==================== spi_tx_scheduler
**spi_tx_scheduler: clock distribution**

Scale: 4 px per micron.
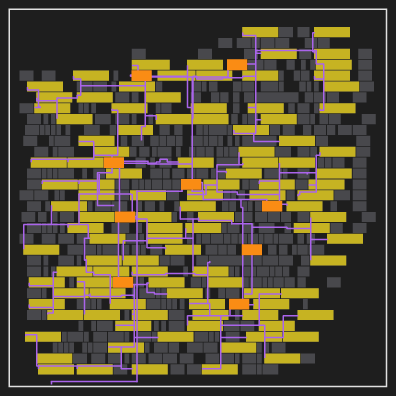
`config.mk`:
```
export PLATFORM = sky130hd
export DESIGN_NAME = spi_tx_scheduler
export DESIGN_NICKNAME = d
export VERILOG_FILES = /design/src/rtl/spi_sched_pkg.sv /design/src/rtl/spi_tx_scheduler_sync2.sv /design/src/rtl/spi_tx_scheduler.sv
export SDC_FILE = /design/constraint.sdc
export NUM_CORES = 1
export LEC_CHECK = 0
export CAP_MARGIN = 15
export CORE_MARGIN = 2
export CORE_UTILIZATION = 57
export CTS_CLUSTER_SIZE = 14
export DETAILED_ROUTE_END_ITERATION = 10
export PLACE_DENSITY = 0.94
export SLEW_MARGIN = 10
export SYNTH_ARGS = -nofsm -noshare
export SYNTH_HDL_FRONTEND = slang
export SYNTH_SLANG_ARGS = --single-unit
```
`constraint.sdc`:
```
create_clock -name clk -period 7.52 [get_ports clk]
set_input_delay 0.752 -clock clk [delete_from_list [all_inputs] [get_ports clk]]
set_output_delay 0.752 -clock clk [all_outputs]
set_load 0.01 [all_outputs]
```
`src/rtl/spi_sched_pkg.sv`:
```
// Shared types and helpers for the SPI transmit scheduler: FSM states, the
// coordinate record kept for the latest frame and the frozen snapshot, and word packing.
package spi_sched_pkg;

    localparam int unsigned WORD_W      = 16;
    localparam int unsigned MAX_COORD_W = 14;
    localparam int unsigned MAX_MW      = 11;

    typedef enum logic [1:0] {
        ST_IDLE,
        ST_BUSY,
        ST_DONE
    } state_t;

    // Fields are sized for the widest legal configuration; unused upper bits stay zero.
    typedef struct packed {
        logic                   found;
        logic [MAX_MW-1:0]      seq;
        logic [MAX_MW-1:0]      age;
        logic [MAX_COORD_W-1:0] x;
        logic [MAX_COORD_W-1:0] y;
    } coord_rec_t;

    function automatic int unsigned meta_w(input int unsigned coord_w);
        return 15 - coord_w;
    endfunction

    function automatic logic [WORD_W-1:0] pack_word(input logic                   flag,
                                                    input logic [MAX_MW-1:0]      meta,
                                                    input logic [MAX_COORD_W-1:0] coord,
                                                    input int unsigned            coord_w);
        logic [WORD_W-2:0] coord_mask;
        logic [WORD_W-2:0] body;
        coord_mask = ((WORD_W-1)'(1) << coord_w) - (WORD_W-1)'(1);
        body       = ((WORD_W-1)'(meta) << coord_w) | ((WORD_W-1)'(coord) & coord_mask);
        return {flag, body};
    endfunction

    function automatic logic [WORD_W-1:0] pack_x(input coord_rec_t rec, input int unsigned coord_w);
        return pack_word(rec.found, rec.seq, rec.x, coord_w);
    endfunction

    function automatic logic [WORD_W-1:0] pack_y(input coord_rec_t rec, input logic fresh,
                                                 input int unsigned coord_w);
        return pack_word(fresh, rec.age, rec.y, coord_w);
    endfunction

endpackage

```
`src/rtl/spi_tx_scheduler_sync2.sv`:
```
// Two-flop synchronizer for a single asynchronous level, with a selectable reset value.
module sync2 #(
    parameter logic RESET_VAL = 1'b0
) (
    input  logic clk,
    input  logic reset,
    input  logic d_i,
    output logic q_o
);

    logic [1:0] sync_q;

    always_ff @(posedge clk or posedge reset) begin
        if (reset) sync_q <= {2{RESET_VAL}};
        else       sync_q <= {sync_q[0], d_i};
    end

    assign q_o = sync_q[1];

endmodule

```
`src/rtl/spi_tx_scheduler.sv`:
```
// Keeps the latest vision result and freezes a coherent snapshot for the SPI slave on
// each request, holding it until chip-select deasserts or the watchdog aborts.
module spi_tx_scheduler
    import spi_sched_pkg::*;
#(
    parameter int unsigned COORD_W     = 10,
    parameter int unsigned TIMEOUT_CYC = 100000
) (
    input  logic               clk,
    input  logic               reset,
    input  logic               coord_valid,
    input  logic               coord_found,
    input  logic [COORD_W-1:0] coord_x,
    input  logic [COORD_W-1:0] coord_y,
    input  logic               spi_req,
    input  logic               spi_cs,
    output logic [15:0]        xdata_tx,
    output logic [15:0]        ydata_tx,
    output logic               busy,
    output logic               timeout_err,
    output logic [15:0]        txn_count
);

    localparam int unsigned       MW       = meta_w(COORD_W);
    localparam logic [MAX_MW-1:0] META_MAX = MAX_MW'((1 << MW) - 1);
    localparam int unsigned       WD_W     = $clog2(TIMEOUT_CYC + 1);
    localparam logic [WD_W-1:0]   WD_LAST  = WD_W'(TIMEOUT_CYC - 1);

    logic       cs_hi;
    logic       req_d_q;
    logic       req_rise;
    state_t     state_q, state_d;
    coord_rec_t latest_q, latest_d;
    coord_rec_t snap_q, snap_d;
    logic       latest_sent_q, latest_sent_d;
    logic       fresh_q, fresh_d;
    logic [WD_W-1:0] wd_q, wd_d;
    logic       timeout_q, timeout_d;
    logic [15:0] txn_q, txn_d;
    logic       load_snap, wd_run, abort, complete;

    sync2 #(.RESET_VAL(1'b1)) u_cs_sync (
        .clk   (clk),
        .reset (reset),
        .d_i   (spi_cs),
        .q_o   (cs_hi)
    );

    assign req_rise = spi_req & ~req_d_q;

    // NOTE: clocked state is written with <= only, so every flop samples pre-edge values.
    always_ff @(posedge clk or posedge reset) begin
        if (reset) state_q <= ST_IDLE;
        else       state_q <= state_d;
    end

    // NOTE: each combinational output gets a default first, so no path can infer a latch.
    always_comb begin
        state_d = state_q;
        case (state_q)
            ST_IDLE: if (req_rise) state_d = ST_BUSY;
            ST_BUSY: begin
                if (cs_hi)                 state_d = ST_DONE;
                else if (wd_q == WD_LAST)  state_d = ST_IDLE;
            end
            ST_DONE: state_d = ST_IDLE;
            default: state_d = ST_IDLE;
        endcase
    end

    always_comb begin
        load_snap = 1'b0;
        wd_run    = 1'b0;
        abort     = 1'b0;
        complete  = 1'b0;
        case (state_q)
            ST_IDLE: load_snap = req_rise;
            ST_BUSY: begin
                wd_run = 1'b1;
                abort  = ~cs_hi & (wd_q == WD_LAST);
            end
            ST_DONE: complete = 1'b1;
            default: ;
        endcase
    end

    always_comb begin
        latest_d      = latest_q;
        latest_sent_d = latest_sent_q;
        if (coord_valid) begin
            latest_d.found = coord_found;
            latest_d.x     = MAX_COORD_W'(coord_x);
            latest_d.y     = MAX_COORD_W'(coord_y);
            latest_d.seq   = (latest_q.seq + MAX_MW'(1)) & META_MAX;
            if (coord_found)                 latest_d.age = '0;
            else if (latest_q.age != META_MAX) latest_d.age = latest_q.age + MAX_MW'(1);
            latest_sent_d = 1'b0;
        end

        // A frame arriving on the load cycle is bypassed straight into the snapshot.
        snap_d  = snap_q;
        fresh_d = fresh_q;
        if (load_snap) begin
            snap_d        = latest_d;
            fresh_d       = ~latest_sent_d;
            latest_sent_d = 1'b1;
        end

        wd_d = wd_q;
        if (load_snap)   wd_d = '0;
        else if (wd_run) wd_d = wd_q + WD_W'(1);

        timeout_d = timeout_q;
        if (abort)         timeout_d = 1'b1;
        else if (complete) timeout_d = 1'b0;

        txn_d = complete ? txn_q + 16'd1 : txn_q;
    end

    // NOTE: the snapshot is a handful of flops, not a memory, so it is reset with everything else.
    always_ff @(posedge clk or posedge reset) begin
        if (reset) begin
            req_d_q       <= 1'b0;
            latest_q      <= '0;
            latest_sent_q <= 1'b1;
            snap_q        <= '0;
            fresh_q       <= 1'b0;
            wd_q          <= '0;
            timeout_q     <= 1'b0;
            txn_q         <= '0;
        end else begin
            req_d_q       <= spi_req;
            latest_q      <= latest_d;
            latest_sent_q <= latest_sent_d;
            snap_q        <= snap_d;
            fresh_q       <= fresh_d;
            wd_q          <= wd_d;
            timeout_q     <= timeout_d;
            txn_q         <= txn_d;
        end
    end

    assign xdata_tx    = pack_x(snap_q, COORD_W);
    assign ydata_tx    = pack_y(snap_q, fresh_q, COORD_W);
    assign busy        = (state_q != ST_IDLE);
    assign timeout_err = timeout_q;
    assign txn_count   = txn_q;

endmodule

```
==> results.py <==
# Generated from Yosys and OpenROAD reports
metrics = {
    "status": {
        "outcome": "complete, no violations",
    },
    "sta": {
        "setup_viol": 0,
        "drv_slew": 0,
        "hold_ws_ns": 0.361,
        "tns_ns": 0,
        "worstMarginPinSlew_ns": 0.764,
        "setup_ws_ns": 4.99,
    },
    "route": {
        "wl_microns": 9670,
        "avgViaCountPerCell": 5.77,
        "dr.pass1.iters": 5,
    },
    "synth": {
        "synth.distinct_cells": 47,
        "xor_share": 0.0456,
        "synth.logic.top_family": "simple AND/OR/NAND/NOR gates",
        "top_cells_by_area": "dfrtp_1 58%, nand2_1 8.6%, mux2_2 6.4%",
        "synth_cells": 421,
        "synth_top_cell_by_area": "dfrtp_1",
        "muxShareOfSynthArea": 0.0722,
        "yosysWarnings": 0,
        "simple_gate_share": 0.199,
        "async_reset_ff_frac": 1.00,
        "yosys-stat-area_sq_um": 4610,
    },
    "die": {
        "ios": 76,
        "fp-utilization": 0.593,
    },
    "finish": {
        "comb_cells": 291,
        "buffers": 79,
        "layout_top_cells": "106 x dfrtp_1, 105 x nand2_1, 75 x clkdlybuf4s50_1, 26 x mux2_2, 17 x nor2_1",
        "logic_area_sq_um": 1790,
        "largest_register_ffs": 37,
    },
    "placed_design": {
        "hpwl_microns": 6480,
        "gp_congestion": 0.870,
        "dpl.cell_count": 585,
        "portBuffers": 75,
    },
    "global_routing": {
        "grt.overflow.total": 0,
        "grt_use_met3": 0.0417,
        "grt_pass1_wl_microns": 16400,
        "grt_max_degree": 64,
    },
    "hold_path": {
        "whs_path_depth": 0,
    },
    "clocking": {
        "cts_sinks": 109,
    },
    "power_and_ir_drop": {
        "seq_power_uw": 758,
        "power_frac_comb": 0.229,
        "leakage_uw": 0.00254,
        "seqPwrFrac": 0.504,
    },
    "worst_setup_path": {
        "cp_num_buf_inv": 3,
        "slowest_delay_ns": 0.45,
        "rr_startpoint": "state_q[0]",
    },
}
Notes on 'clock distribution' of spi_tx_scheduler above:
Purple stands for clock wires, length 1,160 microns. Orange stands for cells driving clock nets, count 9. Yellow stands for flip-flops, count 109.
There are 10 routed clock nets.
total clock network power: 401 uW
Clock Latency Late Sink: 0.37 ns
clock power share: 0.267
Worst Skew: 0.0146 ns

-- worst max path at each step --
stage / startpoint / cells after the start / end / slack, ns
finish: coord_valid / 6 / snap_q[28] / 4.99
global route: coord_valid / 6 / snap_q[28] / 4.87
CTS: coord_valid / 6 / snap_q[28] / 5.01
detailed placement: coord_valid / 6 / snap_q[28] / 4.63
global placement: coord_valid / 6 / snap_q[28] / 4.70
floorplan: reset / 1 / fresh_q / 3.90
-- worst register-to-register path, stage by stage, from the launching register on --
cell and delay (ns):
dfrtp_1 0.50, nor2b_1 0.65, nand4_1 0.45, or3_1 0.47, a21oi_1 0.15

==================== ram_loader
**ram_loader: cell area per tile**

Scale: 6 px per micron. 11 x 11 tiles, from white (low) to dark blue (high), 0 to 100% covered.
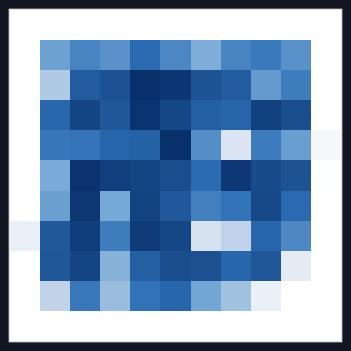
**ram_loader: M1 wires**

Scale: 4 px per micron. Supply wires on this layer in grey.
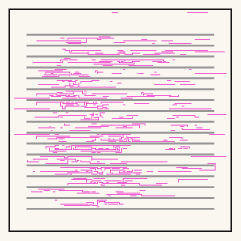
`src/rtl/ram_loader.sv`:
```
`default_nettype none
// ============================================================================
// Module   : ram_loader
// Purpose  : Streams source bytes into program RAM while holding the CPU;
//            optional running checksum with RAM_LOADER_CHECKSUM_EN.
// Revision : 1.0 - initial release
// ============================================================================
module ram_loader #(
    parameter int DATA_WIDTH    = 8,
    parameter int ADDRESS_WIDTH = 4,
    parameter int RAM_LENGTH    = 16
) (
    input  logic                     i_SYS_CLOCK,
    input  logic                     i_RESET,
    input  logic                     i_LOAD_START,
    input  logic                     i_LOAD_ABORT,
    input  logic [DATA_WIDTH-1:0]    i_DATA,
    input  logic                     i_DATA_VALID,
    output logic                     o_DATA_READY,
    output logic [ADDRESS_WIDTH-1:0] o_RAM_ADDR,
    output logic [DATA_WIDTH-1:0]    o_RAM_DATA,
    output logic                     o_RAM_WRITE,
    output logic                     o_CPU_HOLD,
    output logic                     o_CPU_CLEAR,
    output logic                     o_BUSY,
    output logic                     o_DONE,
`ifdef RAM_LOADER_CHECKSUM_EN
    output logic [DATA_WIDTH-1:0]    o_CHECKSUM,
`endif
    output logic [ADDRESS_WIDTH:0]   o_COUNT
);

    localparam logic [ADDRESS_WIDTH-1:0] c_LAST_ADDR = ADDRESS_WIDTH'(RAM_LENGTH - 1);
    localparam logic [ADDRESS_WIDTH:0]   c_LEN_CNT   = (ADDRESS_WIDTH + 1)'(RAM_LENGTH);

    typedef enum logic [1:0] {
        S_IDLE    = 2'd0,
        S_ACCEPT  = 2'd1,
        S_WRITE   = 2'd2,
        S_RELEASE = 2'd3
    } state_t;

    state_t                   r_state_q, w_state_d;
    logic [ADDRESS_WIDTH-1:0] r_addr_q,  w_addr_d;
    logic [ADDRESS_WIDTH:0]   r_count_q, w_count_d;
    logic [DATA_WIDTH-1:0]    r_data_q,  w_data_d;
    logic                     r_hold_q;
    logic                     r_write_q;
    logic                     r_release_q;
`ifdef RAM_LOADER_CHECKSUM_EN
    logic [DATA_WIDTH-1:0]    r_sum_q,   w_sum_d;
`endif

    always_comb begin
        w_state_d = r_state_q;
        w_addr_d  = r_addr_q;
        w_count_d = r_count_q;
        w_data_d  = r_data_q;
`ifdef RAM_LOADER_CHECKSUM_EN
        w_sum_d   = r_sum_q;
`endif
        case (r_state_q)
            S_IDLE: begin
                if (i_LOAD_START) begin
                    w_state_d = S_ACCEPT;
                    w_addr_d  = '0;
                    w_count_d = '0;
`ifdef RAM_LOADER_CHECKSUM_EN
                    w_sum_d   = '0;
`endif
                end
            end
            S_ACCEPT: begin
                // Abort has priority over a byte offered in the same cycle.
                if (i_LOAD_ABORT) begin
                    w_state_d = S_RELEASE;
                end else if (i_DATA_VALID) begin
                    w_data_d  = i_DATA;
                    w_state_d = S_WRITE;
                end
            end
            S_WRITE: begin
                if (r_count_q < c_LEN_CNT) begin
                    w_count_d = r_count_q + 1'b1;
                end
`ifdef RAM_LOADER_CHECKSUM_EN
                w_sum_d = r_sum_q + r_data_q;
`endif
                if ((r_addr_q == c_LAST_ADDR) || i_LOAD_ABORT) begin
                    w_state_d = S_RELEASE;
                end else begin
                    w_addr_d  = r_addr_q + 1'b1;
                    w_state_d = S_ACCEPT;
                end
            end
            S_RELEASE: begin
                w_state_d = S_IDLE;
            end
            default: begin
                w_state_d = S_IDLE;
            end
        endcase
    end

    // Status flags are registered from the next state so they align with it.
    always_ff @(posedge i_SYS_CLOCK or posedge i_RESET) begin
        if (i_RESET) begin
            r_state_q   <= S_IDLE;
            r_addr_q    <= '0;
            r_count_q   <= '0;
            r_data_q    <= '0;
            r_hold_q    <= 1'b0;
            r_write_q   <= 1'b0;
            r_release_q <= 1'b0;
`ifdef RAM_LOADER_CHECKSUM_EN
            r_sum_q     <= '0;
`endif
        end else begin
            r_state_q   <= w_state_d;
            r_addr_q    <= w_addr_d;
            r_count_q   <= w_count_d;
            r_data_q    <= w_data_d;
            r_hold_q    <= (w_state_d != S_IDLE);
            r_write_q   <= (w_state_d == S_WRITE);
            r_release_q <= (w_state_d == S_RELEASE);
`ifdef RAM_LOADER_CHECKSUM_EN
            r_sum_q     <= w_sum_d;
`endif
        end
    end

    assign o_DATA_READY = (r_state_q == S_ACCEPT) & ~i_LOAD_ABORT;
    assign o_RAM_ADDR   = r_addr_q;
    assign o_RAM_DATA   = r_data_q;
    assign o_RAM_WRITE  = r_write_q;
    assign o_CPU_HOLD   = r_hold_q;
    assign o_BUSY       = r_hold_q;
    assign o_CPU_CLEAR  = r_release_q;
    assign o_DONE       = r_release_q;
    assign o_COUNT      = r_count_q;
`ifdef RAM_LOADER_CHECKSUM_EN
    assign o_CHECKSUM   = r_sum_q;
`endif

endmodule
`default_nettype wire

```
`config.mk`:
```
export PLATFORM = sky130hd
export DESIGN_NAME = ram_loader
export DESIGN_NICKNAME = d
export VERILOG_FILES = /design/src/rtl/ram_loader.sv
export SDC_FILE = /design/constraint.sdc
export NUM_CORES = 1
export LEC_CHECK = 0
export CAP_MARGIN = 15
export CORE_MARGIN = 4
export CORE_UTILIZATION = 48
export DETAILED_ROUTE_END_ITERATION = 16
export GPL_ROUTABILITY_DRIVEN = 1
export GPL_TIMING_DRIVEN = 0
export PLACE_DENSITY = 0.88
export SLEW_MARGIN = 0
export SYNTH_ARGS = -nofsm -noshare
export SYNTH_HDL_FRONTEND = slang
export SYNTH_SLANG_ARGS = --single-unit
```
`constraint.sdc`:
```
create_clock -name i_SYS_CLOCK -period 3.5 [get_ports i_SYS_CLOCK]
set_clock_uncertainty 0.15 [all_clocks]
set_input_delay 0.7 -clock i_SYS_CLOCK [delete_from_list [all_inputs] [get_ports i_SYS_CLOCK]]
set_output_delay 0.7 -clock i_SYS_CLOCK [all_outputs]
set_load 0.02 [all_outputs]
```
==> results.py <==
# Generated from Yosys and OpenROAD reports
metrics = {
    "status": {
        "outcome": "complete, no violations",
    },
    "finish": {
        "finish.instance_area_sq_um": 1490,
        "largest_register_ffs": 8,
        "antenna_cells": 0,
        "logic_area_sq_um": 465,
        "layout_top_cells": "35 x clkdlybuf4s50_1, 22 x dfrtp_1, 8 x mux2_4, 7 x nand2_1, 7 x nor2_1",
        "fin_nets": 146,
    },
    "sta": {
        "worstMarginPinSlew_ns": 0.822,
        "setup_viol": 0,
        "finalCritPeriodShare": 0.812,
    },
    "worst_setup_path": {
        "r2r_slack_ns": 1.89,
        "worstPathCellList": "clkdlybuf4s50_1, nor2_1, clkdlybuf4s50_1",
        "rr_endpoint": "o_RAM_ADDR[0]",
        "cp_num_cells": 3,
        "worstSetupEndpointType": "output port",
        "cp_num_buf_inv": 2,
        "start_kind": "primary input",
    },
    "die": {
        "dieArea_sq_um": 3040,
    },
    "placed_design": {
        "dpl.cell_count": 153,
    },
    "synth": {
        "ys_sh_aoi": 0.148,
        "synth_cells": 91,
        "yosys-stat-area_sq_um": 1070,
        "synth_top_cell_by_count": "dfrtp_1",
        "synth_top_area_share": 0.516,
    },
    "clocking": {
        "cts-root-buf": "clkbuf_4",
    },
    "global_routing": {
        "antenna_found_initial": 0,
    },
    "route": {
        "routed-wl-met3_microns": 151,
        "drt-initial-drc-count": 21,
    },
    "hold_path": {
        "whs_endpoint": "o_RAM_DATA[4]",
    },
}
## Picture notes: 'cell area per tile' of ram_loader
The mean over all tiles is 48%. 32% of the tiles are nearly empty. The emptiest ninth of the die: south-east. The densest ninth of the die: centre.
Core Util at FP: 0.523
CORE AREA: 2040 sq um
Final Util: 0.729

## Picture notes: 'M1 wires' of ram_loader
The layer carries 1,090 microns of wire. The wires run mostly horizontal. The longest straight run is 15.6 microns. The layer holds 43% of the routed length.
M1 GR Usage: 0.239
Detailed Route WL: 2530 microns
DR vias: 868

-- layout make-up --
type / count / share of cell area
sequential: 22 / 0.370
multi-input combinational: 60 / 0.313
timing repair buffer: 35 / 0.235
clock buffer: 4 / 0.0244
buffer: 5 / 0.0244
tap: 27 / 0.0227
inverter: 4 / 0.0101
-- power breakdown --
group          total, uW  internal [uW]  switching (uW)
clock network        143           63.6            79.1
logic                677            353             324
registers            439            352            87.2
-- cells by family after synthesis --
group / count (synthesis)
AOI/OAI and AO/OA: 23
adders and majority gates: 2
buffers and inverters: 9
DFF: 22
muxes: 10
and+or+nand+nor: 25

==================== uart_rx_fifo
===== config.mk =====
export PLATFORM = sky130hd
export DESIGN_NAME = uart_rx_fifo
export DESIGN_NICKNAME = d
export VERILOG_FILES = /design/src/rtl/uart_rx_fifo.sv
export SDC_FILE = /design/constraint.sdc
export NUM_CORES = 1
export LEC_CHECK = 0
export CORE_ASPECT_RATIO = 2
export CORE_MARGIN = 2
export CORE_UTILIZATION = 39
export CTS_CLUSTER_DIAMETER = 80
export CTS_CLUSTER_SIZE = 20
export DETAILED_ROUTE_END_ITERATION = 16
export PLACE_DENSITY_LB_ADDON = 0.2
export SLEW_MARGIN = 20
export SYNTH_ARGS = -nofsm -noshare
export SYNTH_HDL_FRONTEND = slang
export SYNTH_SLANG_ARGS = --single-unit
export TNS_END_PERCENT = 30

===== constraint.sdc =====
create_clock -name clk -period 3.2 [get_ports clk]
set_input_delay 0.96 -clock clk [delete_from_list [all_inputs] [get_ports clk]]
set_output_delay 0.96 -clock clk [all_outputs]
set_load 0.02 [all_outputs]

===== src/rtl/uart_rx_fifo.sv =====
// uart_rx_fifo: receive-side byte buffer behind the UART receiver.
// A byte is captured on each rising edge of in_ready. It is then held in a
// first-word-fall-through FIFO until a consumer pops it.
//
// Handshake: out_valid means out_data holds the oldest stored byte.
// A pop happens on a clock edge only when out_rd and out_valid are both high.
// The consumer samples out_data in the same cycle in which it asserts out_rd.
// out_rd while out_valid is low has no effect.
module uart_rx_fifo #(
  parameter int DEPTH_LOG2 = 4,
  parameter int WIDTH      = 8
) (
  input  logic                  clk,
  input  logic                  rst_n,
  input  logic                  in_ready,
  input  logic [WIDTH-1:0]      in_data,
  input  logic                  out_rd,
  input  logic                  flush,
  input  logic                  clr_overrun,
  output logic                  out_valid,
  output logic [WIDTH-1:0]      out_data,
  output logic [DEPTH_LOG2:0]   count,
  output logic                  full,
  output logic                  overrun
);

  localparam int DEPTH = 1 << DEPTH_LOG2;
  localparam logic [DEPTH_LOG2:0] FULL_COUNT = (DEPTH_LOG2 + 1)'(DEPTH);

  logic [WIDTH-1:0]      r_mem [DEPTH];
  logic [DEPTH_LOG2-1:0] r_wp;
  logic [DEPTH_LOG2-1:0] r_rp;
  logic [DEPTH_LOG2:0]   r_count;
  logic                  r_in_ready_q;
  logic                  r_overrun;

  logic w_push;
  logic w_pop;
  logic w_full;
  logic w_valid;
  logic w_wr_en;
  logic w_drop;

  // A push arriving together with a pop is accepted even when full, because
  // the pop frees a slot in the same edge. Flush overrides both.
  always_comb begin
    w_valid = (r_count != '0);
    w_full  = (r_count == FULL_COUNT);
    w_push  = in_ready & ~r_in_ready_q;
    w_pop   = out_rd & w_valid & ~flush;
    w_wr_en = w_push & ~flush & (w_pop | ~w_full);
    w_drop  = w_push & ~flush & ~w_pop & w_full;
  end

  // Track in_ready every cycle, flush included, so that a level held high
  // through a flush does not produce a second push afterwards.
  always_ff @(posedge clk or negedge rst_n) begin
    if (!rst_n) r_in_ready_q <= 1'b0;
    else        r_in_ready_q <= in_ready;
  end

  // Storage array. Its contents are not reset; occupancy is tracked by r_count.
  always_ff @(posedge clk) begin
    if (w_wr_en) r_mem[r_wp] <= in_data;
  end

  // Pointers and occupancy. Pointers wrap naturally modulo DEPTH.
  always_ff @(posedge clk or negedge rst_n) begin
    if (!rst_n) begin
      r_wp    <= '0;
      r_rp    <= '0;
      r_count <= '0;
    end else if (flush) begin
      r_wp    <= '0;
      r_rp    <= '0;
      r_count <= '0;
    end else begin
      if (w_wr_en) r_wp <= r_wp + 1'b1;
      if (w_pop)   r_rp <= r_rp + 1'b1;
      case ({w_wr_en, w_pop})
        2'b10:   r_count <= r_count + 1'b1;
        2'b01:   r_count <= r_count - 1'b1;
        default: r_count <= r_count;
      endcase
    end
  end

  // Sticky overrun: a dropped byte sets it and wins over a same-cycle clear.
  always_ff @(posedge clk or negedge rst_n) begin
    if (!rst_n)           r_overrun <= 1'b0;
    else if (w_drop)      r_overrun <= 1'b1;
    else if (clr_overrun) r_overrun <= 1'b0;
  end

  // Outputs come from registered state; out_data is a fall-through read.
  always_comb begin
    out_valid = w_valid;
    out_data  = r_mem[r_rp];
    count     = r_count;
    full      = w_full;
    overrun   = r_overrun;
  end

endmodule


==> results.py <==
# Generated from Yosys and OpenROAD reports
metrics = {
    "clocking": {
        "cts-root-buf": "clkbuf_16",
        "cts.repair.resized": 21,
        "clkTransAtPathRegs_ns": 0.06,
    },
    "sta": {
        "setup_ws_ns": 0.0306,
        "fmax_mhz": 316,
    },
    "worst_setup_path": {
        "cp-endpoint": "out_data[3]",
        "cp_slowest_cell": "mux4_2",
    },
    "flow_run": {
        "drv_cap": 0,
    },
    "status": {
        "outcome": "complete, no violations",
    },
    "finish": {
        "mostFrequentLayoutCell": "edfxtp_1",
        "largest_register_ffs": 128,
    },
    "placed_design": {
        "hpwl_microns": 9020,
    },
    "route": {
        "avgViaCountPerCell": 5.22,
    },
    "synth": {
        "synth_top_cell_by_count": "edfxtp_1",
    },
    "global_routing": {
        "grt_pass1_wl_microns": 20000,
    },
}
[cell families after synthesis]
group,after synthesis
adders and majority gates,9
and+or+nand+nor,61
xor gates and xnor gates,5
AOI/OAI and AO/OA,50
DFF,143
buffers and inverters,33
muxes,55
[through the flow]
| step | utilization | hold slack [ns] |
|---|---|---|
| floorplan | - | 0.550 |
| global placement | 0.446 | 0.513 |
| detailed placement | 0.446 | 0.522 |
| CTS | 0.490 | 0.531 |
| global route | 0.494 | 0.548 |
| finish | 0.494 | 0.527 |
**uart_rx_fifo: M1 wires**

Scale: 2 px per micron. Supply wires on this layer in grey.
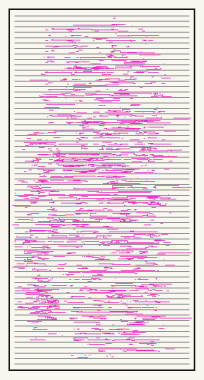
The longest straight run is 29.4 microns. The layer holds 36% of the routed length. The wires run mostly horizontal. The layer carries 4,720 microns of wire.
M1 GR Usage: 0.176
DR vias: 3,326
Detailed Route WL: 13,000 microns

**uart_rx_fifo: cell area per tile**

Scale: 3 px per micron. 9 x 18 tiles, from white (low) to dark blue (high), 0 to 100% covered.
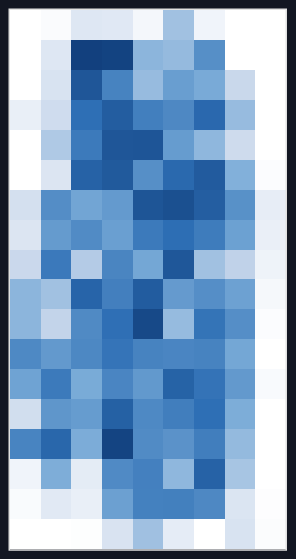
The fullest tile reaches 94%. 14% of the tiles are over 75% full. 14% of the tiles are nearly empty. The densest ninth of the die: centre.
CORE AREA: 15,200 sq um
Core Util at FP: 0.396
Final Util: 0.494


==================== bmpasm_flat
**bmpasm_flat: the clock network**

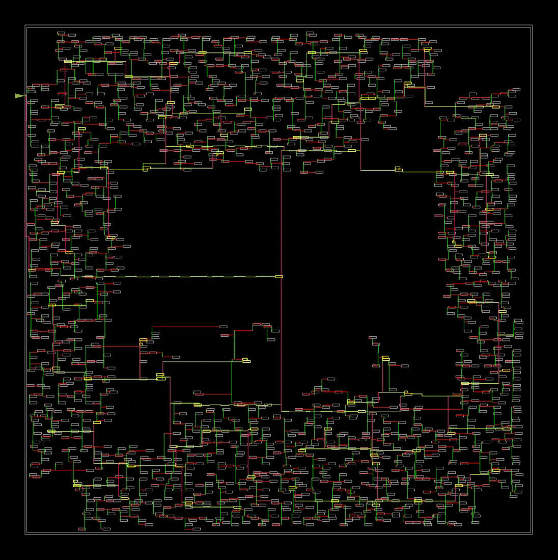
[src/rtl/bmpasm_pkg.sv]
// Shared bitmap definitions: geometry, assembler state encoding and the
// (row, col) -> bit offset mapping used by both the assembler and the bitmap
// register. The optional row-input mode is enabled by the macro BMPASM_ROWIN_EN.
package bmpasm_pkg;

  localparam int ROWS  = 64;
  localparam int COLS  = 24;
  localparam int BMP_W = ROWS * COLS;

`ifdef BMPASM_ROWIN_EN
  // The index register has to count 0..63 when rows are streamed in.
  localparam int IDX_W = 6;
`else
  localparam int IDX_W = 5;
`endif

  typedef enum logic [1:0] {
    ST_IDLE = 2'd0,
    ST_FILL = 2'd1,
    ST_DONE = 2'd2
  } state_t;

  // Bit r*COLS+c of the flat bitmap holds row r, column c.
  function automatic int bit_offset(input int row, input int col);
    return row * COLS + col;
  endfunction

endpackage

[src/rtl/bmpasm_if.sv]
// Column slice handshake bundle between a slice producer (master) and the
// bitmap assembler (slave).
interface bmpasm_if;
  import bmpasm_pkg::*;

  logic [ROWS-1:0]  colin;
  logic             colvalid;
  logic             colaccept;
  logic [IDX_W-1:0] colindex;

  modport master (output colin, output colvalid, input colaccept, input colindex);
  modport slave  (input colin, input colvalid, output colaccept, output colindex);

endinterface

[src/rtl/bmpasm_colwrite.sv]
// Combinational column scatter: spreads one 64-bit column slice across the
// flat bitmap and flags which bitmap bits belong to the selected column.
// Slice bit 63 lands in row 0, slice bit 0 in row 63.
module bmpasm_colwrite
  import bmpasm_pkg::*;
(
  input  logic [4:0]       col,
  input  logic [ROWS-1:0]  colin,
  output logic [BMP_W-1:0] mask,
  output logic [BMP_W-1:0] wdata
);

  for (genvar gi = 0; gi < ROWS; gi++) begin : g_row
    for (genvar gj = 0; gj < COLS; gj++) begin : g_col
      localparam int OFF = bit_offset(gi, gj);
      assign mask[OFF]  = (col == 5'(gj));
      assign wdata[OFF] = colin[ROWS-1-gi];
    end
  end

endmodule

[src/rtl/bmpasm.sv]
// Bitmap assembler: collects 24 column slices (column 23 first, column 0 last)
// into a 24x64 bitmap and pulses bmpvalid for one cycle once it is complete.
// A start at any time restarts assembly with a cleared bitmap.
// With BMPASM_ROWIN_EN defined, a row mode taking 64 row slices (row 0 first)
// is added, selected by rowmode sampled together with start.
module bmpasm
  import bmpasm_pkg::*;
(
  input  logic             clk,
  input  logic             reset,
  input  logic             start,
`ifdef BMPASM_ROWIN_EN
  input  logic             rowmode,
  input  logic [COLS-1:0]  rowin,
  input  logic             rowvalid,
`endif
  bmpasm_if.slave          col,
  output logic             busy,
  output logic [BMP_W-1:0] bmpout,
  output logic             bmpvalid
);

  state_t           state_reg, state_next;
  logic [BMP_W-1:0] data_reg, data_next;
  logic [IDX_W-1:0] idx_reg, idx_next;
  logic [BMP_W-1:0] col_mask, col_wdata;
  logic             handshake;
  logic             last_slice;
  logic [IDX_W-1:0] start_idx;

  bmpasm_colwrite u_colwrite (
    .col   (idx_reg[4:0]),
    .colin (col.colin),
    .mask  (col_mask),
    .wdata (col_wdata)
  );

  // Status outputs come straight from registered state only.
  assign col.colaccept = (state_reg == ST_FILL);
  assign col.colindex  = idx_reg;
  assign busy          = (state_reg == ST_FILL);
  assign bmpvalid      = (state_reg == ST_DONE);
  assign bmpout        = data_reg;

`ifdef BMPASM_ROWIN_EN
  logic rowmode_reg, rowmode_next;

  assign handshake  = col.colaccept & (rowmode_reg ? rowvalid : col.colvalid);
  assign last_slice = rowmode_reg ? (idx_reg == IDX_W'(ROWS-1)) : (idx_reg == '0);
  assign start_idx  = rowmode ? '0 : IDX_W'(COLS-1);
`else
  assign handshake  = col.colaccept & col.colvalid;
  assign last_slice = (idx_reg == '0);
  assign start_idx  = IDX_W'(COLS-1);
`endif

  // State, bitmap and slice index registers.
  always_ff @(posedge clk or posedge reset) begin
    if (reset) begin
      state_reg   <= ST_IDLE;
      data_reg    <= '0;
      idx_reg     <= IDX_W'(COLS-1);
`ifdef BMPASM_ROWIN_EN
      rowmode_reg <= 1'b0;
`endif
    end else begin
      state_reg   <= state_next;
      data_reg    <= data_next;
      idx_reg     <= idx_next;
`ifdef BMPASM_ROWIN_EN
      rowmode_reg <= rowmode_next;
`endif
    end
  end

  // Next-state logic; start overrides any slice arriving in the same cycle.
  always_comb begin
    state_next   = state_reg;
    data_next    = data_reg;
    idx_next     = idx_reg;
`ifdef BMPASM_ROWIN_EN
    rowmode_next = rowmode_reg;
`endif
    if (start) begin
      state_next   = ST_FILL;
      data_next    = '0;
      idx_next     = start_idx;
`ifdef BMPASM_ROWIN_EN
      rowmode_next = rowmode;
`endif
    end else begin
      case (state_reg)
        ST_FILL: begin
          if (handshake) begin
`ifdef BMPASM_ROWIN_EN
            if (rowmode_reg) begin
              data_next[bit_offset(int'(idx_reg), 0) +: COLS] = rowin;
            end else begin
              data_next = (data_reg & ~col_mask) | (col_wdata & col_mask);
            end
`else
            data_next = (data_reg & ~col_mask) | (col_wdata & col_mask);
`endif
            if (last_slice) begin
              state_next = ST_DONE;
`ifdef BMPASM_ROWIN_EN
            end else if (rowmode_reg) begin
              idx_next = idx_reg + IDX_W'(1);
`endif
            end else begin
              idx_next = idx_reg - IDX_W'(1);
            end
          end
        end
        ST_DONE: state_next = ST_IDLE;
        default: state_next = ST_IDLE;
      endcase
    end
  end

endmodule

[src/flat_wrapper.sv]
// flat-port wrapper written by rule: the top's interface ports become plain ports
module bmpasm_flat import bmpasm_pkg::*;
  (clk, reset, start, busy, bmpout, bmpvalid, col_colin, col_colvalid, col_colaccept, col_colindex);
  bmpasm_if col_i ();
  input  logic clk;
  input  logic reset;
  input  logic start;
  output logic busy;
  output logic [BMP_W-1:0] bmpout;
  output logic bmpvalid;
  input wire logic [$bits(col_i.colin)-1:0] col_colin;
  input wire logic [$bits(col_i.colvalid)-1:0] col_colvalid;
  output wire logic [$bits(col_i.colaccept)-1:0] col_colaccept;
  output wire logic [$bits(col_i.colindex)-1:0] col_colindex;
  assign col_i.colin = col_colin;
  assign col_i.colvalid = col_colvalid;
  assign col_colaccept = col_i.colaccept;
  assign col_colindex = col_i.colindex;
  bmpasm u_core (.clk(clk), .reset(reset), .start(start), .col(col_i), .busy(busy), .bmpout(bmpout), .bmpvalid(bmpvalid));
endmodule
[config.mk]
export PLATFORM = sky130hd
export DESIGN_NAME = bmpasm_flat
export DESIGN_NICKNAME = d
export VERILOG_FILES = /design/src/rtl/bmpasm_pkg.sv /design/src/rtl/bmpasm_if.sv /design/src/rtl/bmpasm_colwrite.sv /design/src/rtl/bmpasm.sv /design/src/flat_wrapper.sv
export SDC_FILE = /design/constraint.sdc
export NUM_CORES = 2
export LEC_CHECK = 0
export ABC_AREA = 1
export CORE_AREA = 2 2 633 635
export CTS_CLUSTER_DIAMETER = 200
export CTS_CLUSTER_SIZE = 24
export DETAILED_ROUTE_END_ITERATION = 6
export DIE_AREA = 0 0 635 637
export PLACE_DENSITY = 0.34
export SYNTH_ARGS = -nofsm -noshare
export SYNTH_HDL_FRONTEND = slang
export SYNTH_SLANG_ARGS = --single-unit
[constraint.sdc]
create_clock -name clk -period 147.6 [get_ports clk]
set_input_delay 29.52 -clock clk [delete_from_list [all_inputs] [get_ports clk]]
set_output_delay 29.52 -clock clk [all_outputs]
set_load 0.005 [all_outputs]
==> results.py <==
# Generated from Yosys and OpenROAD reports
metrics = {
    "route": {
        "vias": 60600,
        "wl_met1_microns": 177000,
        "wl_microns": 434000,
        "drt.antenna.violating_nets": 0,
    },
    "finish": {
        "drive_gt1_frac": 0.0393,
        "buffers": 1807,
    },
    "clocking": {
        "tritoncts.num_buffers": 80,
    },
    "synth": {
        "synth_cells": 8030,
        "edf_count": 0,
        "synth_top_cell_by_area": "dfrtp_1",
        "avgSynthCellArea_sq_um": 8.14,
        "synth_flops": 1543,
        "ys_sh_aoi": 0.0518,
        "muxShareOfSynthArea": 0,
        "synth.distinct_cells": 23,
    },
    "worst_setup_path": {
        "cp_max_fo": 117,
        "slowest_delay_ns": 0.88,
        "cp_slowest_cell": "buf_4",
        "cp_num_cells": 8,
        "critPathMostFrequentCell": "buf_4",
        "worstSetupEndpointType": "asynchronous set/reset pin",
    },
    "die": {
        "core-area_sq_um": 398000,
        "fp-utilization": 0.164,
    },
    "power_and_ir_drop": {
        "intPower_uw": 589,
        "switching_power_uw": 277,
    },
    "placed_design": {
        "gp_congestion": 0.792,
        "portBuffers": 1611,
    },
    "sta": {
        "fmax_mhz": 28.8,
    },
    "flow_run": {
        "drv_cap": 0,
    },
    "status": {
        "outcome": "complete, no violations",
    },
}
Notes on 'the clock network' of bmpasm_flat above:
Worst Skew: 0.0451 ns
clk_buf instances: 82
total clock network power: 265 uW
Clock Latency Late Sink: 0.84 ns
flop count: 1,543

==> through the flow <==
step / util / hold WS, ns / instance area [sq um] / setup slack (ns)
after floorplan: - / 0.476 / 65300 / 74.56
after global placement: 0.219 / 0.471 / 87300 / 111.74
after detailed placement: 0.219 / 0.473 / 87300 / 111.69
after CTS: 0.225 / 0.499 / 89400 / 112.66
after global routing: 0.225 / 0.526 / 89500 / 112.09
final: 0.225 / 0.495 / 89500 / 112.84

==================== bram_port_arbiter
**bram_port_arbiter: the clock network**

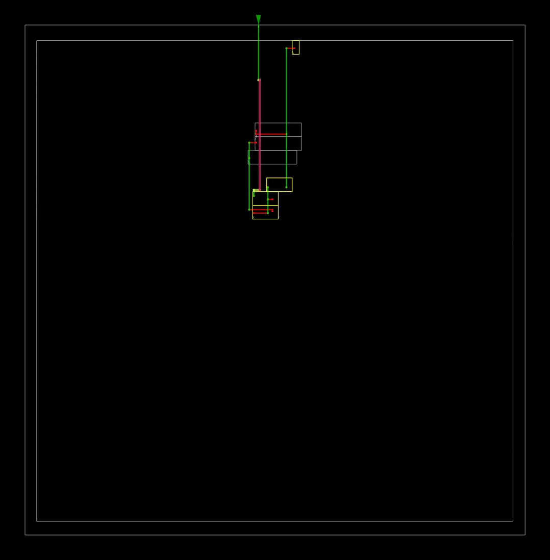
==> src/rtl/bram_port_arbiter.sv <==
// -----------------------------------------------------------------------------
// bram_port_arbiter
//
// Shares a single block-RAM port between two requesters:
//   m0 - core data port
//   m1 - loader / debug port
//
// Each requester has a valid/ready request channel and a valid/ready response
// channel. Arbitration is round-robin. One access can be issued per cycle as
// long as responses are consumed promptly. The BRAM is expected to have a
// 1-cycle registered, read-first dout. The response data is wired straight
// from mem_dout, so it has no extra register stage. While a response waits to
// be consumed, the port is not re-enabled, so dout (and therefore rdata)
// holds its value.
//
// Ports:
//   clk, rst         rising-edge clock, asynchronous active-high reset
//   mN_req_*         request channel of requester N (valid/ready/we/wstrb/
//                    addr/wdata)
//   mN_rsp_*         response channel of requester N (valid/ready/rdata);
//                    rdata is the pre-write word for writes
//   mem_*            BRAM port (en/we/wstrb/addr/din out, dout in)
// -----------------------------------------------------------------------------
module bram_port_arbiter #(
  parameter int ADDR_WIDTH = 10,
  parameter int DATA_WIDTH = 32
) (
  input  logic                    clk,
  input  logic                    rst,

  input  logic                    m0_req_valid,
  output logic                    m0_req_ready,
  input  logic                    m0_req_we,
  input  logic [DATA_WIDTH/8-1:0] m0_req_wstrb,
  input  logic [ADDR_WIDTH-1:0]   m0_req_addr,
  input  logic [DATA_WIDTH-1:0]   m0_req_wdata,
  output logic                    m0_rsp_valid,
  input  logic                    m0_rsp_ready,
  output logic [DATA_WIDTH-1:0]   m0_rsp_rdata,

  input  logic                    m1_req_valid,
  output logic                    m1_req_ready,
  input  logic                    m1_req_we,
  input  logic [DATA_WIDTH/8-1:0] m1_req_wstrb,
  input  logic [ADDR_WIDTH-1:0]   m1_req_addr,
  input  logic [DATA_WIDTH-1:0]   m1_req_wdata,
  output logic                    m1_rsp_valid,
  input  logic                    m1_rsp_ready,
  output logic [DATA_WIDTH-1:0]   m1_rsp_rdata,

  output logic                    mem_en,
  output logic                    mem_we,
  output logic [DATA_WIDTH/8-1:0] mem_wstrb,
  output logic [ADDR_WIDTH-1:0]   mem_addr,
  output logic [DATA_WIDTH-1:0]   mem_din,
  input  logic [DATA_WIDTH-1:0]   mem_dout
);

  localparam int STRB_WIDTH = DATA_WIDTH / 8;

  typedef enum logic {
    IDLE = 1'b0,
    BUSY = 1'b1
  } state_t;

  state_t st, st_next;
  logic   owner, owner_next;
  logic   last_grant, last_grant_next;

  logic   grant_valid;
  logic   grant;
  logic   rsp_done;
  logic   can_issue;
  logic   accept;

  logic                  sel_we;
  logic [STRB_WIDTH-1:0] sel_wstrb;
  logic [ADDR_WIDTH-1:0] sel_addr;
  logic [DATA_WIDTH-1:0] sel_wdata;

  // Round-robin grant. Under contention, the requester that did not win last
  // time goes first. last_grant resets to 1, so the first contention after
  // reset goes to m0.
  // NOTE: every always_comb output gets a default before any branch; a path
  // that leaves a signal unassigned would infer a latch.
  always_comb begin
    grant_valid = m0_req_valid || m1_req_valid;
    grant       = 1'b0;
    if (m0_req_valid && m1_req_valid) begin
      grant = ~last_grant;
    end else if (m1_req_valid) begin
      grant = 1'b1;
    end
  end

  // A new access may share the cycle in which the previous response is
  // consumed; this is what gives one access per cycle.
  assign rsp_done  = (st == BUSY) && (owner ? m1_rsp_ready : m0_rsp_ready);
  assign can_issue = (st == IDLE) || rsp_done;

  // rst also gates the combinational outputs. Otherwise the IDLE state that
  // reset forces would let ready/mem_en follow req_valid while reset is still
  // held.
  assign accept = can_issue && grant_valid && !rst;

  assign m0_req_ready = accept && (grant == 1'b0);
  assign m1_req_ready = accept && (grant == 1'b1);

  assign sel_we    = grant ? m1_req_we    : m0_req_we;
  assign sel_wstrb = grant ? m1_req_wstrb : m0_req_wstrb;
  assign sel_addr  = grant ? m1_req_addr  : m0_req_addr;
  assign sel_wdata = grant ? m1_req_wdata : m0_req_wdata;

  // Reads drive zero strobes, so a stray strobe pattern on a read request can
  // never modify memory.
  assign mem_en    = accept;
  assign mem_we    = accept && sel_we;
  assign mem_wstrb = (accept && sel_we) ? sel_wstrb : '0;
  assign mem_addr  = sel_addr;
  assign mem_din   = sel_wdata;

  // Responses come straight from the BRAM output register. mem_en stays low
  // during a stall, so dout holds.
  assign m0_rsp_valid = (st == BUSY) && (owner == 1'b0);
  assign m1_rsp_valid = (st == BUSY) && (owner == 1'b1);
  assign m0_rsp_rdata = mem_dout;
  assign m1_rsp_rdata = mem_dout;

  always_comb begin
    st_next         = st;
    owner_next      = owner;
    last_grant_next = last_grant;
    if (accept) begin
      st_next         = BUSY;
      owner_next      = grant;
      last_grant_next = grant;
    end else if (rsp_done) begin
      st_next = IDLE;
    end
  end

  // NOTE: state registers use non-blocking assignments only, so every flop
  // samples its pre-edge value regardless of statement order.
  always_ff @(posedge clk or posedge rst) begin
    if (rst) begin
      st         <= IDLE;
      owner      <= 1'b0;
      last_grant <= 1'b1;
    end else begin
      st         <= st_next;
      owner      <= owner_next;
      last_grant <= last_grant_next;
    end
  end

endmodule

==> config.mk <==
export PLATFORM = sky130hd
export DESIGN_NAME = bram_port_arbiter
export DESIGN_NICKNAME = d
export VERILOG_FILES = /design/src/rtl/bram_port_arbiter.sv
export SDC_FILE = /design/constraint.sdc
export NUM_CORES = 1
export LEC_CHECK = 0
export CAP_MARGIN = 20
export CORE_AREA = 2 2 97 99
export CTS_BUF_LIST = sky130_fd_sc_hd__clkbuf_8
export CTS_CLUSTER_SIZE = 14
export DETAILED_ROUTE_END_ITERATION = 8
export DIE_AREA = 0 0 99 101
export GPL_ROUTABILITY_DRIVEN = 0
export PLACE_DENSITY = 0.76
export SLEW_MARGIN = 20
export SYNTH_ARGS = -nofsm -noshare
export SYNTH_HDL_FRONTEND = slang
export SYNTH_SLANG_ARGS = --single-unit
==> constraint.sdc <==
create_clock -name clk -period 1.5 [get_ports clk]
set_input_delay 0.3 -clock clk [delete_from_list [all_inputs] [get_ports clk]]
set_output_delay 0.3 -clock clk [all_outputs]
set_load 0.1 [all_outputs]
==> results.py <==
# Generated from Yosys and OpenROAD reports
metrics = {
    "status": {
        "outcome": "finished, violations left",
        "violations": "negative setup slack",
    },
    "worst_setup_path": {
        "worstRegToRegCells": 5,
        "critPathMostFrequentCell": "buf_12",
        "slowest_delay_ns": 0.55,
        "rr_endpoint": "owner",
        "worstSetupEndpointType": "output port",
    },
    "synth": {
        "yosysWarnings": 0,
        "avgSynthCellArea_sq_um": 9.01,
        "syn_area_sq_um": 1250,
        "synth_top_cell_by_area": "buf_4",
        "synth.distinct_cells": 17,
        "synth_top_area_share": 0.390,
        "synth_flops": 3,
        "synth_top_cell_by_count": "buf_4",
    },
    "die": {
        "die_x_microns": 99,
        "core-area_sq_um": 8980,
        "row_count": 35,
        "tapCellCount": 111,
    },
    "finish": {
        "clock_area_frac": 0.0130,
        "buffer_area_frac": 0.644,
        "regArea_sq_um": 76.3,
        "mostFrequentLayoutCell": "clkdlybuf4s50_1",
        "area_dominant_class": "buffers",
        "fillers": 849,
        "inverters": 2,
        "fin_nets": 371,
    },
    "sta": {
        "hold_viol": 0,
        "setup_viol": 50,
        "setup_ws_ns": -0.486,
        "fmax_mhz": 504,
        "layout_min_cycle_time_ns": 1.99,
    },
    "power_and_ir_drop": {
        "power.total_uw": 3390,
        "switching_power_uw": 1770,
    },
    "clocking": {
        "cts_buffer_depth": 2,
        "tritoncts.num_buffers": 3,
        "post-cts-setup-buffers": 3,
        "cts_htree_levels": 1,
    },
    "global_routing": {
        "grt_use_total": 0.0900,
        "grt.overflow.total": 0,
    },
    "route": {
        "vias": 1294,
        "avgViaCountPerCell": 3.71,
    },
    "placed_design": {
        "dpl.cell_count": 340,
    },
}
## Picture notes: 'the clock network' of bram_port_arbiter
flop count: 3
total clock network power: 227 uW
Num Clock Sinks: 3
Clock Latency Late Sink: 0.21 ns
clk_buf instances: 3

==> kinds of logic (layout without fill, tap and decap cells) <==
group | count (synthesis) | in the layout | share of synthesized area
AND/OR/NAND/NOR | 11 | 11 | 0.0480
flip-flops | 3 | 3 | 0.0609
AND-OR/OR-AND | 3 | 3 | 0.0210
multiplexers | 50 | 50 | 0.450
buffers and inverters | 72 | 171 | 0.421
==> per-layer routing <==
metal / up-vias / share of wire / GRT usage
met5: - / 0 / 0
met4: 0 / 0.015 / 0.0232
met3: 10 / 0.11 / 0.0257
met2: 102 / 0.56 / 0.183
met1: 582 / 0.31 / 0.0879
li1: 600 / - / -

==================== uart_program_loader
[config.mk]
export PLATFORM = sky130hd
export DESIGN_NAME = uart_program_loader
export DESIGN_NICKNAME = d
export VERILOG_FILES = /design/src/rtl/uart_program_loader_pkg.sv /design/src/rtl/uart_program_loader_rx.sv /design/src/rtl/uart_program_loader.sv
export SDC_FILE = /design/constraint.sdc
export NUM_CORES = 1
export LEC_CHECK = 0
export CAP_MARGIN = 25
export CORE_MARGIN = 2
export CORE_UTILIZATION = 45
export DETAILED_ROUTE_END_ITERATION = 8
export GPL_TIMING_DRIVEN = 0
export PLACE_DENSITY_LB_ADDON = 0.1
export SYNTH_ARGS = -nofsm -noshare
export SYNTH_HDL_FRONTEND = slang
export SYNTH_HIERARCHICAL = 1
export SYNTH_SLANG_ARGS = --single-unit
[constraint.sdc]
create_clock -name clock -period 4.6 [get_ports clock]
set_input_delay 0.92 -clock clock [delete_from_list [all_inputs] [get_ports clock]]
set_output_delay 0.92 -clock clock [all_outputs]
set_load 0.05 [all_outputs]
[src/rtl/uart_program_loader_pkg.sv]
// Shared types and constants for the UART program loader: FSM state encodings
// and the bit-period helper used to size the receiver.
package uart_program_loader_pkg;

  typedef enum logic [2:0] {
    LD_IDLE,
    LD_LEN_LO,
    LD_LEN_HI,
    LD_DATA,
    LD_DONE,
    LD_ERR
  } ld_state_e;

  typedef enum logic [1:0] {
    RX_IDLE,
    RX_START,
    RX_DATA,
    RX_STOP
  } rx_state_e;

  localparam int MIN_CLKS_PER_BIT = 4;

  function automatic int calc_clks_per_bit(input int clk_freq, input int baud);
    int c;
    c = clk_freq / baud;
    return (c < MIN_CLKS_PER_BIT) ? MIN_CLKS_PER_BIT : c;
  endfunction

endpackage

[src/rtl/uart_program_loader_rx.sv]
// 8N1 UART byte receiver: 2-FF synchronizer, mid-bit sampling, glitch-rejecting
// start detection, one-cycle byte_valid / frame_err pulses.
module uart_rx_byte
  import uart_program_loader_pkg::*;
#(
  parameter int CLKS_PER_BIT = 16
) (
  input  logic       clk_i,
  input  logic       rst_i,
  input  logic       rx_i,
  output logic       byte_valid_o,
  output logic [7:0] byte_o,
  output logic       frame_err_o
);

  localparam int HALF_BIT = CLKS_PER_BIT / 2;
  localparam int CNT_W    = $clog2(CLKS_PER_BIT);

  logic             rx_meta_q, rx_sync_q, rx_prev_q;
  rx_state_e        state_q, state_d;
  logic [CNT_W-1:0] cnt_q, cnt_d;
  logic [2:0]       bit_q, bit_d;
  logic [7:0]       shift_q, shift_d;
  logic             valid_q, valid_d;
  logic             ferr_q, ferr_d;

  always_ff @(posedge clk_i) begin
    if (rst_i) begin
      rx_meta_q <= 1'b1;
      rx_sync_q <= 1'b1;
      rx_prev_q <= 1'b1;
      state_q   <= RX_IDLE;
      cnt_q     <= '0;
      bit_q     <= '0;
      shift_q   <= '0;
      valid_q   <= 1'b0;
      ferr_q    <= 1'b0;
    end else begin
      rx_meta_q <= rx_i;
      rx_sync_q <= rx_meta_q;
      rx_prev_q <= rx_sync_q;
      state_q   <= state_d;
      cnt_q     <= cnt_d;
      bit_q     <= bit_d;
      shift_q   <= shift_d;
      valid_q   <= valid_d;
      ferr_q    <= ferr_d;
    end
  end

  always_comb begin
    state_d = state_q;
    cnt_d   = cnt_q + 1'b1;
    bit_d   = bit_q;
    shift_d = shift_q;
    valid_d = 1'b0;
    ferr_d  = 1'b0;
    case (state_q)
      RX_IDLE: begin
        cnt_d = '0;
        bit_d = '0;
        // Edge, not level: a line stuck low after a bad stop bit must not retrigger.
        if (rx_prev_q && !rx_sync_q) state_d = RX_START;
      end
      RX_START: begin
        if (cnt_q == CNT_W'(HALF_BIT - 1)) begin
          cnt_d   = '0;
          state_d = rx_sync_q ? RX_IDLE : RX_DATA;
        end
      end
      RX_DATA: begin
        if (cnt_q == CNT_W'(CLKS_PER_BIT - 1)) begin
          cnt_d   = '0;
          shift_d = {rx_sync_q, shift_q[7:1]};
          bit_d   = bit_q + 1'b1;
          if (bit_q == 3'd7) state_d = RX_STOP;
        end
      end
      RX_STOP: begin
        if (cnt_q == CNT_W'(CLKS_PER_BIT - 1)) begin
          cnt_d   = '0;
          state_d = RX_IDLE;
          if (rx_sync_q) valid_d = 1'b1;
          else           ferr_d  = 1'b1;
        end
      end
      default: state_d = RX_IDLE;
    endcase
  end

  assign byte_valid_o = valid_q;
  assign byte_o       = shift_q;
  assign frame_err_o  = ferr_q;

endmodule

[src/rtl/uart_program_loader.sv]
// Program loader: receives a length-prefixed image over UART and writes it
// word by word into instruction memory through the upload port.
module uart_program_loader
  import uart_program_loader_pkg::*;
#(
  parameter int CLK_FREQ    = 10_000_000,
  parameter int BAUD        = 115200,
  parameter int ADDR_W      = 14,
  parameter int TIMEOUT_CYC = 1_000_000
) (
  input  logic              clock,
  input  logic              reset,
  input  logic              load_en,
  input  logic              rx,
  output logic              upg_wen_o,
  output logic [ADDR_W-1:0] upg_adr_o,
  output logic [31:0]       upg_dat_o,
  output logic              upg_done_o,
  output logic              upg_err_o
);

  localparam int          CLKS_PER_BIT = calc_clks_per_bit(CLK_FREQ, BAUD);
  localparam logic [32:0] MAX_WORDS    = 33'(1) << ADDR_W;

  logic       byte_valid;
  logic [7:0] rx_byte;
  logic       frame_err;

  uart_rx_byte #(.CLKS_PER_BIT(CLKS_PER_BIT)) u_rx (
    .clk_i        (clock),
    .rst_i        (reset),
    .rx_i         (rx),
    .byte_valid_o (byte_valid),
    .byte_o       (rx_byte),
    .frame_err_o  (frame_err)
  );

  ld_state_e         state_q, state_d;
  logic              load_en_q;
  logic [15:0]       len_q, len_d;
  logic [15:0]       word_idx_q, word_idx_d;
  logic [1:0]        byte_idx_q, byte_idx_d;
  logic [23:0]       buf_q, buf_d;
  logic [31:0]       tmo_q, tmo_d;
  logic              wen_q, wen_d;
  logic [ADDR_W-1:0] adr_q, adr_d;
  logic [31:0]       dat_q, dat_d;
  logic              done_q, done_d;
  logic              err_q, err_d;
  logic [15:0]       hdr_len;
  logic              tmo_hit;

  always_ff @(posedge clock) begin
    if (reset) begin
      state_q    <= LD_IDLE;
      load_en_q  <= 1'b0;
      len_q      <= '0;
      word_idx_q <= '0;
      byte_idx_q <= '0;
      buf_q      <= '0;
      tmo_q      <= '0;
      wen_q      <= 1'b0;
      adr_q      <= '0;
      dat_q      <= '0;
      done_q     <= 1'b0;
      err_q      <= 1'b0;
    end else begin
      state_q    <= state_d;
      load_en_q  <= load_en;
      len_q      <= len_d;
      word_idx_q <= word_idx_d;
      byte_idx_q <= byte_idx_d;
      buf_q      <= buf_d;
      tmo_q      <= tmo_d;
      wen_q      <= wen_d;
      adr_q      <= adr_d;
      dat_q      <= dat_d;
      done_q     <= done_d;
      err_q      <= err_d;
    end
  end

  assign hdr_len = {rx_byte, len_q[7:0]};
  assign tmo_hit = (tmo_q == 32'(TIMEOUT_CYC - 1)) && !byte_valid;

  always_comb begin
    state_d    = state_q;
    len_d      = len_q;
    word_idx_d = word_idx_q;
    byte_idx_d = byte_idx_q;
    buf_d      = buf_q;
    tmo_d      = '0;
    wen_d      = 1'b0;
    adr_d      = adr_q;
    dat_d      = dat_q;
    err_d      = err_q;
    // Derived from the registered state so done trails the last strobe by one cycle.
    done_d     = (state_q == LD_DONE) && load_en;

    if ((state_q == LD_LEN_HI || state_q == LD_DATA) && !byte_valid) tmo_d = tmo_q + 1'b1;

    if (!load_en) begin
      state_d    = LD_IDLE;
      byte_idx_d = '0;
    end else begin
      case (state_q)
        LD_IDLE: begin
          if (!load_en_q) begin
            state_d    = LD_LEN_LO;
            err_d      = 1'b0;
            word_idx_d = '0;
            byte_idx_d = '0;
          end
        end
        LD_LEN_LO: begin
          if (frame_err) state_d = LD_ERR;
          else if (byte_valid) begin
            len_d[7:0] = rx_byte;
            state_d    = LD_LEN_HI;
          end
        end
        LD_LEN_HI: begin
          if (frame_err) state_d = LD_ERR;
          else if (byte_valid) begin
            len_d = hdr_len;
            if (hdr_len == 16'd0)                state_d = LD_DONE;
            else if (33'(hdr_len) > MAX_WORDS)   state_d = LD_ERR;
            else                                 state_d = LD_DATA;
          end else if (tmo_hit) state_d = LD_ERR;
        end
        LD_DATA: begin
          if (frame_err) state_d = LD_ERR;
          else if (byte_valid) begin
            if (byte_idx_q == 2'd3) begin
              wen_d      = 1'b1;
              adr_d      = ADDR_W'(word_idx_q);
              dat_d      = {rx_byte, buf_q};
              word_idx_d = word_idx_q + 1'b1;
              byte_idx_d = '0;
              if (word_idx_q == len_q - 16'd1) state_d = LD_DONE;
            end else begin
              buf_d      = {rx_byte, buf_q[23:8]};
              byte_idx_d = byte_idx_q + 1'b1;
            end
          end else if (tmo_hit) state_d = LD_ERR;
        end
        LD_DONE: ;
        LD_ERR:  ;
        default: state_d = LD_IDLE;
      endcase
    end

    if (state_d == LD_ERR) err_d = 1'b1;
  end

  assign upg_wen_o  = wen_q;
  assign upg_adr_o  = adr_q;
  assign upg_dat_o  = dat_q;
  assign upg_done_o = done_q;
  assign upg_err_o  = err_q;

endmodule

**uart_program_loader: the clock network**

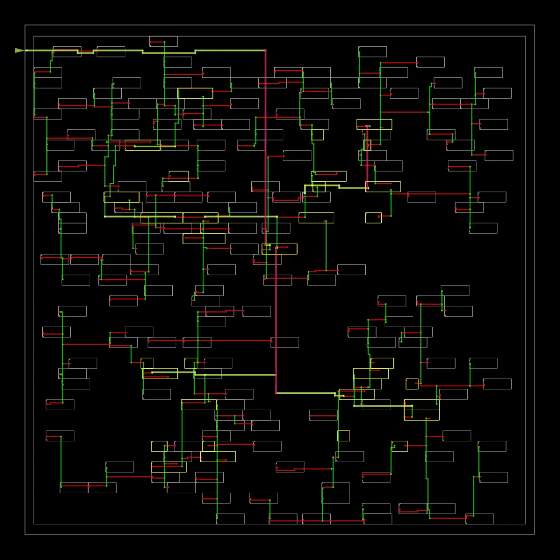
CTS buffer count: 17
Worst Skew: 0.0144 ns
Clock Latency Late Sink: 0.43 ns
Num Clock Sinks: 168

==> results.py <==
# Generated from Yosys and OpenROAD reports
metrics = {
    "synth": {
        "xor_share": 0.0650,
        "synth_flops": 168,
        "async_reset_ff_frac": 0,
        "muxShareOfSynthArea": 0.0239,
        "yosys-stat-area_sq_um": 7550,
        "simple_gate_share": 0.291,
        "adder_share": 0.0149,
        "top_cells_by_area": "dfxtp_1 45%, nand2_1 8.8%, a21oi_1 6.1%",
        "yosysCellCount": 907,
        "synth_top_cell_by_count": "nand2_1",
        "avgSynthCellArea_sq_um": 8.32,
    },
    "sta": {
        "setup_ws_ns": 1.92,
        "rsz0062_at_grt": "no",
        "maxSlewHeadroom": 0.599,
    },
    "worst_setup_path": {
        "cp_slowest_cell": "clkdlybuf4s50_1",
        "rr_startpoint": "len_q[0]",
        "worstPathCellList": "clkdlybuf4s50_1, clkbuf_1, or3_1, clkbuf_1, clkbuf_1, nor2_1",
        "cp-startpoint": "reset",
        "critPathMostFrequentCell": "clkbuf_1",
        "rr_endpoint": "state_q[1]",
        "required_ns": 4.89,
        "worstRegToRegCells": 7,
        "path_class": "in2reg",
    },
    "global_routing": {
        "grt_pass1_vias": 5716,
        "use_met2": 0.312,
        "grt.overflow.total": 0,
        "grt_pass1_wl_microns": 29200,
        "grt_max_degree": 18,
    },
    "finish": {
        "fin_nets": 991,
        "fillers": 1595,
    },
    "power_and_ir_drop": {
        "power_frac_comb": 0.017,
        "ir_drop_mv": 0.268,
        "seqPwrFrac": 0.488,
        "switching_power_uw": 679,
    },
    "route": {
        "wl_microns": 17600,
        "routed-wl-met3_microns": 536,
        "drc_errors": 0,
    },
    "clocking": {
        "cts.repair.resized": 0,
        "cts_tree": "built",
        "cts_buffer_depth": 2,
        "hold_buffers": 0,
    },
    "hold_path": {
        "hold_path.startpoint": "u_rx/rx_meta_q",
    },
    "flow_run": {
        "drv_cap": 0,
    },
    "placed_design": {
        "portBuffers": 52,
    },
    "status": {
        "outcome": "complete, no violations",
    },
}
**uart_program_loader: clock distribution**

Scale: 3 px per micron.
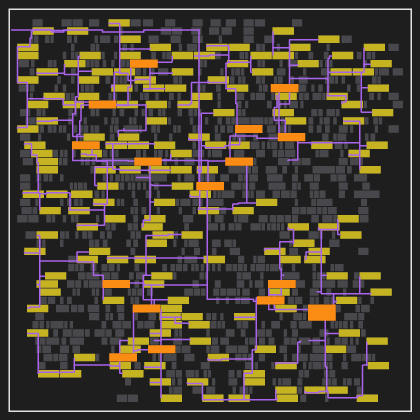
Purple stands for clock wires, length 1,990 microns. Yellow stands for flip-flops, count 168. Orange stands for cells driving clock nets, count 17.
Position of the flops: spread over the die. There are 18 routed clock nets.

==> cell type report <==
| cell class | count | area, sq um | share of cell area |
|---|---|---|---|
| flip-flops and latches | 168 | 3360 | 0.375 |
| plain buffers | 52 | 224 | 0.0250 |
| clock buffers | 18 | 439 | 0.0490 |
| clock inverters | 14 | 176 | 0.0197 |
| well taps | 220 | 275 | 0.0307 |
| repair buffers | 52 | 520 | 0.0581 |
| multi-input cells | 665 | 3880 | 0.433 |
| inverters | 22 | 82.6 | 0.00922 |

==================== decode
<file path="src/rtl/decode.sv">
// SWT16 decode stage: field split, two-word instruction assembly, load-use stall
// detection and the DC->EX pipeline register.
module decode #(
    parameter int PC_WIDTH      = 12,
    parameter int INSTR_WIDTH   = 16,
    parameter int RF_ADDR_WIDTH = 4
) (
    input  logic                     clock,
    input  logic                     reset,
    input  logic [INSTR_WIDTH-1:0]   in_instr,
    input  logic [PC_WIDTH-1:0]      in_pc,
    input  logic                     in_flush,
    input  logic                     in_stall_ex,
    output logic                     out_stall,
    output logic [RF_ADDR_WIDTH-1:0] out_rf_raddr1,
    output logic [RF_ADDR_WIDTH-1:0] out_rf_raddr2,
    output logic                     out_valid,
    output logic [3:0]               out_opcode,
    output logic [RF_ADDR_WIDTH-1:0] out_rd,
    output logic [RF_ADDR_WIDTH-1:0] out_rs1,
    output logic [RF_ADDR_WIDTH-1:0] out_rs2,
    output logic [INSTR_WIDTH-1:0]   out_imm,
    output logic [PC_WIDTH-1:0]      out_pc,
    output logic                     out_wr_en,
    output logic                     out_is_load,
    output logic                     out_illegal
);

    typedef enum logic {S_HDR, S_IMM} state_t;

    state_t                   state, state_next;
    logic [3:0]               hold_opcode, hold_opcode_next;
    logic [RF_ADDR_WIDTH-1:0] hold_rd, hold_rd_next;
    logic [PC_WIDTH-1:0]      hold_pc, hold_pc_next;

    logic                     valid_next, wr_en_next, is_load_next, illegal_next;
    logic [3:0]               opcode_next;
    logic [RF_ADDR_WIDTH-1:0] rd_next, rs1_next, rs2_next;
    logic [INSTR_WIDTH-1:0]   imm_next;
    logic [PC_WIDTH-1:0]      pc_next;

    logic [3:0]               f_opcode;
    logic [RF_ADDR_WIDTH-1:0] f_rd, f_rs1, f_rs2;
    logic                     uses_rs1, uses_rs2, load_use;

    assign f_opcode = in_instr[15:12];
    assign f_rd     = in_instr[11:8];
    assign f_rs1    = in_instr[7:4];
    assign f_rs2    = in_instr[3:0];

    assign out_rf_raddr1 = f_rs1;
    assign out_rf_raddr2 = f_rs2;

    // ALU, LD and ST read rs1; only ALU and ST read rs2.
    assign uses_rs1 = (f_opcode >= 4'h1) && (f_opcode <= 4'hB);
    assign uses_rs2 = ((f_opcode >= 4'h1) && (f_opcode <= 4'h9)) || (f_opcode == 4'hB);

    assign load_use = (state == S_HDR) && out_valid && out_is_load &&
                      ((uses_rs1 && (out_rd == f_rs1)) || (uses_rs2 && (out_rd == f_rs2)));

    assign out_stall = (in_stall_ex | load_use) & ~in_flush & reset;

    always_comb begin
        state_next       = state;
        hold_opcode_next = hold_opcode;
        hold_rd_next     = hold_rd;
        hold_pc_next     = hold_pc;
        valid_next       = 1'b0;
        opcode_next      = '0;
        rd_next          = '0;
        rs1_next         = '0;
        rs2_next         = '0;
        imm_next         = '0;
        pc_next          = '0;
        wr_en_next       = 1'b0;
        is_load_next     = 1'b0;
        illegal_next     = 1'b0;

        if (in_flush) begin
            state_next       = S_HDR;
            hold_opcode_next = '0;
            hold_rd_next     = '0;
            hold_pc_next     = '0;
        end else if (in_stall_ex) begin
            valid_next   = out_valid;
            opcode_next  = out_opcode;
            rd_next      = out_rd;
            rs1_next     = out_rs1;
            rs2_next     = out_rs2;
            imm_next     = out_imm;
            pc_next      = out_pc;
            wr_en_next   = out_wr_en;
            is_load_next = out_is_load;
            illegal_next = out_illegal;
        end else if (!load_use) begin
            if (state == S_IMM) begin
                // The current word is the immediate, never an opcode.
                valid_next  = 1'b1;
                opcode_next = hold_opcode;
                rd_next     = hold_rd;
                imm_next    = in_instr;
                pc_next     = hold_pc;
                wr_en_next  = (hold_opcode == 4'hC);
                state_next  = S_HDR;
            end else begin
                case (f_opcode)
                    4'h0: ;
                    4'hC, 4'hD: begin
                        hold_opcode_next = f_opcode;
                        hold_rd_next     = f_rd;
                        hold_pc_next     = in_pc;
                        state_next       = S_IMM;
                    end
                    4'hE, 4'hF: illegal_next = 1'b1;
                    default: begin
                        valid_next   = 1'b1;
                        opcode_next  = f_opcode;
                        rd_next      = f_rd;
                        rs1_next     = f_rs1;
                        rs2_next     = f_rs2;
                        pc_next      = in_pc;
                        wr_en_next   = (f_opcode <= 4'hA);
                        is_load_next = (f_opcode == 4'hA);
                    end
                endcase
            end
        end
    end

    always_ff @(posedge clock) begin
        if (!reset) begin
            state       <= S_HDR;
            hold_opcode <= '0;
            hold_rd     <= '0;
            hold_pc     <= '0;
            out_valid   <= 1'b0;
            out_opcode  <= '0;
            out_rd      <= '0;
            out_rs1     <= '0;
            out_rs2     <= '0;
            out_imm     <= '0;
            out_pc      <= '0;
            out_wr_en   <= 1'b0;
            out_is_load <= 1'b0;
            out_illegal <= 1'b0;
        end else begin
            state       <= state_next;
            hold_opcode <= hold_opcode_next;
            hold_rd     <= hold_rd_next;
            hold_pc     <= hold_pc_next;
            out_valid   <= valid_next;
            out_opcode  <= opcode_next;
            out_rd      <= rd_next;
            out_rs1     <= rs1_next;
            out_rs2     <= rs2_next;
            out_imm     <= imm_next;
            out_pc      <= pc_next;
            out_wr_en   <= wr_en_next;
            out_is_load <= is_load_next;
            out_illegal <= illegal_next;
        end
    end

endmodule

</file>
<file path="config.mk">
export PLATFORM = sky130hd
export DESIGN_NAME = decode
export DESIGN_NICKNAME = d
export VERILOG_FILES = /design/src/rtl/decode.sv
export SDC_FILE = /design/constraint.sdc
export NUM_CORES = 1
export LEC_CHECK = 0
export CAP_MARGIN = 15
export CORE_AREA = 2 2 88 90
export CTS_CLUSTER_SIZE = 28
export DETAILED_ROUTE_END_ITERATION = 10
export DIE_AREA = 0 0 90 92
export GPL_TIMING_DRIVEN = 0
export PLACE_DENSITY_LB_ADDON = 0.3
export SYNTH_ARGS = -nofsm -noshare
export SYNTH_HDL_FRONTEND = slang
export SYNTH_SLANG_ARGS = --single-unit
</file>
<file path="constraint.sdc">
create_clock -name clock -period 2.2 [get_ports clock]
set_clock_uncertainty 0.15 [all_clocks]
set_input_delay 0.44 -clock clock [delete_from_list [all_inputs] [get_ports clock]]
set_output_delay 0.44 -clock clock [all_outputs]
set_load 0.005 [all_outputs]
</file>
**decode: the clock network**

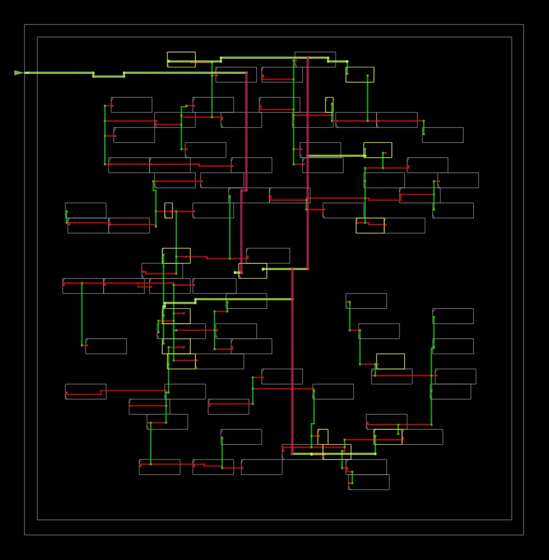
Clock Latency Late Sink: 0.35 ns
CTS buffer count: 9
Num Clock Sinks: 69
clk_buf instances: 14

==> results.py <==
# Generated from Yosys and OpenROAD reports
metrics = {
    "hold_path": {
        "hold_path.startpoint": "in_instr[12]",
    },
    "route": {
        "drt.antenna.violating_nets": 0,
        "drt-initial-drc-count": 249,
        "vias": 2841,
        "highest_layer": "met4",
    },
    "power_and_ir_drop": {
        "maxPowerGroup": "registers",
        "clk-power_uw": 952,
        "intPower_uw": 1920,
        "switching_power_uw": 633,
    },
    "finish": {
        "antenna_cells": 0,
        "clock_area_frac": 0.0420,
        "buffers": 133,
        "comb_cells": 223,
    },
    "worst_setup_path": {
        "critPathTopFamily": "AND-OR/OR-AND gates",
        "cp_slowest_cell": "dfxtp_4",
        "required_ns": 1.61,
    },
    "synth": {
        "avgSynthCellArea_sq_um": 8.77,
        "async_reset_ff_frac": 0,
        "top_cells_by_area": "dfxtp_1 48%, nand2_1 8.1%, a21oi_1 7.4%",
        "synth_top_area_share": 0.483,
        "yosysCellCount": 326,
        "ff_type": "dfxtp_1",
        "yosysWarnings": 0,
    },
    "status": {
        "outcome": "finished, violations left",
        "violations": "negative setup slack",
    },
    "sta": {
        "setup_viol": 1,
        "setup_ws_ns": -0.0783,
        "layout_min_cycle_time_ns": 2.28,
        "fmax_mhz": 439,
    },
    "clocking": {
        "cts-root-buf": "clkbuf_8",
        "cts_htree_levels": 3,
        "clkTransAtPathRegs_ns": 0.07,
    },
    "die": {
        "ios": 89,
    },
    "placed_design": {
        "gp_congestion": 0.848,
    },
}
**decode: met3 routing**

Scale: 4 px per micron.
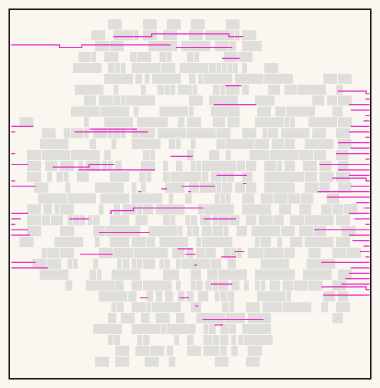
The layer holds 6.4% of the routed length. The wires run mostly horizontal. The longest straight run is 22.1 microns. The layer carries 543 microns of wire.

-- repair_timing --
item	CTS	global route
gates resized	39	19
hold endpoints to repair	0	0
hold buffers	0	0
pin swaps	8	8
buffers inserted	8	7
endpoints found under the setup margin	46	32
-- stage by stage --
stage | cells | setup WS, ns | hold slack [ns] | area, sq um
2_1_floorplan | 326 | 0.0215 | 0.286 | 2860
4_1_cts | 537 | -0.0859 | 0.242 | 4120
5_1_grt | 543 | -0.125 | 0.295 | 4230
3_5_place_dp | 514 | -1.09 | 0.295 | 3850
3_3_place_gp | 514 | -1.09 | 0.293 | 3850
6_report | 543 | -0.0783 | 0.279 | 4230

==================== fifo_write_arbiter
==> config.mk <==
export PLATFORM = sky130hd
export DESIGN_NAME = fifo_write_arbiter
export DESIGN_NICKNAME = d
export VERILOG_FILES = /design/src/rtl/fifo_write_arbiter.sv
export SDC_FILE = /design/constraint.sdc
export NUM_CORES = 1
export LEC_CHECK = 0
export CAP_MARGIN = 15
export CORE_UTILIZATION = 25
export DETAILED_ROUTE_END_ITERATION = 7
export PLACE_DENSITY = 0.6
export SYNTH_ARGS = -nofsm -noshare
export SYNTH_HDL_FRONTEND = slang
export SYNTH_SLANG_ARGS = --single-unit
==> constraint.sdc <==
create_clock -name clk -period 2.25 [get_ports clk]
set_input_delay 0.45 -clock clk [delete_from_list [all_inputs] [get_ports clk]]
set_output_delay 0.45 -clock clk [all_outputs]
set_load 0.02 [all_outputs]
==> src/rtl/fifo_write_arbiter.sv <==
// fifo_write_arbiter: packet-level round-robin arbiter for the single write
// port of the CDC FIFO. One requester holds the grant for a whole packet
// (delimited by req_last, or cut at MAX_PKT_BEATS) and its beats are passed
// straight through to the FIFO write port.
//
// Ports:
//   clk, rst        clock, synchronous active-high reset
//   req_valid/last  per-requester beat valid / last beat of packet
//   req_data        requester i data at [i*DATA_LEN +: DATA_LEN]
//   req_ready       per-requester beat accepted (combinational)
//   fifo_full       FIFO cannot accept a write this cycle
//   fifo_write_en   FIFO write strobe (combinational)
//   fifo_data_in    FIFO write data (combinational, zero outside XFER)
//   grant_id        currently / last granted requester
//   busy            high while a grant is active
//   pkt_done        one-cycle pulse the cycle after a grant is released
//   overrun_err     sticky: a packet exceeded MAX_PKT_BEATS
module fifo_write_arbiter #(
  parameter int unsigned NUM_REQ       = 2,
  parameter int unsigned DATA_LEN      = 16,
  parameter int unsigned MAX_PKT_BEATS = 512
) (
  input  logic                          clk,
  input  logic                          rst,
  input  logic [NUM_REQ-1:0]            req_valid,
  input  logic [NUM_REQ-1:0]            req_last,
  input  logic [NUM_REQ*DATA_LEN-1:0]   req_data,
  output logic [NUM_REQ-1:0]            req_ready,
  input  logic                          fifo_full,
  output logic                          fifo_write_en,
  output logic [DATA_LEN-1:0]           fifo_data_in,
  output logic [$clog2(NUM_REQ)-1:0]    grant_id,
  output logic                          busy,
  output logic                          pkt_done,
  output logic                          overrun_err
);

  localparam int unsigned GW = $clog2(NUM_REQ);
  localparam int unsigned CW = $clog2(MAX_PKT_BEATS + 1);

  localparam logic [0:0] IDLE = 1'b0;
  localparam logic [0:0] XFER = 1'b1;

  logic [0:0]    r_state;
  logic [GW-1:0] r_grant;
  logic [GW-1:0] r_rr_ptr;
  logic [CW-1:0] r_beat_cnt;
  logic          r_pkt_done;
  logic          r_overrun;

  logic [0:0]    w_state_nxt;
  logic [GW-1:0] w_grant_nxt;
  logic [GW-1:0] w_rr_nxt;
  logic [CW-1:0] w_cnt_nxt;
  logic          w_done_nxt;
  logic          w_ovr_nxt;

  logic          w_found;
  logic [GW-1:0] w_pick;
  logic [GW-1:0] w_idx;
  logic          w_xfer_ready;
  logic          w_accept;
  logic          w_last_beat;
  logic          w_cnt_max;

  // Round-robin pick: first valid requester after r_rr_ptr, with wrap.
  always_comb begin
    w_found = 1'b0;
    w_pick  = '0;
    w_idx   = '0;
    for (int k = 1; k <= int'(NUM_REQ); k++) begin
      w_idx = GW'((int'(r_rr_ptr) + k) % int'(NUM_REQ));
      if (!w_found && req_valid[w_idx]) begin
        w_found = 1'b1;
        w_pick  = w_idx;
      end
    end
  end

  // Beat handshake for the granted requester.
  always_comb begin
    w_xfer_ready  = (r_state == XFER) && !fifo_full;
    w_accept      = w_xfer_ready && req_valid[r_grant];
    w_last_beat   = req_last[r_grant];
    w_cnt_max     = (r_beat_cnt == CW'(MAX_PKT_BEATS - 1));
    req_ready     = w_xfer_ready ? (NUM_REQ'(1) << r_grant) : '0;
    fifo_write_en = w_accept;
    fifo_data_in  = (r_state == XFER) ?
                    req_data[int'(r_grant)*int'(DATA_LEN) +: DATA_LEN] : '0;
  end

  // Next-state logic.
  always_comb begin
    w_state_nxt = r_state;
    w_grant_nxt = r_grant;
    w_rr_nxt    = r_rr_ptr;
    w_cnt_nxt   = r_beat_cnt;
    w_done_nxt  = 1'b0;
    w_ovr_nxt   = r_overrun;
    case (r_state)
      IDLE: begin
        if (w_found) begin
          w_grant_nxt = w_pick;
          w_state_nxt = XFER;
        end
      end
      XFER: begin
        if (w_accept) begin
          if (w_last_beat || w_cnt_max) begin
            // Grant released; an overrun cut leaves the tail to re-arbitrate.
            w_state_nxt = IDLE;
            w_rr_nxt    = r_grant;
            w_cnt_nxt   = '0;
            w_done_nxt  = 1'b1;
            if (!w_last_beat) begin
              w_ovr_nxt = 1'b1;
            end
          end else begin
            w_cnt_nxt = r_beat_cnt + CW'(1);
          end
        end
      end
      default: w_state_nxt = IDLE;
    endcase
  end

  // State and output registers.
  always_ff @(posedge clk) begin
    if (rst) begin
      r_state    <= IDLE;
      r_grant    <= '0;
      r_rr_ptr   <= GW'(NUM_REQ - 1);
      r_beat_cnt <= '0;
      r_pkt_done <= 1'b0;
      r_overrun  <= 1'b0;
    end else begin
      r_state    <= w_state_nxt;
      r_grant    <= w_grant_nxt;
      r_rr_ptr   <= w_rr_nxt;
      r_beat_cnt <= w_cnt_nxt;
      r_pkt_done <= w_done_nxt;
      r_overrun  <= w_ovr_nxt;
    end
  end

  assign grant_id    = r_grant;
  assign busy        = (r_state == XFER);
  assign pkt_done    = r_pkt_done;
  assign overrun_err = r_overrun;

endmodule

**fifo_write_arbiter: met3 routing**

Scale: 8 px per micron.
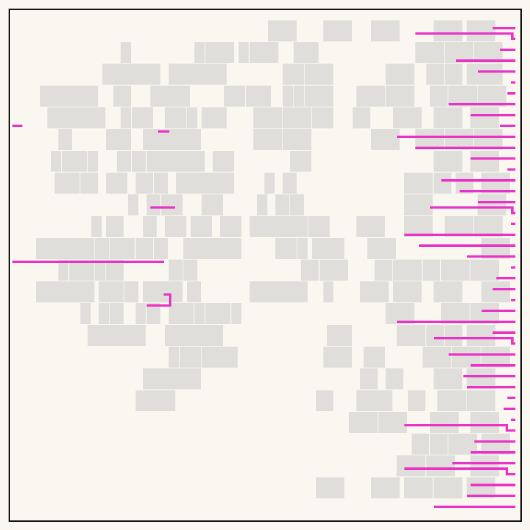
The wires run mostly horizontal. The layer carries 298 microns of wire.
grt met3 use: 0.0357
Detailed Route WL: 2950 microns

==> results.py <==
# Generated from Yosys and OpenROAD reports
metrics = {
    "synth": {
        "synth_top_area_share": 0.315,
        "synth_top_cell_by_count": "mux2i_1",
        "top_cells_by_area": "dfxtp_1 31%, mux2i_1 19%, nor2b_1 10%",
        "xor_share": 0.0550,
        "synth_flops": 15,
    },
    "die": {
        "ios": 62,
        "core-area_sq_um": 3660,
    },
    "worst_setup_path": {
        "path_class": "in2out",
        "worstRegToRegCells": 5,
        "rr_endpoint": "r_beat_cnt[7]",
        "slowest_delay_ns": 0.60,
    },
    "global_routing": {
        "antenna_found_initial": 0,
    },
    "route": {
        "drt.antenna.violating_nets": 0,
        "drt-initial-drc-count": 27,
        "dr.pass1.iters": 4,
    },
    "clocking": {
        "cts_buffer_depth": 2,
    },
    "power_and_ir_drop": {
        "pwr-share-clk": 0.296,
        "seqPwrFrac": 0.371,
        "intPower_uw": 543,
        "ir_drop_mv": 0.327,
    },
    "finish": {
        "drive_gt1_frac": 0.0899,
    },
    "hold_path": {
        "whs_endpoint": "overrun_err",
    },
    "placed_design": {
        "hpwl_microns": 2360,
    },
    "status": {
        "outcome": "complete, no violations",
    },
}
**fifo_write_arbiter: the clock network**

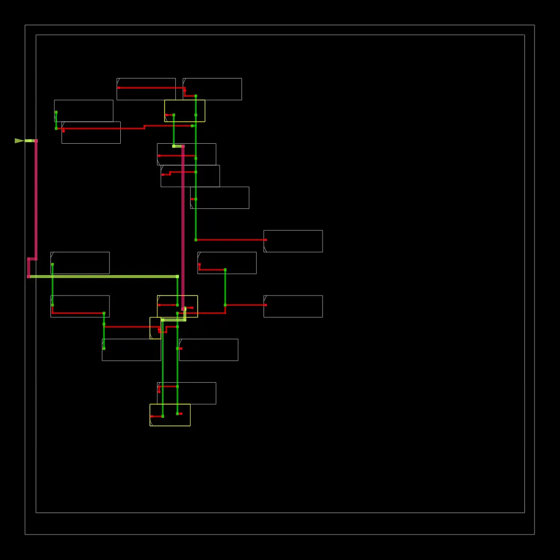
flop count: 15
total clock network power: 220 uW
Clock Latency Late Sink: 0.25 ns

[area by class of cell]
| type | count | area share |
|---|---|---|
| flip-flops and latches | 15 | 0.172 |
| well taps | 48 | 0.0343 |
| repair buffers | 74 | 0.408 |
| clock buffers | 4 | 0.0258 |
| multi-input cells | 92 | 0.352 |
| inverters | 4 | 0.00858 |
[per-layer routing]
| metal | up-vias | global-route usage | wire length [microns] |
|---|---|---|---|
| li1 | 550 | - | - |
| met1 | 493 | 0.177 | 1280 |
| met2 | 51 | 0.262 | 1340 |
| met3 | 4 | 0.0357 | 298 |
| met4 | 0 | 0.0682 | 38 |
| met5 | - | 0 | 0 |

==================== mem_access_unit
**mem_access_unit: M1 wires**

Scale: 2 px per micron. Supply wires on this layer in grey.
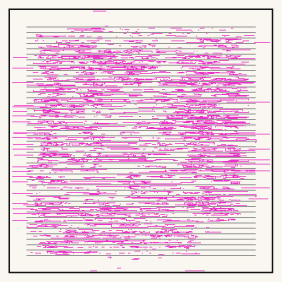
**mem_access_unit: cell area per tile**

Scale: 3 px per micron. 13 x 13 tiles, from white (low) to dark blue (high), 0 to 100% covered.
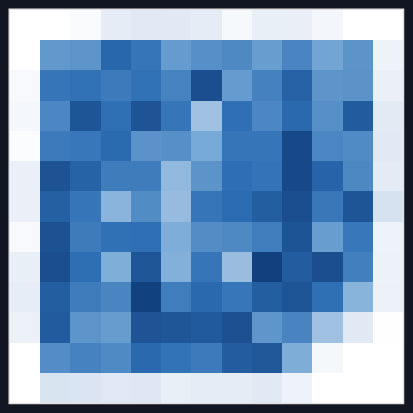
## src/rtl/mem_access_unit.sv

```systemverilog
// Load/store bus master for the multi-cycle core: turns a MEM-stage request into a
// req/ack word-bus transaction with byte enables, extends load data, and stalls until done.
module mem_access_unit #(
    parameter int TIMEOUT_CYCLES = 255
) (
    input  logic        clk,
    input  logic        rst,
    input  logic        req_rden,
    input  logic        req_wren,
    input  logic [2:0]  funct3,
    input  logic [31:0] addr,
    input  logic [31:0] wdata,
    output logic        stall,
    output logic        done,
    output logic        err,
    output logic [31:0] rdata_ext,
    output logic        bus_req,
    output logic        bus_we,
    output logic [31:0] bus_addr,
    output logic [3:0]  bus_be,
    output logic [31:0] bus_wdata,
    input  logic        bus_ack,
    input  logic [31:0] bus_rdata
);

    localparam int CW = $clog2(TIMEOUT_CYCLES + 1);
    localparam logic [CW-1:0] CNT_LAST = CW'(TIMEOUT_CYCLES - 1);

    localparam logic [1:0] S_IDLE  = 2'd0;
    localparam logic [1:0] S_REQ   = 2'd1;
    localparam logic [1:0] S_DONE  = 2'd2;
    localparam logic [1:0] S_FAULT = 2'd3;

    logic [1:0]    state;
    logic [31:0]   addr_q;
    logic [2:0]    f3_q;
    logic [31:0]   wdata_q;
    logic          we_q;
    logic [CW-1:0] cnt;
    logic [31:0]   rdata_q;

    logic          legal;
    logic [1:0]    ofs;
    logic [3:0]    be_c;
    logic [31:0]   wlane_c;
    logic [7:0]    byte_v;
    logic [15:0]   half_v;
    logic [31:0]   ext_c;

    // Legality is judged on the live inputs so the accept cycle decides REQ vs FAULT.
    always_comb begin
        legal = 1'b0;
        case (funct3)
            3'b000:  legal = 1'b1;
            3'b001:  legal = ~addr[0];
            3'b010:  legal = (addr[1:0] == 2'b00);
            3'b100:  legal = ~req_wren;
            3'b101:  legal = ~req_wren & ~addr[0];
            default: legal = 1'b0;
        endcase
    end

    assign ofs = addr_q[1:0];

    always_comb begin
        be_c    = 4'b1111;
        wlane_c = wdata_q;
        case (f3_q[1:0])
            2'b00: begin
                be_c    = 4'b0001 << ofs;
                wlane_c = {4{wdata_q[7:0]}};
            end
            2'b01: begin
                be_c    = ofs[1] ? 4'b1100 : 4'b0011;
                wlane_c = {2{wdata_q[15:0]}};
            end
            default: begin
                be_c    = 4'b1111;
                wlane_c = wdata_q;
            end
        endcase
    end

    assign byte_v = bus_rdata[{ofs, 3'b000} +: 8];
    assign half_v = bus_rdata[{ofs[1], 4'b0000} +: 16];

    always_comb begin
        ext_c = bus_rdata;
        case (f3_q)
            3'b000:  ext_c = {{24{byte_v[7]}}, byte_v};
            3'b001:  ext_c = {{16{half_v[15]}}, half_v};
            3'b100:  ext_c = {24'd0, byte_v};
            3'b101:  ext_c = {16'd0, half_v};
            default: ext_c = bus_rdata;
        endcase
    end

    always_ff @(posedge clk) begin
        if (rst) begin
            state   <= S_IDLE;
            addr_q  <= '0;
            f3_q    <= '0;
            wdata_q <= '0;
            we_q    <= 1'b0;
            cnt     <= '0;
            rdata_q <= '0;
        end else begin
            case (state)
                S_IDLE: begin
                    if (req_wren | req_rden) begin
                        addr_q  <= addr;
                        f3_q    <= funct3;
                        wdata_q <= wdata;
                        we_q    <= req_wren;
                        cnt     <= '0;
                        state   <= legal ? S_REQ : S_FAULT;
                    end
                end
                S_REQ: begin
                    // An ack coinciding with the final count still completes normally.
                    if (bus_ack) begin
                        if (!we_q) rdata_q <= ext_c;
                        state <= S_DONE;
                    end else if (cnt == CNT_LAST) begin
                        state <= S_FAULT;
                    end else begin
                        cnt <= cnt + CW'(1);
                    end
                end
                default: state <= S_IDLE;
            endcase
        end
    end

    assign stall     = ((state == S_IDLE) & (req_rden | req_wren)) | (state == S_REQ);
    assign done      = (state == S_DONE) | (state == S_FAULT);
    assign err       = (state == S_FAULT);
    assign rdata_ext = rdata_q;
    assign bus_req   = (state == S_REQ);
    assign bus_we    = bus_req & we_q;
    assign bus_addr  = bus_req ? {addr_q[31:2], 2'b00} : 32'd0;
    assign bus_be    = bus_req ? be_c : 4'd0;
    assign bus_wdata = bus_req ? wlane_c : 32'd0;

endmodule

```

## config.mk

```make
export PLATFORM = sky130hd
export DESIGN_NAME = mem_access_unit
export DESIGN_NICKNAME = d
export VERILOG_FILES = /design/src/rtl/mem_access_unit.sv
export SDC_FILE = /design/constraint.sdc
export NUM_CORES = 1
export LEC_CHECK = 0
export CORE_MARGIN = 8
export CORE_UTILIZATION = 40
export DETAILED_ROUTE_END_ITERATION = 8
export PLACE_DENSITY_LB_ADDON = 0.1
export SYNTH_ARGS = -nofsm -noshare
export SYNTH_HDL_FRONTEND = slang
export SYNTH_SLANG_ARGS = --single-unit
```

## constraint.sdc

```tcl
create_clock -name clk -period 1.7 [get_ports clk]
set_clock_uncertainty 0.05 [all_clocks]
set_input_delay 0.51 -clock clk [delete_from_list [all_inputs] [get_ports clk]]
set_output_delay 0.51 -clock clk [all_outputs]
set_load 0.005 [all_outputs]
```

==> results.py <==
# Generated from Yosys and OpenROAD reports
metrics = {
    "finish": {
        "comb_cells": 526,
        "buffers": 297,
        "mostFrequentLayoutCell": "nand2_1",
        "sh_comb_area": 0.351,
        "antenna_cells": 0,
        "flops": 110,
        "nClkBuffers": 13,
        "logic_area_sq_um": 3140,
        "drive_gt1_frac": 0.299,
    },
    "sta": {
        "setup_viol": 72,
        "tns_ns": -29.23,
        "maxSlewHeadroom": 0.674,
        "setup_ws_ns": -0.480,
    },
    "route": {
        "highest_layer": "met4",
    },
    "global_routing": {
        "grt_use_total": 0.226,
        "grt.overflow.total": 0,
        "use_met2": 0.383,
    },
    "clocking": {
        "tritoncts.num_buffers": 9,
        "cts_htree_levels": 3,
        "cts_tree": "built",
        "clkTransAtPathRegs_ns": 0.07,
        "cts_buffer_depth": 2,
        "cts_sinks": 110,
    },
    "power_and_ir_drop": {
        "ir_drop_mv": 0.696,
        "intPower_uw": 5040,
    },
    "placed_design": {
        "gp_congestion": 0.831,
        "dp_slack_ns": -0.582,
        "hpwl_microns": 13500,
    },
    "worst_setup_path": {
        "cp_max_fo": 15,
        "worstRegToRegCells": 7,
        "cp-startpoint": "state[0]",
        "cp-endpoint": "bus_wdata[20]",
    },
    "synth": {
        "syn_area_sq_um": 5280,
        "async_reset_ff_frac": 0,
        "xor_share": 0.00166,
    },
    "status": {
        "violations": "negative setup slack",
        "outcome": "finished, violations left",
    },
    "flow_run": {
        "warnings": 29,
    },
    "hold_path": {
        "hold_path.startpoint": "addr_q[3]",
    },
    "die": {
        "tapCellCount": 176,
    },
}
Notes on 'M1 wires' of mem_access_unit above:
The longest straight run is 35.4 microns. The layer carries 8,210 microns of wire. 924 nets have wire on it.
DR vias: 5,868
M1 GR Usage: 0.260
Detailed Route WL: 20,200 microns

Notes on 'cell area per tile' of mem_access_unit above:
The fullest tile reaches 93%. 8.3% of the tiles are nearly empty. The emptiest ninth of the die: south-east. The mean over all tiles is 51%. 23% of the tiles are over 75% full.

## flip-flops by register name, summed over array words and instances, names as in the netlist
register / count
cnt: 8
addr_q: 32
state: 2
wdata_q: 32
rdata_ext: 32
f3_q: 3
we_q: 1
## metrics by stage
stage | utilization | total power (uW) | std cells
CTS | 0.649 | 6990 | 1117
detailed placement | 0.607 | 4810 | 1089
finish | 0.684 | 7190 | 1128
global placement | 0.607 | 4780 | 1089
global route | 0.684 | 7530 | 1128
floorplan | - | 3810 | 699
## worst max-delay path: cells and delay by family (launching register included)
family        cells  cell delay, ns
buf+inv           3            0.53
simple gates      2            0.40
flops             1            0.32

==================== prog_encoder_rom_flat
`config.mk`:
```
export PLATFORM = sky130hd
export DESIGN_NAME = prog_encoder_rom_flat
export DESIGN_NICKNAME = d
export VERILOG_FILES = /design/src/rtl/prog_encoder_rom_if.sv /design/src/rtl/prog_encoder_rom.sv /design/src/flat_wrapper.sv
export SDC_FILE = /design/constraint.sdc
export NUM_CORES = 1
export LEC_CHECK = 0
export ABC_AREA = 0
export CORE_MARGIN = 4
export CORE_UTILIZATION = 58
export CTS_BUF_LIST = sky130_fd_sc_hd__clkbuf_16
export CTS_CLUSTER_SIZE = 40
export DETAILED_ROUTE_END_ITERATION = 10
export GPL_TIMING_DRIVEN = 1
export PLACE_DENSITY_LB_ADDON = 0.05
export RECOVER_POWER = 25
export SKIP_CTS_REPAIR_TIMING = 1
export SYNTH_ARGS = -nofsm -noshare
export SYNTH_HDL_FRONTEND = slang
export SYNTH_SLANG_ARGS = --single-unit
```
`constraint.sdc`:
```
create_clock -name clk -period 2.46 [get_ports clk]
set_input_delay 0.492 -clock clk [delete_from_list [all_inputs] [get_ports clk]]
set_output_delay 0.492 -clock clk [all_outputs]
set_load 0.05 [all_outputs]
```
`src/rtl/prog_encoder_rom_if.sv`:
```
// Field-bundle handshake between an instruction producer and the encoder ROM.
// The master drives decoded fields; the slave reports readiness.
interface prog_encoder_rom_if;
  logic       in_valid;
  logic       in_ready;
  logic [1:0] in_op;
  logic [2:0] in_wr;
  logic [2:0] in_rd_b;
  logic [2:0] in_rd_a;
  logic       in_nop;
  logic       in_last;

  modport master (
    output in_valid, in_op, in_wr, in_rd_b, in_rd_a, in_nop, in_last,
    input  in_ready
  );

  modport slave (
    input  in_valid, in_op, in_wr, in_rd_b, in_rd_a, in_nop, in_last,
    output in_ready
  );
endinterface

```
`src/rtl/prog_encoder_rom.sv`:
```
// Packs decoded instruction fields into 16-bit words, stores them, then serves
// them on the mproc fetch port while holding the core in reset during loading.
module prog_encoder_rom #(
  parameter int          AW       = 4,
  parameter logic [15:0] NOP_WORD = 16'h0800
) (
  input  logic                    clk,
  input  logic                    reset,
  prog_encoder_rom_if.slave       bus,
  input  logic                    restart,
  input  logic [15:0]             addr,
  output logic [15:0]             ins,
  output logic                    cpu_hold,
  output logic [AW:0]             count,
  output logic                    loading
);

  localparam int          DEPTH    = 2 ** AW;
  localparam logic [AW:0] LAST_IDX = (AW + 1)'(DEPTH - 1);

  typedef enum logic {LOAD, RUN} state_t;

  state_t      state;
  state_t      state_next;
  logic [15:0] mem [DEPTH];
  logic        transfer;
  logic [15:0] packed_word;
  logic [15:0] count_wide;

  assign bus.in_ready = (state == LOAD);
  assign loading      = (state == LOAD);
  assign cpu_hold     = (state == LOAD);

  assign transfer    = bus.in_valid && (state == LOAD);
  assign packed_word = {(bus.in_nop ? 5'b00001 : 5'b00000),
                        bus.in_op, bus.in_wr, bus.in_rd_b, bus.in_rd_a};
  assign count_wide  = 16'(count);

  always_ff @(posedge clk) begin
    if (!reset) state <= LOAD;
    else        state <= state_next;
  end

  // Leaving LOAD on the final bundle or on the one that fills memory means
  // the memory can never wrap.
  always_comb begin
    state_next = state;
    case (state)
      LOAD: if (transfer && (bus.in_last || count == LAST_IDX)) state_next = RUN;
      RUN:  if (restart) state_next = LOAD;
      default: state_next = LOAD;
    endcase
  end

  always_ff @(posedge clk) begin
    if (!reset)                       count <= '0;
    else if (state == RUN && restart) count <= '0;
    else if (transfer)                count <= count + 1'b1;
  end

  // Contents survive reset; count masks anything not loaded in this program.
  always_ff @(posedge clk) begin
    if (reset && transfer) mem[count[AW-1:0]] <= packed_word;
  end

  always_ff @(posedge clk) begin
    if (!reset)
      ins <= NOP_WORD;
    else if (state == RUN && !restart && addr < count_wide)
      ins <= mem[addr[AW-1:0]];
    else
      ins <= NOP_WORD;
  end

endmodule

```
`src/flat_wrapper.sv`:
```
// flat-port wrapper written by rule: the top's interface ports become plain ports
module prog_encoder_rom_flat 
#(
  parameter int          AW       = 4,
  parameter logic [15:0] NOP_WORD = 16'h0800
)
  (clk, reset, restart, addr, ins, cpu_hold, count, loading, bus_in_valid, bus_in_op, bus_in_wr, bus_in_rd_b, bus_in_rd_a, bus_in_nop, bus_in_last, bus_in_ready);
  prog_encoder_rom_if bus_i ();
  input  logic clk;
  input  logic reset;
  input  logic restart;
  input  logic [15:0] addr;
  output logic [15:0] ins;
  output logic cpu_hold;
  output logic [AW:0] count;
  output logic loading;
  input wire logic [$bits(bus_i.in_valid)-1:0] bus_in_valid;
  input wire logic [$bits(bus_i.in_op)-1:0] bus_in_op;
  input wire logic [$bits(bus_i.in_wr)-1:0] bus_in_wr;
  input wire logic [$bits(bus_i.in_rd_b)-1:0] bus_in_rd_b;
  input wire logic [$bits(bus_i.in_rd_a)-1:0] bus_in_rd_a;
  input wire logic [$bits(bus_i.in_nop)-1:0] bus_in_nop;
  input wire logic [$bits(bus_i.in_last)-1:0] bus_in_last;
  output wire logic [$bits(bus_i.in_ready)-1:0] bus_in_ready;
  assign bus_i.in_valid = bus_in_valid;
  assign bus_i.in_op = bus_in_op;
  assign bus_i.in_wr = bus_in_wr;
  assign bus_i.in_rd_b = bus_in_rd_b;
  assign bus_i.in_rd_a = bus_in_rd_a;
  assign bus_i.in_nop = bus_in_nop;
  assign bus_i.in_last = bus_in_last;
  assign bus_in_ready = bus_i.in_ready;
  prog_encoder_rom #(.AW(AW), .NOP_WORD(NOP_WORD)) u_core (.clk(clk), .reset(reset), .bus(bus_i), .restart(restart), .addr(addr), .ins(ins), .cpu_hold(cpu_hold), .count(count), .loading(loading));
endmodule
```
==> results.py <==
# Generated from Yosys and OpenROAD reports
metrics = {
    "global_routing": {
        "grt_max_degree": 26,
        "antenna_found_initial": 0,
    },
    "synth": {
        "async_reset_ff_frac": 0,
        "muxShareOfSynthArea": 0.135,
        "yosysWarnings": 0,
    },
    "hold_path": {
        "min_path_type": "reg2reg",
    },
    "clocking": {
        "clkTransAtPathRegs_ns": 0.06,
        "cts_buffer_depth": 3,
    },
    "route": {
        "wl_met1_microns": 6840,
        "dr.pass1.iters": 5,
        "drt-initial-drc-count": 375,
        "met2_length_microns": 8540,
        "wl_per_cell_microns": 24.1,
        "drt.antenna.violating_nets": 0,
    },
    "worst_setup_path": {
        "cp-startpoint": "u_core.count[0]",
        "cp_num_buf_inv": 1,
    },
    "power_and_ir_drop": {
        "switching_share": 0.205,
        "intPower_uw": 5750,
    },
    "sta": {
        "tns_ns": 0,
        "drv_slew": 0,
    },
    "die": {
        "die_x_microns": 127,
    },
    "status": {
        "outcome": "complete, no violations",
    },
    "finish": {
        "area_delta_synth_final_pct": 20.4,
    },
}
## power groups by stage
stage          sequential (uW)  combinational, uW  clock (uW)
2_1_floorplan             4010                223           0
3_5_place_dp              4000                423           0
4_1_cts                   3930                425        2960
3_3_place_gp              4000                414           0
5_1_grt                   3930                449        3130
6_report                  3930                417        2900
## cell type report
cell class,instances,share of cell area
clock buffers,21,0.0535
clock inverters,16,0.0102
inverters,8,0.00306
multi-input cells,170,0.191
flip-flops and latches,210,0.624
well taps,180,0.0229
repair buffers,96,0.0958
## sequential cells by signal, indices dropped and copies added (netlist names)
signal and count:
u_core.mem 192, u_core.ins 12, u_core.count 5, u_core.state 1
**prog_encoder_rom_flat: met3 routing**

Scale: 4 px per micron.
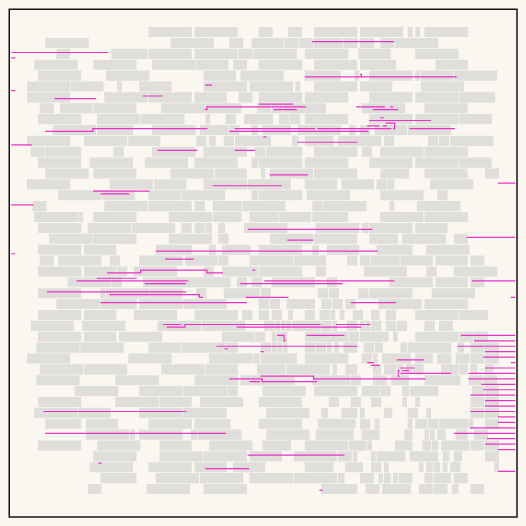
The layer holds 7.7% of the routed length. The wires run mostly horizontal. The longest straight run is 55.2 microns.
DR vias: 4,192
Detailed Route WL: 16,900 microns
grt met3 use: 0.0349

**prog_encoder_rom_flat: clock distribution**

Scale: 3 px per micron.
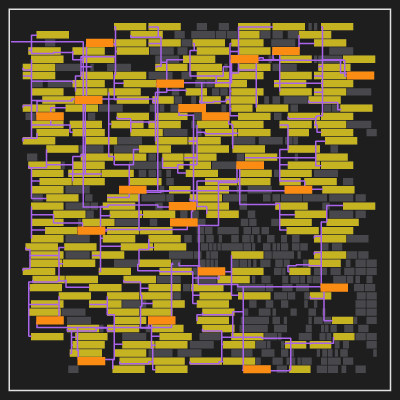
Yellow stands for flip-flops, count 210. Orange stands for cells driving clock nets, count 21. Purple stands for clock wires, length 2,210 microns.
Position of the flops: spread over the die. There are 22 routed clock nets.
clock power share: 0.400
total clock network power: 2900 uW
Worst Skew: 0.00893 ns
Clock Latency Late Sink: 0.49 ns


==================== coproc_custom0_arbiter
--- config.mk ---
export PLATFORM = sky130hd
export DESIGN_NAME = coproc_custom0_arbiter
export DESIGN_NICKNAME = d
export VERILOG_FILES = /design/src/rtl/coproc_custom0_arbiter.sv
export SDC_FILE = /design/constraint.sdc
export NUM_CORES = 1
export LEC_CHECK = 0
export CORE_ASPECT_RATIO = 1.2
export CORE_MARGIN = 8
export CORE_UTILIZATION = 26
export DETAILED_ROUTE_END_ITERATION = 8
export PLACE_DENSITY = 0.93
export SETUP_SLACK_MARGIN = 0.02
export SYNTH_ARGS = -nofsm -noshare
export SYNTH_HDL_FRONTEND = slang
export SYNTH_SLANG_ARGS = --single-unit
--- constraint.sdc ---
create_clock -name clk_i -period 2.5 [get_ports clk_i]
set_clock_uncertainty 0.1 [all_clocks]
set_input_delay 0.375 -clock clk_i [delete_from_list [all_inputs] [get_ports clk_i]]
set_output_delay 0.375 -clock clk_i [all_outputs]
set_load 0.005 [all_outputs]
--- src/rtl/coproc_custom0_arbiter.sv ---
// Two-requester round-robin arbiter with session locking in front of one custom0
// stream coprocessor; an owner-tag FIFO steers in-order responses back.
module coproc_custom0_arbiter #(
  parameter int unsigned TAG_DEPTH = 4,
  parameter int unsigned REQ_W     = 32,
  parameter int unsigned RESP_W    = 32
) (
  input  logic              clk_i,
  input  logic              rst_i,
  input  logic              m0_stream_req_bus_genfifo_req_i,
  input  logic [REQ_W-1:0]  m0_stream_req_bus_genfifo_rdata_bi,
  output logic              m0_stream_req_bus_genfifo_ack_o,
  input  logic              m0_lock_i,
  output logic              m0_stream_resp_bus_genfifo_req_o,
  output logic [RESP_W-1:0] m0_stream_resp_bus_genfifo_wdata_bo,
  input  logic              m0_stream_resp_bus_genfifo_ack_i,
  input  logic              m1_stream_req_bus_genfifo_req_i,
  input  logic [REQ_W-1:0]  m1_stream_req_bus_genfifo_rdata_bi,
  output logic              m1_stream_req_bus_genfifo_ack_o,
  input  logic              m1_lock_i,
  output logic              m1_stream_resp_bus_genfifo_req_o,
  output logic [RESP_W-1:0] m1_stream_resp_bus_genfifo_wdata_bo,
  input  logic              m1_stream_resp_bus_genfifo_ack_i,
  output logic              cp_stream_req_bus_genfifo_req_o,
  output logic [REQ_W-1:0]  cp_stream_req_bus_genfifo_wdata_bo,
  input  logic              cp_stream_req_bus_genfifo_ack_i,
  input  logic              cp_stream_resp_bus_genfifo_req_i,
  input  logic [RESP_W-1:0] cp_stream_resp_bus_genfifo_rdata_bi,
  output logic              cp_stream_resp_bus_genfifo_ack_o,
  output logic              busy_o
);

  localparam int unsigned PW = $clog2(TAG_DEPTH);
  localparam int unsigned CW = $clog2(TAG_DEPTH + 1);

  typedef enum logic [1:0] {IDLE, OWN0, OWN1} state_t;

  state_t                 state, state_next;
  logic                   rr_last, rr_next;
  logic                   sel, grant, lock_sel;
  logic                   push, pop, full, empty, head, resp_ok;
  logic [TAG_DEPTH-1:0]   tags;
  logic [PW-1:0]          wr_ptr, rd_ptr;
  logic [CW-1:0]          count;

  assign full  = (count == CW'(TAG_DEPTH));
  assign empty = (count == '0);
  assign head  = tags[rd_ptr];

  always_comb begin
    sel   = 1'b0;
    grant = 1'b0;
    unique case (state)
      IDLE: begin
        if (m0_stream_req_bus_genfifo_req_i && m1_stream_req_bus_genfifo_req_i) begin
          sel   = ~rr_last;
          grant = 1'b1;
        end else if (m0_stream_req_bus_genfifo_req_i) begin
          sel   = 1'b0;
          grant = 1'b1;
        end else if (m1_stream_req_bus_genfifo_req_i) begin
          sel   = 1'b1;
          grant = 1'b1;
        end
      end
      OWN0: begin
        sel   = 1'b0;
        grant = m0_stream_req_bus_genfifo_req_i;
      end
      OWN1: begin
        sel   = 1'b1;
        grant = m1_stream_req_bus_genfifo_req_i;
      end
      default: ;
    endcase
  end

  // Outputs are gated by rst_i so they clear asynchronously, not just at the next edge.
  assign cp_stream_req_bus_genfifo_req_o    = rst_i & grant & ~full;
  assign cp_stream_req_bus_genfifo_wdata_bo = sel ? m1_stream_req_bus_genfifo_rdata_bi
                                                  : m0_stream_req_bus_genfifo_rdata_bi;
  assign m0_stream_req_bus_genfifo_ack_o = rst_i & grant & ~sel & ~full & cp_stream_req_bus_genfifo_ack_i;
  assign m1_stream_req_bus_genfifo_ack_o = rst_i & grant &  sel & ~full & cp_stream_req_bus_genfifo_ack_i;

  assign push     = cp_stream_req_bus_genfifo_req_o & cp_stream_req_bus_genfifo_ack_i;
  assign lock_sel = sel ? m1_lock_i : m0_lock_i;

  always_comb begin
    state_next = state;
    rr_next    = rr_last;
    if (push) rr_next = sel;
    unique case (state)
      IDLE: if (push && lock_sel) state_next = sel ? OWN1 : OWN0;
      OWN0: if (!m0_lock_i) state_next = IDLE;
      OWN1: if (!m1_lock_i) state_next = IDLE;
      default: state_next = IDLE;
    endcase
  end

  assign resp_ok = rst_i & ~empty;
  assign m0_stream_resp_bus_genfifo_req_o    = resp_ok & ~head & cp_stream_resp_bus_genfifo_req_i;
  assign m1_stream_resp_bus_genfifo_req_o    = resp_ok &  head & cp_stream_resp_bus_genfifo_req_i;
  assign m0_stream_resp_bus_genfifo_wdata_bo = (resp_ok & ~head) ? cp_stream_resp_bus_genfifo_rdata_bi : '0;
  assign m1_stream_resp_bus_genfifo_wdata_bo = (resp_ok &  head) ? cp_stream_resp_bus_genfifo_rdata_bi : '0;
  assign cp_stream_resp_bus_genfifo_ack_o    = resp_ok & (head ? m1_stream_resp_bus_genfifo_ack_i
                                                               : m0_stream_resp_bus_genfifo_ack_i);
  assign pop = cp_stream_resp_bus_genfifo_req_i & cp_stream_resp_bus_genfifo_ack_o;

  assign busy_o = (state != IDLE) | ~empty;

  always_ff @(posedge clk_i or negedge rst_i) begin
    if (!rst_i) begin
      state   <= IDLE;
      rr_last <= 1'b1;
      tags    <= '0;
      wr_ptr  <= '0;
      rd_ptr  <= '0;
      count   <= '0;
    end else begin
      state   <= state_next;
      rr_last <= rr_next;
      if (push) begin
        tags[wr_ptr] <= sel;
        wr_ptr       <= wr_ptr + 1'b1;
      end
      if (pop) rd_ptr <= rd_ptr + 1'b1;
      unique case ({push, pop})
        2'b10:   count <= count + 1'b1;
        2'b01:   count <= count - 1'b1;
        default: count <= count;
      endcase
    end
  end

endmodule
==> results.py <==
# Generated from Yosys and OpenROAD reports
metrics = {
    "status": {
        "outcome": "complete, no violations",
    },
    "hold_path": {
        "min_path_type": "in2async",
    },
    "finish": {
        "mostFrequentLayoutCell": "clkdlybuf4s50_1",
        "area_delta_synth_final_pct": 151,
        "antenna_cells": 1,
        "comb_cells": 186,
        "top_register": "tags",
        "top_regs": "tags: 4 flops, count: 3 flops",
        "inverters": 6,
        "largest_register_ffs": 4,
        "buffer_area_frac": 0.575,
    },
    "sta": {
        "fmax_mhz": 407,
        "layout_min_cycle_time_ns": 2.46,
        "hold_viol": 0,
        "drv_slew": 0,
        "finalCritPeriodShare": 0.983,
    },
    "die": {
        "die-height_microns": 104,
        "ios": 209,
        "dieArea_sq_um": 9290,
    },
    "route": {
        "highest_layer": "met5",
        "drt.antenna.violating_nets": 0,
        "wl_met1_microns": 3630,
    },
    "clocking": {
        "clock_latency_ns": 0.24,
        "cts-root-buf": "clkbuf_8",
        "cts.repair.resized": 87,
    },
    "global_routing": {
        "grt_max_degree": 34,
    },
    "worst_setup_path": {
        "cp-startpoint": "count[1]",
        "r2r_slack_ns": 0.13,
        "cp_slowest_cell": "clkdlybuf4s50_1",
        "worstPathCellList": "o31a_4, bufbuf_16, nand2_1, nor2_1, clkdlybuf4s50_1",
        "rr_startpoint": "rd_ptr[1]",
        "cp_max_fo": 14,
    },
    "synth": {
        "fp_nets": 332,
        "async_reset_ff_frac": 1.00,
        "edf_count": 0,
        "top_cells_by_area": "mux2_2 23%, dfrtp_1 19%, nor2_1 17%",
    },
    "power_and_ir_drop": {
        "leakage_uw": 0.00196,
        "intPower_uw": 1960,
        "ir_drop_mv": 1.04,
        "comb-power_uw": 2550,
        "switching_power_uw": 1270,
        "switching_share": 0.393,
        "maxPowerGroup": "combinational cells",
    },
    "placed_design": {
        "gp_congestion": 0.882,
        "dpl.cell_count": 514,
    },
}
==> cell usage after synthesis, drive strengths merged (2+ instances only) <==
library cell  instances
clkbuf                2
xor2                  3
ha                    5
buf                  12
mux2i                 6
mux2                 38
inv                   6
nor2b                 2
dfrtp                13
o21bai                2
nor3b                 2
nand2                39
xnor2                 2
nor2                 74
==> critical path, delay by kind of cell, from the launching register on <==
family | cells | cell delay, ns
compound gates | 1 | 0.40
simple gates | 2 | 0.16
buf+inv | 2 | 0.75
flops | 1 | 0.42
**coproc_custom0_arbiter: the clock network**

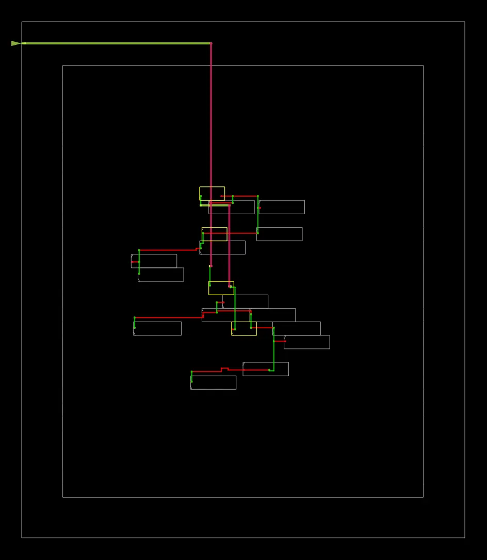
flop count: 14
CTS buffer count: 3


==================== clock_div_meter
**clock_div_meter: cell area per tile**

Scale: 4 px per micron. 8 x 6 tiles, from white (low) to dark blue (high), 0 to 100% covered.
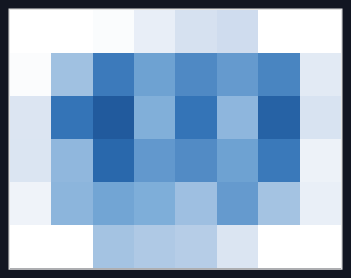
==> config.mk <==
export PLATFORM = sky130hd
export DESIGN_NAME = clock_div_meter
export DESIGN_NICKNAME = d
export VERILOG_FILES = /design/src/rtl/clock_div_meter_pkg.sv /design/src/rtl/clock_div_meter_sync_edge.sv /design/src/rtl/clock_div_meter.sv
export SDC_FILE = /design/constraint.sdc
export NUM_CORES = 1
export LEC_CHECK = 0
export ABC_AREA = 1
export ABC_CLOCK_PERIOD_IN_PS = 4080
export CORE_ASPECT_RATIO = 0.75
export CORE_MARGIN = 5
export CORE_UTILIZATION = 40
export DETAILED_ROUTE_END_ITERATION = 8
export GPL_TIMING_DRIVEN = 0
export PLACE_DENSITY = 0.59
export SYNTH_ARGS = -nofsm -noshare
export SYNTH_HDL_FRONTEND = slang
export SYNTH_SLANG_ARGS = --single-unit
==> constraint.sdc <==
create_clock -name i_clk -period 4.08 [get_ports i_clk]
set_input_delay 0.612 -clock i_clk [delete_from_list [all_inputs] [get_ports i_clk]]
set_output_delay 0.612 -clock i_clk [all_outputs]
set_load 0.01 [all_outputs]
==> src/rtl/clock_div_meter_pkg.sv <==
// -----------------------------------------------------------------------------
// clock_div_meter_pkg
// Shared definitions for the divided-clock period/high-time meter:
//   - FSM state encoding (IDLE / MEASURE / LOCKED)
//   - counter width (period/high counters, 5 bits) and match-counter width
//   - saturating increment helper for the 5-bit counters
// -----------------------------------------------------------------------------
package clock_div_meter_pkg;

   localparam int CNT_W   = 5;
   localparam int MATCH_W = 4;

   localparam logic [CNT_W-1:0] CNT_MAX = '1;

   // State encoding kept as plain constants so older tools and netlists that
   // expect a raw 2-bit vector stay compatible.
   localparam logic [1:0] ST_IDLE    = 2'd0;  // waiting for the first rise
   localparam logic [1:0] ST_MEASURE = 2'd1;  // measuring, not yet stable
   localparam logic [1:0] ST_LOCKED  = 2'd2;  // period stable

   // Increment that sticks at the counter maximum instead of wrapping.
   function automatic logic [CNT_W-1:0] sat_inc(input logic [CNT_W-1:0] value);
      return (value == CNT_MAX) ? value : value + 1'b1;
   endfunction

endpackage

==> src/rtl/clock_div_meter_sync_edge.sv <==
// -----------------------------------------------------------------------------
// sync_edge
// Brings the measured clock into the i_clk domain and detects its edges.
//   i_clk     : sampling clock
//   i_rst     : asynchronous active-low reset (clears all flops)
//   i_div_clk : divided clock under measurement
//   o_sync    : synchronized level (after SYNC_STAGES flops; the raw input
//               when SYNC_STAGES is 0)
//   o_rise    : o_sync high while the history flop is still low
//   o_fall    : o_sync low while the history flop is still high
// -----------------------------------------------------------------------------
module sync_edge #(
   parameter int SYNC_STAGES = 2
) (
   input  logic i_clk,
   input  logic i_rst,
   input  logic i_div_clk,
   output logic o_sync,
   output logic o_rise,
   output logic o_fall
);

   logic hist_reg;

   generate
      if (SYNC_STAGES == 0) begin : g_direct
         // Input is already launched from i_clk; no synchronizer needed.
         assign o_sync = i_div_clk;
      end else if (SYNC_STAGES == 1) begin : g_single
         logic stage_reg;
         always_ff @(posedge i_clk or negedge i_rst) begin
            if (!i_rst) begin
               stage_reg <= 1'b0;
            end else begin
               stage_reg <= i_div_clk;
            end
         end
         assign o_sync = stage_reg;
      end else begin : g_chain
         logic [SYNC_STAGES-1:0] stage_reg;
         always_ff @(posedge i_clk or negedge i_rst) begin
            if (!i_rst) begin
               stage_reg <= '0;
            end else begin
               stage_reg <= {stage_reg[SYNC_STAGES-2:0], i_div_clk};
            end
         end
         assign o_sync = stage_reg[SYNC_STAGES-1];
      end
   endgenerate

   always_ff @(posedge i_clk or negedge i_rst) begin
      if (!i_rst) begin
         hist_reg <= 1'b0;
      end else begin
         hist_reg <= o_sync;
      end
   end

   assign o_rise = o_sync & ~hist_reg;
   assign o_fall = ~o_sync & hist_reg;

endmodule

==> src/rtl/clock_div_meter.sv <==
// -----------------------------------------------------------------------------
// clock_div_meter
// Measures period and high time of a divided clock in i_clk cycles and reports
// when the period has been stable for LOCK_COUNT consecutive measurements.
//   i_clk     : sole clock
//   i_rst     : asynchronous active-low reset
//   i_div_clk : divided clock under measurement
//   o_rise    : one-cycle pulse per detected rising edge of i_div_clk
//   o_period  : last measured period (rising edge to rising edge)
//   o_high    : last measured high time
//   o_valid   : one-cycle pulse when o_period/o_high report a new measurement
//   o_locked  : level, high while in the LOCKED state
//   o_timeout : level, no rising edge within TIMEOUT cycles; cleared by a rise
// -----------------------------------------------------------------------------
module clock_div_meter
   import clock_div_meter_pkg::*;
#(
   parameter int SYNC_STAGES = 2,
   parameter int LOCK_COUNT  = 4,
   parameter int TIMEOUT     = 31
) (
   input  logic             i_clk,
   input  logic             i_rst,
   input  logic             i_div_clk,
   output logic             o_rise,
   output logic [CNT_W-1:0] o_period,
   output logic [CNT_W-1:0] o_high,
   output logic             o_valid,
   output logic             o_locked,
   output logic             o_timeout
);

   localparam logic [MATCH_W-1:0] LOCK_LIM    = MATCH_W'(LOCK_COUNT);
   localparam logic [CNT_W-1:0]   TIMEOUT_LIM = CNT_W'(TIMEOUT);

   logic sync_level;
   logic rise;
   logic fall;

   logic [1:0]         state_reg,      state_next;
   logic [CNT_W-1:0]   period_cnt_reg, period_cnt_next;
   logic [CNT_W-1:0]   high_cnt_reg,   high_cnt_next;
   logic [CNT_W-1:0]   period_reg,     period_next;
   logic [CNT_W-1:0]   high_reg,       high_next;
   logic [MATCH_W-1:0] match_reg,      match_next;
   logic [MATCH_W-1:0] match_inc;
   logic               rise_reg;
   logic               valid_reg,      valid_next;
   logic               timeout_reg,    timeout_next;
   logic               fall_seen_reg,  fall_seen_next;

   sync_edge #(
      .SYNC_STAGES(SYNC_STAGES)
   ) u_sync_edge (
      .i_clk    (i_clk),
      .i_rst    (i_rst),
      .i_div_clk(i_div_clk),
      .o_sync   (sync_level),
      .o_rise   (rise),
      .o_fall   (fall)
   );

   always_comb begin
      state_next      = state_reg;
      period_cnt_next = sat_inc(period_cnt_reg);
      high_cnt_next   = sync_level ? sat_inc(high_cnt_reg) : high_cnt_reg;
      period_next     = period_reg;
      high_next       = high_reg;
      match_next      = match_reg;
      valid_next      = 1'b0;
      timeout_next    = timeout_reg;
      fall_seen_next  = fall_seen_reg;
      match_inc       = (match_reg >= LOCK_LIM) ? match_reg : match_reg + 1'b1;

      // High time is captured at the falling edge; in IDLE the last reported
      // value is held untouched.
      if (fall && (state_reg != ST_IDLE)) begin
         high_next      = high_cnt_reg;
         fall_seen_next = 1'b1;
      end

      if (rise) begin
         // The counters restart at 1 so that the value present when the next
         // rise arrives equals the period in i_clk cycles.
         period_cnt_next = 5'd1;
         high_cnt_next   = 5'd1;
         fall_seen_next  = 1'b0;
         timeout_next    = 1'b0;
         if (state_reg == ST_IDLE) begin
            state_next = ST_MEASURE;
         end else begin
            valid_next  = 1'b1;
            period_next = period_cnt_reg;
            // A rise with no fall since the previous one means the level never
            // dropped as seen by us; report the whole period as high time.
            if (!fall_seen_reg) begin
               high_next = period_cnt_reg;
            end
            if (period_cnt_reg == period_reg) begin
               match_next = match_inc;
               state_next = (match_inc == LOCK_LIM) ? ST_LOCKED : ST_MEASURE;
            end else begin
               match_next = '0;
               state_next = ST_MEASURE;
            end
         end
      end else if ((state_reg != ST_IDLE) && (period_cnt_reg >= TIMEOUT_LIM)) begin
         // Rise takes priority above; only a quiet cycle can time out.
         state_next   = ST_IDLE;
         timeout_next = 1'b1;
         match_next   = '0;
      end
   end

   always_ff @(posedge i_clk or negedge i_rst) begin
      if (!i_rst) begin
         state_reg      <= ST_IDLE;
         period_cnt_reg <= '0;
         high_cnt_reg   <= '0;
         period_reg     <= '0;
         high_reg       <= '0;
         match_reg      <= '0;
         rise_reg       <= 1'b0;
         valid_reg      <= 1'b0;
         timeout_reg    <= 1'b0;
         fall_seen_reg  <= 1'b0;
      end else begin
         state_reg      <= state_next;
         period_cnt_reg <= period_cnt_next;
         high_cnt_reg   <= high_cnt_next;
         period_reg     <= period_next;
         high_reg       <= high_next;
         match_reg      <= match_next;
         rise_reg       <= rise;
         valid_reg      <= valid_next;
         timeout_reg    <= timeout_next;
         fall_seen_reg  <= fall_seen_next;
      end
   end

   assign o_rise    = rise_reg;
   assign o_period  = period_reg;
   assign o_high    = high_reg;
   assign o_valid   = valid_reg;
   assign o_locked  = (state_reg == ST_LOCKED);
   assign o_timeout = timeout_reg;

endmodule

==> results.py <==
# Generated from Yosys and OpenROAD reports
metrics = {
    "die": {
        "dieArea_sq_um": 5350,
        "ios": 17,
    },
    "power_and_ir_drop": {
        "comb-power_uw": 311,
        "clk-power_uw": 239,
        "leakage_uw": 0.000881,
    },
    "status": {
        "outcome": "complete, no violations",
    },
    "placed_design": {
        "gp_congestion": 0.773,
        "dpl.cell_count": 245,
    },
    "global_routing": {
        "antenna_found_initial": 0,
        "grt_use_total": 0.141,
    },
    "sta": {
        "finClkSkew_ns": 0.00756,
        "setup_viol": 0,
        "layout_min_cycle_time_ns": 1.99,
    },
    "clocking": {
        "cts_buffer_depth": 2,
        "post-cts-setup-buffers": 0,
    },
    "route": {
        "drc_errors": 0,
    },
    "worst_setup_path": {
        "start_kind": "flip-flop",
        "cp_num_buf_inv": 3,
        "cp-startpoint": "period_cnt_reg[0]",
        "rr_endpoint": "match_reg[1]",
        "worstSetupEndpointType": "flip-flop",
    },
    "synth": {
        "synth_top_cell_by_area": "dfrtp_1",
        "muxShareOfSynthArea": 0,
    },
    "finish": {
        "area_delta_synth_final_pct": 19.3,
    },
}
Notes on 'cell area per tile' of clock_div_meter above:
The fullest tile reaches 83%. 19% of the tiles are nearly empty. The densest ninth of the die: centre.

[metal layers]
layer / GRT usage / share of wire / up-vias
met5: 0 / 0 / -
met2: 0.212 / 0.45 / 25
met1: 0.192 / 0.49 / 573
met3: 0.0457 / 0.044 / 7
li1: - / - / 623
met4: 0.0490 / 0.013 / 0
[final cells by class]
type,instances,area [sq um],area share
buffer,3,27.5,0.0145
clock buffer,5,68.8,0.0363
clock inverter,3,17.5,0.00924
inverter,25,93.8,0.0495
multi-input combinational,116,642,0.339
sequential,33,826,0.436
tap,52,65.1,0.0343
timing repair buffer,16,155,0.0818

==================== sd_cmd_engine
### src/rtl/sd_cmd_engine.sv
// sd_cmd_engine: SD-bus CMD-line sequencer. Generates sd_clk, sends a
// 48-bit command frame with CRC7, optionally receives and checks a 48-bit
// response, then holds Ncc idle clocks before signalling completion.
//
// Ports:
//   clk, rst_n                        clock, synchronous active-low reset
//   cmd_start, cmd_index, cmd_arg,    command request and its fields
//   resp_type                         (0 none, 1/3 checked, 2 unchecked)
//   cmd_busy, cmd_done                busy level and one-cycle completion pulse
//   resp_index, resp_arg              captured response fields
//   err_timeout, err_crc, err_index   response error flags
//   sd_clk                            SD bus clock
//   sd_cmd_out, sd_cmd_oe, sd_cmd_in  CMD pad output, enable, input
module sd_cmd_engine #(
    parameter int unsigned CLK_DIV      = 4,
    parameter int unsigned RESP_TIMEOUT = 64
) (
    input  logic        clk,
    input  logic        rst_n,
    input  logic        cmd_start,
    input  logic [5:0]  cmd_index,
    input  logic [31:0] cmd_arg,
    input  logic [1:0]  resp_type,
    output logic        cmd_busy,
    output logic        cmd_done,
    output logic [5:0]  resp_index,
    output logic [31:0] resp_arg,
    output logic        err_timeout,
    output logic        err_crc,
    output logic        err_index,
    output logic        sd_clk,
    output logic        sd_cmd_out,
    output logic        sd_cmd_oe,
    input  logic        sd_cmd_in
);

    localparam int unsigned DIV_W   = (CLK_DIV > 2) ? $clog2(CLK_DIV) : 1;
    localparam int unsigned TO_W    = $clog2(RESP_TIMEOUT + 1);
    localparam int unsigned FRAME_W = 48;

    typedef enum logic [2:0] {
        S_IDLE,
        S_SEND,
        S_WAIT,
        S_RECV,
        S_GAP,
        S_DONE
    } state_t;

    // CRC7, polynomial x^7 + x^3 + 1, initial value 0, MSB first
    function automatic logic [6:0] crc7(input logic [39:0] data);
        logic [6:0] crc;
        logic       fb;
        crc = '0;
        for (int i = 39; i >= 0; i--) begin
            fb  = data[i] ^ crc[6];
            crc = {crc[5:0], 1'b0};
            if (fb) begin
                crc = crc ^ 7'h09;
            end
        end
        return crc;
    endfunction

    state_t             state;
    logic [DIV_W-1:0]   div_cnt;
    logic [FRAME_W-1:0] tx_shift;
    logic [5:0]         bit_cnt;
    logic [46:0]        rx_shift;
    logic [5:0]         rx_cnt;
    logic [TO_W-1:0]    to_cnt;
    logic [2:0]         gap_cnt;
    logic [5:0]         lat_index;
    logic [1:0]         lat_type;

    logic               div_tick;
    logic               fall_tick;
    logic               rise_tick;
    logic [FRAME_W-1:0] rx_frame_c;
    logic [6:0]         rx_crc_c;
    logic [39:0]        tx_head_c;

    assign div_tick   = (div_cnt == DIV_W'(CLK_DIV - 1));
    assign fall_tick  = div_tick & sd_clk;
    assign rise_tick  = div_tick & ~sd_clk;
    // Full response as it stands once the current CMD sample is shifted in
    assign rx_frame_c = {rx_shift, sd_cmd_in};
    assign rx_crc_c   = crc7(rx_frame_c[47:8]);
    assign tx_head_c  = {2'b01, cmd_index, cmd_arg};

    // Clock divider plus command sequencer
    always_ff @(posedge clk) begin
        if (!rst_n) begin
            state       <= S_IDLE;
            div_cnt     <= '0;
            sd_clk      <= 1'b0;
            sd_cmd_out  <= 1'b1;
            sd_cmd_oe   <= 1'b0;
            cmd_busy    <= 1'b0;
            cmd_done    <= 1'b0;
            resp_index  <= '0;
            resp_arg    <= '0;
            err_timeout <= 1'b0;
            err_crc     <= 1'b0;
            err_index   <= 1'b0;
            tx_shift    <= '1;
            bit_cnt     <= '0;
            rx_shift    <= '0;
            rx_cnt      <= '0;
            to_cnt      <= '0;
            gap_cnt     <= '0;
            lat_index   <= '0;
            lat_type    <= '0;
        end else begin
            if (div_tick) begin
                div_cnt <= '0;
                sd_clk  <= ~sd_clk;
            end else begin
                div_cnt <= div_cnt + DIV_W'(1);
            end

            cmd_done <= 1'b0;

            case (state)
                S_IDLE: begin
                    if (cmd_start) begin
                        lat_index   <= cmd_index;
                        lat_type    <= resp_type;
                        tx_shift    <= {tx_head_c, crc7(tx_head_c), 1'b1};
                        bit_cnt     <= '0;
                        resp_index  <= '0;
                        resp_arg    <= '0;
                        err_timeout <= 1'b0;
                        err_crc     <= 1'b0;
                        err_index   <= 1'b0;
                        cmd_busy    <= 1'b1;
                        state       <= S_SEND;
                    end
                end

                S_SEND: begin
                    if (fall_tick) begin
                        if (bit_cnt != 6'(FRAME_W)) begin
                            sd_cmd_out <= tx_shift[FRAME_W-1];
                            sd_cmd_oe  <= 1'b1;
                            tx_shift   <= {tx_shift[FRAME_W-2:0], 1'b1};
                            bit_cnt    <= bit_cnt + 6'd1;
                        end else begin
                            // End bit has had its full period; release the line
                            sd_cmd_out <= 1'b1;
                            sd_cmd_oe  <= 1'b0;
                            to_cnt     <= '0;
                            gap_cnt    <= '0;
                            state      <= (lat_type == 2'd0) ? S_GAP : S_WAIT;
                        end
                    end
                end

                S_WAIT: begin
                    // A start bit on the last allowed tick wins over the timeout
                    if (rise_tick) begin
                        if (!sd_cmd_in) begin
                            rx_shift <= '0;
                            rx_cnt   <= 6'd1;
                            state    <= S_RECV;
                        end else if (to_cnt == TO_W'(RESP_TIMEOUT - 1)) begin
                            err_timeout <= 1'b1;
                            state       <= S_GAP;
                        end else begin
                            to_cnt <= to_cnt + TO_W'(1);
                        end
                    end
                end

                S_RECV: begin
                    if (rise_tick) begin
                        if (rx_cnt == 6'(FRAME_W - 1)) begin
                            resp_index <= rx_frame_c[45:40];
                            resp_arg   <= rx_frame_c[39:8];
                            if (lat_type != 2'd2) begin
                                err_crc   <= rx_frame_c[46] | ~rx_frame_c[0] |
                                             (rx_frame_c[7:1] != rx_crc_c);
                                err_index <= (rx_frame_c[45:40] != lat_index);
                            end
                            state <= S_GAP;
                        end else begin
                            rx_shift <= rx_frame_c[46:0];
                            rx_cnt   <= rx_cnt + 6'd1;
                        end
                    end
                end

                S_GAP: begin
                    // Ncc: eight idle clocks with CMD released
                    if (fall_tick) begin
                        if (gap_cnt == 3'd7) begin
                            cmd_done <= 1'b1;
                            cmd_busy <= 1'b0;
                            state    <= S_DONE;
                        end else begin
                            gap_cnt <= gap_cnt + 3'd1;
                        end
                    end
                end

                S_DONE: begin
                    // Swallows any start coinciding with cmd_done
                    state <= S_IDLE;
                end

                default: begin
                    state <= S_IDLE;
                end
            endcase
        end
    end

endmodule

### config.mk
export PLATFORM = sky130hd
export DESIGN_NAME = sd_cmd_engine
export DESIGN_NICKNAME = d
export VERILOG_FILES = /design/src/rtl/sd_cmd_engine.sv
export SDC_FILE = /design/constraint.sdc
export NUM_CORES = 1
export LEC_CHECK = 0
export CAP_MARGIN = 0
export CORE_UTILIZATION = 30
export CTS_CLUSTER_SIZE = 12
export DETAILED_ROUTE_END_ITERATION = 6
export DONT_BUFFER_PORTS = 1
export PLACE_DENSITY_LB_ADDON = 0.05
export SLEW_MARGIN = 0
export SYNTH_ARGS = -nofsm -noshare
export SYNTH_HDL_FRONTEND = slang
export SYNTH_SLANG_ARGS = --single-unit
### constraint.sdc
create_clock -name clk -period 4 [get_ports clk]
set_input_delay 0.6 -clock clk [delete_from_list [all_inputs] [get_ports clk]]
set_output_delay 0.6 -clock clk [all_outputs]
set_load 0.05 [all_outputs]
**sd_cmd_engine: cell area per tile**

Scale: 2 px per micron. 17 x 17 tiles, from white (low) to dark blue (high), 0 to 100% covered.
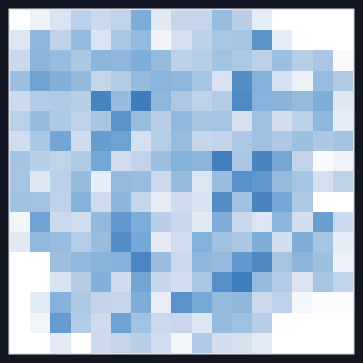
The mean over all tiles is 31%. The fullest tile reaches 69%. 9.3% of the tiles are nearly empty.
Core Util at FP: 0.308
Final Util: 0.338
CORE AREA: 28,000 sq um

**sd_cmd_engine: met3 routing**

Scale: 3 px per micron.
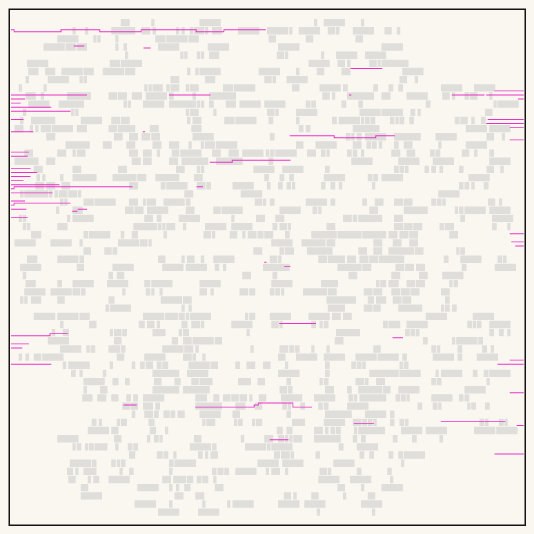
51 nets have wire on it. The layer holds 2.8% of the routed length. The layer carries 648 microns of wire. The longest straight run is 39.3 microns. The wires run mostly horizontal.

**sd_cmd_engine: the clock network**

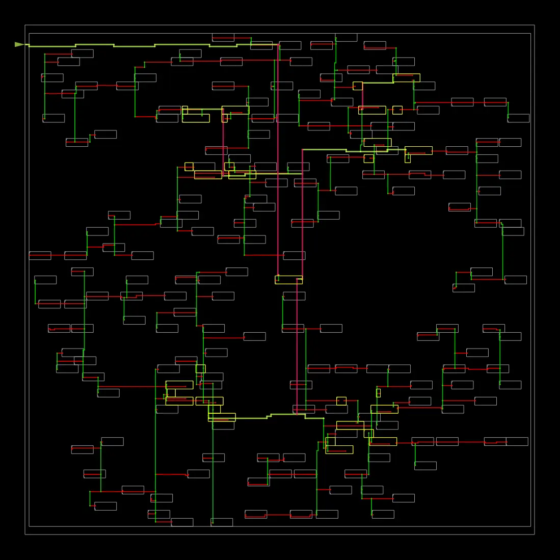
flop count: 175
clk_buf instances: 18

==> results.py <==
# Generated from Yosys and OpenROAD reports
metrics = {
    "worst_setup_path": {
        "rr_endpoint": "err_crc",
        "slowest_delay_ns": 0.55,
        "critPathMostFrequentCell": "xnor3_2",
        "cp_num_buf_inv": 0,
        "cp-endpoint": "err_crc",
        "worstPathCellList": "xnor3_2, xnor3_2, xnor2_2, xnor2_4, xnor2_1, or3_4, a2111oi_4, a211oi_1",
    },
    "die": {
        "row_count": 61,
        "die-height_microns": 171,
    },
    "synth": {
        "yosysWarnings": 0,
        "synth_top_cell_by_area": "dfxtp_1",
        "syn_area_sq_um": 8620,
        "avgSynthCellArea_sq_um": 8.83,
        "async_reset_ff_frac": 0,
    },
    "sta": {
        "tns_ns": 0,
        "fmax_mhz": 336,
        "hold_viol": 0,
        "rsz0062_at_grt": "no",
        "drv_slew": 0,
    },
    "finish": {
        "clock_area_frac": 0.0570,
        "comb_cells": 722,
        "seq_share": 0.370,
        "sh_comb_area": 0.509,
    },
    "placed_design": {
        "dp_slack_ns": 1.01,
        "hpwl_microns": 15900,
    },
    "power_and_ir_drop": {
        "maxPowerGroup": "registers",
        "powerDensity_nw_per_um2": 550,
        "switching_power_uw": 1780,
        "seq_power_uw": 2150,
    },
    "route": {
        "avgViaCountPerCell": 4.88,
        "wl_microns": 23300,
    },
    "global_routing": {
        "antenna_found_initial": 0,
        "grt-busiest-layer": "met2",
    },
    "flow_run": {
        "drv_cap": 0,
        "warnings": 27,
    },
    "clocking": {
        "clkTransAtPathRegs_ns": 0.07,
        "cts.repair.resized": 0,
        "hold_buffers": 0,
        "cts_sinks": 175,
        "cts_htree_levels": 4,
        "cts-root-buf": "clkbuf_16",
    },
    "status": {
        "outcome": "complete, no violations",
    },
}
==> cells by family (layout without fill, tap and decap cells) <==
| kind of cell | Yosys count | after routing | synth area share |
|---|---|---|---|
| buf+inv | 79 | 53 | 0.0354 |
| mux | 3 | 3 | 0.00349 |
| xor+xnor | 151 | 151 | 0.200 |
| compound gates | 187 | 187 | 0.152 |
| flops | 175 | 175 | 0.407 |
| fa+ha+maj | 7 | 7 | 0.0102 |
| simple gates | 374 | 374 | 0.192 |
==> metal layers <==
layer / share of wire / up-vias
li1: - / 3278
met1: 0.47 / 3112
met2: 0.49 / 78
met3: 0.028 / 13
met4: 0.0096 / 0
met5: 0 / -

==================== calc_entry_ctrl
--- src/rtl/calc_entry_ctrl.sv ---
// calc_entry_ctrl: keypad-entry sequencer for the calculator.
// Builds two decimal operands from validated key codes, latches the
// operator, pulses the ALU start, waits for the result (with timeout) and
// selects the value shown on the display.
//
// Ports:
//   clk, rst            clock (rising edge), async active-high reset
//   key_code, key_valid 0-9 digit, 10-13 operator, 14 equals, 15 clear
//   alu_done            one-cycle result-valid pulse from the ALU
//   alu_result/neg/err  unsigned magnitude, sign and fault from the ALU
//   operand_a/b, op_sel operands and operator presented to the ALU
//   calc_start          one-cycle ALU start pulse
//   disp_value/neg      display magnitude and sign
//   err, busy           error indicator, high while waiting on the ALU
module calc_entry_ctrl #(
  parameter int unsigned MAX_DIGITS = 3,
  parameter int unsigned WIDTH      = 10,
  parameter int unsigned TIMEOUT    = 64
) (
  input  logic               clk,
  input  logic               rst,
  input  logic [3:0]         key_code,
  input  logic               key_valid,
  input  logic               alu_done,
  input  logic [2*WIDTH-1:0] alu_result,
  input  logic               alu_neg,
  input  logic               alu_err,
  output logic [WIDTH-1:0]   operand_a,
  output logic [WIDTH-1:0]   operand_b,
  output logic [1:0]         op_sel,
  output logic               calc_start,
  output logic [2*WIDTH-1:0] disp_value,
  output logic               disp_neg,
  output logic               err,
  output logic               busy
);

  localparam int unsigned CW = $clog2(MAX_DIGITS + 1);
  localparam int unsigned TW = $clog2(TIMEOUT + 1);
  localparam int unsigned RW = 2 * WIDTH;
  localparam logic [RW-1:0] MAX_VAL = RW'(10 ** MAX_DIGITS - 1);

  // S_START is the single cycle between the equals key and WAIT in which
  // calc_start is asserted.
  typedef enum logic [2:0] {
    S_ENTER_A,
    S_ENTER_B,
    S_START,
    S_WAIT,
    S_SHOW,
    S_ERROR
  } state_t;

  state_t          state, state_n;
  logic [WIDTH-1:0] a_q, a_n, b_q, b_n;
  logic [1:0]      op_q, op_n;
  logic [CW-1:0]   cnt_q, cnt_n;
  logic [TW-1:0]   tmr_q, tmr_n;
  logic [RW-1:0]   res_q, res_n;
  logic            neg_q, neg_n;

  logic             is_digit, is_op, is_eq, is_clr;
  logic [1:0]       key_op;
  logic [WIDTH-1:0] a_dig, b_dig;

  always_ff @(posedge clk or posedge rst) begin
    if (rst) begin
      state <= S_ENTER_A;
      a_q   <= '0;
      b_q   <= '0;
      op_q  <= '0;
      cnt_q <= '0;
      tmr_q <= '0;
      res_q <= '0;
      neg_q <= 1'b0;
    end else begin
      state <= state_n;
      a_q   <= a_n;
      b_q   <= b_n;
      op_q  <= op_n;
      cnt_q <= cnt_n;
      tmr_q <= tmr_n;
      res_q <= res_n;
      neg_q <= neg_n;
    end
  end

  always_comb begin
    is_digit = key_valid && (key_code < 4'd10);
    is_op    = key_valid && (key_code >= 4'd10) && (key_code <= 4'd13);
    is_eq    = key_valid && (key_code == 4'd14);
    is_clr   = key_valid && (key_code == 4'd15);
    key_op   = 2'(key_code - 4'd10);
    // acc*10 + d evaluated at WIDTH+4 bits, then truncated back to WIDTH
    a_dig = WIDTH'({4'b0000, a_q} * (WIDTH + 4)'(10) + (WIDTH + 4)'(key_code));
    b_dig = WIDTH'({4'b0000, b_q} * (WIDTH + 4)'(10) + (WIDTH + 4)'(key_code));

    state_n = state;
    a_n     = a_q;
    b_n     = b_q;
    op_n    = op_q;
    cnt_n   = cnt_q;
    tmr_n   = tmr_q;
    res_n   = res_q;
    neg_n   = neg_q;

    case (state)
      S_ENTER_A: begin
        if (is_digit && (cnt_q < CW'(MAX_DIGITS))) begin
          a_n   = a_dig;
          cnt_n = cnt_q + CW'(1);
        end else if (is_op) begin
          op_n    = key_op;
          b_n     = '0;
          cnt_n   = '0;
          state_n = S_ENTER_B;
        end
      end
      S_ENTER_B: begin
        if (is_digit && (cnt_q < CW'(MAX_DIGITS))) begin
          b_n   = b_dig;
          cnt_n = cnt_q + CW'(1);
        end else if (is_op && (cnt_q == '0)) begin
          op_n = key_op;
        end else if (is_eq) begin
          state_n = S_START;
        end
      end
      S_START: begin
        tmr_n   = '0;
        state_n = S_WAIT;
      end
      S_WAIT: begin
        // A completing ALU beats both the timeout and any non-clear key.
        if (alu_done) begin
          res_n   = alu_result;
          neg_n   = alu_neg;
          state_n = alu_err ? S_ERROR : S_SHOW;
        end else if (tmr_q == TW'(TIMEOUT - 1)) begin
          state_n = S_ERROR;
        end else begin
          tmr_n = tmr_q + TW'(1);
        end
      end
      S_SHOW: begin
        if (is_digit) begin
          a_n     = WIDTH'(key_code);
          b_n     = '0;
          cnt_n   = CW'(1);
          state_n = S_ENTER_A;
        end else if (is_op && !neg_q && (res_q <= MAX_VAL)) begin
          a_n     = WIDTH'(res_q);
          b_n     = '0;
          op_n    = key_op;
          cnt_n   = '0;
          state_n = S_ENTER_B;
        end
      end
      default: ;
    endcase

    if (is_clr) begin
      state_n = S_ENTER_A;
      a_n     = '0;
      b_n     = '0;
      op_n    = '0;
      cnt_n   = '0;
      tmr_n   = '0;
      res_n   = '0;
      neg_n   = 1'b0;
    end
  end

  always_comb begin
    operand_a  = a_q;
    operand_b  = b_q;
    op_sel     = op_q;
    calc_start = (state == S_START);
    busy       = (state == S_WAIT);
    err        = (state == S_ERROR);
    disp_neg   = (state == S_SHOW) && neg_q;
    disp_value = '0;
    case (state)
      S_ENTER_A:       disp_value = RW'(a_q);
      S_ENTER_B:       disp_value = (cnt_q != '0) ? RW'(b_q) : RW'(a_q);
      S_START, S_WAIT: disp_value = RW'(b_q);
      S_SHOW:          disp_value = res_q;
      default:         disp_value = '0;
    endcase
  end

endmodule

--- config.mk ---
export PLATFORM = sky130hd
export DESIGN_NAME = calc_entry_ctrl
export DESIGN_NICKNAME = d
export VERILOG_FILES = /design/src/rtl/calc_entry_ctrl.sv
export SDC_FILE = /design/constraint.sdc
export NUM_CORES = 1
export LEC_CHECK = 0
export ABC_CLOCK_PERIOD_IN_PS = 6800
export CAP_MARGIN = 10
export CORE_ASPECT_RATIO = 0.7
export CORE_MARGIN = 2
export CORE_UTILIZATION = 43
export CTS_CLUSTER_DIAMETER = 60
export DETAILED_ROUTE_END_ITERATION = 16
export PLACE_DENSITY_LB_ADDON = 0.2
export SYNTH_ARGS = -nofsm -noshare
export SYNTH_HDL_FRONTEND = slang
export SYNTH_SLANG_ARGS = --single-unit
--- constraint.sdc ---
create_clock -name clk -period 6.8 [get_ports clk]
set_input_delay 1.36 -clock clk [delete_from_list [all_inputs] [get_ports clk]]
set_output_delay 1.36 -clock clk [all_outputs]
set_load 0.1 [all_outputs]
**calc_entry_ctrl: clock distribution**

Scale: 3 px per micron.
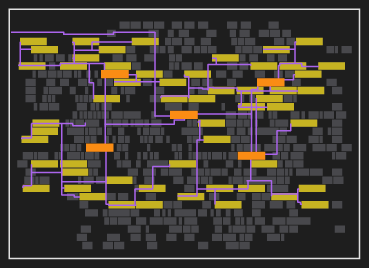
Yellow stands for flip-flops, count 55. Purple stands for clock wires, length 755 microns. Orange stands for cells driving clock nets, count 5.
There are 6 routed clock nets.
Clock Latency Late Sink: 0.30 ns
Worst Skew: 0.00662 ns

**calc_entry_ctrl: the clock network**

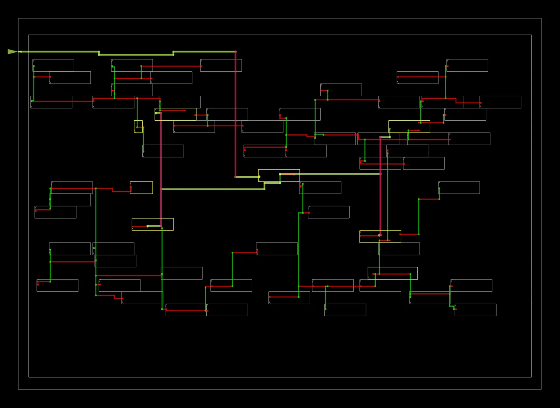
clk_buf instances: 6
Num Clock Sinks: 55
flop count: 55

==> results.py <==
# Generated from Yosys and OpenROAD reports
metrics = {
    "status": {
        "outcome": "complete, no violations",
    },
    "finish": {
        "regArea_sq_um": 1380,
        "mostFrequentLayoutCell": "clkdlybuf4s50_1",
        "logic_area_sq_um": 2270,
        "drive_gt1_frac": 0.0501,
    },
    "global_routing": {
        "grt_max_degree": 56,
    },
    "placed_design": {
        "placed_area_sq_um": 4650,
        "dpl.cell_count": 571,
    },
    "synth": {
        "yosysCellCount": 390,
        "postSynthSeqShare": 0.363,
        "edf_count": 0,
        "avgSynthCellArea_sq_um": 9.73,
        "yosysWarnings": 0,
        "synthTopCellsByCount": "55 x dfrtp_1, 31 x ha_1, 30 x a22o_1, 30 x nand2_1, 27 x nor2_1",
        "yosys-stat-area_sq_um": 3790,
        "xor_share": 0.0696,
        "simple_gate_share": 0.133,
    },
    "sta": {
        "rsz0062_at_grt": "no",
        "finalCritPeriodShare": 0.716,
        "setup_ws_ns": 1.93,
    },
    "route": {
        "wl_met1_microns": 5030,
    },
    "hold_path": {
        "hold_path.startpoint": "tmr_q[6]",
        "min_path_type": "reg2reg",
    },
    "worst_setup_path": {
        "rr_endpoint": "operand_b[9]",
        "cp_slowest_cell": "clkdlybuf4s50_1",
    },
    "clocking": {
        "post-cts-setup-buffers": 0,
    },
    "die": {
        "dieArea_sq_um": 9600,
    },
}
**calc_entry_ctrl: cell area per tile**

Scale: 3 px per micron. 12 x 8 tiles, from white (low) to dark blue (high), 0 to 100% covered.
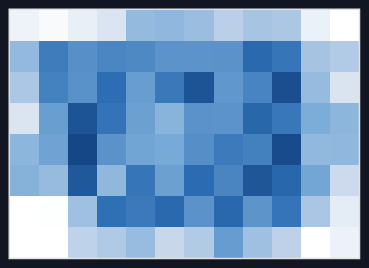
The emptiest ninth of the die: south-west. The mean over all tiles is 49%. 6.2% of the tiles are nearly empty. 15% of the tiles are over 75% full. The fullest tile reaches 91%.

-- worst max-delay path by stage --
stage	startpoint	end	slack (ns)	depth (start not counted)
6_report	state[0]	disp_value[7]	1.93	7
5_1_grt	state[0]	disp_value[7]	1.76	7
4_1_cts	state[0]	disp_value[7]	1.97	7
3_5_place_dp	state[0]	disp_value[7]	2.33	7
3_3_place_gp	state[0]	disp_value[7]	2.40	7
2_1_floorplan	state[1]	disp_value[1]	2.50	5
-- flip-flops by register name (all words and copies together), names as in the netlist --
register / count
res_q: 20
operand_a: 10
operand_b: 10
tmr_q: 7
state: 3
cnt_q: 2
op_sel: 2
neg_q: 1

==================== fir_input_feeder_flat
**fir_input_feeder_flat: the clock network**

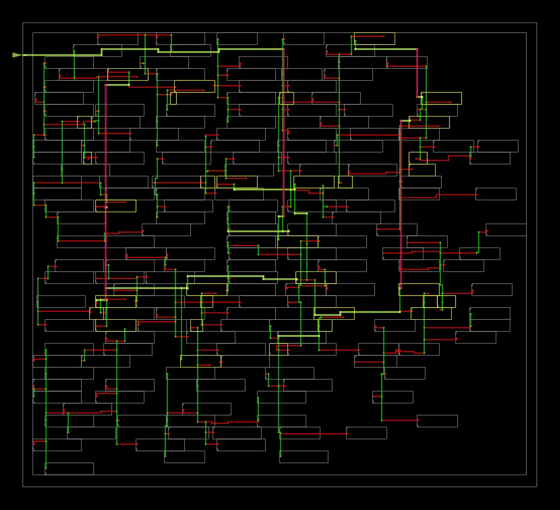
<file path="config.mk">
export PLATFORM = sky130hd
export DESIGN_NAME = fir_input_feeder_flat
export DESIGN_NICKNAME = d
export VERILOG_FILES = /design/src/rtl/fir_input_feeder_if.sv /design/src/rtl/fir_input_feeder.sv /design/src/flat_wrapper.sv
export SDC_FILE = /design/constraint.sdc
export NUM_CORES = 1
export LEC_CHECK = 0
export CORE_ASPECT_RATIO = 0.9
export CORE_MARGIN = 2
export CORE_UTILIZATION = 59
export DETAILED_ROUTE_END_ITERATION = 6
export PLACE_DENSITY = 0.81
export SLEW_MARGIN = 20
export SYNTH_ARGS = -nofsm -noshare
export SYNTH_HDL_FRONTEND = slang
export SYNTH_SLANG_ARGS = --single-unit
</file>
<file path="constraint.sdc">
create_clock -name clk -period 3.2 [get_ports clk]
set_input_delay 0.96 -clock clk [delete_from_list [all_inputs] [get_ports clk]]
set_output_delay 0.96 -clock clk [all_outputs]
set_load 0.05 [all_outputs]
</file>
<file path="src/rtl/fir_input_feeder_if.sv">
// Sample-stream and FIR handshake bundle for fir_input_feeder.
// The slave modport is the feeder's view; master is the environment (source plus FIR).
interface fir_input_feeder_if #(
  parameter int WIDTH = 16
);
  logic [WIDTH-1:0] src_data;
  logic             src_valid;
  logic             src_ready;
  logic [WIDTH-1:0] FIR_input;
  logic             input_valid;
  logic             output_valid;

  modport slave (
    input  src_data,
    input  src_valid,
    input  output_valid,
    output src_ready,
    output FIR_input,
    output input_valid
  );

  modport master (
    output src_data,
    output src_valid,
    output output_valid,
    input  src_ready,
    input  FIR_input,
    input  input_valid
  );
endinterface

</file>
<file path="src/rtl/fir_input_feeder.sv">
// FIFO-buffered sample feeder that paces one sample at a time into the FIR,
// waiting for the FIR's output_valid rise/fall with a sticky watchdog flag.
module fir_input_feeder #(
  parameter int WIDTH   = 16,
  parameter int DEPTH   = 8,
  parameter int PULSE   = 2,
  parameter int TIMEOUT = 255
) (
  input  logic                     clk,
  input  logic                     reset,
  fir_input_feeder_if.slave        bus,
  output logic [$clog2(DEPTH):0]   level,
  output logic                     busy,
  output logic                     timeout_err
);

  localparam int AW = $clog2(DEPTH);
  localparam int LW = AW + 1;
  localparam int PW = (PULSE > 1) ? $clog2(PULSE) : 1;
  localparam int TW = $clog2(TIMEOUT + 1);

  typedef enum logic [1:0] {
    IDLE    = 2'd0,
    ISSUE   = 2'd1,
    WAIT_HI = 2'd2,
    WAIT_LO = 2'd3
  } state_t;

  state_t            state;
  state_t            state_next;
  logic [WIDTH-1:0]  mem [DEPTH];
  logic [AW-1:0]     wr_ptr;
  logic [AW-1:0]     rd_ptr;
  logic [PW-1:0]     pulse_cnt;
  logic [TW-1:0]     wd_cnt;
  logic              push;
  logic              pop;
  logic              pulse_dec;
  logic              wd_clr;
  logic              wd_inc;
  logic              wd_hit;

  // FIFO handshake: no pass-through when full, and nothing accepted during reset
  always_comb begin
    bus.src_ready = (level != LW'(DEPTH)) && !reset;
    push          = bus.src_valid && bus.src_ready;
    pop           = (state == IDLE) && (level != LW'(0));
  end

  // FSM next-state and control strobes
  always_comb begin
    state_next = state;
    pulse_dec  = 1'b0;
    wd_clr     = 1'b0;
    wd_inc     = 1'b0;
    wd_hit     = 1'b0;
    case (state)
      IDLE: begin
        if (pop) begin
          state_next = ISSUE;
        end else begin
          state_next = IDLE;
        end
      end
      ISSUE: begin
        if (pulse_cnt == PW'(0)) begin
          state_next = WAIT_HI;
          wd_clr     = 1'b1;
        end else begin
          pulse_dec  = 1'b1;
        end
      end
      WAIT_HI: begin
        if (bus.output_valid) begin
          state_next = WAIT_LO;
        end else if (wd_cnt == TW'(TIMEOUT - 1)) begin
          state_next = IDLE;
          wd_hit     = 1'b1;
        end else begin
          wd_inc     = 1'b1;
        end
      end
      WAIT_LO: begin
        if (!bus.output_valid) begin
          state_next = IDLE;
        end else if (wd_cnt == TW'(TIMEOUT - 1)) begin
          state_next = IDLE;
          wd_hit     = 1'b1;
        end else begin
          wd_inc     = 1'b1;
        end
      end
      default: begin
        state_next = IDLE;
      end
    endcase
  end

  // FSM state register and registered status outputs
  always_ff @(posedge clk or posedge reset) begin
    if (reset) begin
      state           <= IDLE;
      busy            <= 1'b0;
      bus.input_valid <= 1'b0;
      timeout_err     <= 1'b0;
    end else begin
      state           <= state_next;
      busy            <= (state_next != IDLE);
      // Strobe is high exactly while the FSM sits in ISSUE
      bus.input_valid <= (state_next == ISSUE);
      if (wd_hit) begin
        timeout_err <= 1'b1;
      end
    end
  end

  // Pulse-width counter and shared watchdog counter
  always_ff @(posedge clk or posedge reset) begin
    if (reset) begin
      pulse_cnt <= PW'(0);
      wd_cnt    <= TW'(0);
    end else begin
      if (pop) begin
        pulse_cnt <= PW'(PULSE - 1);
      end else if (pulse_dec) begin
        pulse_cnt <= pulse_cnt - PW'(1);
      end
      if (wd_clr) begin
        wd_cnt <= TW'(0);
      end else if (wd_inc) begin
        wd_cnt <= wd_cnt + TW'(1);
      end
    end
  end

  // FIFO pointers, occupancy and the held FIR sample
  always_ff @(posedge clk or posedge reset) begin
    if (reset) begin
      wr_ptr        <= AW'(0);
      rd_ptr        <= AW'(0);
      level         <= LW'(0);
      bus.FIR_input <= WIDTH'(0);
    end else begin
      if (push) begin
        wr_ptr <= wr_ptr + AW'(1);
      end
      if (pop) begin
        rd_ptr        <= rd_ptr + AW'(1);
        bus.FIR_input <= mem[rd_ptr];
      end
      case ({push, pop})
        2'b10:   level <= level + LW'(1);
        2'b01:   level <= level - LW'(1);
        default: level <= level;
      endcase
    end
  end

  // FIFO storage; contents need no reset since level gates every read
  always_ff @(posedge clk) begin
    if (push) begin
      mem[wr_ptr] <= bus.src_data;
    end
  end

endmodule

</file>
<file path="src/flat_wrapper.sv">
// flat-port wrapper written by rule: the top's interface ports become plain ports
module fir_input_feeder_flat 
#(
  parameter int WIDTH   = 16,
  parameter int DEPTH   = 8,
  parameter int PULSE   = 2,
  parameter int TIMEOUT = 255
)
  (clk, reset, level, busy, timeout_err, bus_src_data, bus_src_valid, bus_output_valid, bus_src_ready, bus_FIR_input, bus_input_valid);
  fir_input_feeder_if #(.WIDTH(WIDTH)) bus_i ();
  input  logic clk;
  input  logic reset;
  output logic [$clog2(DEPTH):0] level;
  output logic busy;
  output logic timeout_err;
  input wire logic [$bits(bus_i.src_data)-1:0] bus_src_data;
  input wire logic [$bits(bus_i.src_valid)-1:0] bus_src_valid;
  input wire logic [$bits(bus_i.output_valid)-1:0] bus_output_valid;
  output wire logic [$bits(bus_i.src_ready)-1:0] bus_src_ready;
  output wire logic [$bits(bus_i.FIR_input)-1:0] bus_FIR_input;
  output wire logic [$bits(bus_i.input_valid)-1:0] bus_input_valid;
  assign bus_i.src_data = bus_src_data;
  assign bus_i.src_valid = bus_src_valid;
  assign bus_i.output_valid = bus_output_valid;
  assign bus_src_ready = bus_i.src_ready;
  assign bus_FIR_input = bus_i.FIR_input;
  assign bus_input_valid = bus_i.input_valid;
  fir_input_feeder #(.WIDTH(WIDTH), .DEPTH(DEPTH), .PULSE(PULSE), .TIMEOUT(TIMEOUT)) u_core (.clk(clk), .reset(reset), .bus(bus_i), .level(level), .busy(busy), .timeout_err(timeout_err));
endmodule
</file>
==> results.py <==
# Generated from Yosys and OpenROAD reports
metrics = {
    "sta": {
        "hold_ws_ns": 0.471,
        "worstMarginPinSlew_ns": 0.583,
    },
    "die": {
        "die-height_microns": 106,
        "dieArea_sq_um": 12300,
        "ios": 44,
    },
    "route": {
        "met2_length_microns": 6360,
        "drt.antenna.violating_nets": 0,
    },
    "finish": {
        "layout_top_cells": "128 x edfxtp_1, 42 x clkdlybuf4s50_1, 39 x dfrtp_1, 32 x mux4_2, 27 x nand2_1",
        "mostFrequentLayoutCell": "edfxtp_1",
        "drive_gt1_frac": 0.239,
        "largest_register_ffs": 128,
    },
    "status": {
        "outcome": "complete, no violations",
    },
    "worst_setup_path": {
        "start_kind": "primary input",
    },
    "synth": {
        "async_reset_ff_frac": 0.238,
        "ys_sh_aoi": 0.0436,
        "synth.distinct_cells": 47,
    },
    "power_and_ir_drop": {
        "maxPowerGroup": "registers",
        "clk-power_uw": 1930,
    },
    "global_routing": {
        "grt_pass1_vias": 3582,
    },
}
About 'the clock network' of fir_input_feeder_flat:
Worst Skew: 0.0107 ns
CTS buffer count: 17
Clock Latency Late Sink: 0.42 ns

[area by class of cell]
| cell class | count | area [sq um] | share of cell area |
|---|---|---|---|
| inverters | 9 | 33.8 | 0.00423 |
| clock inverters | 15 | 135 | 0.0169 |
| flip-flops and latches | 168 | 4850 | 0.607 |
| well taps | 156 | 195 | 0.0245 |
| clock buffers | 17 | 425 | 0.0533 |
| repair buffers | 57 | 571 | 0.0715 |
| multi-input cells | 177 | 1770 | 0.222 |
[worst max-delay path: stages]
cell             delay (ns)
clkdlybuf4s50_1        0.47
a21oi_1                0.25
buf_12                 0.17

==================== axis_msg_upsizer_flat
**axis_msg_upsizer_flat: met3 routing**

Scale: 1.5 px per micron.
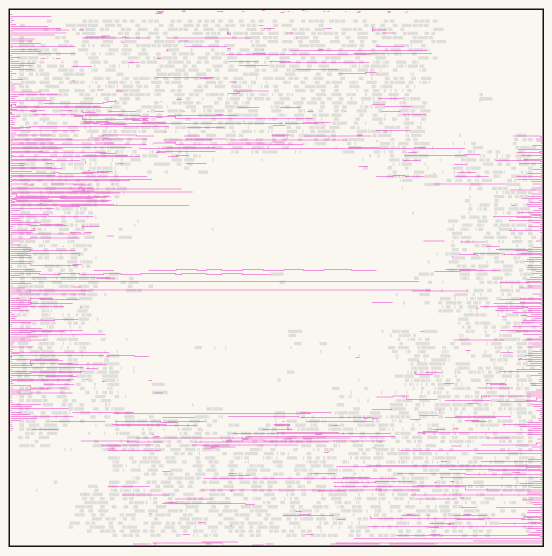
`config.mk`:
```
export PLATFORM = sky130hd
export DESIGN_NAME = axis_msg_upsizer_flat
export DESIGN_NICKNAME = d
export VERILOG_FILES = /design/src/rtl/sha2_axis_pkg.sv /design/src/rtl/axis_msg_upsizer_if.sv /design/src/rtl/axis_msg_upsizer.sv /design/src/flat_wrapper.sv
export SDC_FILE = /design/constraint.sdc
export NUM_CORES = 1
export LEC_CHECK = 0
export CAP_MARGIN = 20
export CELL_PAD_IN_SITES_DETAIL_PLACEMENT = 0
export CELL_PAD_IN_SITES_GLOBAL_PLACEMENT = 1
export CORE_AREA = 4 4 351 353
export DETAILED_ROUTE_END_ITERATION = 6
export DIE_AREA = 0 0 355 357
export GPL_TIMING_DRIVEN = 0
export PLACE_DENSITY = 0.64
export SYNTH_ARGS = -nofsm -noshare
export SYNTH_HDL_FRONTEND = slang
export SYNTH_SLANG_ARGS = --single-unit
```
`constraint.sdc`:
```
create_clock -name axis_aclk -period 5.9 [get_ports axis_aclk]
set_clock_uncertainty 0.2 [all_clocks]
set_input_delay 1.475 -clock axis_aclk [delete_from_list [all_inputs] [get_ports axis_aclk]]
set_output_delay 1.475 -clock axis_aclk [all_outputs]
set_load 0.03 [all_outputs]
```
`src/rtl/sha2_axis_pkg.sv`:
```
// Shared definitions between the SHA-2 engine and its AXI-Stream front end.
package sha2_axis_pkg;

    localparam int BLOCK_DATA_WIDTH = 512;
    localparam int WORDS_DATA_WIDTH = 64;
    localparam int TUSER_WIDTH_DEF  = 128;

    function automatic int clog2(input int value);
        int result;
        result = 0;
        for (int v = value - 1; v > 0; v = v >> 1) begin
            result = result + 1;
        end
        return result;
    endfunction

    typedef enum logic {
        FILL = 1'b0,
        HOLD = 1'b1
    } upsizer_state_t;

endpackage

```
`src/rtl/axis_msg_upsizer_if.sv`:
```
// AXI-Stream bundle with tkeep/tuser/tlast, used on both sides of the upsizer.
interface axis_msg_upsizer_if #(
    parameter int DATA_WIDTH  = 64,
    parameter int TUSER_WIDTH = 128
);
    logic [DATA_WIDTH-1:0]   tdata;
    logic [DATA_WIDTH/8-1:0] tkeep;
    logic [TUSER_WIDTH-1:0]  tuser;
    logic                    tvalid;
    logic                    tready;
    logic                    tlast;

    modport master (output tdata, tkeep, tuser, tvalid, tlast, input tready);
    modport slave  (input tdata, tkeep, tuser, tvalid, tlast, output tready);
endinterface

```
`src/rtl/axis_msg_upsizer.sv`:
```
// Packs narrow host beats LSB-first into engine-width words, closing on a full word or tlast.
//
//   state | meaning
//   FILL  | collecting beats into the word register, m_axis.tvalid low
//   HOLD  | completed word presented, stable until m_axis.tready
module axis_msg_upsizer
    import sha2_axis_pkg::*;
#(
    parameter int S_AXIS_DATA_WIDTH  = WORDS_DATA_WIDTH,
    parameter int M_AXIS_DATA_WIDTH  = BLOCK_DATA_WIDTH,
    parameter int S_AXIS_TUSER_WIDTH = TUSER_WIDTH_DEF,
    parameter int M_AXIS_TUSER_WIDTH = TUSER_WIDTH_DEF
) (
    input  logic                      axis_aclk,
    input  logic                      axis_reset,
    axis_msg_upsizer_if.slave         s_axis,
    axis_msg_upsizer_if.master        m_axis,
    output logic                      sparse_err
);

    localparam int RATIO  = M_AXIS_DATA_WIDTH / S_AXIS_DATA_WIDTH;
    localparam int CNT_W  = (RATIO > 1) ? clog2(RATIO) : 1;
    localparam int S_KEEP = S_AXIS_DATA_WIDTH / 8;
    localparam int M_KEEP = M_AXIS_DATA_WIDTH / 8;

    if ((M_AXIS_DATA_WIDTH % S_AXIS_DATA_WIDTH) != 0 || S_AXIS_DATA_WIDTH < 8 ||
        (S_AXIS_DATA_WIDTH & (S_AXIS_DATA_WIDTH - 1)) != 0 ||
        M_AXIS_TUSER_WIDTH != S_AXIS_TUSER_WIDTH) begin : g_bad_params
        $error("axis_msg_upsizer: unsupported width parameters");
    end

    upsizer_state_t                state_q;
    logic [CNT_W-1:0]              cnt_q;
    logic [M_AXIS_DATA_WIDTH-1:0]  data_q;
    logic [M_KEEP-1:0]             keep_q;
    logic [S_AXIS_TUSER_WIDTH-1:0] user_q;
    logic                          last_q;
    logic                          valid_q;
    logic                          sparse_q;

    logic                          s_ready;
    logic                          accept;
    logic                          closing;
    logic                          handoff;
    logic [M_AXIS_DATA_WIDTH-1:0]  data_next;
    logic [M_KEEP-1:0]             keep_next;

    // Ready may follow m_axis.tready combinationally so a held word and a new beat can swap in one cycle.
    assign s_ready = !axis_reset && (state_q == FILL || m_axis.tready);
    assign accept  = s_axis.tvalid && s_ready;
    assign closing = s_axis.tlast || (cnt_q == CNT_W'(RATIO - 1));
    assign handoff = (state_q == HOLD) && m_axis.tready;

    // Lane 0 starts a fresh word, so everything above it is cleared rather than carried over.
    always_comb begin
        data_next = (cnt_q == '0) ? '0 : data_q;
        keep_next = (cnt_q == '0) ? '0 : keep_q;
        for (int i = 0; i < RATIO; i++) begin
            if (cnt_q == CNT_W'(i)) begin
                data_next[i*S_AXIS_DATA_WIDTH +: S_AXIS_DATA_WIDTH] = s_axis.tdata;
                keep_next[i*S_KEEP +: S_KEEP]                       = s_axis.tkeep;
            end
        end
    end

    always_ff @(posedge axis_aclk) begin
        if (axis_reset) begin
            state_q  <= FILL;
            cnt_q    <= '0;
            data_q   <= '0;
            keep_q   <= '0;
            user_q   <= '0;
            last_q   <= 1'b0;
            valid_q  <= 1'b0;
            sparse_q <= 1'b0;
        end else begin
            if (handoff) begin
                valid_q <= 1'b0;
                state_q <= FILL;
            end
            if (accept) begin
                data_q <= data_next;
                keep_q <= keep_next;
                if (cnt_q == '0) begin
                    user_q <= s_axis.tuser;
                end
                if (!s_axis.tlast && !(&s_axis.tkeep)) begin
                    sparse_q <= 1'b1;
                end
                if (closing) begin
                    valid_q <= 1'b1;
                    last_q  <= s_axis.tlast;
                    state_q <= HOLD;
                    cnt_q   <= '0;
                end else begin
                    cnt_q <= cnt_q + CNT_W'(1);
                end
            end
        end
    end

    assign s_axis.tready = s_ready;
    assign m_axis.tdata  = data_q;
    assign m_axis.tkeep  = keep_q;
    assign m_axis.tuser  = user_q;
    assign m_axis.tlast  = last_q;
    assign m_axis.tvalid = valid_q;
    assign sparse_err    = sparse_q;

endmodule

```
`src/flat_wrapper.sv`:
```
// flat-port wrapper written by rule: the top's interface ports become plain ports
module axis_msg_upsizer_flat import sha2_axis_pkg::*;
#(
    parameter int S_AXIS_DATA_WIDTH  = WORDS_DATA_WIDTH,
    parameter int M_AXIS_DATA_WIDTH  = BLOCK_DATA_WIDTH,
    parameter int S_AXIS_TUSER_WIDTH = TUSER_WIDTH_DEF,
    parameter int M_AXIS_TUSER_WIDTH = TUSER_WIDTH_DEF
)
  (axis_aclk, axis_reset, sparse_err, s_axis_tdata, s_axis_tkeep, s_axis_tuser, s_axis_tvalid, s_axis_tlast, s_axis_tready, m_axis_tdata, m_axis_tkeep, m_axis_tuser, m_axis_tvalid, m_axis_tlast, m_axis_tready);
  axis_msg_upsizer_if #(.DATA_WIDTH(64), .TUSER_WIDTH(128)) s_axis_i ();
  axis_msg_upsizer_if #(.DATA_WIDTH(512), .TUSER_WIDTH(128)) m_axis_i ();
  input  logic axis_aclk;
  input  logic axis_reset;
  output logic sparse_err;
  input wire logic [$bits(s_axis_i.tdata)-1:0] s_axis_tdata;
  input wire logic [$bits(s_axis_i.tkeep)-1:0] s_axis_tkeep;
  input wire logic [$bits(s_axis_i.tuser)-1:0] s_axis_tuser;
  input wire logic [$bits(s_axis_i.tvalid)-1:0] s_axis_tvalid;
  input wire logic [$bits(s_axis_i.tlast)-1:0] s_axis_tlast;
  output wire logic [$bits(s_axis_i.tready)-1:0] s_axis_tready;
  output wire logic [$bits(m_axis_i.tdata)-1:0] m_axis_tdata;
  output wire logic [$bits(m_axis_i.tkeep)-1:0] m_axis_tkeep;
  output wire logic [$bits(m_axis_i.tuser)-1:0] m_axis_tuser;
  output wire logic [$bits(m_axis_i.tvalid)-1:0] m_axis_tvalid;
  output wire logic [$bits(m_axis_i.tlast)-1:0] m_axis_tlast;
  input wire logic [$bits(m_axis_i.tready)-1:0] m_axis_tready;
  assign s_axis_i.tdata = s_axis_tdata;
  assign s_axis_i.tkeep = s_axis_tkeep;
  assign s_axis_i.tuser = s_axis_tuser;
  assign s_axis_i.tvalid = s_axis_tvalid;
  assign s_axis_i.tlast = s_axis_tlast;
  assign s_axis_tready = s_axis_i.tready;
  assign m_axis_tdata = m_axis_i.tdata;
  assign m_axis_tkeep = m_axis_i.tkeep;
  assign m_axis_tuser = m_axis_i.tuser;
  assign m_axis_tvalid = m_axis_i.tvalid;
  assign m_axis_tlast = m_axis_i.tlast;
  assign m_axis_i.tready = m_axis_tready;
  axis_msg_upsizer #(.S_AXIS_DATA_WIDTH(S_AXIS_DATA_WIDTH), .M_AXIS_DATA_WIDTH(M_AXIS_DATA_WIDTH), .S_AXIS_TUSER_WIDTH(S_AXIS_TUSER_WIDTH), .M_AXIS_TUSER_WIDTH(M_AXIS_TUSER_WIDTH)) u_core (.axis_aclk(axis_aclk), .axis_reset(axis_reset), .s_axis(s_axis_i), .m_axis(m_axis_i), .sparse_err(sparse_err));
endmodule
```
==> results.py <==
# Generated from Yosys and OpenROAD reports
metrics = {
    "power_and_ir_drop": {
        "switching_power_uw": 3260,
        "comb-power_uw": 1330,
        "ir_drop_mv": 0.207,
        "clk-power_uw": 5490,
    },
    "route": {
        "dr.pass1.iters": 5,
    },
    "flow_run": {
        "drv_cap": 0,
    },
    "finish": {
        "drive_gt1_frac": 0.0710,
        "largest_register_ffs": 512,
        "final_util": 0.331,
        "sh_comb_area": 0.226,
        "fillers": 12500,
        "nClkBuffers": 124,
        "regArea_sq_um": 14200,
        "area_dominant_class": "sequential cells",
        "clock_area_frac": 0.0744,
    },
    "clocking": {
        "cts-root-buf": "clkbuf_16",
        "hold_buffers": 0,
        "cts_buffer_depth": 3,
    },
    "die": {
        "die-height_microns": 357,
    },
    "worst_setup_path": {
        "worstSetupEndpointType": "output port",
        "cp_slowest_cell": "clkdlybuf4s50_1",
    },
    "synth": {
        "edf_count": 0,
        "xor_share": 0,
    },
    "global_routing": {
        "grt_max_degree": 15,
    },
    "status": {
        "outcome": "complete, no violations",
    },
    "sta": {
        "setup_ws_ns": 0.217,
    },
}
Notes on 'met3 routing' of axis_msg_upsizer_flat above:
621 nets have wire on it. The wires run mostly horizontal. The layer holds 11% of the routed length. The longest straight run is 280 microns. The layer carries 15,200 microns of wire.

## placed cells by master, fill, tap and decap left out, types with 8 or more instances in the layout
cell             instances
a22o_1                 144
inv_1                  203
buf_8                   10
o21ai_0                248
o311ai_0               272
nand2_1                151
clkbuf_16               86
a21oi_1                  8
buf_6                   17
dfxtp_1                711
clkbuf_1               218
nand4_1                  8
buf_2                   49
clkdlybuf4s50_1        904
clkinv_2                12
diode_2                  8
o21ai_1                 25
mux2i_1                 74
clkbuf_8                21
a32o_1                 211
buf_4                   13
## worst min-delay path, stage by stage (launching register included)
cell and delay [ns]:
dfxtp_1 0.31, nand2_1 0.05, mux2i_1 0.05

==================== lfsr_seq_ctrl
**lfsr_seq_ctrl: M1 wires**

Scale: 3 px per micron. Supply wires on this layer in grey.
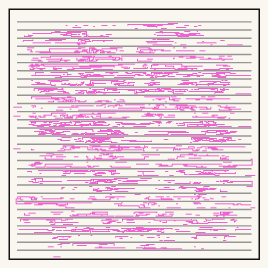
**lfsr_seq_ctrl: the clock network**

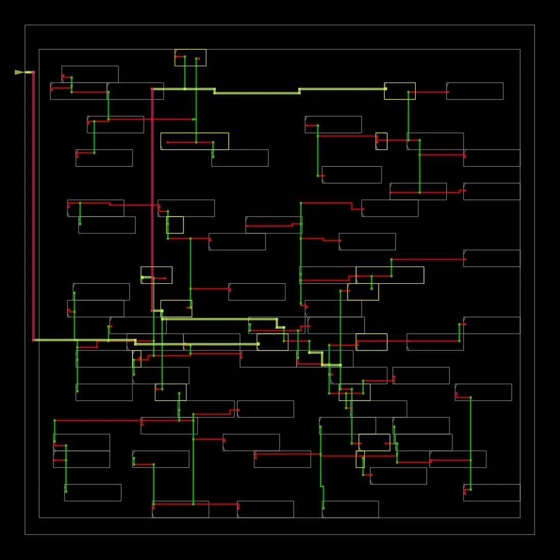
<file path="config.mk">
export PLATFORM = sky130hd
export DESIGN_NAME = lfsr_seq_ctrl
export DESIGN_NICKNAME = d
export VERILOG_FILES = /design/src/rtl/lfsr_seq_pkg.sv /design/src/rtl/lfsr_word_packer.sv /design/src/rtl/lfsr_seq_ctrl.sv
export SDC_FILE = /design/constraint.sdc
export NUM_CORES = 1
export LEC_CHECK = 0
export CAP_MARGIN = 10
export CORE_MARGIN = 2
export CORE_UTILIZATION = 54
export DETAILED_ROUTE_END_ITERATION = 12
export PLACE_DENSITY_LB_ADDON = 0.1
export SYNTH_ARGS = -nofsm -noshare
export SYNTH_HDL_FRONTEND = slang
export SYNTH_SLANG_ARGS = --single-unit
</file>
<file path="constraint.sdc">
create_clock -name clk_i -period 2.3 [get_ports clk_i]
set_clock_uncertainty 0.2 [all_clocks]
set_input_delay 0.575 -clock clk_i [delete_from_list [all_inputs] [get_ports clk_i]]
set_output_delay 0.575 -clock clk_i [all_outputs]
set_load 0.01 [all_outputs]
</file>
<file path="src/rtl/lfsr_seq_pkg.sv">
// ------------------------------------------------------------------
// lfsr_seq_pkg: shared types and helpers for the LFSR sequencer
// Rev 1.0
// ------------------------------------------------------------------
`default_nettype none

package lfsr_seq_pkg;

  typedef enum logic [1:0] {
    IDLE = 2'd0,
    SEED = 2'd1,
    FILL = 2'd2,
    OUT  = 2'd3
  } state_e;

  // Counter width wide enough to count to max(size, word_w) inclusive.
  function automatic int cnt_width(input int size, input int word_w);
    int m;
    m = (size > word_w) ? size : word_w;
    return $clog2(m + 1);
  endfunction

endpackage

`default_nettype wire

</file>
<file path="src/rtl/lfsr_word_packer.sv">
// ------------------------------------------------------------------
// lfsr_word_packer: collects captured LFSR bits into a held output word
// Rev 1.0
// ------------------------------------------------------------------
`default_nettype none

module lfsr_word_packer
  import lfsr_seq_pkg::*;
#(
  parameter int WordW = 8,
  parameter int CntW  = cnt_width(WordW, WordW)
) (
  input  logic             clk_i,
  input  logic             rst_ni,
  input  logic             clear_i,
  input  logic             capture_i,
  input  logic             bit_i,
  output logic             last_o,
  output logic [WordW-1:0] word_o
);

  logic [CntW-1:0]  bit_cnt_q;
  logic [WordW-1:0] shift_q;
  logic [WordW-1:0] shift_d;
  logic [WordW-1:0] word_q;

  assign last_o = capture_i && (bit_cnt_q == CntW'(WordW - 1));
  assign word_o = word_q;

  always_comb begin
    shift_d = shift_q;
    for (int i = 0; i < WordW; i++) begin
      if (bit_cnt_q == CntW'(i)) begin
        shift_d[i] = bit_i;
      end
    end
  end

  // The output word only changes on the final capture, so it stays put while offered.
  always_ff @(posedge clk_i or negedge rst_ni) begin
    if (!rst_ni) begin
      bit_cnt_q <= '0;
      shift_q   <= '0;
      word_q    <= '0;
    end else if (clear_i) begin
      bit_cnt_q <= '0;
    end else if (capture_i) begin
      shift_q <= shift_d;
      if (last_o) begin
        bit_cnt_q <= '0;
        word_q    <= shift_d;
      end else begin
        bit_cnt_q <= bit_cnt_q + 1'b1;
      end
    end
  end

endmodule

`default_nettype wire

</file>
<file path="src/rtl/lfsr_seq_ctrl.sv">
// ------------------------------------------------------------------
// lfsr_seq_ctrl: presets an external LFSR and streams its bits as words
// Rev 1.0
// ------------------------------------------------------------------
`default_nettype none

module lfsr_seq_ctrl
  import lfsr_seq_pkg::*;
#(
  parameter int Size   = 16,
  parameter int WordW  = 8,
  parameter int CountW = 16
) (
  input  logic              clk_i,
  input  logic              rst_ni,
  input  logic              cmd_valid_i,
  output logic              cmd_ready_o,
  input  logic              cmd_seed_load_i,
  input  logic [Size-1:0]   cmd_seed_i,
  input  logic [CountW-1:0] cmd_count_i,
  input  logic              abort_i,
  output logic              word_valid_o,
  input  logic              word_ready_i,
  output logic [WordW-1:0]  word_data_o,
  output logic              done_o,
  output logic              busy_o,
  output logic              lfsr_enable_o,
  output logic              lfsr_preset_enable_o,
  output logic              lfsr_preset_data_o,
  input  logic              lfsr_bit_i
);

  localparam int CntW = cnt_width(Size, WordW);

  state_e            state_q, state_d;
  logic [Size-1:0]   seed_q;
  logic [CountW-1:0] count_q;
  logic [CntW-1:0]   seed_idx_q;
  logic              done_q, done_d;
  logic              accept, handshake, capture, clear, fill_last;

  assign busy_o = (state_q != IDLE);
  assign done_o = done_q;

  always_comb begin
    state_d              = state_q;
    done_d               = 1'b0;
    accept               = 1'b0;
    handshake            = 1'b0;
    capture              = 1'b0;
    clear                = 1'b0;
    cmd_ready_o          = 1'b0;
    word_valid_o         = 1'b0;
    lfsr_enable_o        = 1'b0;
    lfsr_preset_enable_o = 1'b0;
    lfsr_preset_data_o   = 1'b0;
    unique case (state_q)
      IDLE: begin
        cmd_ready_o = 1'b1;
        clear       = 1'b1;
        if (cmd_valid_i) begin
          accept = 1'b1;
          if (cmd_seed_load_i)          state_d = SEED;
          else if (cmd_count_i != '0)   state_d = FILL;
          else                          done_d  = 1'b1;
        end
      end
      SEED: begin
        lfsr_enable_o        = 1'b1;
        lfsr_preset_enable_o = 1'b1;
        // seed_q shifts right each cycle, so bit 0 is always seed[idx].
        lfsr_preset_data_o   = seed_q[0];
        if (seed_idx_q == CntW'(Size - 1)) begin
          if (count_q != '0) begin
            state_d = FILL;
          end else begin
            state_d = IDLE;
            done_d  = 1'b1;
          end
        end
      end
      FILL: begin
        lfsr_enable_o = 1'b1;
        capture       = 1'b1;
        if (fill_last) state_d = OUT;
      end
      OUT: begin
        word_valid_o = 1'b1;
        if (word_ready_i) begin
          handshake = 1'b1;
          if (count_q == CountW'(1)) begin
            state_d = IDLE;
            done_d  = 1'b1;
          end else begin
            state_d = FILL;
          end
        end
      end
      default: state_d = IDLE;
    endcase

    if (abort_i && (state_q != IDLE)) begin
      state_d   = IDLE;
      done_d    = 1'b0;
      handshake = 1'b0;
      capture   = 1'b0;
      clear     = 1'b1;
    end
  end

  always_ff @(posedge clk_i or negedge rst_ni) begin
    if (!rst_ni) begin
      state_q    <= IDLE;
      seed_q     <= '0;
      count_q    <= '0;
      seed_idx_q <= '0;
      done_q     <= 1'b0;
    end else begin
      state_q <= state_d;
      done_q  <= done_d;
      if (accept) begin
        seed_q     <= cmd_seed_i;
        count_q    <= cmd_count_i;
        seed_idx_q <= '0;
      end else if (state_q == SEED) begin
        seed_q     <= {1'b0, seed_q[Size-1:1]};
        seed_idx_q <= seed_idx_q + 1'b1;
      end
      if (handshake) begin
        count_q <= count_q - 1'b1;
      end
    end
  end

  lfsr_word_packer #(
    .WordW (WordW),
    .CntW  (CntW)
  ) u_packer (
    .clk_i     (clk_i),
    .rst_ni    (rst_ni),
    .clear_i   (clear),
    .capture_i (capture),
    .bit_i     (lfsr_bit_i),
    .last_o    (fill_last),
    .word_o    (word_data_o)
  );

endmodule

`default_nettype wire

</file>
==> results.py <==
# Generated from Yosys and OpenROAD reports
metrics = {
    "worst_setup_path": {
        "rr_startpoint": "state_q[0]",
        "rr_endpoint": "count_q[11]",
        "worstSetupEndpointType": "output port",
        "worstPathCellList": "buf_4, ha_4, and2_1, dlygate4sd2_1",
        "cp-endpoint": "lfsr_preset_data_o",
        "r2r_slack_ns": 0.19,
        "cp-startpoint": "state_q[0]",
    },
    "synth": {
        "synth_flops": 60,
        "synth_top_cell_by_count": "dfrtp_1",
        "xor_share": 0.0130,
        "muxShareOfSynthArea": 0.0787,
        "synth_top_cell_by_area": "dfrtp_1",
        "ff_type": "dfrtp_1",
    },
    "global_routing": {
        "grt_max_degree": 46,
        "grt-busiest-layer": "met2",
        "grt_use_total": 0.239,
        "grt_pass1_vias": 2995,
        "use_met2": 0.405,
    },
    "status": {
        "outcome": "complete, no violations",
    },
    "power_and_ir_drop": {
        "clk-power_uw": 1070,
        "seq_power_uw": 1700,
        "maxPowerGroup": "combinational cells",
        "power_frac_comb": 0.407,
        "intPower_uw": 2950,
        "ir_drop_mv": 0.650,
    },
    "placed_design": {
        "dpl.cell_count": 498,
        "hpwl_microns": 5610,
        "portBuffers": 53,
    },
    "route": {
        "drc_errors": 0,
        "met2_length_microns": 3850,
        "wl_per_cell_microns": 14.9,
    },
    "sta": {
        "layout_min_cycle_time_ns": 2.27,
        "rsz0062_at_grt": "yes",
        "finalCritPeriodShare": 0.988,
        "hold_ws_ns": 0.282,
    },
    "hold_path": {
        "whs_path_depth": 2,
    },
    "clocking": {
        "cts-root-buf": "clkbuf_8",
        "hold_buffers": 1,
        "cts_tree": "built",
        "cts_sinks": 60,
    },
    "die": {
        "dieArea_sq_um": 6860,
    },
    "finish": {
        "fin_nets": 489,
        "area_delta_synth_final_pct": 31.5,
        "fin_cells": 516,
    },
}
About 'M1 wires' of lfsr_seq_ctrl:
The wires run mostly horizontal. 434 nets have wire on it. The layer carries 3,330 microns of wire. The layer holds 43% of the routed length. The longest straight run is 24.8 microns.
Detailed Route WL: 7710 microns
M1 GR Usage: 0.284
DR vias: 2,901

About 'the clock network' of lfsr_seq_ctrl:
clk_buf instances: 12
CTS buffer count: 9

-- layout make-up --
cell class / count / area, sq um
Multi-Input combinational cell: 266 / 1740
Fill cell: 452 / 1540
Sequential cell: 60 / 1500
Timing Repair Buffer: 87 / 808
Clock buffer: 12 / 145
Tap cell: 75 / 93.8
Clock inverter: 4 / 72.6
Inverter: 12 / 45.0
-- worst register-to-register path, delay by kind of cell (launching register included) --
family / cells / cell delay (ns)
flip-flops: 1 / 0.43
buffers and inverters: 4 / 0.67
adder cells (fa/ha/maj): 1 / 0.17
AND-OR/OR-AND: 1 / 0.10
AND/OR/NAND/NOR: 3 / 0.44

==================== snd
**snd: the clock network**

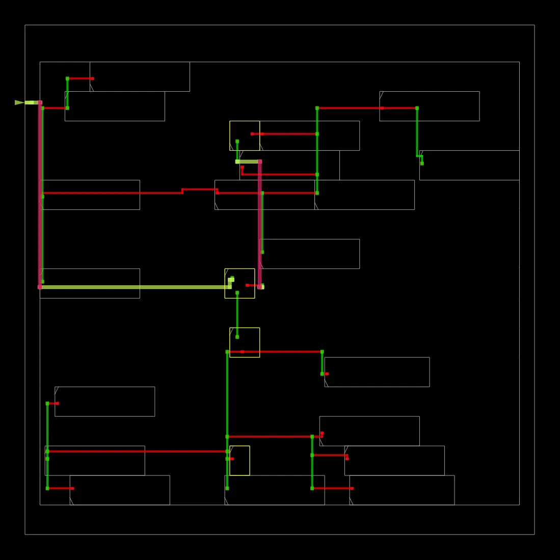
`src/rtl/snd.sv`:
```
// UART transmitter: accepts one byte over a four-phase Req/Ack handshake and
// sends it as an 8-N-1 frame on RxD, LSB first, CLKS_PER_BIT clocks per bit.
module snd #(
  parameter int CLKS_PER_BIT = 8
) (
  input  logic       clk,
  input  logic       clr,
  input  logic       Req,
  input  logic [7:0] char,
  output logic       RxD,
  output logic       Ack
);

  localparam int CW = $clog2(CLKS_PER_BIT);
  localparam logic [CW-1:0] LAST = CW'(CLKS_PER_BIT - 1);

  typedef enum logic [2:0] {IDLE, START, DATA, STOP, DONE} state_t;

  state_t          r_state, w_state_nxt;
  logic [CW-1:0]   r_cnt,   w_cnt_nxt;
  logic [2:0]      r_bit,   w_bit_nxt;
  logic [7:0]      r_shift, w_shift_nxt;
  logic            r_rxd,   w_rxd_nxt;
  logic            r_ack,   w_ack_nxt;
  logic            w_tick;

  assign w_tick = (r_cnt == LAST);
  assign RxD    = r_rxd;
  assign Ack    = r_ack;

  always_ff @(posedge clk or negedge clr) begin
    if (!clr) begin
      r_state <= IDLE;
      r_cnt   <= '0;
      r_bit   <= '0;
      r_shift <= '0;
      r_rxd   <= 1'b1;
      r_ack   <= 1'b0;
    end else begin
      r_state <= w_state_nxt;
      r_cnt   <= w_cnt_nxt;
      r_bit   <= w_bit_nxt;
      r_shift <= w_shift_nxt;
      r_rxd   <= w_rxd_nxt;
      r_ack   <= w_ack_nxt;
    end
  end

  // Outputs are computed for the next state so RxD/Ack change on the same
  // edge as the state transition while remaining registered.
  always_comb begin
    w_state_nxt = r_state;
    w_cnt_nxt   = r_cnt;
    w_bit_nxt   = r_bit;
    w_shift_nxt = r_shift;
    w_rxd_nxt   = r_rxd;
    w_ack_nxt   = r_ack;
    case (r_state)
      IDLE: begin
        w_rxd_nxt = 1'b1;
        w_ack_nxt = 1'b0;
        if (Req) begin
          w_state_nxt = START;
          w_cnt_nxt   = '0;
          w_shift_nxt = char;
          w_rxd_nxt   = 1'b0;
        end
      end
      START: begin
        if (w_tick) begin
          w_state_nxt = DATA;
          w_cnt_nxt   = '0;
          w_bit_nxt   = '0;
          w_rxd_nxt   = r_shift[0];
        end else begin
          w_cnt_nxt = r_cnt + 1'b1;
        end
      end
      DATA: begin
        if (w_tick) begin
          w_cnt_nxt = '0;
          if (r_bit == 3'd7) begin
            w_state_nxt = STOP;
            w_rxd_nxt   = 1'b1;
          end else begin
            w_bit_nxt   = r_bit + 3'd1;
            w_shift_nxt = {1'b0, r_shift[7:1]};
            w_rxd_nxt   = r_shift[1];
          end
        end else begin
          w_cnt_nxt = r_cnt + 1'b1;
        end
      end
      STOP: begin
        if (w_tick) begin
          w_state_nxt = DONE;
          w_cnt_nxt   = '0;
          w_ack_nxt   = 1'b1;
        end else begin
          w_cnt_nxt = r_cnt + 1'b1;
        end
      end
      DONE: begin
        w_rxd_nxt = 1'b1;
        if (!Req) begin
          w_state_nxt = IDLE;
          w_ack_nxt   = 1'b0;
        end
      end
      default: begin
        w_state_nxt = IDLE;
        w_rxd_nxt   = 1'b1;
        w_ack_nxt   = 1'b0;
      end
    endcase
  end

endmodule

```
`config.mk`:
```
export PLATFORM = sky130hd
export DESIGN_NAME = snd
export DESIGN_NICKNAME = d
export VERILOG_FILES = /design/src/rtl/snd.sv
export SDC_FILE = /design/constraint.sdc
export NUM_CORES = 1
export LEC_CHECK = 0
export ABC_AREA = 1
export CORE_UTILIZATION = 53
export DETAILED_ROUTE_END_ITERATION = 7
export HOLD_SLACK_MARGIN = 0.06
export PLACE_DENSITY = 0.79
export SLEW_MARGIN = 25
export SYNTH_ARGS = -nofsm -noshare
export SYNTH_HDL_FRONTEND = slang
export SYNTH_SLANG_ARGS = --single-unit
```
`constraint.sdc`:
```
create_clock -name clk -period 1.7 [get_ports clk]
set_clock_uncertainty 0.2 [all_clocks]
set_input_delay 0.17 -clock clk [delete_from_list [all_inputs] [get_ports clk]]
set_output_delay 0.17 -clock clk [all_outputs]
set_load 0.02 [all_outputs]
```
==> results.py <==
# Generated from Yosys and OpenROAD reports
metrics = {
    "status": {
        "outcome": "complete, no violations",
    },
    "worst_setup_path": {
        "cp_max_fo": 4,
        "worstPathCellList": "ha_1, ha_1, inv_2, nand3_2, nand2_2, nor2_2, nand2_1, nand2_1",
        "cp_num_cells": 8,
    },
    "finish": {
        "fin_cells": 192,
    },
    "sta": {
        "hold_viol": 0,
        "maxSlewHeadroom": 0.768,
        "layout_min_cycle_time_ns": 1.65,
        "tns_ns": 0,
    },
    "die": {
        "dieArea_sq_um": 2200,
    },
    "synth": {
        "synth_top_cell_by_area": "dfrtp_1",
        "synth.logic.top_family": "simple AND/OR/NAND/NOR gates",
    },
    "global_routing": {
        "grt_use_met3": 0.0269,
    },
    "flow_run": {
        "warnings": 28,
    },
    "power_and_ir_drop": {
        "seq_power_uw": 799,
        "leakage_uw": 0.000716,
    },
    "route": {
        "drc_errors": 0,
    },
    "clocking": {
        "cts.repair.resized": 2,
        "cts-root-buf": "clkbuf_4",
    },
    "placed_design": {
        "portBuffers": 12,
    },
}
Notes on 'the clock network' of snd above:
Clock Latency Late Sink: 0.29 ns
Num Clock Sinks: 19
CTS buffer count: 3
clk_buf instances: 3
total clock network power: 226 uW

area by class of cell:
class                           count  area [sq um]  share of cell area
Clock buffer                        3          22.5              0.0166
Clock inverter                      1          5.00             0.00369
Inverter                           10          37.5              0.0277
Multi-Input combinational cell    109           559               0.412
Sequential cell                    19           478               0.352
Tap cell                           25          31.3              0.0231
Timing Repair Buffer               25           223               0.164
layer usage:
metal	part of all wire	wire length, microns
met1	0.44	1040
met4	0.012	28
met2	0.51	1200
met3	0.042	101
met5	0	0
worst min-delay path: stages:
cell and delay, ns:
clkdlybuf4s50_1 0.39, nand3_1 0.07, nand2_1 0.05

==================== seg_scan_ctrl
===== config.mk =====
export PLATFORM = sky130hd
export DESIGN_NAME = seg_scan_ctrl
export DESIGN_NICKNAME = d
export VERILOG_FILES = /design/src/rtl/seg_pkg.sv /design/src/rtl/seg_hex_decoder.sv /design/src/rtl/seg_scan_ctrl.sv
export SDC_FILE = /design/constraint.sdc
export NUM_CORES = 1
export LEC_CHECK = 0
export CAP_MARGIN = 0
export CORE_MARGIN = 3
export CORE_UTILIZATION = 55
export DETAILED_ROUTE_END_ITERATION = 12
export PLACE_DENSITY = 0.79
export SYNTH_ARGS = -nofsm -noshare
export SYNTH_HDL_FRONTEND = slang
export SYNTH_SLANG_ARGS = --single-unit

===== constraint.sdc =====
create_clock -name Clock -period 4.71 [get_ports Clock]
set_clock_uncertainty 0.05 [all_clocks]
set_input_delay 0.942 -clock Clock [delete_from_list [all_inputs] [get_ports Clock]]
set_output_delay 0.942 -clock Clock [all_outputs]
set_load 0.01 [all_outputs]

===== src/rtl/seg_pkg.sv =====
// Shared definitions for the multiplexed seven-segment scan controller:
// segment bit order, hex glyph table, blank constant and handshake states.
package seg_pkg;

  // Segment bit positions within the 8-bit Segs bus {dp,g,f,e,d,c,b,a}
  localparam int SEG_A  = 0;
  localparam int SEG_B  = 1;
  localparam int SEG_C  = 2;
  localparam int SEG_D  = 3;
  localparam int SEG_E  = 4;
  localparam int SEG_F  = 5;
  localparam int SEG_G  = 6;
  localparam int SEG_DP = 7;

  // All segments dark, expressed active-high
  localparam logic [7:0] SEG_OFF = 8'h00;

  // Active-high glyphs {g,f,e,d,c,b,a} for 0-9, A, b, C, d, E, F
  localparam logic [6:0] GLYPHS [16] = '{
    7'h3F, 7'h06, 7'h5B, 7'h4F, 7'h66, 7'h6D, 7'h7D, 7'h07,
    7'h7F, 7'h6F, 7'h77, 7'h7C, 7'h39, 7'h5E, 7'h79, 7'h71
  };

  // Load handshake: idle (Ready high) or holding data for the next frame
  typedef enum logic {
    HS_IDLE    = 1'b0,
    HS_PENDING = 1'b1
  } hsState_t;

endpackage


===== src/rtl/seg_hex_decoder.sv =====
// Combinational hex nibble to active-high 7-segment glyph lookup.
module seg_hex_decoder
  import seg_pkg::*;
(
  input  logic [3:0] i_nibble,
  output logic [6:0] o_glyph
);

  assign o_glyph = GLYPHS[i_nibble];

endmodule


===== src/rtl/seg_scan_ctrl.sv =====
// Multiplexed seven-segment scan controller: prescaled tick, 16 sub-slots
// per digit for PWM brightness, frame-synchronous double-buffered data load.
module seg_scan_ctrl
  import seg_pkg::*;
#(
  parameter int DIGITS     = 6,
  parameter int CLK_DIV    = 50000,
  parameter bit ACTIVE_LOW = 1'b1
)(
  input  logic                  Clock,
  input  logic                  Reset,
  input  logic                  Load,
  input  logic [4*DIGITS-1:0]   Data,
  input  logic [DIGITS-1:0]     Points,
  input  logic [DIGITS-1:0]     DisplayEnables,
  input  logic [3:0]            Duty,
  output logic                  Ready,
  output logic                  FrameDone,
  output logic [DIGITS-1:0]     En,
  output logic [7:0]            Segs
);

  localparam int PW = (CLK_DIV > 1) ? $clog2(CLK_DIV) : 1;
  localparam int IW = (DIGITS > 1) ? $clog2(DIGITS) : 1;
  localparam logic [PW-1:0]     PRESC_LAST    = PW'(CLK_DIV - 1);
  localparam logic [IW-1:0]     IDX_LAST      = IW'(DIGITS - 1);
  localparam logic [DIGITS-1:0] EN_INACTIVE   = {DIGITS{ACTIVE_LOW}};
  localparam logic [7:0]        SEGS_INACTIVE = ACTIVE_LOW ? ~SEG_OFF : SEG_OFF;

  logic [PW-1:0]       r_presc;
  logic [3:0]          r_sub;
  logic [IW-1:0]       r_idx;
  logic [4*DIGITS-1:0] r_pendData;
  logic [DIGITS-1:0]   r_pendPts;
  logic [4*DIGITS-1:0] r_dispData;
  logic [DIGITS-1:0]   r_dispPts;
  logic                r_frameDone;
  logic [DIGITS-1:0]   r_en;
  logic [7:0]          r_segs;
  hsState_t            r_hsState;
  hsState_t            w_hsNext;

  logic                w_tick;
  logic                w_slotWrap;
  logic                w_frameWrap;
  logic [3:0]          w_nibble;
  logic                w_point;
  logic                w_enabled;
  logic [DIGITS-1:0]   w_enOneHot;
  logic                w_lit;
  logic [6:0]          w_glyph;

  assign w_tick      = (r_presc == PRESC_LAST);
  assign w_slotWrap  = w_tick && (r_sub == 4'hF);
  assign w_frameWrap = w_slotWrap && (r_idx == IDX_LAST);

  // Scan timebase: prescaler, sub-slot counter and digit index
  always_ff @(posedge Clock or posedge Reset) begin
    if (Reset) begin
      r_presc <= '0;
      r_sub   <= '0;
      r_idx   <= '0;
    end else if (w_tick) begin
      r_presc <= '0;
      r_sub   <= r_sub + 4'd1;
      if (r_sub == 4'hF) begin
        r_idx <= (r_idx == IDX_LAST) ? '0 : r_idx + 1'b1;
      end
    end else begin
      r_presc <= r_presc + 1'b1;
    end
  end

  // Pick the current digit's nibble, point, enable and strobe position
  always_comb begin
    w_nibble   = '0;
    w_point    = 1'b0;
    w_enabled  = 1'b0;
    w_enOneHot = '0;
    for (int i = 0; i < DIGITS; i++) begin
      if (r_idx == IW'(i)) begin
        w_nibble      = r_dispData[4*i +: 4];
        w_point       = r_dispPts[i];
        w_enabled     = DisplayEnables[i];
        w_enOneHot[i] = 1'b1;
      end
    end
  end

  assign w_lit = w_enabled && (r_sub < Duty);

  seg_hex_decoder u_decoder (
    .i_nibble (w_nibble),
    .o_glyph  (w_glyph)
  );

  // Registered, polarity-adjusted strobes and segments (blank when unlit)
  always_ff @(posedge Clock or posedge Reset) begin
    if (Reset) begin
      r_en   <= EN_INACTIVE;
      r_segs <= SEGS_INACTIVE;
    end else if (w_lit) begin
      r_en   <= w_enOneHot ^ EN_INACTIVE;
      r_segs <= {w_point, w_glyph} ^ SEGS_INACTIVE;
    end else begin
      r_en   <= EN_INACTIVE;
      r_segs <= SEGS_INACTIVE;
    end
  end

  // Handshake state register
  always_ff @(posedge Clock or posedge Reset) begin
    if (Reset) begin
      r_hsState <= HS_IDLE;
    end else begin
      r_hsState <= w_hsNext;
    end
  end

  // Handshake next state: accept a load when idle, release at frame wrap
  always_comb begin
    w_hsNext = r_hsState;
    case (r_hsState)
      HS_IDLE:    if (Load)        w_hsNext = HS_PENDING;
      HS_PENDING: if (w_frameWrap) w_hsNext = HS_IDLE;
      default:                     w_hsNext = HS_IDLE;
    endcase
  end

  // Capture accepted load data into the pending buffer
  always_ff @(posedge Clock or posedge Reset) begin
    if (Reset) begin
      r_pendData <= '0;
      r_pendPts  <= '0;
    end else if ((r_hsState == HS_IDLE) && Load) begin
      r_pendData <= Data;
      r_pendPts  <= Points;
    end
  end

  // Promote pending data to the display buffer only at a frame boundary
  always_ff @(posedge Clock or posedge Reset) begin
    if (Reset) begin
      r_dispData <= '0;
      r_dispPts  <= '0;
    end else if ((r_hsState == HS_PENDING) && w_frameWrap) begin
      r_dispData <= r_pendData;
      r_dispPts  <= r_pendPts;
    end
  end

  // One-cycle frame pulse, aligned with the display buffer update
  always_ff @(posedge Clock or posedge Reset) begin
    if (Reset) begin
      r_frameDone <= 1'b0;
    end else begin
      r_frameDone <= w_frameWrap;
    end
  end

  assign Ready     = (r_hsState == HS_IDLE);
  assign FrameDone = r_frameDone;
  assign En        = r_en;
  assign Segs      = r_segs;

endmodule


**seg_scan_ctrl: M1 wires**

Scale: 3 px per micron. Supply wires on this layer in grey.
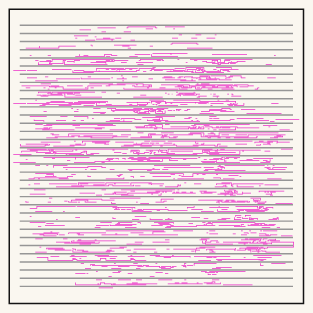
412 nets have wire on it. The wires run mostly horizontal. The longest straight run is 28.1 microns. The layer carries 3,980 microns of wire.
Detailed Route WL: 8580 microns
DR vias: 2,860
M1 GR Usage: 0.262

==> results.py <==
# Generated from Yosys and OpenROAD reports
metrics = {
    "status": {
        "outcome": "complete, no violations",
    },
    "die": {
        "fp-utilization": 0.582,
        "row_count": 32,
        "die_x_microns": 97.6,
    },
    "power_and_ir_drop": {
        "ir_drop_mv": 0.212,
        "pwr-share-clk": 0.367,
        "seqPwrFrac": 0.569,
        "power_frac_comb": 0.065,
    },
    "worst_setup_path": {
        "cp_num_cells": 6,
        "rr_startpoint": "r_presc[7]",
    },
    "route": {
        "dr.pass1.iters": 5,
        "drc_errors": 0,
    },
    "synth": {
        "async_reset_ff_frac": 1.00,
        "xor_share": 0.0285,
        "synth_top_cell_by_count": "dfrtp_1",
        "avgSynthCellArea_sq_um": 13.1,
    },
    "sta": {
        "setup_ws_ns": 1.46,
        "hold_viol": 0,
        "maxSlewHeadroom": 0.471,
        "layout_min_cycle_time_ns": 3.25,
        "fmax_mhz": 308,
    },
    "clocking": {
        "cts_tree": "built",
        "cts_buffer_depth": 2,
        "cts-root-buf": "clkbuf_8",
    },
    "global_routing": {
        "grt.overflow.total": 0,
        "grt_pass1_vias": 3005,
    },
    "finish": {
        "final_util": 0.693,
    },
}
[cell type report]
type,instances,area (sq um),area share
sequential,99,2490,0.454
multi-input combinational,221,1970,0.359
timing repair buffer,64,626,0.114
tap,102,128,0.0232
clock buffer,9,124,0.0226
clock inverter,6,88.8,0.0162
inverter,16,61.3,0.0112
[state kept, by name, summed over array words and instances (netlist names)]
name,flops
Segs,8
En,6
r_idx,3
r_presc,16
r_dispData,24
r_pendData,24
r_sub,4
r_pendPts,6
FrameDone,1
r_hsState,1
r_dispPts,6

==================== rtimer_commander_p
$ cat config.mk
export PLATFORM = sky130hd
export DESIGN_NAME = rtimer_commander_p
export DESIGN_NICKNAME = d
export VERILOG_FILES = /design/src/rtl/rtimer_commander_p.sv
export SDC_FILE = /design/constraint.sdc
export NUM_CORES = 1
export LEC_CHECK = 0
export CELL_PAD_IN_SITES_DETAIL_PLACEMENT = 1
export CELL_PAD_IN_SITES_GLOBAL_PLACEMENT = 1
export CORE_ASPECT_RATIO = 2
export CORE_MARGIN = 2
export CORE_UTILIZATION = 47
export CTS_CLUSTER_SIZE = 20
export DETAILED_ROUTE_END_ITERATION = 8
export PLACE_DENSITY_LB_ADDON = 0.1
export SETUP_SLACK_MARGIN = 0.15
export SYNTH_ARGS = -nofsm -noshare
export SYNTH_HDL_FRONTEND = slang
export SYNTH_SLANG_ARGS = --single-unit
$ cat constraint.sdc
create_clock -name clk_core -period 3.2 [get_ports clk_core]
set_clock_uncertainty 0.1 [all_clocks]
set_input_delay 0.64 -clock clk_core [delete_from_list [all_inputs] [get_ports clk_core]]
set_output_delay 0.64 -clock clk_core [all_outputs]
set_load 0.005 [all_outputs]
$ cat src/rtl/rtimer_commander_p.sv
// Button-driven BCD timer (min:sec:centisec) with a built-in 10 ms tick
// prescaler. It counts down to zero or up to MIN_MAX:59.99, can pause, and
// can optionally reload itself on timeout. The user-set preset is kept
// separate from the running value, so a finished or aborted run always
// returns to the last edited time.
module rtimer_commander_p #(
    parameter int          TICK_DIV    = 500000,
    parameter int          COUNT_UP    = 0,
    parameter int          AUTO_RELOAD = 0,
    parameter logic [7:0]  MIN_MAX     = 8'h99,
    parameter logic [7:0]  DEFAULT_MIN = 8'h05,
    parameter logic [7:0]  DEFAULT_SEC = 8'h00
) (
    input  logic       clk_core,
    input  logic       rst_n,
    input  logic       center_button,
    input  logic       left_button,
    input  logic       right_button,
    input  logic       up_button,
    input  logic       down_button,
    output logic [7:0] min_o,
    output logic [7:0] sec_o,
    output logic [7:0] ms_10_o,
    output logic [1:0] target,
    output logic       time_out_o,
    output logic [1:0] state_o
);

    localparam int          PW         = $clog2(TICK_DIV);
    localparam logic [PW-1:0] PRESC_LAST = PW'(TICK_DIV - 1);
    localparam logic [23:0] RESET_VAL  = {DEFAULT_MIN, DEFAULT_SEC, 8'h00};
    // Value whose arrival ends a run: zero counting down, the top counting up.
    localparam logic [23:0] TERM_VAL   = (COUNT_UP != 0) ? {MIN_MAX, 8'h59, 8'h99} : 24'h0;

    typedef enum logic [1:0] {
        ST_EDIT  = 2'b00,
        ST_RUN   = 2'b01,
        ST_PAUSE = 2'b10,
        ST_DONE  = 2'b11
    } state_t;

    state_t        state;
    logic [23:0]   preset;
    logic [23:0]   run_val;
    logic [23:0]   disp;
    logic [PW-1:0] presc;

    logic [3:0]    dir_btn;
    logic          single;
    logic          press_left;
    logic          press_right;
    logic          press_up;
    logic          press_down;
    logic [23:0]   preset_up;
    logic [23:0]   preset_dn;
    logic [23:0]   step_val;
    logic [23:0]   base_val;

    // BCD increment of one byte field, wrapping past max back to 00.
    function automatic logic [7:0] bcd_inc(input logic [7:0] v, input logic [7:0] max);
        logic [7:0] r;
        if (v >= max)
            r = 8'h00;
        else if (v[3:0] == 4'h9)
            r = {v[7:4] + 4'd1, 4'h0};
        else
            r = v + 8'd1;
        return r;
    endfunction

    // BCD decrement of one byte field, wrapping below 00 back to max.
    function automatic logic [7:0] bcd_dec(input logic [7:0] v, input logic [7:0] max);
        logic [7:0] r;
        if (v == 8'h00)
            r = max;
        else if (v[3:0] == 4'h0)
            r = {v[7:4] - 4'd1, 4'h9};
        else
            r = v - 8'd1;
        return r;
    endfunction

    // One centisecond down with borrow cs -> sec -> min.
    function automatic logic [23:0] step_down(input logic [23:0] v);
        logic [7:0] m;
        logic [7:0] s;
        logic [7:0] c;
        m = v[23:16];
        s = v[15:8];
        c = v[7:0];
        if (c != 8'h00) begin
            c = bcd_dec(c, 8'h99);
        end else begin
            c = 8'h99;
            if (s != 8'h00) begin
                s = bcd_dec(s, 8'h59);
            end else begin
                s = 8'h59;
                m = bcd_dec(m, MIN_MAX);
            end
        end
        return {m, s, c};
    endfunction

    // One centisecond up with carry cs -> sec -> min.
    function automatic logic [23:0] step_up(input logic [23:0] v);
        logic [7:0] m;
        logic [7:0] s;
        logic [7:0] c;
        m = v[23:16];
        s = v[15:8];
        c = v[7:0];
        if (c != 8'h99) begin
            c = bcd_inc(c, 8'h99);
        end else begin
            c = 8'h00;
            if (s != 8'h59) begin
                s = bcd_inc(s, 8'h59);
            end else begin
                s = 8'h00;
                m = bcd_inc(m, MIN_MAX);
            end
        end
        return {m, s, c};
    endfunction

    // Center wins outright; the other buttons act only when exactly one is pressed.
    assign dir_btn     = {left_button, right_button, up_button, down_button};
    assign single      = !center_button && (dir_btn != 4'd0) && ((dir_btn & (dir_btn - 4'd1)) == 4'd0);
    assign press_left  = single && left_button;
    assign press_right = single && right_button;
    assign press_up    = single && up_button;
    assign press_down  = single && down_button;

    assign step_val = (COUNT_UP != 0) ? step_up(run_val) : step_down(run_val);
    // Starting value of a run and reload value after an auto-reload timeout.
    assign base_val = (COUNT_UP != 0) ? 24'h0 : preset;

    assign min_o   = disp[23:16];
    assign sec_o   = disp[15:8];
    assign ms_10_o = disp[7:0];
    assign state_o = state;

    // Preset candidates after an up/down press on the selected field.
    always_comb begin
        preset_up = preset;
        preset_dn = preset;
        case (target)
            2'b00: begin
                preset_up[7:0] = bcd_inc(preset[7:0], 8'h99);
                preset_dn[7:0] = bcd_dec(preset[7:0], 8'h99);
            end
            2'b01: begin
                preset_up[15:8] = bcd_inc(preset[15:8], 8'h59);
                preset_dn[15:8] = bcd_dec(preset[15:8], 8'h59);
            end
            2'b10: begin
                preset_up[23:16] = bcd_inc(preset[23:16], MIN_MAX);
                preset_dn[23:16] = bcd_dec(preset[23:16], MIN_MAX);
            end
            default: ;
        endcase
    end

    // Timer FSM: edit, run, pause and done, with all outputs registered.
    always_ff @(posedge clk_core or negedge rst_n) begin
        if (!rst_n) begin
            state      <= ST_EDIT;
            target     <= 2'b01;
            time_out_o <= 1'b0;
            preset     <= RESET_VAL;
            run_val    <= RESET_VAL;
            disp       <= RESET_VAL;
            presc      <= '0;
        end else begin
            case (state)
                ST_EDIT: begin
                    if (center_button) begin
                        // A zero preset has nothing to count down from.
                        if (!(COUNT_UP == 0 && preset == 24'h0)) begin
                            state   <= ST_RUN;
                            target  <= 2'b11;
                            presc   <= '0;
                            run_val <= base_val;
                            disp    <= base_val;
                        end
                    end else if (press_left) begin
                        if (target != 2'b10)
                            target <= target + 2'b01;
                    end else if (press_right) begin
                        if (target != 2'b00)
                            target <= target - 2'b01;
                    end else if (press_up) begin
                        preset <= preset_up;
                        disp   <= preset_up;
                    end else if (press_down) begin
                        preset <= preset_dn;
                        disp   <= preset_dn;
                    end
                end
                ST_RUN: begin
                    time_out_o <= 1'b0;
                    if (center_button) begin
                        state <= ST_PAUSE;
                    end else if (presc == PRESC_LAST) begin
                        presc <= '0;
                        if (step_val == TERM_VAL) begin
                            time_out_o <= 1'b1;
                            if (AUTO_RELOAD != 0) begin
                                run_val <= base_val;
                                disp    <= base_val;
                            end else begin
                                run_val <= step_val;
                                disp    <= step_val;
                                state   <= ST_DONE;
                            end
                        end else begin
                            run_val <= step_val;
                            disp    <= step_val;
                        end
                    end else begin
                        presc <= presc + 1'b1;
                    end
                end
                ST_PAUSE: begin
                    if (center_button) begin
                        state <= ST_RUN;
                    end else if (press_right) begin
                        run_val <= preset;
                        disp    <= preset;
                        state   <= ST_EDIT;
                        target  <= 2'b01;
                    end
                end
                ST_DONE: begin
                    if (center_button) begin
                        time_out_o <= 1'b0;
                        state      <= ST_EDIT;
                        target     <= 2'b01;
                        disp       <= preset;
                    end
                end
            endcase
        end
    end

endmodule

**rtimer_commander_p: the clock network**

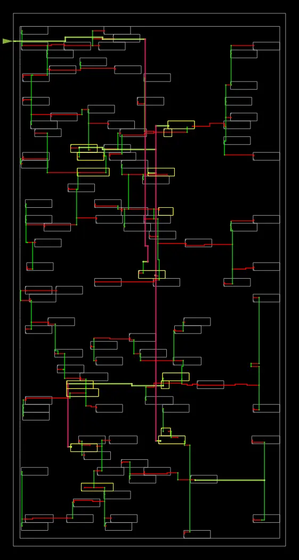
total clock network power: 1320 uW
Clock Latency Late Sink: 0.36 ns
flop count: 96
CTS buffer count: 9

**rtimer_commander_p: cell area per tile**

Scale: 3 px per micron. 9 x 18 tiles, from white (low) to dark blue (high), 0 to 100% covered.
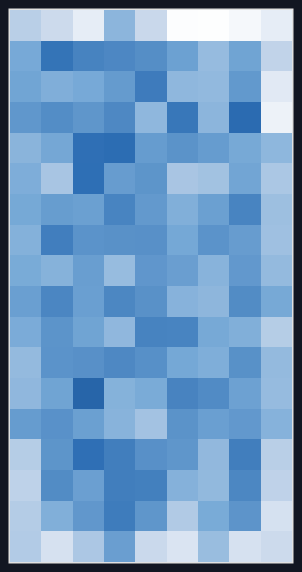
The emptiest ninth of the die: north-east. 1.9% of the tiles are over 75% full. The mean over all tiles is 49%.
CORE AREA: 15,900 sq um
Final Util: 0.554
Core Util at FP: 0.480

==> results.py <==
# Generated from Yosys and OpenROAD reports
metrics = {
    "route": {
        "routed-wl-met3_microns": 962,
        "wl_per_cell_microns": 24.6,
        "wl_met1_microns": 11200,
        "drt-initial-drc-count": 536,
    },
    "finish": {
        "buffers": 93,
        "antenna_cells": 0,
    },
    "synth": {
        "async_reset_ff_frac": 1.00,
        "yosysWarnings": 0,
        "synth_top_area_share": 0.292,
        "edf_count": 0,
        "synth_cells": 952,
        "synth_top_cell_by_count": "nand2_1",
        "syn_area_sq_um": 7620,
    },
    "power_and_ir_drop": {
        "leakage_uw": 0.00355,
        "switching_power_uw": 3540,
        "maxPowerGroup": "combinational cells",
        "switching_share": 0.464,
        "pwr-share-clk": 0.174,
        "ir_drop_mv": 0.452,
    },
    "global_routing": {
        "use_met1": 0.392,
        "grt_pass1_wl_microns": 46200,
    },
    "worst_setup_path": {
        "slowest_delay_ns": 0.48,
        "cp_slowest_cell": "nor4_2",
        "required_ns": 3.37,
    },
    "clocking": {
        "cts_htree_levels": 3,
        "cts_buffer_depth": 2,
    },
    "die": {
        "die-height_microns": 184,
        "tapCellCount": 201,
    },
    "status": {
        "outcome": "complete, no violations",
    },
    "sta": {
        "finalCritPeriodShare": 0.921,
    },
    "flow_run": {
        "drv_cap": 0,
    },
}
**rtimer_commander_p: met3 routing**

Scale: 3 px per micron.
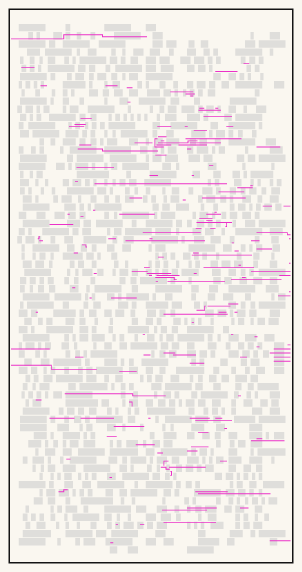
The layer holds 3.3% of the routed length. The longest straight run is 43.9 microns. 101 nets have wire on it. The wires run mostly horizontal. The layer carries 962 microns of wire.
Detailed Route WL: 29,200 microns
DR vias: 7,864
grt met3 use: 0.0426

-- placed cells by master (no fill, tap or decap), types with 13 or more instances in the layout --
cell type        count
nand2_1            110
dfrtp_1             89
o21ai_0             87
nor2_1              81
a21oi_1             54
buf_4               54
nand3_1             40
clkdlybuf4s50_1     34
inv_1               32
nor3_1              27
ha_1                25
xnor2_1             17
mux2_2              14
nor4_1              13
o22ai_1             13
-- per-stage QoR --
stage	total power, uW	area (sq um)
global route	8090	8780
floorplan	4580	7620
global placement	6050	8420
detailed placement	6210	8420
finish	7620	8780
CTS	7560	8770

==================== ch_desel
## src/rtl/ch_desel_pkg.sv

```systemverilog
// Shared definitions for the channel select / deselect blocks.
package ch_desel_pkg;
    typedef enum logic {
        ST_IDLE = 1'b0,
        ST_RUN  = 1'b1
    } state_t;

    localparam logic [7:0] ERR_SAT = 8'hFF;
endpackage

```

## src/rtl/ch_idx_ctr.sv

```systemverilog
// Wrapping channel-index counter: load sets the limit and restarts at 1 (or 0
// for a single-channel frame); advance wraps to 0 after the latched limit.
module ch_idx_ctr #(
    parameter int CH_W = 3
) (
    input  logic            clk_i,
    input  logic            rst_i,
    input  logic            load_i,
    input  logic            adv_i,
    input  logic [CH_W-1:0] lim_i,
    output logic [CH_W-1:0] idx_o,
    output logic [CH_W-1:0] max_o
);
    logic [CH_W-1:0] idx_q, idx_d;
    logic [CH_W-1:0] max_q, max_d;

    always_comb begin
        idx_d = idx_q;
        max_d = max_q;
        if (load_i) begin
            max_d = lim_i;
            idx_d = (lim_i == '0) ? '0 : CH_W'(1);
        end else if (adv_i) begin
            idx_d = (idx_q == max_q) ? '0 : idx_q + CH_W'(1);
        end
    end

    always_ff @(posedge clk_i or posedge rst_i) begin
        if (rst_i) begin
            idx_q <= '0;
            max_q <= '0;
        end else begin
            idx_q <= idx_d;
            max_q <= max_d;
        end
    end

    assign idx_o = idx_q;
    assign max_o = max_q;
endmodule

```

## src/rtl/ch_desel.sv

```systemverilog
// Channel de-interleaver: tags each strobed sample with its channel index,
// locking on sync and flagging syncs that arrive mid-frame.
module ch_desel
    import ch_desel_pkg::*;
#(
    parameter int WIDTH = 16,
    parameter int CH_W  = 3
) (
    input  logic             clk,
    input  logic             reset,
    input  logic             enable,
    input  logic             strobe,
    input  logic             sync,
    input  logic [WIDTH-1:0] data_in,
    input  logic [CH_W-1:0]  channels,
    output logic [WIDTH-1:0] data_out,
    output logic [CH_W-1:0]  ch_out,
    output logic             valid_out,
    output logic             frame_done,
    output logic             sync_err,
    output logic [7:0]       err_count
);
    state_t           state_q, state_d;
    logic [WIDTH-1:0] data_q;
    logic [CH_W-1:0]  ch_q;
    logic             valid_q, fd_q, serr_q;
    logic [7:0]       errc_q;

    logic             accept, is_ch0, load, adv, misalign, fd_d;
    logic [CH_W-1:0]  idx, ch_max, ch_d;

    ch_idx_ctr #(.CH_W(CH_W)) u_idx (
        .clk_i  (clk),
        .rst_i  (reset),
        .load_i (load),
        .adv_i  (adv),
        .lim_i  (channels),
        .idx_o  (idx),
        .max_o  (ch_max)
    );

    // Any channel-0 emission restarts the frame and re-latches the limit,
    // so a new channel count only takes effect at a frame boundary.
    always_comb begin
        accept   = enable && strobe && (state_q == ST_RUN || sync);
        is_ch0   = (state_q == ST_IDLE) || sync || (idx == '0);
        load     = accept && is_ch0;
        adv      = accept && !is_ch0;
        misalign = accept && (state_q == ST_RUN) && sync && (idx != '0);
        ch_d     = is_ch0 ? '0 : idx;
        fd_d     = is_ch0 ? (channels == '0) : (idx == ch_max);
        state_d  = state_q;
        if (!enable)
            state_d = ST_IDLE;
        else if (accept)
            state_d = ST_RUN;
    end

    always_ff @(posedge clk or posedge reset) begin
        if (reset) begin
            state_q <= ST_IDLE;
            data_q  <= '0;
            ch_q    <= '0;
            valid_q <= 1'b0;
            fd_q    <= 1'b0;
            serr_q  <= 1'b0;
            errc_q  <= '0;
        end else begin
            state_q <= state_d;
            valid_q <= accept;
            fd_q    <= accept && fd_d;
            serr_q  <= misalign;
            if (accept) begin
                data_q <= data_in;
                ch_q   <= ch_d;
            end
            if (misalign && errc_q != ERR_SAT)
                errc_q <= errc_q + 8'd1;
        end
    end

    assign data_out   = data_q;
    assign ch_out     = ch_q;
    assign valid_out  = valid_q;
    assign frame_done = fd_q;
    assign sync_err   = serr_q;
    assign err_count  = errc_q;
endmodule

```

## config.mk

```make
export PLATFORM = sky130hd
export DESIGN_NAME = ch_desel
export DESIGN_NICKNAME = d
export VERILOG_FILES = /design/src/rtl/ch_desel_pkg.sv /design/src/rtl/ch_idx_ctr.sv /design/src/rtl/ch_desel.sv
export SDC_FILE = /design/constraint.sdc
export NUM_CORES = 1
export LEC_CHECK = 0
export CORE_ASPECT_RATIO = 1.4
export CORE_UTILIZATION = 48
export DETAILED_ROUTE_END_ITERATION = 16
export PLACE_DENSITY = 0.89
export SETUP_SLACK_MARGIN = 0.5
export SLEW_MARGIN = 25
export SYNTH_ARGS = -nofsm -noshare
export SYNTH_HDL_FRONTEND = slang
export SYNTH_SLANG_ARGS = --single-unit
```

## constraint.sdc

```tcl
create_clock -name clk -period 4.8 [get_ports clk]
set_clock_uncertainty 0.1 [all_clocks]
set_input_delay 0.72 -clock clk [delete_from_list [all_inputs] [get_ports clk]]
set_output_delay 0.72 -clock clk [all_outputs]
set_load 0.01 [all_outputs]
```

**ch_desel: cell area per tile**

Scale: 6 px per micron. 5 x 7 tiles, from white (low) to dark blue (high), 0 to 100% covered.
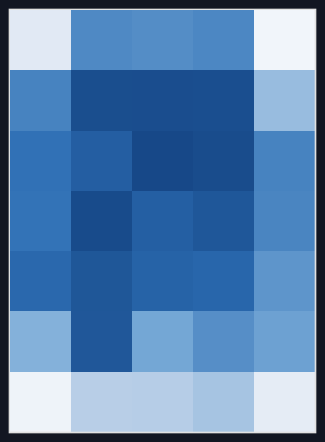
The fullest tile reaches 90%. 40% of the tiles are over 75% full. The mean over all tiles is 62%.

==> results.py <==
# Generated from Yosys and OpenROAD reports
metrics = {
    "status": {
        "outcome": "complete, no violations",
    },
    "worst_setup_path": {
        "path_class": "in2reg",
        "worstSetupEndpointType": "flip-flop",
        "cp_max_fo": 21,
        "required_ns": 4.87,
    },
    "placed_design": {
        "dpl.cell_count": 246,
        "gp_congestion": 0.754,
        "portBuffers": 53,
    },
    "synth": {
        "synth_flops": 37,
        "yosysCellCount": 157,
        "yosys-stat-area_sq_um": 1600,
    },
    "sta": {
        "layout_min_cycle_time_ns": 2.34,
        "worstMarginPinSlew_ns": 0.604,
    },
    "finish": {
        "final_util": 0.715,
        "logic_area_sq_um": 634,
    },
    "clocking": {
        "cts_tree": "built",
        "cts_htree_levels": 2,
        "cts-root-buf": "clkbuf_8",
        "tritoncts.num_buffers": 5,
    },
    "route": {
        "wl_microns": 3410,
        "vias": 1332,
    },
    "die": {
        "core-area_sq_um": 3150,
    },
    "power_and_ir_drop": {
        "power.total_uw": 812,
    },
    "global_routing": {
        "grt.overflow.total": 0,
        "antenna_found_initial": 0,
    },
}
**ch_desel: the clock network**

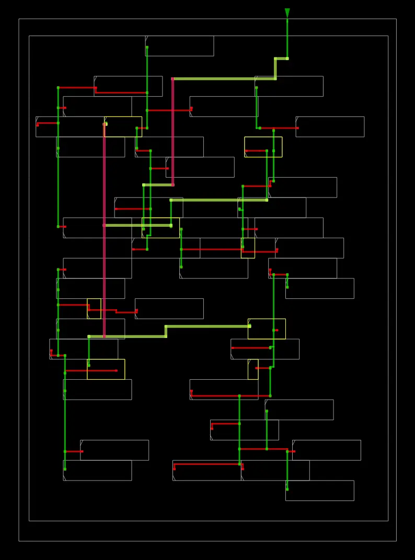
flop count: 37
Num Clock Sinks: 37
Clock Latency Late Sink: 0.29 ns
clk_buf instances: 6

[metal layers]
layer / global-route usage / up-vias / wire, microns
li1: - / 634 / -
met1: 0.267 / 635 / 1440
met2: 0.351 / 56 / 1710
met3: 0.0501 / 7 / 220
met4: 0.102 / 0 / 46
met5: 0 / - / 0
[area by class of cell]
cell class,instances,area share
clock inverters,2,0.00444
well taps,39,0.0216
clock buffers,6,0.0322
flip-flops and latches,37,0.410
inverters,5,0.00832
multi-input cells,110,0.281
repair buffers,55,0.242
[report_power, final]
group | switching [uW] | internal (uW)
combinational | 91.1 | 120
sequential | 37.9 | 359
clock | 103 | 100

==================== dcs_host
$ cat src/rtl/dcs_host.sv
// Host-side sequencer for the DCS matrix accelerator: buffers one job, streams
// matrix and weights out, collects eight result words and drains them downstream.
`timescale 1ns/1ps

module dcs_host #(
  parameter int TIMEOUT = 255
) (
  input  logic        clk,
  input  logic        rst_n,
  input  logic        job_valid,
  input  logic [7:0]  job_data,
  output logic        job_ready,
  output logic        i_valid,
  output logic [7:0]  i_data,
  input  logic        w_ready,
  output logic        w_valid,
  output logic [7:0]  w_data,
  input  logic        o_valid,
  input  logic [31:0] o_data,
  output logic        res_valid,
  output logic [31:0] res_data,
  output logic        res_last,
  input  logic        res_ready,
  output logic        busy,
  output logic        err
);

  typedef enum logic [2:0] {IDLE, LOAD, SEND_I, WAIT_W, SEND_W, COLLECT, DRAIN} state_t;

  localparam int TW = (TIMEOUT < 2) ? 1 : $clog2(TIMEOUT + 1);
  localparam logic [TW-1:0] TMO_LAST = TW'(TIMEOUT - 1);

  logic [7:0]    r_buf [0:135];
  logic [31:0]   r_slot [0:7];
  state_t        r_state;
  logic [7:0]    r_idx;
  logic [TW-1:0] r_tmo;
  logic [2:0]    r_slotIdx;
  logic          r_jobReady, r_iValid, r_wValid, r_resValid, r_resLast, r_busy, r_err;
  logic [7:0]    r_iData, r_wData;
  logic [31:0]   r_resData;

  logic          w_bufWe;
  logic [7:0]    w_bufAddr;
  logic          w_slotWe;

  assign w_bufWe   = ((r_state == IDLE) || (r_state == LOAD)) && job_valid;
  assign w_bufAddr = (r_state == IDLE) ? 8'd0 : r_idx;
  assign w_slotWe  = (r_state == COLLECT) && o_valid;

  always_ff @(posedge clk) begin
    if (w_bufWe) r_buf[w_bufAddr] <= job_data;
  end

  always_ff @(posedge clk) begin
    if (w_slotWe) r_slot[r_slotIdx] <= o_data;
  end

  // r_tmo holds the 1-based index of the current idle cycle, so err lands on the TIMEOUT-th one.
  always_ff @(posedge clk or negedge rst_n) begin
    if (!rst_n) begin
      r_state    <= IDLE;
      r_idx      <= 8'd0;
      r_tmo      <= '0;
      r_slotIdx  <= 3'd0;
      r_jobReady <= 1'b1;
      r_iValid   <= 1'b0;
      r_iData    <= 8'd0;
      r_wValid   <= 1'b0;
      r_wData    <= 8'd0;
      r_resValid <= 1'b0;
      r_resData  <= 32'd0;
      r_resLast  <= 1'b0;
      r_busy     <= 1'b0;
      r_err      <= 1'b0;
    end else begin
      r_err <= 1'b0;
      case (r_state)
        IDLE: begin
          if (job_valid) begin
            r_idx   <= 8'd1;
            r_busy  <= 1'b1;
            r_state <= LOAD;
          end
        end
        LOAD: begin
          if (job_valid) begin
            if (r_idx == 8'd135) begin
              r_jobReady <= 1'b0;
              r_iValid   <= 1'b1;
              r_iData    <= r_buf[0];
              r_idx      <= 8'd1;
              r_state    <= SEND_I;
            end else begin
              r_idx <= r_idx + 8'd1;
            end
          end
        end
        SEND_I: begin
          if (r_idx == 8'd128) begin
            r_iValid <= 1'b0;
            r_iData  <= 8'd0;
            r_tmo    <= TW'(1);
            r_state  <= WAIT_W;
          end else begin
            r_iData <= r_buf[r_idx];
            r_idx   <= r_idx + 8'd1;
          end
        end
        WAIT_W: begin
          if (w_ready) begin
            r_wValid <= 1'b1;
            r_wData  <= r_buf[128];
            r_idx    <= 8'd129;
            r_state  <= SEND_W;
          end else if (r_tmo == TMO_LAST) begin
            r_err      <= 1'b1;
            r_busy     <= 1'b0;
            r_jobReady <= 1'b1;
            r_tmo      <= '0;
            r_state    <= IDLE;
          end else begin
            r_tmo <= r_tmo + 1'b1;
          end
        end
        SEND_W: begin
          if (r_idx == 8'd136) begin
            r_wValid  <= 1'b0;
            r_wData   <= 8'd0;
            r_tmo     <= TW'(1);
            r_slotIdx <= 3'd0;
            r_state   <= COLLECT;
          end else begin
            r_wData <= r_buf[r_idx];
            r_idx   <= r_idx + 8'd1;
          end
        end
        COLLECT: begin
          if (o_valid) begin
            r_tmo <= TW'(1);
            if (r_slotIdx == 3'd7) begin
              r_resValid <= 1'b1;
              r_resData  <= r_slot[0];
              r_resLast  <= 1'b0;
              r_slotIdx  <= 3'd0;
              r_state    <= DRAIN;
            end else begin
              r_slotIdx <= r_slotIdx + 3'd1;
            end
          end else if (r_tmo == TMO_LAST) begin
            r_err      <= 1'b1;
            r_busy     <= 1'b0;
            r_jobReady <= 1'b1;
            r_tmo      <= '0;
            r_slotIdx  <= 3'd0;
            r_state    <= IDLE;
          end else begin
            r_tmo <= r_tmo + 1'b1;
          end
        end
        DRAIN: begin
          if (res_ready) begin
            if (r_slotIdx == 3'd7) begin
              r_resValid <= 1'b0;
              r_resData  <= 32'd0;
              r_resLast  <= 1'b0;
              r_slotIdx  <= 3'd0;
              r_busy     <= 1'b0;
              r_jobReady <= 1'b1;
              r_state    <= IDLE;
            end else begin
              r_resData <= r_slot[r_slotIdx + 3'd1];
              r_resLast <= (r_slotIdx == 3'd6);
              r_slotIdx <= r_slotIdx + 3'd1;
            end
          end
        end
        default: r_state <= IDLE;
      endcase
    end
  end

  assign job_ready = r_jobReady;
  assign i_valid   = r_iValid;
  assign i_data    = r_iData;
  assign w_valid   = r_wValid;
  assign w_data    = r_wData;
  assign res_valid = r_resValid;
  assign res_data  = r_resData;
  assign res_last  = r_resLast;
  assign busy      = r_busy;
  assign err       = r_err;

endmodule
$ cat config.mk
export PLATFORM = sky130hd
export DESIGN_NAME = dcs_host
export DESIGN_NICKNAME = d
export VERILOG_FILES = /design/src/rtl/dcs_host.sv
export SDC_FILE = /design/constraint.sdc
export NUM_CORES = 2
export LEC_CHECK = 0
export CORE_MARGIN = 2
export CORE_UTILIZATION = 50
export DETAILED_ROUTE_END_ITERATION = 7
export GPL_ROUTABILITY_DRIVEN = 1
export PLACE_DENSITY = 0.73
export SLEW_MARGIN = 20
export SYNTH_ARGS = -nofsm -noshare
export SYNTH_HDL_FRONTEND = slang
export SYNTH_SLANG_ARGS = --single-unit
$ cat constraint.sdc
create_clock -name clk -period 3.5 [get_ports clk]
set_input_delay 0.7 -clock clk [delete_from_list [all_inputs] [get_ports clk]]
set_output_delay 0.7 -clock clk [all_outputs]
set_load 0.03 [all_outputs]
**dcs_host: met3 routing**

Scale: 1.5 px per micron.
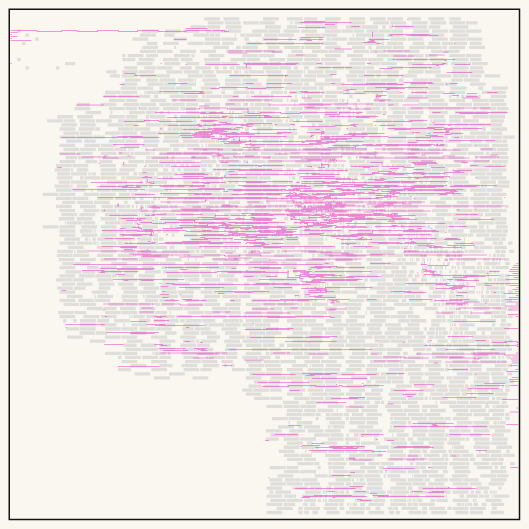
The layer holds 11% of the routed length. The longest straight run is 166 microns. The layer carries 16,100 microns of wire.

**dcs_host: cell area per tile**

Scale: 1 px per micron. 34 x 34 tiles, from white (low) to dark blue (high), 0 to 100% covered.
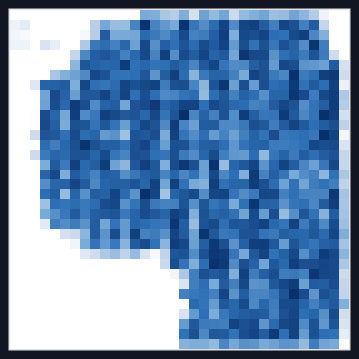
The emptiest ninth of the die: south-west. 40% of the tiles are over 75% full. 23% of the tiles are nearly empty.
Final Util: 0.586
Core Util at FP: 0.506

==> results.py <==
# Generated from Yosys and OpenROAD reports
metrics = {
    "status": {
        "outcome": "finished, violations left",
        "violations": "negative setup slack",
    },
    "synth": {
        "synth_top_area_share": 0.719,
        "synthTopCellsByCount": "1,344 x edfxtp_1, 318 x mux4_2, 176 x nor2_1, 112 x nand2_1, 82 x o21ai_0",
        "yosys-stat-area_sq_um": 56100,
        "ff_type": "edfxtp_1",
    },
    "route": {
        "drc_errors": 0,
        "wl_per_cell_microns": 29.7,
        "wl_microns": 141000,
    },
    "sta": {
        "finalCritPeriodShare": 1.01,
        "setup_viol": 1,
        "hold_viol": 0,
        "finClkSkew_ns": 0.0513,
        "setup_ws_ns": -0.0309,
    },
    "global_routing": {
        "grt_pass1_wl_microns": 208000,
        "antenna_found_initial": 1,
    },
    "finish": {
        "fillers": 7738,
        "buffer_area_frac": 0.0489,
        "sh_comb_area": 0.200,
    },
    "worst_setup_path": {
        "required_ns": 4.04,
        "cp_num_cells": 7,
        "start_kind": "flip-flop",
        "critPathTopFamily": "simple AND/OR/NAND/NOR gates",
        "cp_slowest_cell": "nor2b_4",
    },
    "power_and_ir_drop": {
        "switching_power_uw": 12900,
        "switching_share": 0.284,
    },
    "hold_path": {
        "min_path_type": "in2reg",
        "whs_path_depth": 1,
    },
    "clocking": {
        "cts.repair.resized": 0,
    },
    "die": {
        "die-height_microns": 339,
    },
}
==> routing by layer <==
metal,share of wire,GRT usage
met5,0.00055,0
met3,0.11,0.0591
met4,0.034,0.0840
met2,0.48,0.387
met1,0.37,0.341
==> power groups by stage <==
stage | clock network [uW] | logic [uW] | registers, uW
after floorplan | 0 | 6970 | 19900
after global placement | 0 | 10700 | 19800
after detailed placement | 0 | 10900 | 19900
after CTS | 15200 | 11000 | 19500
after global routing | 15800 | 11500 | 19500
final | 15000 | 11000 | 19500

==================== imm_ext_arbiter
**imm_ext_arbiter: the clock network**

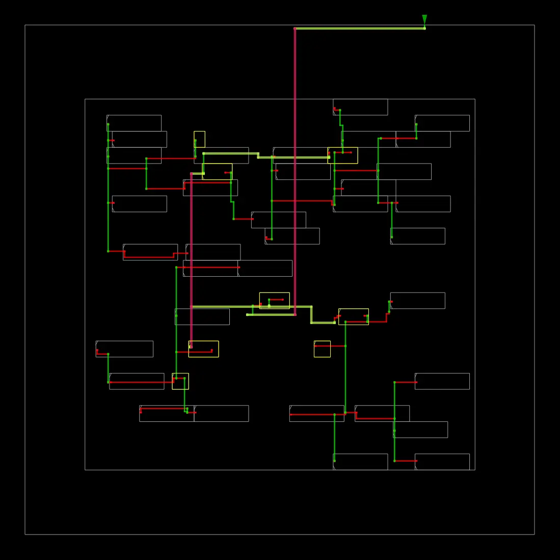
**src/rtl/imm_ext_arbiter.sv**
```systemverilog
// imm_ext_arbiter: shares one 16->32-bit immediate extension unit between
// the ALU operand path (A) and the branch/jump target path (B). The block
// arbitrates round-robin or with fixed A priority, extends the granted
// immediate, and holds the result in a one-entry valid/ready output register.
`timescale 1ns/1ps

module imm_ext_arbiter #(
  parameter int RR_EN = 1
) (
  input  logic        clk,
  input  logic        rst_n,
  input  logic        a_valid,
  output logic        a_ready,
  input  logic [15:0] a_imm,
  input  logic [1:0]  a_mode,
  input  logic        b_valid,
  output logic        b_ready,
  input  logic [15:0] b_imm,
  input  logic [1:0]  b_mode,
  output logic        out_valid,
  input  logic        out_ready,
  output logic [31:0] out_data,
  output logic        out_owner
);

  typedef enum logic {
    ST_EMPTY = 1'b0,
    ST_FULL  = 1'b1
  } state_t;

  state_t      r_state;
  logic        r_last_grant;
  logic [31:0] r_out_data;
  logic        r_out_owner;

  logic        w_accept;
  logic        w_grant_a;
  logic        w_grant_b;
  logic        w_hs_a;
  logic        w_hs_b;
  logic [15:0] w_imm;
  logic [1:0]  w_mode;
  logic [31:0] w_ext;

  // Slot availability and arbitration; rst_n gating keeps both readies low
  // while reset is held, since the EMPTY reset state would otherwise accept.
  always_comb begin
    w_accept  = rst_n & ((r_state == ST_EMPTY) | out_ready);
    w_grant_a = 1'b0;
    w_grant_b = 1'b0;
    if (a_valid && b_valid) begin
      if ((RR_EN != 0) && (r_last_grant == 1'b0)) begin
        w_grant_b = 1'b1;
      end else begin
        w_grant_a = 1'b1;
      end
    end else begin
      w_grant_a = a_valid;
      w_grant_b = b_valid;
    end
  end

  assign a_ready = w_accept & w_grant_a;
  assign b_ready = w_accept & w_grant_b;
  assign w_hs_a  = a_valid & a_ready;
  assign w_hs_b  = b_valid & b_ready;

  // Select the granted operand and extend it according to its mode
  always_comb begin
    w_imm  = w_hs_b ? b_imm  : a_imm;
    w_mode = w_hs_b ? b_mode : a_mode;
    w_ext  = '0;
    unique case (w_mode)
      2'b00: w_ext = {{16{w_imm[15]}}, w_imm};
      2'b01: w_ext = {16'h0000, w_imm};
      2'b10: w_ext = {w_imm, 16'h0000};
      2'b11: w_ext = {{14{w_imm[15]}}, w_imm, 2'b00};
      default: w_ext = '0;
    endcase
  end

  // Output register FSM: load on handshake, drain when consumed
  always_ff @(posedge clk or negedge rst_n) begin
    if (!rst_n) begin
      r_state      <= ST_EMPTY;
      r_out_data   <= '0;
      r_out_owner  <= 1'b0;
      r_last_grant <= 1'b1;
    end else begin
      if (w_hs_a || w_hs_b) begin
        r_state      <= ST_FULL;
        r_out_data   <= w_ext;
        r_out_owner  <= w_hs_b;
        r_last_grant <= w_hs_b;
      end else if ((r_state == ST_FULL) && out_ready) begin
        r_state <= ST_EMPTY;
      end
    end
  end

  assign out_valid = (r_state == ST_FULL);
  assign out_data  = r_out_data;
  assign out_owner = r_out_owner;

endmodule

```
**config.mk**
```make
export PLATFORM = sky130hd
export DESIGN_NAME = imm_ext_arbiter
export DESIGN_NICKNAME = d
export VERILOG_FILES = /design/src/rtl/imm_ext_arbiter.sv
export SDC_FILE = /design/constraint.sdc
export NUM_CORES = 1
export LEC_CHECK = 0
export CORE_MARGIN = 10
export CORE_UTILIZATION = 50
export CTS_BUF_LIST = sky130_fd_sc_hd__clkbuf_8
export DETAILED_ROUTE_END_ITERATION = 7
export GPL_ROUTABILITY_DRIVEN = 0
export GPL_TIMING_DRIVEN = 1
export PLACE_DENSITY = 0.9
export SYNTH_ARGS = -nofsm -noshare
export SYNTH_HDL_FRONTEND = slang
export SYNTH_SLANG_ARGS = --single-unit
```
**constraint.sdc**
```tcl
create_clock -name clk -period 3.75 [get_ports clk]
set_input_delay 1.125 -clock clk [delete_from_list [all_inputs] [get_ports clk]]
set_output_delay 1.125 -clock clk [all_outputs]
set_load 0.01 [all_outputs]
```
==> results.py <==
# Generated from Yosys and OpenROAD reports
metrics = {
    "global_routing": {
        "grt_pass1_wl_microns": 11300,
        "use_met2": 0.330,
        "grt-busiest-layer": "met2",
        "grt_max_degree": 44,
        "grt.overflow.total": 0,
    },
    "power_and_ir_drop": {
        "comb-power_uw": 505,
        "seq_power_uw": 508,
        "ir_drop_mv": 0.300,
        "power_frac_comb": 0.391,
    },
    "die": {
        "fp-utilization": 0.528,
        "row_count": 23,
    },
    "clocking": {
        "hold_buffers": 0,
        "cts_buffer_depth": 2,
    },
    "worst_setup_path": {
        "worstSetupEndpointType": "output port",
        "arrival_ns": 2.54,
        "r2r_slack_ns": 1.87,
    },
    "sta": {
        "finalCritPeriodShare": 0.977,
        "fmax_mhz": 273,
        "rsz0062_at_grt": "no",
        "layout_min_cycle_time_ns": 3.66,
    },
    "flow_run": {
        "warnings": 26,
    },
    "status": {
        "outcome": "complete, no violations",
    },
    "placed_design": {
        "dpl.cell_count": 331,
    },
    "synth": {
        "synth_top_area_share": 0.391,
        "yosys-stat-area_sq_um": 2170,
        "ys_sh_aoi": 0.351,
        "xor_share": 0,
        "synth_flops": 35,
        "avgSynthCellArea_sq_um": 10.2,
    },
    "finish": {
        "regArea_sq_um": 877,
        "buffer_area_frac": 0.275,
        "area_delta_synth_final_pct": 40.5,
        "mostFrequentLayoutCell": "clkdlybuf4s50_1",
        "fin_cells": 339,
        "layout_top_cells": "73 x clkdlybuf4s50_1, 34 x nand2_1, 34 x dfrtp_1, 16 x a221oi_1, 15 x o31ai_1",
        "logic_area_sq_um": 1150,
    },
    "route": {
        "drt-initial-drc-count": 270,
        "highest_layer": "met4",
    },
}
About 'the clock network' of imm_ext_arbiter:
Worst Skew: 0.00304 ns
clk_buf instances: 5
Clock Latency Late Sink: 0.30 ns
CTS buffer count: 5

## final timing paths
check                            startpoint            to  depth (start not counted)
worst max-delay path                a_valid       b_ready                          6
worst min-delay path            out_data[8]   out_data[8]                          2
worst max register to register    out_valid  out_data[28]                          5
worst min register to register  out_data[8]   out_data[8]                          2
max in group asynchronous             rst_n  r_last_grant                          2
min in group asynchronous             rst_n     out_valid                          2
## critical path, stage by stage
cell and delay [ns]:
clkdlybuf4s50_1 0.42, buf_4 0.16, a21boi_4 0.15, nand3_2 0.10, inv_2 0.06, clkdlybuf4s50_1 0.53

==================== ext_rom_port
**ext_rom_port: M1 wires**

Scale: 4 px per micron. Supply wires on this layer in grey.
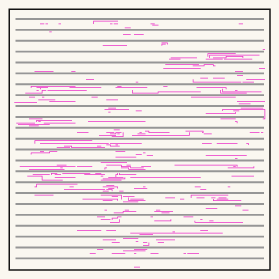
**ext_rom_port: cell area per tile**

Scale: 6 px per micron. 6 x 6 tiles, from white (low) to dark blue (high), 0 to 100% covered.
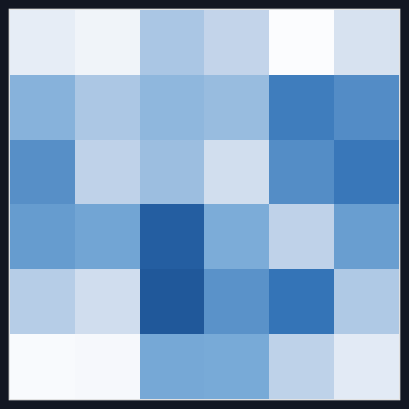
==> config.mk <==
export PLATFORM = sky130hd
export DESIGN_NAME = ext_rom_port
export DESIGN_NICKNAME = d
export VERILOG_FILES = /design/src/rtl/ext_rom_pkg.sv /design/src/rtl/ext_rom_port_if.sv /design/src/rtl/ext_rom_loader.sv /design/src/rtl/ext_rom_port.sv
export SDC_FILE = /design/constraint.sdc
export NUM_CORES = 1
export LEC_CHECK = 0
export CAP_MARGIN = 20
export CORE_UTILIZATION = 30
export DETAILED_ROUTE_END_ITERATION = 6
export PLACE_DENSITY = 0.69
export SYNTH_ARGS = -nofsm -noshare
export SYNTH_HDL_FRONTEND = slang
export SYNTH_HIERARCHICAL = 1
export SYNTH_SLANG_ARGS = --single-unit
==> constraint.sdc <==
create_clock -name clk -period 1.6 [get_ports clk]
set_input_delay 0.24 -clock clk [delete_from_list [all_inputs] [get_ports clk]]
set_output_delay 0.24 -clock clk [all_outputs]
set_load 0.05 [all_outputs]
==> src/rtl/ext_rom_pkg.sv <==
// Shared constants, read-FSM state encoding and window-decode helper for the
// external 2 KB ROM port.
package ext_rom_pkg;

  localparam int ROM_AW    = 11;
  localparam int ROM_BYTES = 2048;

  localparam logic [ROM_AW-1:0] ROM_LAST_ADDR = ROM_AW'(ROM_BYTES - 1);

  typedef enum logic [2:0] {
    R_IDLE = 3'd0,
    R_ADDR = 3'd1,
    R_CAP  = 3'd2,
    R_HOLD = 3'd3,
    R_WAIT = 3'd4
  } rd_state_e;

  // The window is 2 KB aligned, so only the upper five address bits decode it.
  function automatic logic rom_window_hit(input logic [15:0] addr,
                                          input logic [15:0] base);
    return addr[15:11] == base[15:11];
  endfunction

endpackage

==> src/rtl/ext_rom_port_if.sv <==
// Loader-side bundle: byte stream in, BRAM port B write strobes out.
interface ext_rom_port_if;
  import ext_rom_pkg::*;

  // Handshake: a byte moves on every rising edge where ld_valid and ld_ready
  // are both high; ld_ready is registered and only changes on clock edges,
  // ld_start overrides the handshake for the cycle it is high.
  logic              ld_start;
  logic              ld_valid;
  logic [7:0]        ld_data;
  logic              ld_ready;
  logic              ld_done;
  logic [ROM_AW-1:0] rom_adb;
  logic [7:0]        rom_dinb;
  logic              rom_ceb;
  logic              rom_wreb;

  modport master (
    output ld_start, ld_valid, ld_data,
    input  ld_ready, ld_done, rom_adb, rom_dinb, rom_ceb, rom_wreb
  );

  modport slave (
    input  ld_start, ld_valid, ld_data,
    output ld_ready, ld_done, rom_adb, rom_dinb, rom_ceb, rom_wreb
  );

endinterface

==> src/rtl/ext_rom_loader.sv <==
// Streams a 2048-byte image into BRAM port B; built only with EXT_ROM_LOADER_EN.
module ext_rom_loader
  import ext_rom_pkg::*;
(
  input  logic           clk,
  input  logic           rst_n,
  ext_rom_port_if.slave  ld
);

  logic [ROM_AW-1:0] ptr;
  logic              ready_q;
  logic              done_q;
  logic              ceb_q;
  logic              wreb_q;
  logic [ROM_AW-1:0] adb_q;
  logic [7:0]        dinb_q;

  always_ff @(posedge clk or negedge rst_n) begin
    if (!rst_n) begin
      ptr     <= '0;
      ready_q <= 1'b0;
      done_q  <= 1'b0;
      ceb_q   <= 1'b0;
      wreb_q  <= 1'b0;
      adb_q   <= '0;
      dinb_q  <= 8'h00;
    end else begin
      ceb_q  <= 1'b0;
      wreb_q <= 1'b0;
      // A start pulse restarts the image and swallows any coincident byte.
      if (ld.ld_start) begin
        ptr     <= '0;
        ready_q <= 1'b1;
        done_q  <= 1'b0;
      end else if (ld.ld_valid && ready_q) begin
        ceb_q  <= 1'b1;
        wreb_q <= 1'b1;
        adb_q  <= ptr;
        dinb_q <= ld.ld_data;
        ptr    <= ptr + 1'b1;
        if (ptr == ROM_LAST_ADDR) begin
          ready_q <= 1'b0;
          done_q  <= 1'b1;
        end
      end
    end
  end

  assign ld.ld_ready = ready_q;
  assign ld.ld_done  = done_q;
  assign ld.rom_ceb  = ceb_q;
  assign ld.rom_wreb = wreb_q;
  assign ld.rom_adb  = adb_q;
  assign ld.rom_dinb = dinb_q;

endmodule

==> src/rtl/ext_rom_port.sv <==
// Z80 read overlay for a 2 KB BRAM ROM window plus optional image loader
// (loader compiled in when EXT_ROM_LOADER_EN is defined).
module ext_rom_port
  import ext_rom_pkg::*;
#(
  parameter logic [15:0] ROM_BASE = 16'h0000
) (
  input  logic              clk,
  input  logic              rst_n,
  input  logic              rom_en,
  input  logic [15:0]       z80_addr,
  input  logic              z80_mreq_n,
  input  logic              z80_rd_n,
  output logic [7:0]        z80_dout,
  output logic              z80_oe,
  output logic [ROM_AW-1:0] rom_ada,
  output logic              rom_cea,
  output logic              rom_ocea,
  input  logic [7:0]        rom_douta,
  input  logic              ld_start,
  input  logic              ld_valid,
  input  logic [7:0]        ld_data,
  output logic              ld_ready,
  output logic              ld_done,
  output logic [ROM_AW-1:0] rom_adb,
  output logic [7:0]        rom_dinb,
  output logic              rom_ceb,
  output logic              rom_wreb
);

  rd_state_e state;
  rd_state_e state_nxt;
  logic      rd_req;
  logic      hit;
  logic      load_busy;

  assign rd_req = !z80_mreq_n && !z80_rd_n;
  assign hit    = rd_req && rom_en && !load_busy && rom_window_hit(z80_addr, ROM_BASE);

  // Strobe loss before R_HOLD abandons the access without driving the bus.
  always_comb begin
    state_nxt = state;
    case (state)
      R_IDLE: begin
        if (hit)         state_nxt = R_ADDR;
        else if (rd_req) state_nxt = R_WAIT;
      end
      R_ADDR:  state_nxt = rd_req ? R_CAP  : R_IDLE;
      R_CAP:   state_nxt = rd_req ? R_HOLD : R_IDLE;
      R_HOLD:  if (!rd_req) state_nxt = R_IDLE;
      R_WAIT:  if (!rd_req) state_nxt = R_IDLE;
      default: state_nxt = R_IDLE;
    endcase
  end

  always_ff @(posedge clk or negedge rst_n) begin
    if (!rst_n) begin
      state    <= R_IDLE;
      rom_cea  <= 1'b0;
      rom_ada  <= '0;
      z80_dout <= 8'h00;
    end else begin
      state   <= state_nxt;
      rom_cea <= (state == R_IDLE) && hit;
      if ((state == R_IDLE) && hit) rom_ada <= z80_addr[ROM_AW-1:0];
      if ((state == R_CAP) && rd_req) z80_dout <= rom_douta;
    end
  end

  assign z80_oe   = (state == R_HOLD);
  assign rom_ocea = 1'b1;

`ifdef EXT_ROM_LOADER_EN
  ext_rom_port_if ld_bus ();

  assign ld_bus.ld_start = ld_start;
  assign ld_bus.ld_valid = ld_valid;
  assign ld_bus.ld_data  = ld_data;

  ext_rom_loader u_loader (
    .clk   (clk),
    .rst_n (rst_n),
    .ld    (ld_bus)
  );

  assign ld_ready  = ld_bus.ld_ready;
  assign ld_done   = ld_bus.ld_done;
  assign rom_adb   = ld_bus.rom_adb;
  assign rom_dinb  = ld_bus.rom_dinb;
  assign rom_ceb   = ld_bus.rom_ceb;
  assign rom_wreb  = ld_bus.rom_wreb;
  assign load_busy = ld_bus.ld_ready;
`else
  // Without a loader the ROM keeps its initialized content and is always "loaded".
  logic done_q;

  always_ff @(posedge clk or negedge rst_n) begin
    if (!rst_n) done_q <= 1'b0;
    else        done_q <= 1'b1;
  end

  logic unused_ld;
  assign unused_ld = &{1'b0, ld_start, ld_valid, ld_data};

  assign ld_ready  = 1'b0;
  assign ld_done   = done_q;
  assign rom_adb   = '0;
  assign rom_dinb  = 8'h00;
  assign rom_ceb   = 1'b0;
  assign rom_wreb  = 1'b0;
  assign load_busy = 1'b0;
`endif

endmodule

==> results.py <==
# Generated from Yosys and OpenROAD reports
metrics = {
    "worst_setup_path": {
        "cp_slowest_cell": "clkdlybuf4s50_1",
        "start_kind": "primary input",
        "rr_startpoint": "state[1]",
        "required_ns": 1.74,
        "critPathTopFamily": "buffers and inverters",
    },
    "route": {
        "wl_per_cell_microns": 12.2,
        "dr.pass1.iters": 2,
        "drt-initial-drc-count": 5,
    },
    "global_routing": {
        "grt.overflow.total": 0,
        "grt_pass1_wl_microns": 3710,
        "grt_use_total": 0.120,
    },
    "clocking": {
        "clkTransAtPathRegs_ns": 0.08,
        "clock_latency_ns": 0.25,
        "cts_htree_levels": 1,
    },
    "finish": {
        "buffers": 61,
        "comb_cells": 56,
        "inverters": 0,
        "final_util": 0.470,
        "drive_gt1_frac": 0.417,
        "layout_top_cells": "30 x buf_4, 24 x conb_1, 24 x dfrtp_1, 22 x clkdlybuf4s50_1, 10 x mux2_4",
        "top_register": "rom_ada",
        "flops": 24,
        "top_regs": "rom_ada: 11 flops, z80_dout: 8 flops, state: 3 flops",
        "mostFrequentLayoutCell": "buf_4",
    },
    "synth": {
        "postSynthSeqShare": 0.507,
        "yosysWarnings": 6,
        "synth_top_cell_by_count": "dfrtp_1",
    },
    "power_and_ir_drop": {
        "intPower_uw": 927,
        "clk-power_uw": 334,
        "comb-power_uw": 384,
    },
    "sta": {
        "setup_ws_ns": -0.0169,
        "setup_viol": 5,
    },
    "status": {
        "outcome": "finished, violations left",
        "violations": "negative setup slack",
    },
    "placed_design": {
        "hpwl_microns": 1750,
        "dp_slack_ns": -0.349,
    },
    "die": {
        "row_count": 22,
    },
    "hold_path": {
        "min_path_type": "in2async",
    },
}
## Picture notes: 'M1 wires' of ext_rom_port
The layer carries 903 microns of wire. The wires run mostly horizontal. The longest straight run is 23.0 microns.
Detailed Route WL: 2350 microns
M1 GR Usage: 0.123

## Picture notes: 'cell area per tile' of ext_rom_port
The emptiest ninth of the die: south-west. 5.6% of the tiles are over 75% full. 2.8% of the tiles are nearly empty. The mean over all tiles is 40%. The densest ninth of the die: south.

==> how the worst max path moves through the flow <==
stage,slack (ns),cells past startpoint,end
final,-0.02,5,rom_ada[7]
after global routing,-0.05,5,rom_ada[7]
after CTS,0.02,5,rom_ada[7]
after detailed placement,-0.35,5,z80_dout[1]
after global placement,-0.29,5,rom_ada[4]
after floorplan,0.19,4,rom_ada[10]
==> timing repair <==
action	in CTS	in global routing
endpoints found under the setup margin	18	10
buffers inserted	3	1
resized	8	0
endpoints found under the hold margin	0	0
cloned	1	0
pin swaps	4	0

==================== decapsulation2
**decapsulation2: met3 routing**

Scale: 4 px per micron.
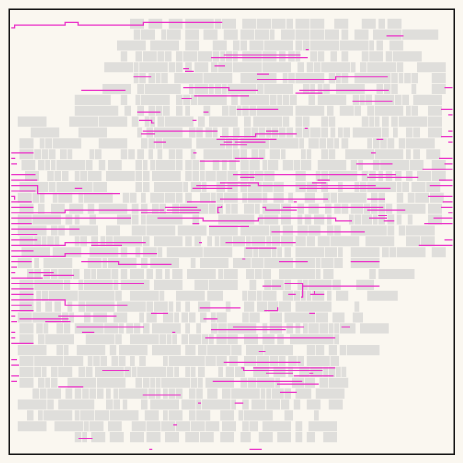
**decapsulation2: clock distribution**

Scale: 3 px per micron.
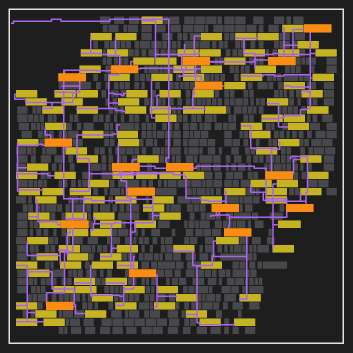
**decapsulation2: cell area per tile**

Scale: 3 px per micron. 11 x 11 tiles, from white (low) to dark blue (high), 0 to 100% covered.
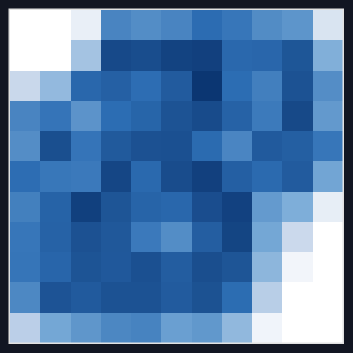
**src/rtl/can_pkg.sv**
```systemverilog
// Shared CAN receive definitions: field widths, state encodings and the
// real-data-length helper used by the decapsulation unit.
package can_pkg;

   localparam int MAX_BYTES = 8;
   localparam int ID_A_W    = 11;
   localparam int ID_B_W    = 18;
   localparam int DLC_W     = 4;
   localparam int CRC_W     = 15;
   localparam int CNT_W     = 6;

   localparam logic [3:0] ST_IDLE  = 4'd0;
   localparam logic [3:0] ST_ID_A  = 4'd1;
   localparam logic [3:0] ST_BIT12 = 4'd2;
   localparam logic [3:0] ST_IDE   = 4'd3;
   localparam logic [3:0] ST_ID_B  = 4'd4;
   localparam logic [3:0] ST_RTR   = 4'd5;
   localparam logic [3:0] ST_R1    = 4'd6;
   localparam logic [3:0] ST_R0    = 4'd7;
   localparam logic [3:0] ST_DLC   = 4'd8;
   localparam logic [3:0] ST_DATA  = 4'd9;
   localparam logic [3:0] ST_CRC   = 4'd10;

   typedef enum logic [3:0] {
      S_IDLE  = ST_IDLE,
      S_ID_A  = ST_ID_A,
      S_BIT12 = ST_BIT12,
      S_IDE   = ST_IDE,
      S_ID_B  = ST_ID_B,
      S_RTR   = ST_RTR,
      S_R1    = ST_R1,
      S_R0    = ST_R0,
      S_DLC   = ST_DLC,
      S_DATA  = ST_DATA,
      S_CRC   = ST_CRC
   } state_t;

   // Remote frames carry no data regardless of DLC; oversize DLC is clipped.
   function automatic logic [3:0] real_len(input logic [3:0] dlc, input logic rtr,
                                           input int max_bytes);
      if (rtr)
         return 4'd0;
      else if (int'(dlc) > max_bytes)
         return 4'(max_bytes);
      else
         return dlc;
   endfunction

endpackage

```
**src/rtl/decap_fieldcnt.sv**
```systemverilog
// Per-field bit counter: counts consumed bits and flags the last bit of the
// current field by comparing against the field length minus one.
module decap_fieldcnt
   import can_pkg::*;
(
   input  logic             clock,
   input  logic             reset,
   input  logic             i_clr,
   input  logic             i_inc,
   input  logic [CNT_W-1:0] i_last,
   output logic [CNT_W-1:0] o_cnt,
   output logic             o_tc
);

   logic [CNT_W-1:0] r_cnt;

   always_ff @(posedge clock) begin
      if (!reset)
         r_cnt <= '0;
      else if (i_clr)
         r_cnt <= '0;
      else if (i_inc)
         r_cnt <= r_cnt + 1'b1;
   end

   assign o_cnt = r_cnt;
   assign o_tc  = (r_cnt == i_last);

endmodule

```
**src/rtl/decapsulation2.sv**
```systemverilog
// CAN receive decapsulation: walks the destuffed bit stream through the frame
// header, data and CRC fields and presents each decoded field as a register.
module decapsulation2 #(
   parameter int MAX_BYTES = can_pkg::MAX_BYTES
) (
   input  logic        clock,
   input  logic        reset,
   input  logic        bit_in,
   input  logic        bit_valid,
   input  logic        sof,
   input  logic        abort,
   output logic [28:0] identifier,
   output logic        extended,
   output logic        remote,
   output logic [3:0]  datalen,
   output logic [3:0]  rmlen,
   output logic [63:0] data,
   output logic [14:0] crc_rx,
   output logic        crc_en,
   output logic        dlc_done,
   output logic        frame_done
);
   import can_pkg::*;

   state_t           r_state;
   state_t           w_state_nxt;
   logic [28:0]      r_id;
   logic             r_ext;
   logic             r_rem;
   logic             r_rtr_tmp;
   logic [3:0]       r_dlc;
   logic [3:0]       r_rmlen;
   logic [63:0]      r_data;
   logic [14:0]      r_crc;
   logic             r_crc_en;
   logic             r_dlc_done;
   logic             r_frame_done;

   logic [CNT_W-1:0] w_cnt;
   logic [CNT_W-1:0] w_last;
   logic             w_tc;
   logic             w_clr;
   logic             w_start;
   logic [3:0]       w_dlc_nxt;
   logic [3:0]       w_rmlen_nxt;

   assign w_start     = sof & bit_valid;
   assign w_dlc_nxt   = {r_dlc[2:0], bit_in};
   assign w_rmlen_nxt = real_len(w_dlc_nxt, r_rem, MAX_BYTES);
   assign w_clr       = abort | (bit_valid & (sof | w_tc)) | (r_state == S_IDLE);

   decap_fieldcnt u_fieldcnt (
      .clock  (clock),
      .reset  (reset),
      .i_clr  (w_clr),
      .i_inc  (bit_valid),
      .i_last (w_last),
      .o_cnt  (w_cnt),
      .o_tc   (w_tc)
   );

   always_comb begin
      w_last = '0;
      case (r_state)
         S_ID_A:  w_last = CNT_W'(ID_A_W - 1);
         S_ID_B:  w_last = CNT_W'(ID_B_W - 1);
         S_DLC:   w_last = CNT_W'(DLC_W - 1);
         // rmlen 1..8 maps to 7..63; rmlen=8 wraps its low bits to 0 first.
         S_DATA:  w_last = {r_rmlen[2:0] - 3'd1, 3'b111};
         S_CRC:   w_last = CNT_W'(CRC_W - 1);
         default: w_last = '0;
      endcase
   end

   always_comb begin
      w_state_nxt = r_state;
      if (abort) begin
         w_state_nxt = S_IDLE;
      end else if (w_start) begin
         w_state_nxt = S_ID_A;
      end else if (bit_valid && w_tc) begin
         case (r_state)
            S_ID_A:  w_state_nxt = S_BIT12;
            S_BIT12: w_state_nxt = S_IDE;
            S_IDE:   w_state_nxt = bit_in ? S_ID_B : S_R0;
            S_ID_B:  w_state_nxt = S_RTR;
            S_RTR:   w_state_nxt = S_R1;
            S_R1:    w_state_nxt = S_R0;
            S_R0:    w_state_nxt = S_DLC;
            S_DLC:   w_state_nxt = (w_rmlen_nxt == 4'd0) ? S_CRC : S_DATA;
            S_DATA:  w_state_nxt = S_CRC;
            S_CRC:   w_state_nxt = S_IDLE;
            default: w_state_nxt = S_IDLE;
         endcase
      end
   end

   always_ff @(posedge clock) begin
      if (!reset) begin
         r_state      <= S_IDLE;
         r_id         <= '0;
         r_ext        <= 1'b0;
         r_rem        <= 1'b0;
         r_rtr_tmp    <= 1'b0;
         r_dlc        <= '0;
         r_rmlen      <= '0;
         r_data       <= '0;
         r_crc        <= '0;
         r_crc_en     <= 1'b0;
         r_dlc_done   <= 1'b0;
         r_frame_done <= 1'b0;
      end else begin
         r_state      <= w_state_nxt;
         r_crc_en     <= (w_state_nxt != S_IDLE) && (w_state_nxt != S_CRC);
         r_dlc_done   <= 1'b0;
         r_frame_done <= 1'b0;
         if (abort) begin
            // Partial field values are left in place for diagnosis.
         end else if (w_start) begin
            r_id      <= '0;
            r_ext     <= 1'b0;
            r_rem     <= 1'b0;
            r_rtr_tmp <= 1'b0;
            r_dlc     <= '0;
            r_data    <= '0;
            r_crc     <= '0;
         end else if (bit_valid) begin
            case (r_state)
               S_ID_A:  r_id[28:18] <= {r_id[27:18], bit_in};
               S_BIT12: r_rtr_tmp <= bit_in;
               S_IDE: begin
                  r_ext <= bit_in;
                  if (!bit_in) r_rem <= r_rtr_tmp;
               end
               S_ID_B:  r_id[17:0] <= {r_id[16:0], bit_in};
               S_RTR:   r_rem <= bit_in;
               S_DLC: begin
                  r_dlc <= w_dlc_nxt;
                  if (w_tc) begin
                     r_rmlen    <= w_rmlen_nxt;
                     r_dlc_done <= 1'b1;
                  end
               end
               S_DATA:  r_data[6'd63 - w_cnt] <= bit_in;
               S_CRC: begin
                  r_crc <= {r_crc[13:0], bit_in};
                  if (w_tc) r_frame_done <= 1'b1;
               end
               default: ;
            endcase
         end
      end
   end

   assign identifier = r_id;
   assign extended   = r_ext;
   assign remote     = r_rem;
   assign datalen    = r_dlc;
   assign rmlen      = r_rmlen;
   assign data       = r_data;
   assign crc_rx     = r_crc;
   assign crc_en     = r_crc_en;
   assign dlc_done   = r_dlc_done;
   assign frame_done = r_frame_done;

endmodule

```
**config.mk**
```make
export PLATFORM = sky130hd
export DESIGN_NAME = decapsulation2
export DESIGN_NICKNAME = d
export VERILOG_FILES = /design/src/rtl/can_pkg.sv /design/src/rtl/decap_fieldcnt.sv /design/src/rtl/decapsulation2.sv
export SDC_FILE = /design/constraint.sdc
export NUM_CORES = 1
export LEC_CHECK = 0
export CAP_MARGIN = 5
export CORE_MARGIN = 1.5
export CORE_UTILIZATION = 51
export DETAILED_ROUTE_END_ITERATION = 8
export MAX_ROUTING_LAYER = met4
export PLACE_DENSITY = 0.86
export SETUP_SLACK_MARGIN = 0.05
export SYNTH_ARGS = -nofsm -noshare
export SYNTH_HDL_FRONTEND = slang
export SYNTH_SLANG_ARGS = --single-unit
```
**constraint.sdc**
```tcl
create_clock -name clock -period 2.7 [get_ports clock]
set_clock_uncertainty 0.1 [all_clocks]
set_input_delay 0.27 -clock clock [delete_from_list [all_inputs] [get_ports clock]]
set_output_delay 0.27 -clock clock [all_outputs]
set_load 0.03 [all_outputs]
```
==> results.py <==
# Generated from Yosys and OpenROAD reports
metrics = {
    "hold_path": {
        "min_path_type": "reg2reg",
        "hold_path.startpoint": "identifier[28]",
    },
    "sta": {
        "finalCritPeriodShare": 0.925,
        "setup_ws_ns": 0.202,
        "hold_viol": 0,
    },
    "status": {
        "outcome": "complete, no violations",
    },
    "route": {
        "drt-initial-drc-count": 756,
        "wl_microns": 17900,
        "avgViaCountPerCell": 5.86,
    },
    "worst_setup_path": {
        "worstRegToRegCells": 9,
        "path_class": "reg2reg",
        "cp_max_fo": 9,
    },
    "synth": {
        "synth_top_cell_by_area": "dfxtp_1",
        "synth_cells": 782,
        "synth_top_cell_by_count": "a21oi_1",
        "ys_sh_aoi": 0.250,
        "yosysWarnings": 0,
        "synth_flops": 132,
        "xor_share": 0.0162,
        "top_cells_by_area": "dfxtp_1 45%, a21oi_1 16%, nand2_1 8.0%",
    },
    "die": {
        "dieArea_sq_um": 12300,
        "die_x_microns": 111,
        "core-area_sq_um": 11400,
        "tapCellCount": 143,
    },
    "power_and_ir_drop": {
        "comb-power_uw": 220,
        "leakage_uw": 0.00267,
        "seqPwrFrac": 0.437,
        "switching_power_uw": 1010,
    },
    "clocking": {
        "clkTransAtPathRegs_ns": 0.06,
        "cts_sinks": 132,
        "cts-root-buf": "clkbuf_16",
        "cts_buffer_depth": 2,
    },
}
About 'met3 routing' of decapsulation2:
The wires run mostly horizontal. The layer carries 1,540 microns of wire.

About 'clock distribution' of decapsulation2:
Yellow stands for flip-flops, count 132. Purple stands for clock wires, length 1,680 microns. Orange stands for cells driving clock nets, count 17.
There are 18 routed clock nets.
clock power share: 0.514
total clock network power: 2310 uW
Clock Latency Late Sink: 0.42 ns

About 'cell area per tile' of decapsulation2:
51% of the tiles are over 75% full. 8.3% of the tiles are nearly empty. The emptiest ninth of the die: south-east. The mean over all tiles is 64%. The fullest tile reaches 98%.

## timing repair
action / 4_1_cts / 5_1_grt
setup endpoints to repair: 0 / 10
setup buffers: 0 / 0
gates resized: 0 / 3
## per-stage QoR
step | total power, uW | utilization | hold WS (ns) | std cells
3_5_place_dp | 2210 | 0.659 | 0.351 | 1029
2_1_floorplan | 2150 | - | 0.292 | 782
4_1_cts | 4500 | 0.711 | 0.357 | 1061
5_1_grt | 4610 | 0.712 | 0.378 | 1062
3_3_place_gp | 2210 | 0.659 | 0.342 | 1029
6_report | 4490 | 0.712 | 0.359 | 1062


==> notes/layouts.md <==
Pictures saved along the way, in no particular order.

M1 wires.
picture 1
Scale: 1 px per micron. Supply wires on this layer in grey.
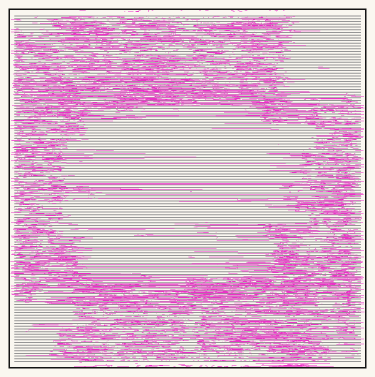
picture 2
Scale: 2 px per micron. Supply wires on this layer in grey.
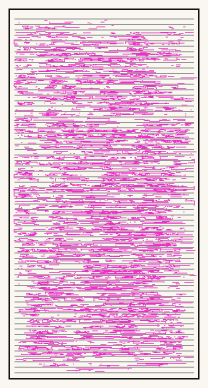
picture 3
Scale: 3 px per micron. Supply wires on this layer in grey.
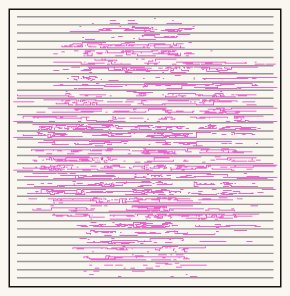
picture 4
Scale: 6 px per micron. Supply wires on this layer in grey.
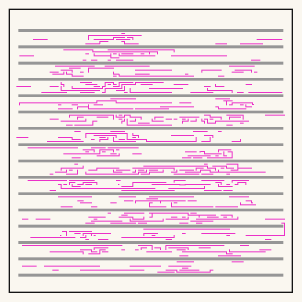
picture 5
Scale: 2 px per micron. Supply wires on this layer in grey.
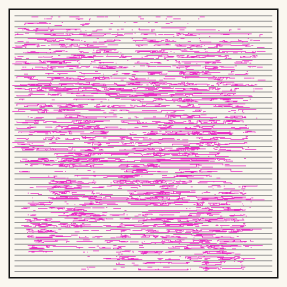
picture 6
Scale: 3 px per micron. Supply wires on this layer in grey.
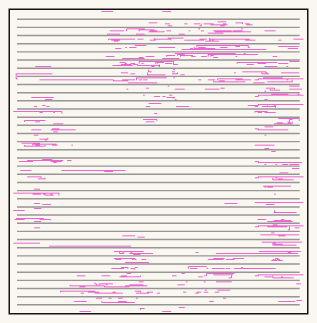
Of these, largest die: picture 1
Of these, smallest die: picture 4
- picture 5 = uart_program_loader
- picture 2 = rtimer_commander_p
- picture 6 = bram_port_arbiter
- picture 1 = axis_msg_upsizer_flat
- picture 3 = decode
- picture 4 = snd


==> gallery <==
M1 wires.
panel A
Scale: 1 px per micron. Supply wires on this layer in grey.
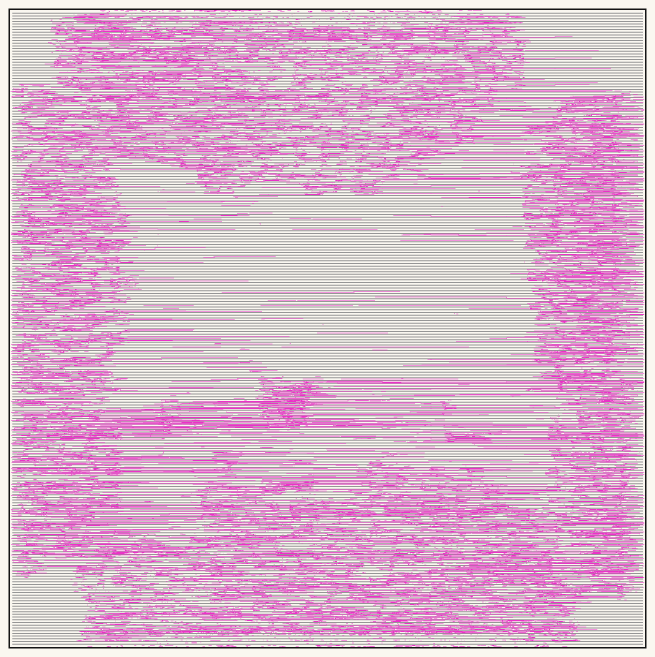
panel B
Scale: 2 px per micron. Supply wires on this layer in grey.
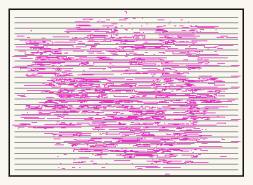
panel C
Scale: 3 px per micron. Supply wires on this layer in grey.
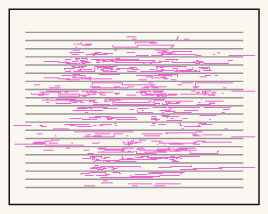
panel D
Scale: 3 px per micron. Supply wires on this layer in grey.
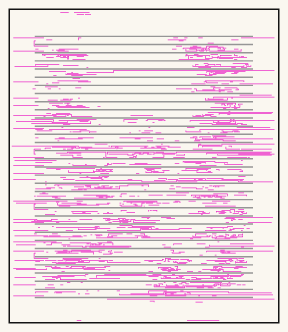
panel E
Scale: 2 px per micron. Supply wires on this layer in grey.
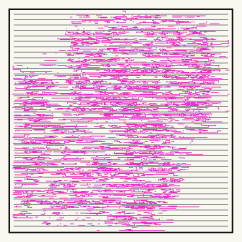
panel F
Scale: 4 px per micron. Supply wires on this layer in grey.
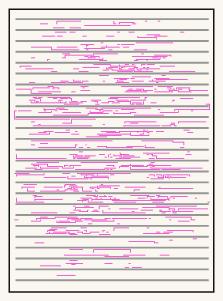
Panel A is bmpasm_flat.
Panel F is ch_desel.
Panel C is clock_div_meter.
Panel D is coproc_custom0_arbiter.
Panel E is decapsulation2.
Panel B is calc_entry_ctrl.
Of these, largest die: panel A
Of these, smallest die: panel F

Power and IR drop assume default switching activity.
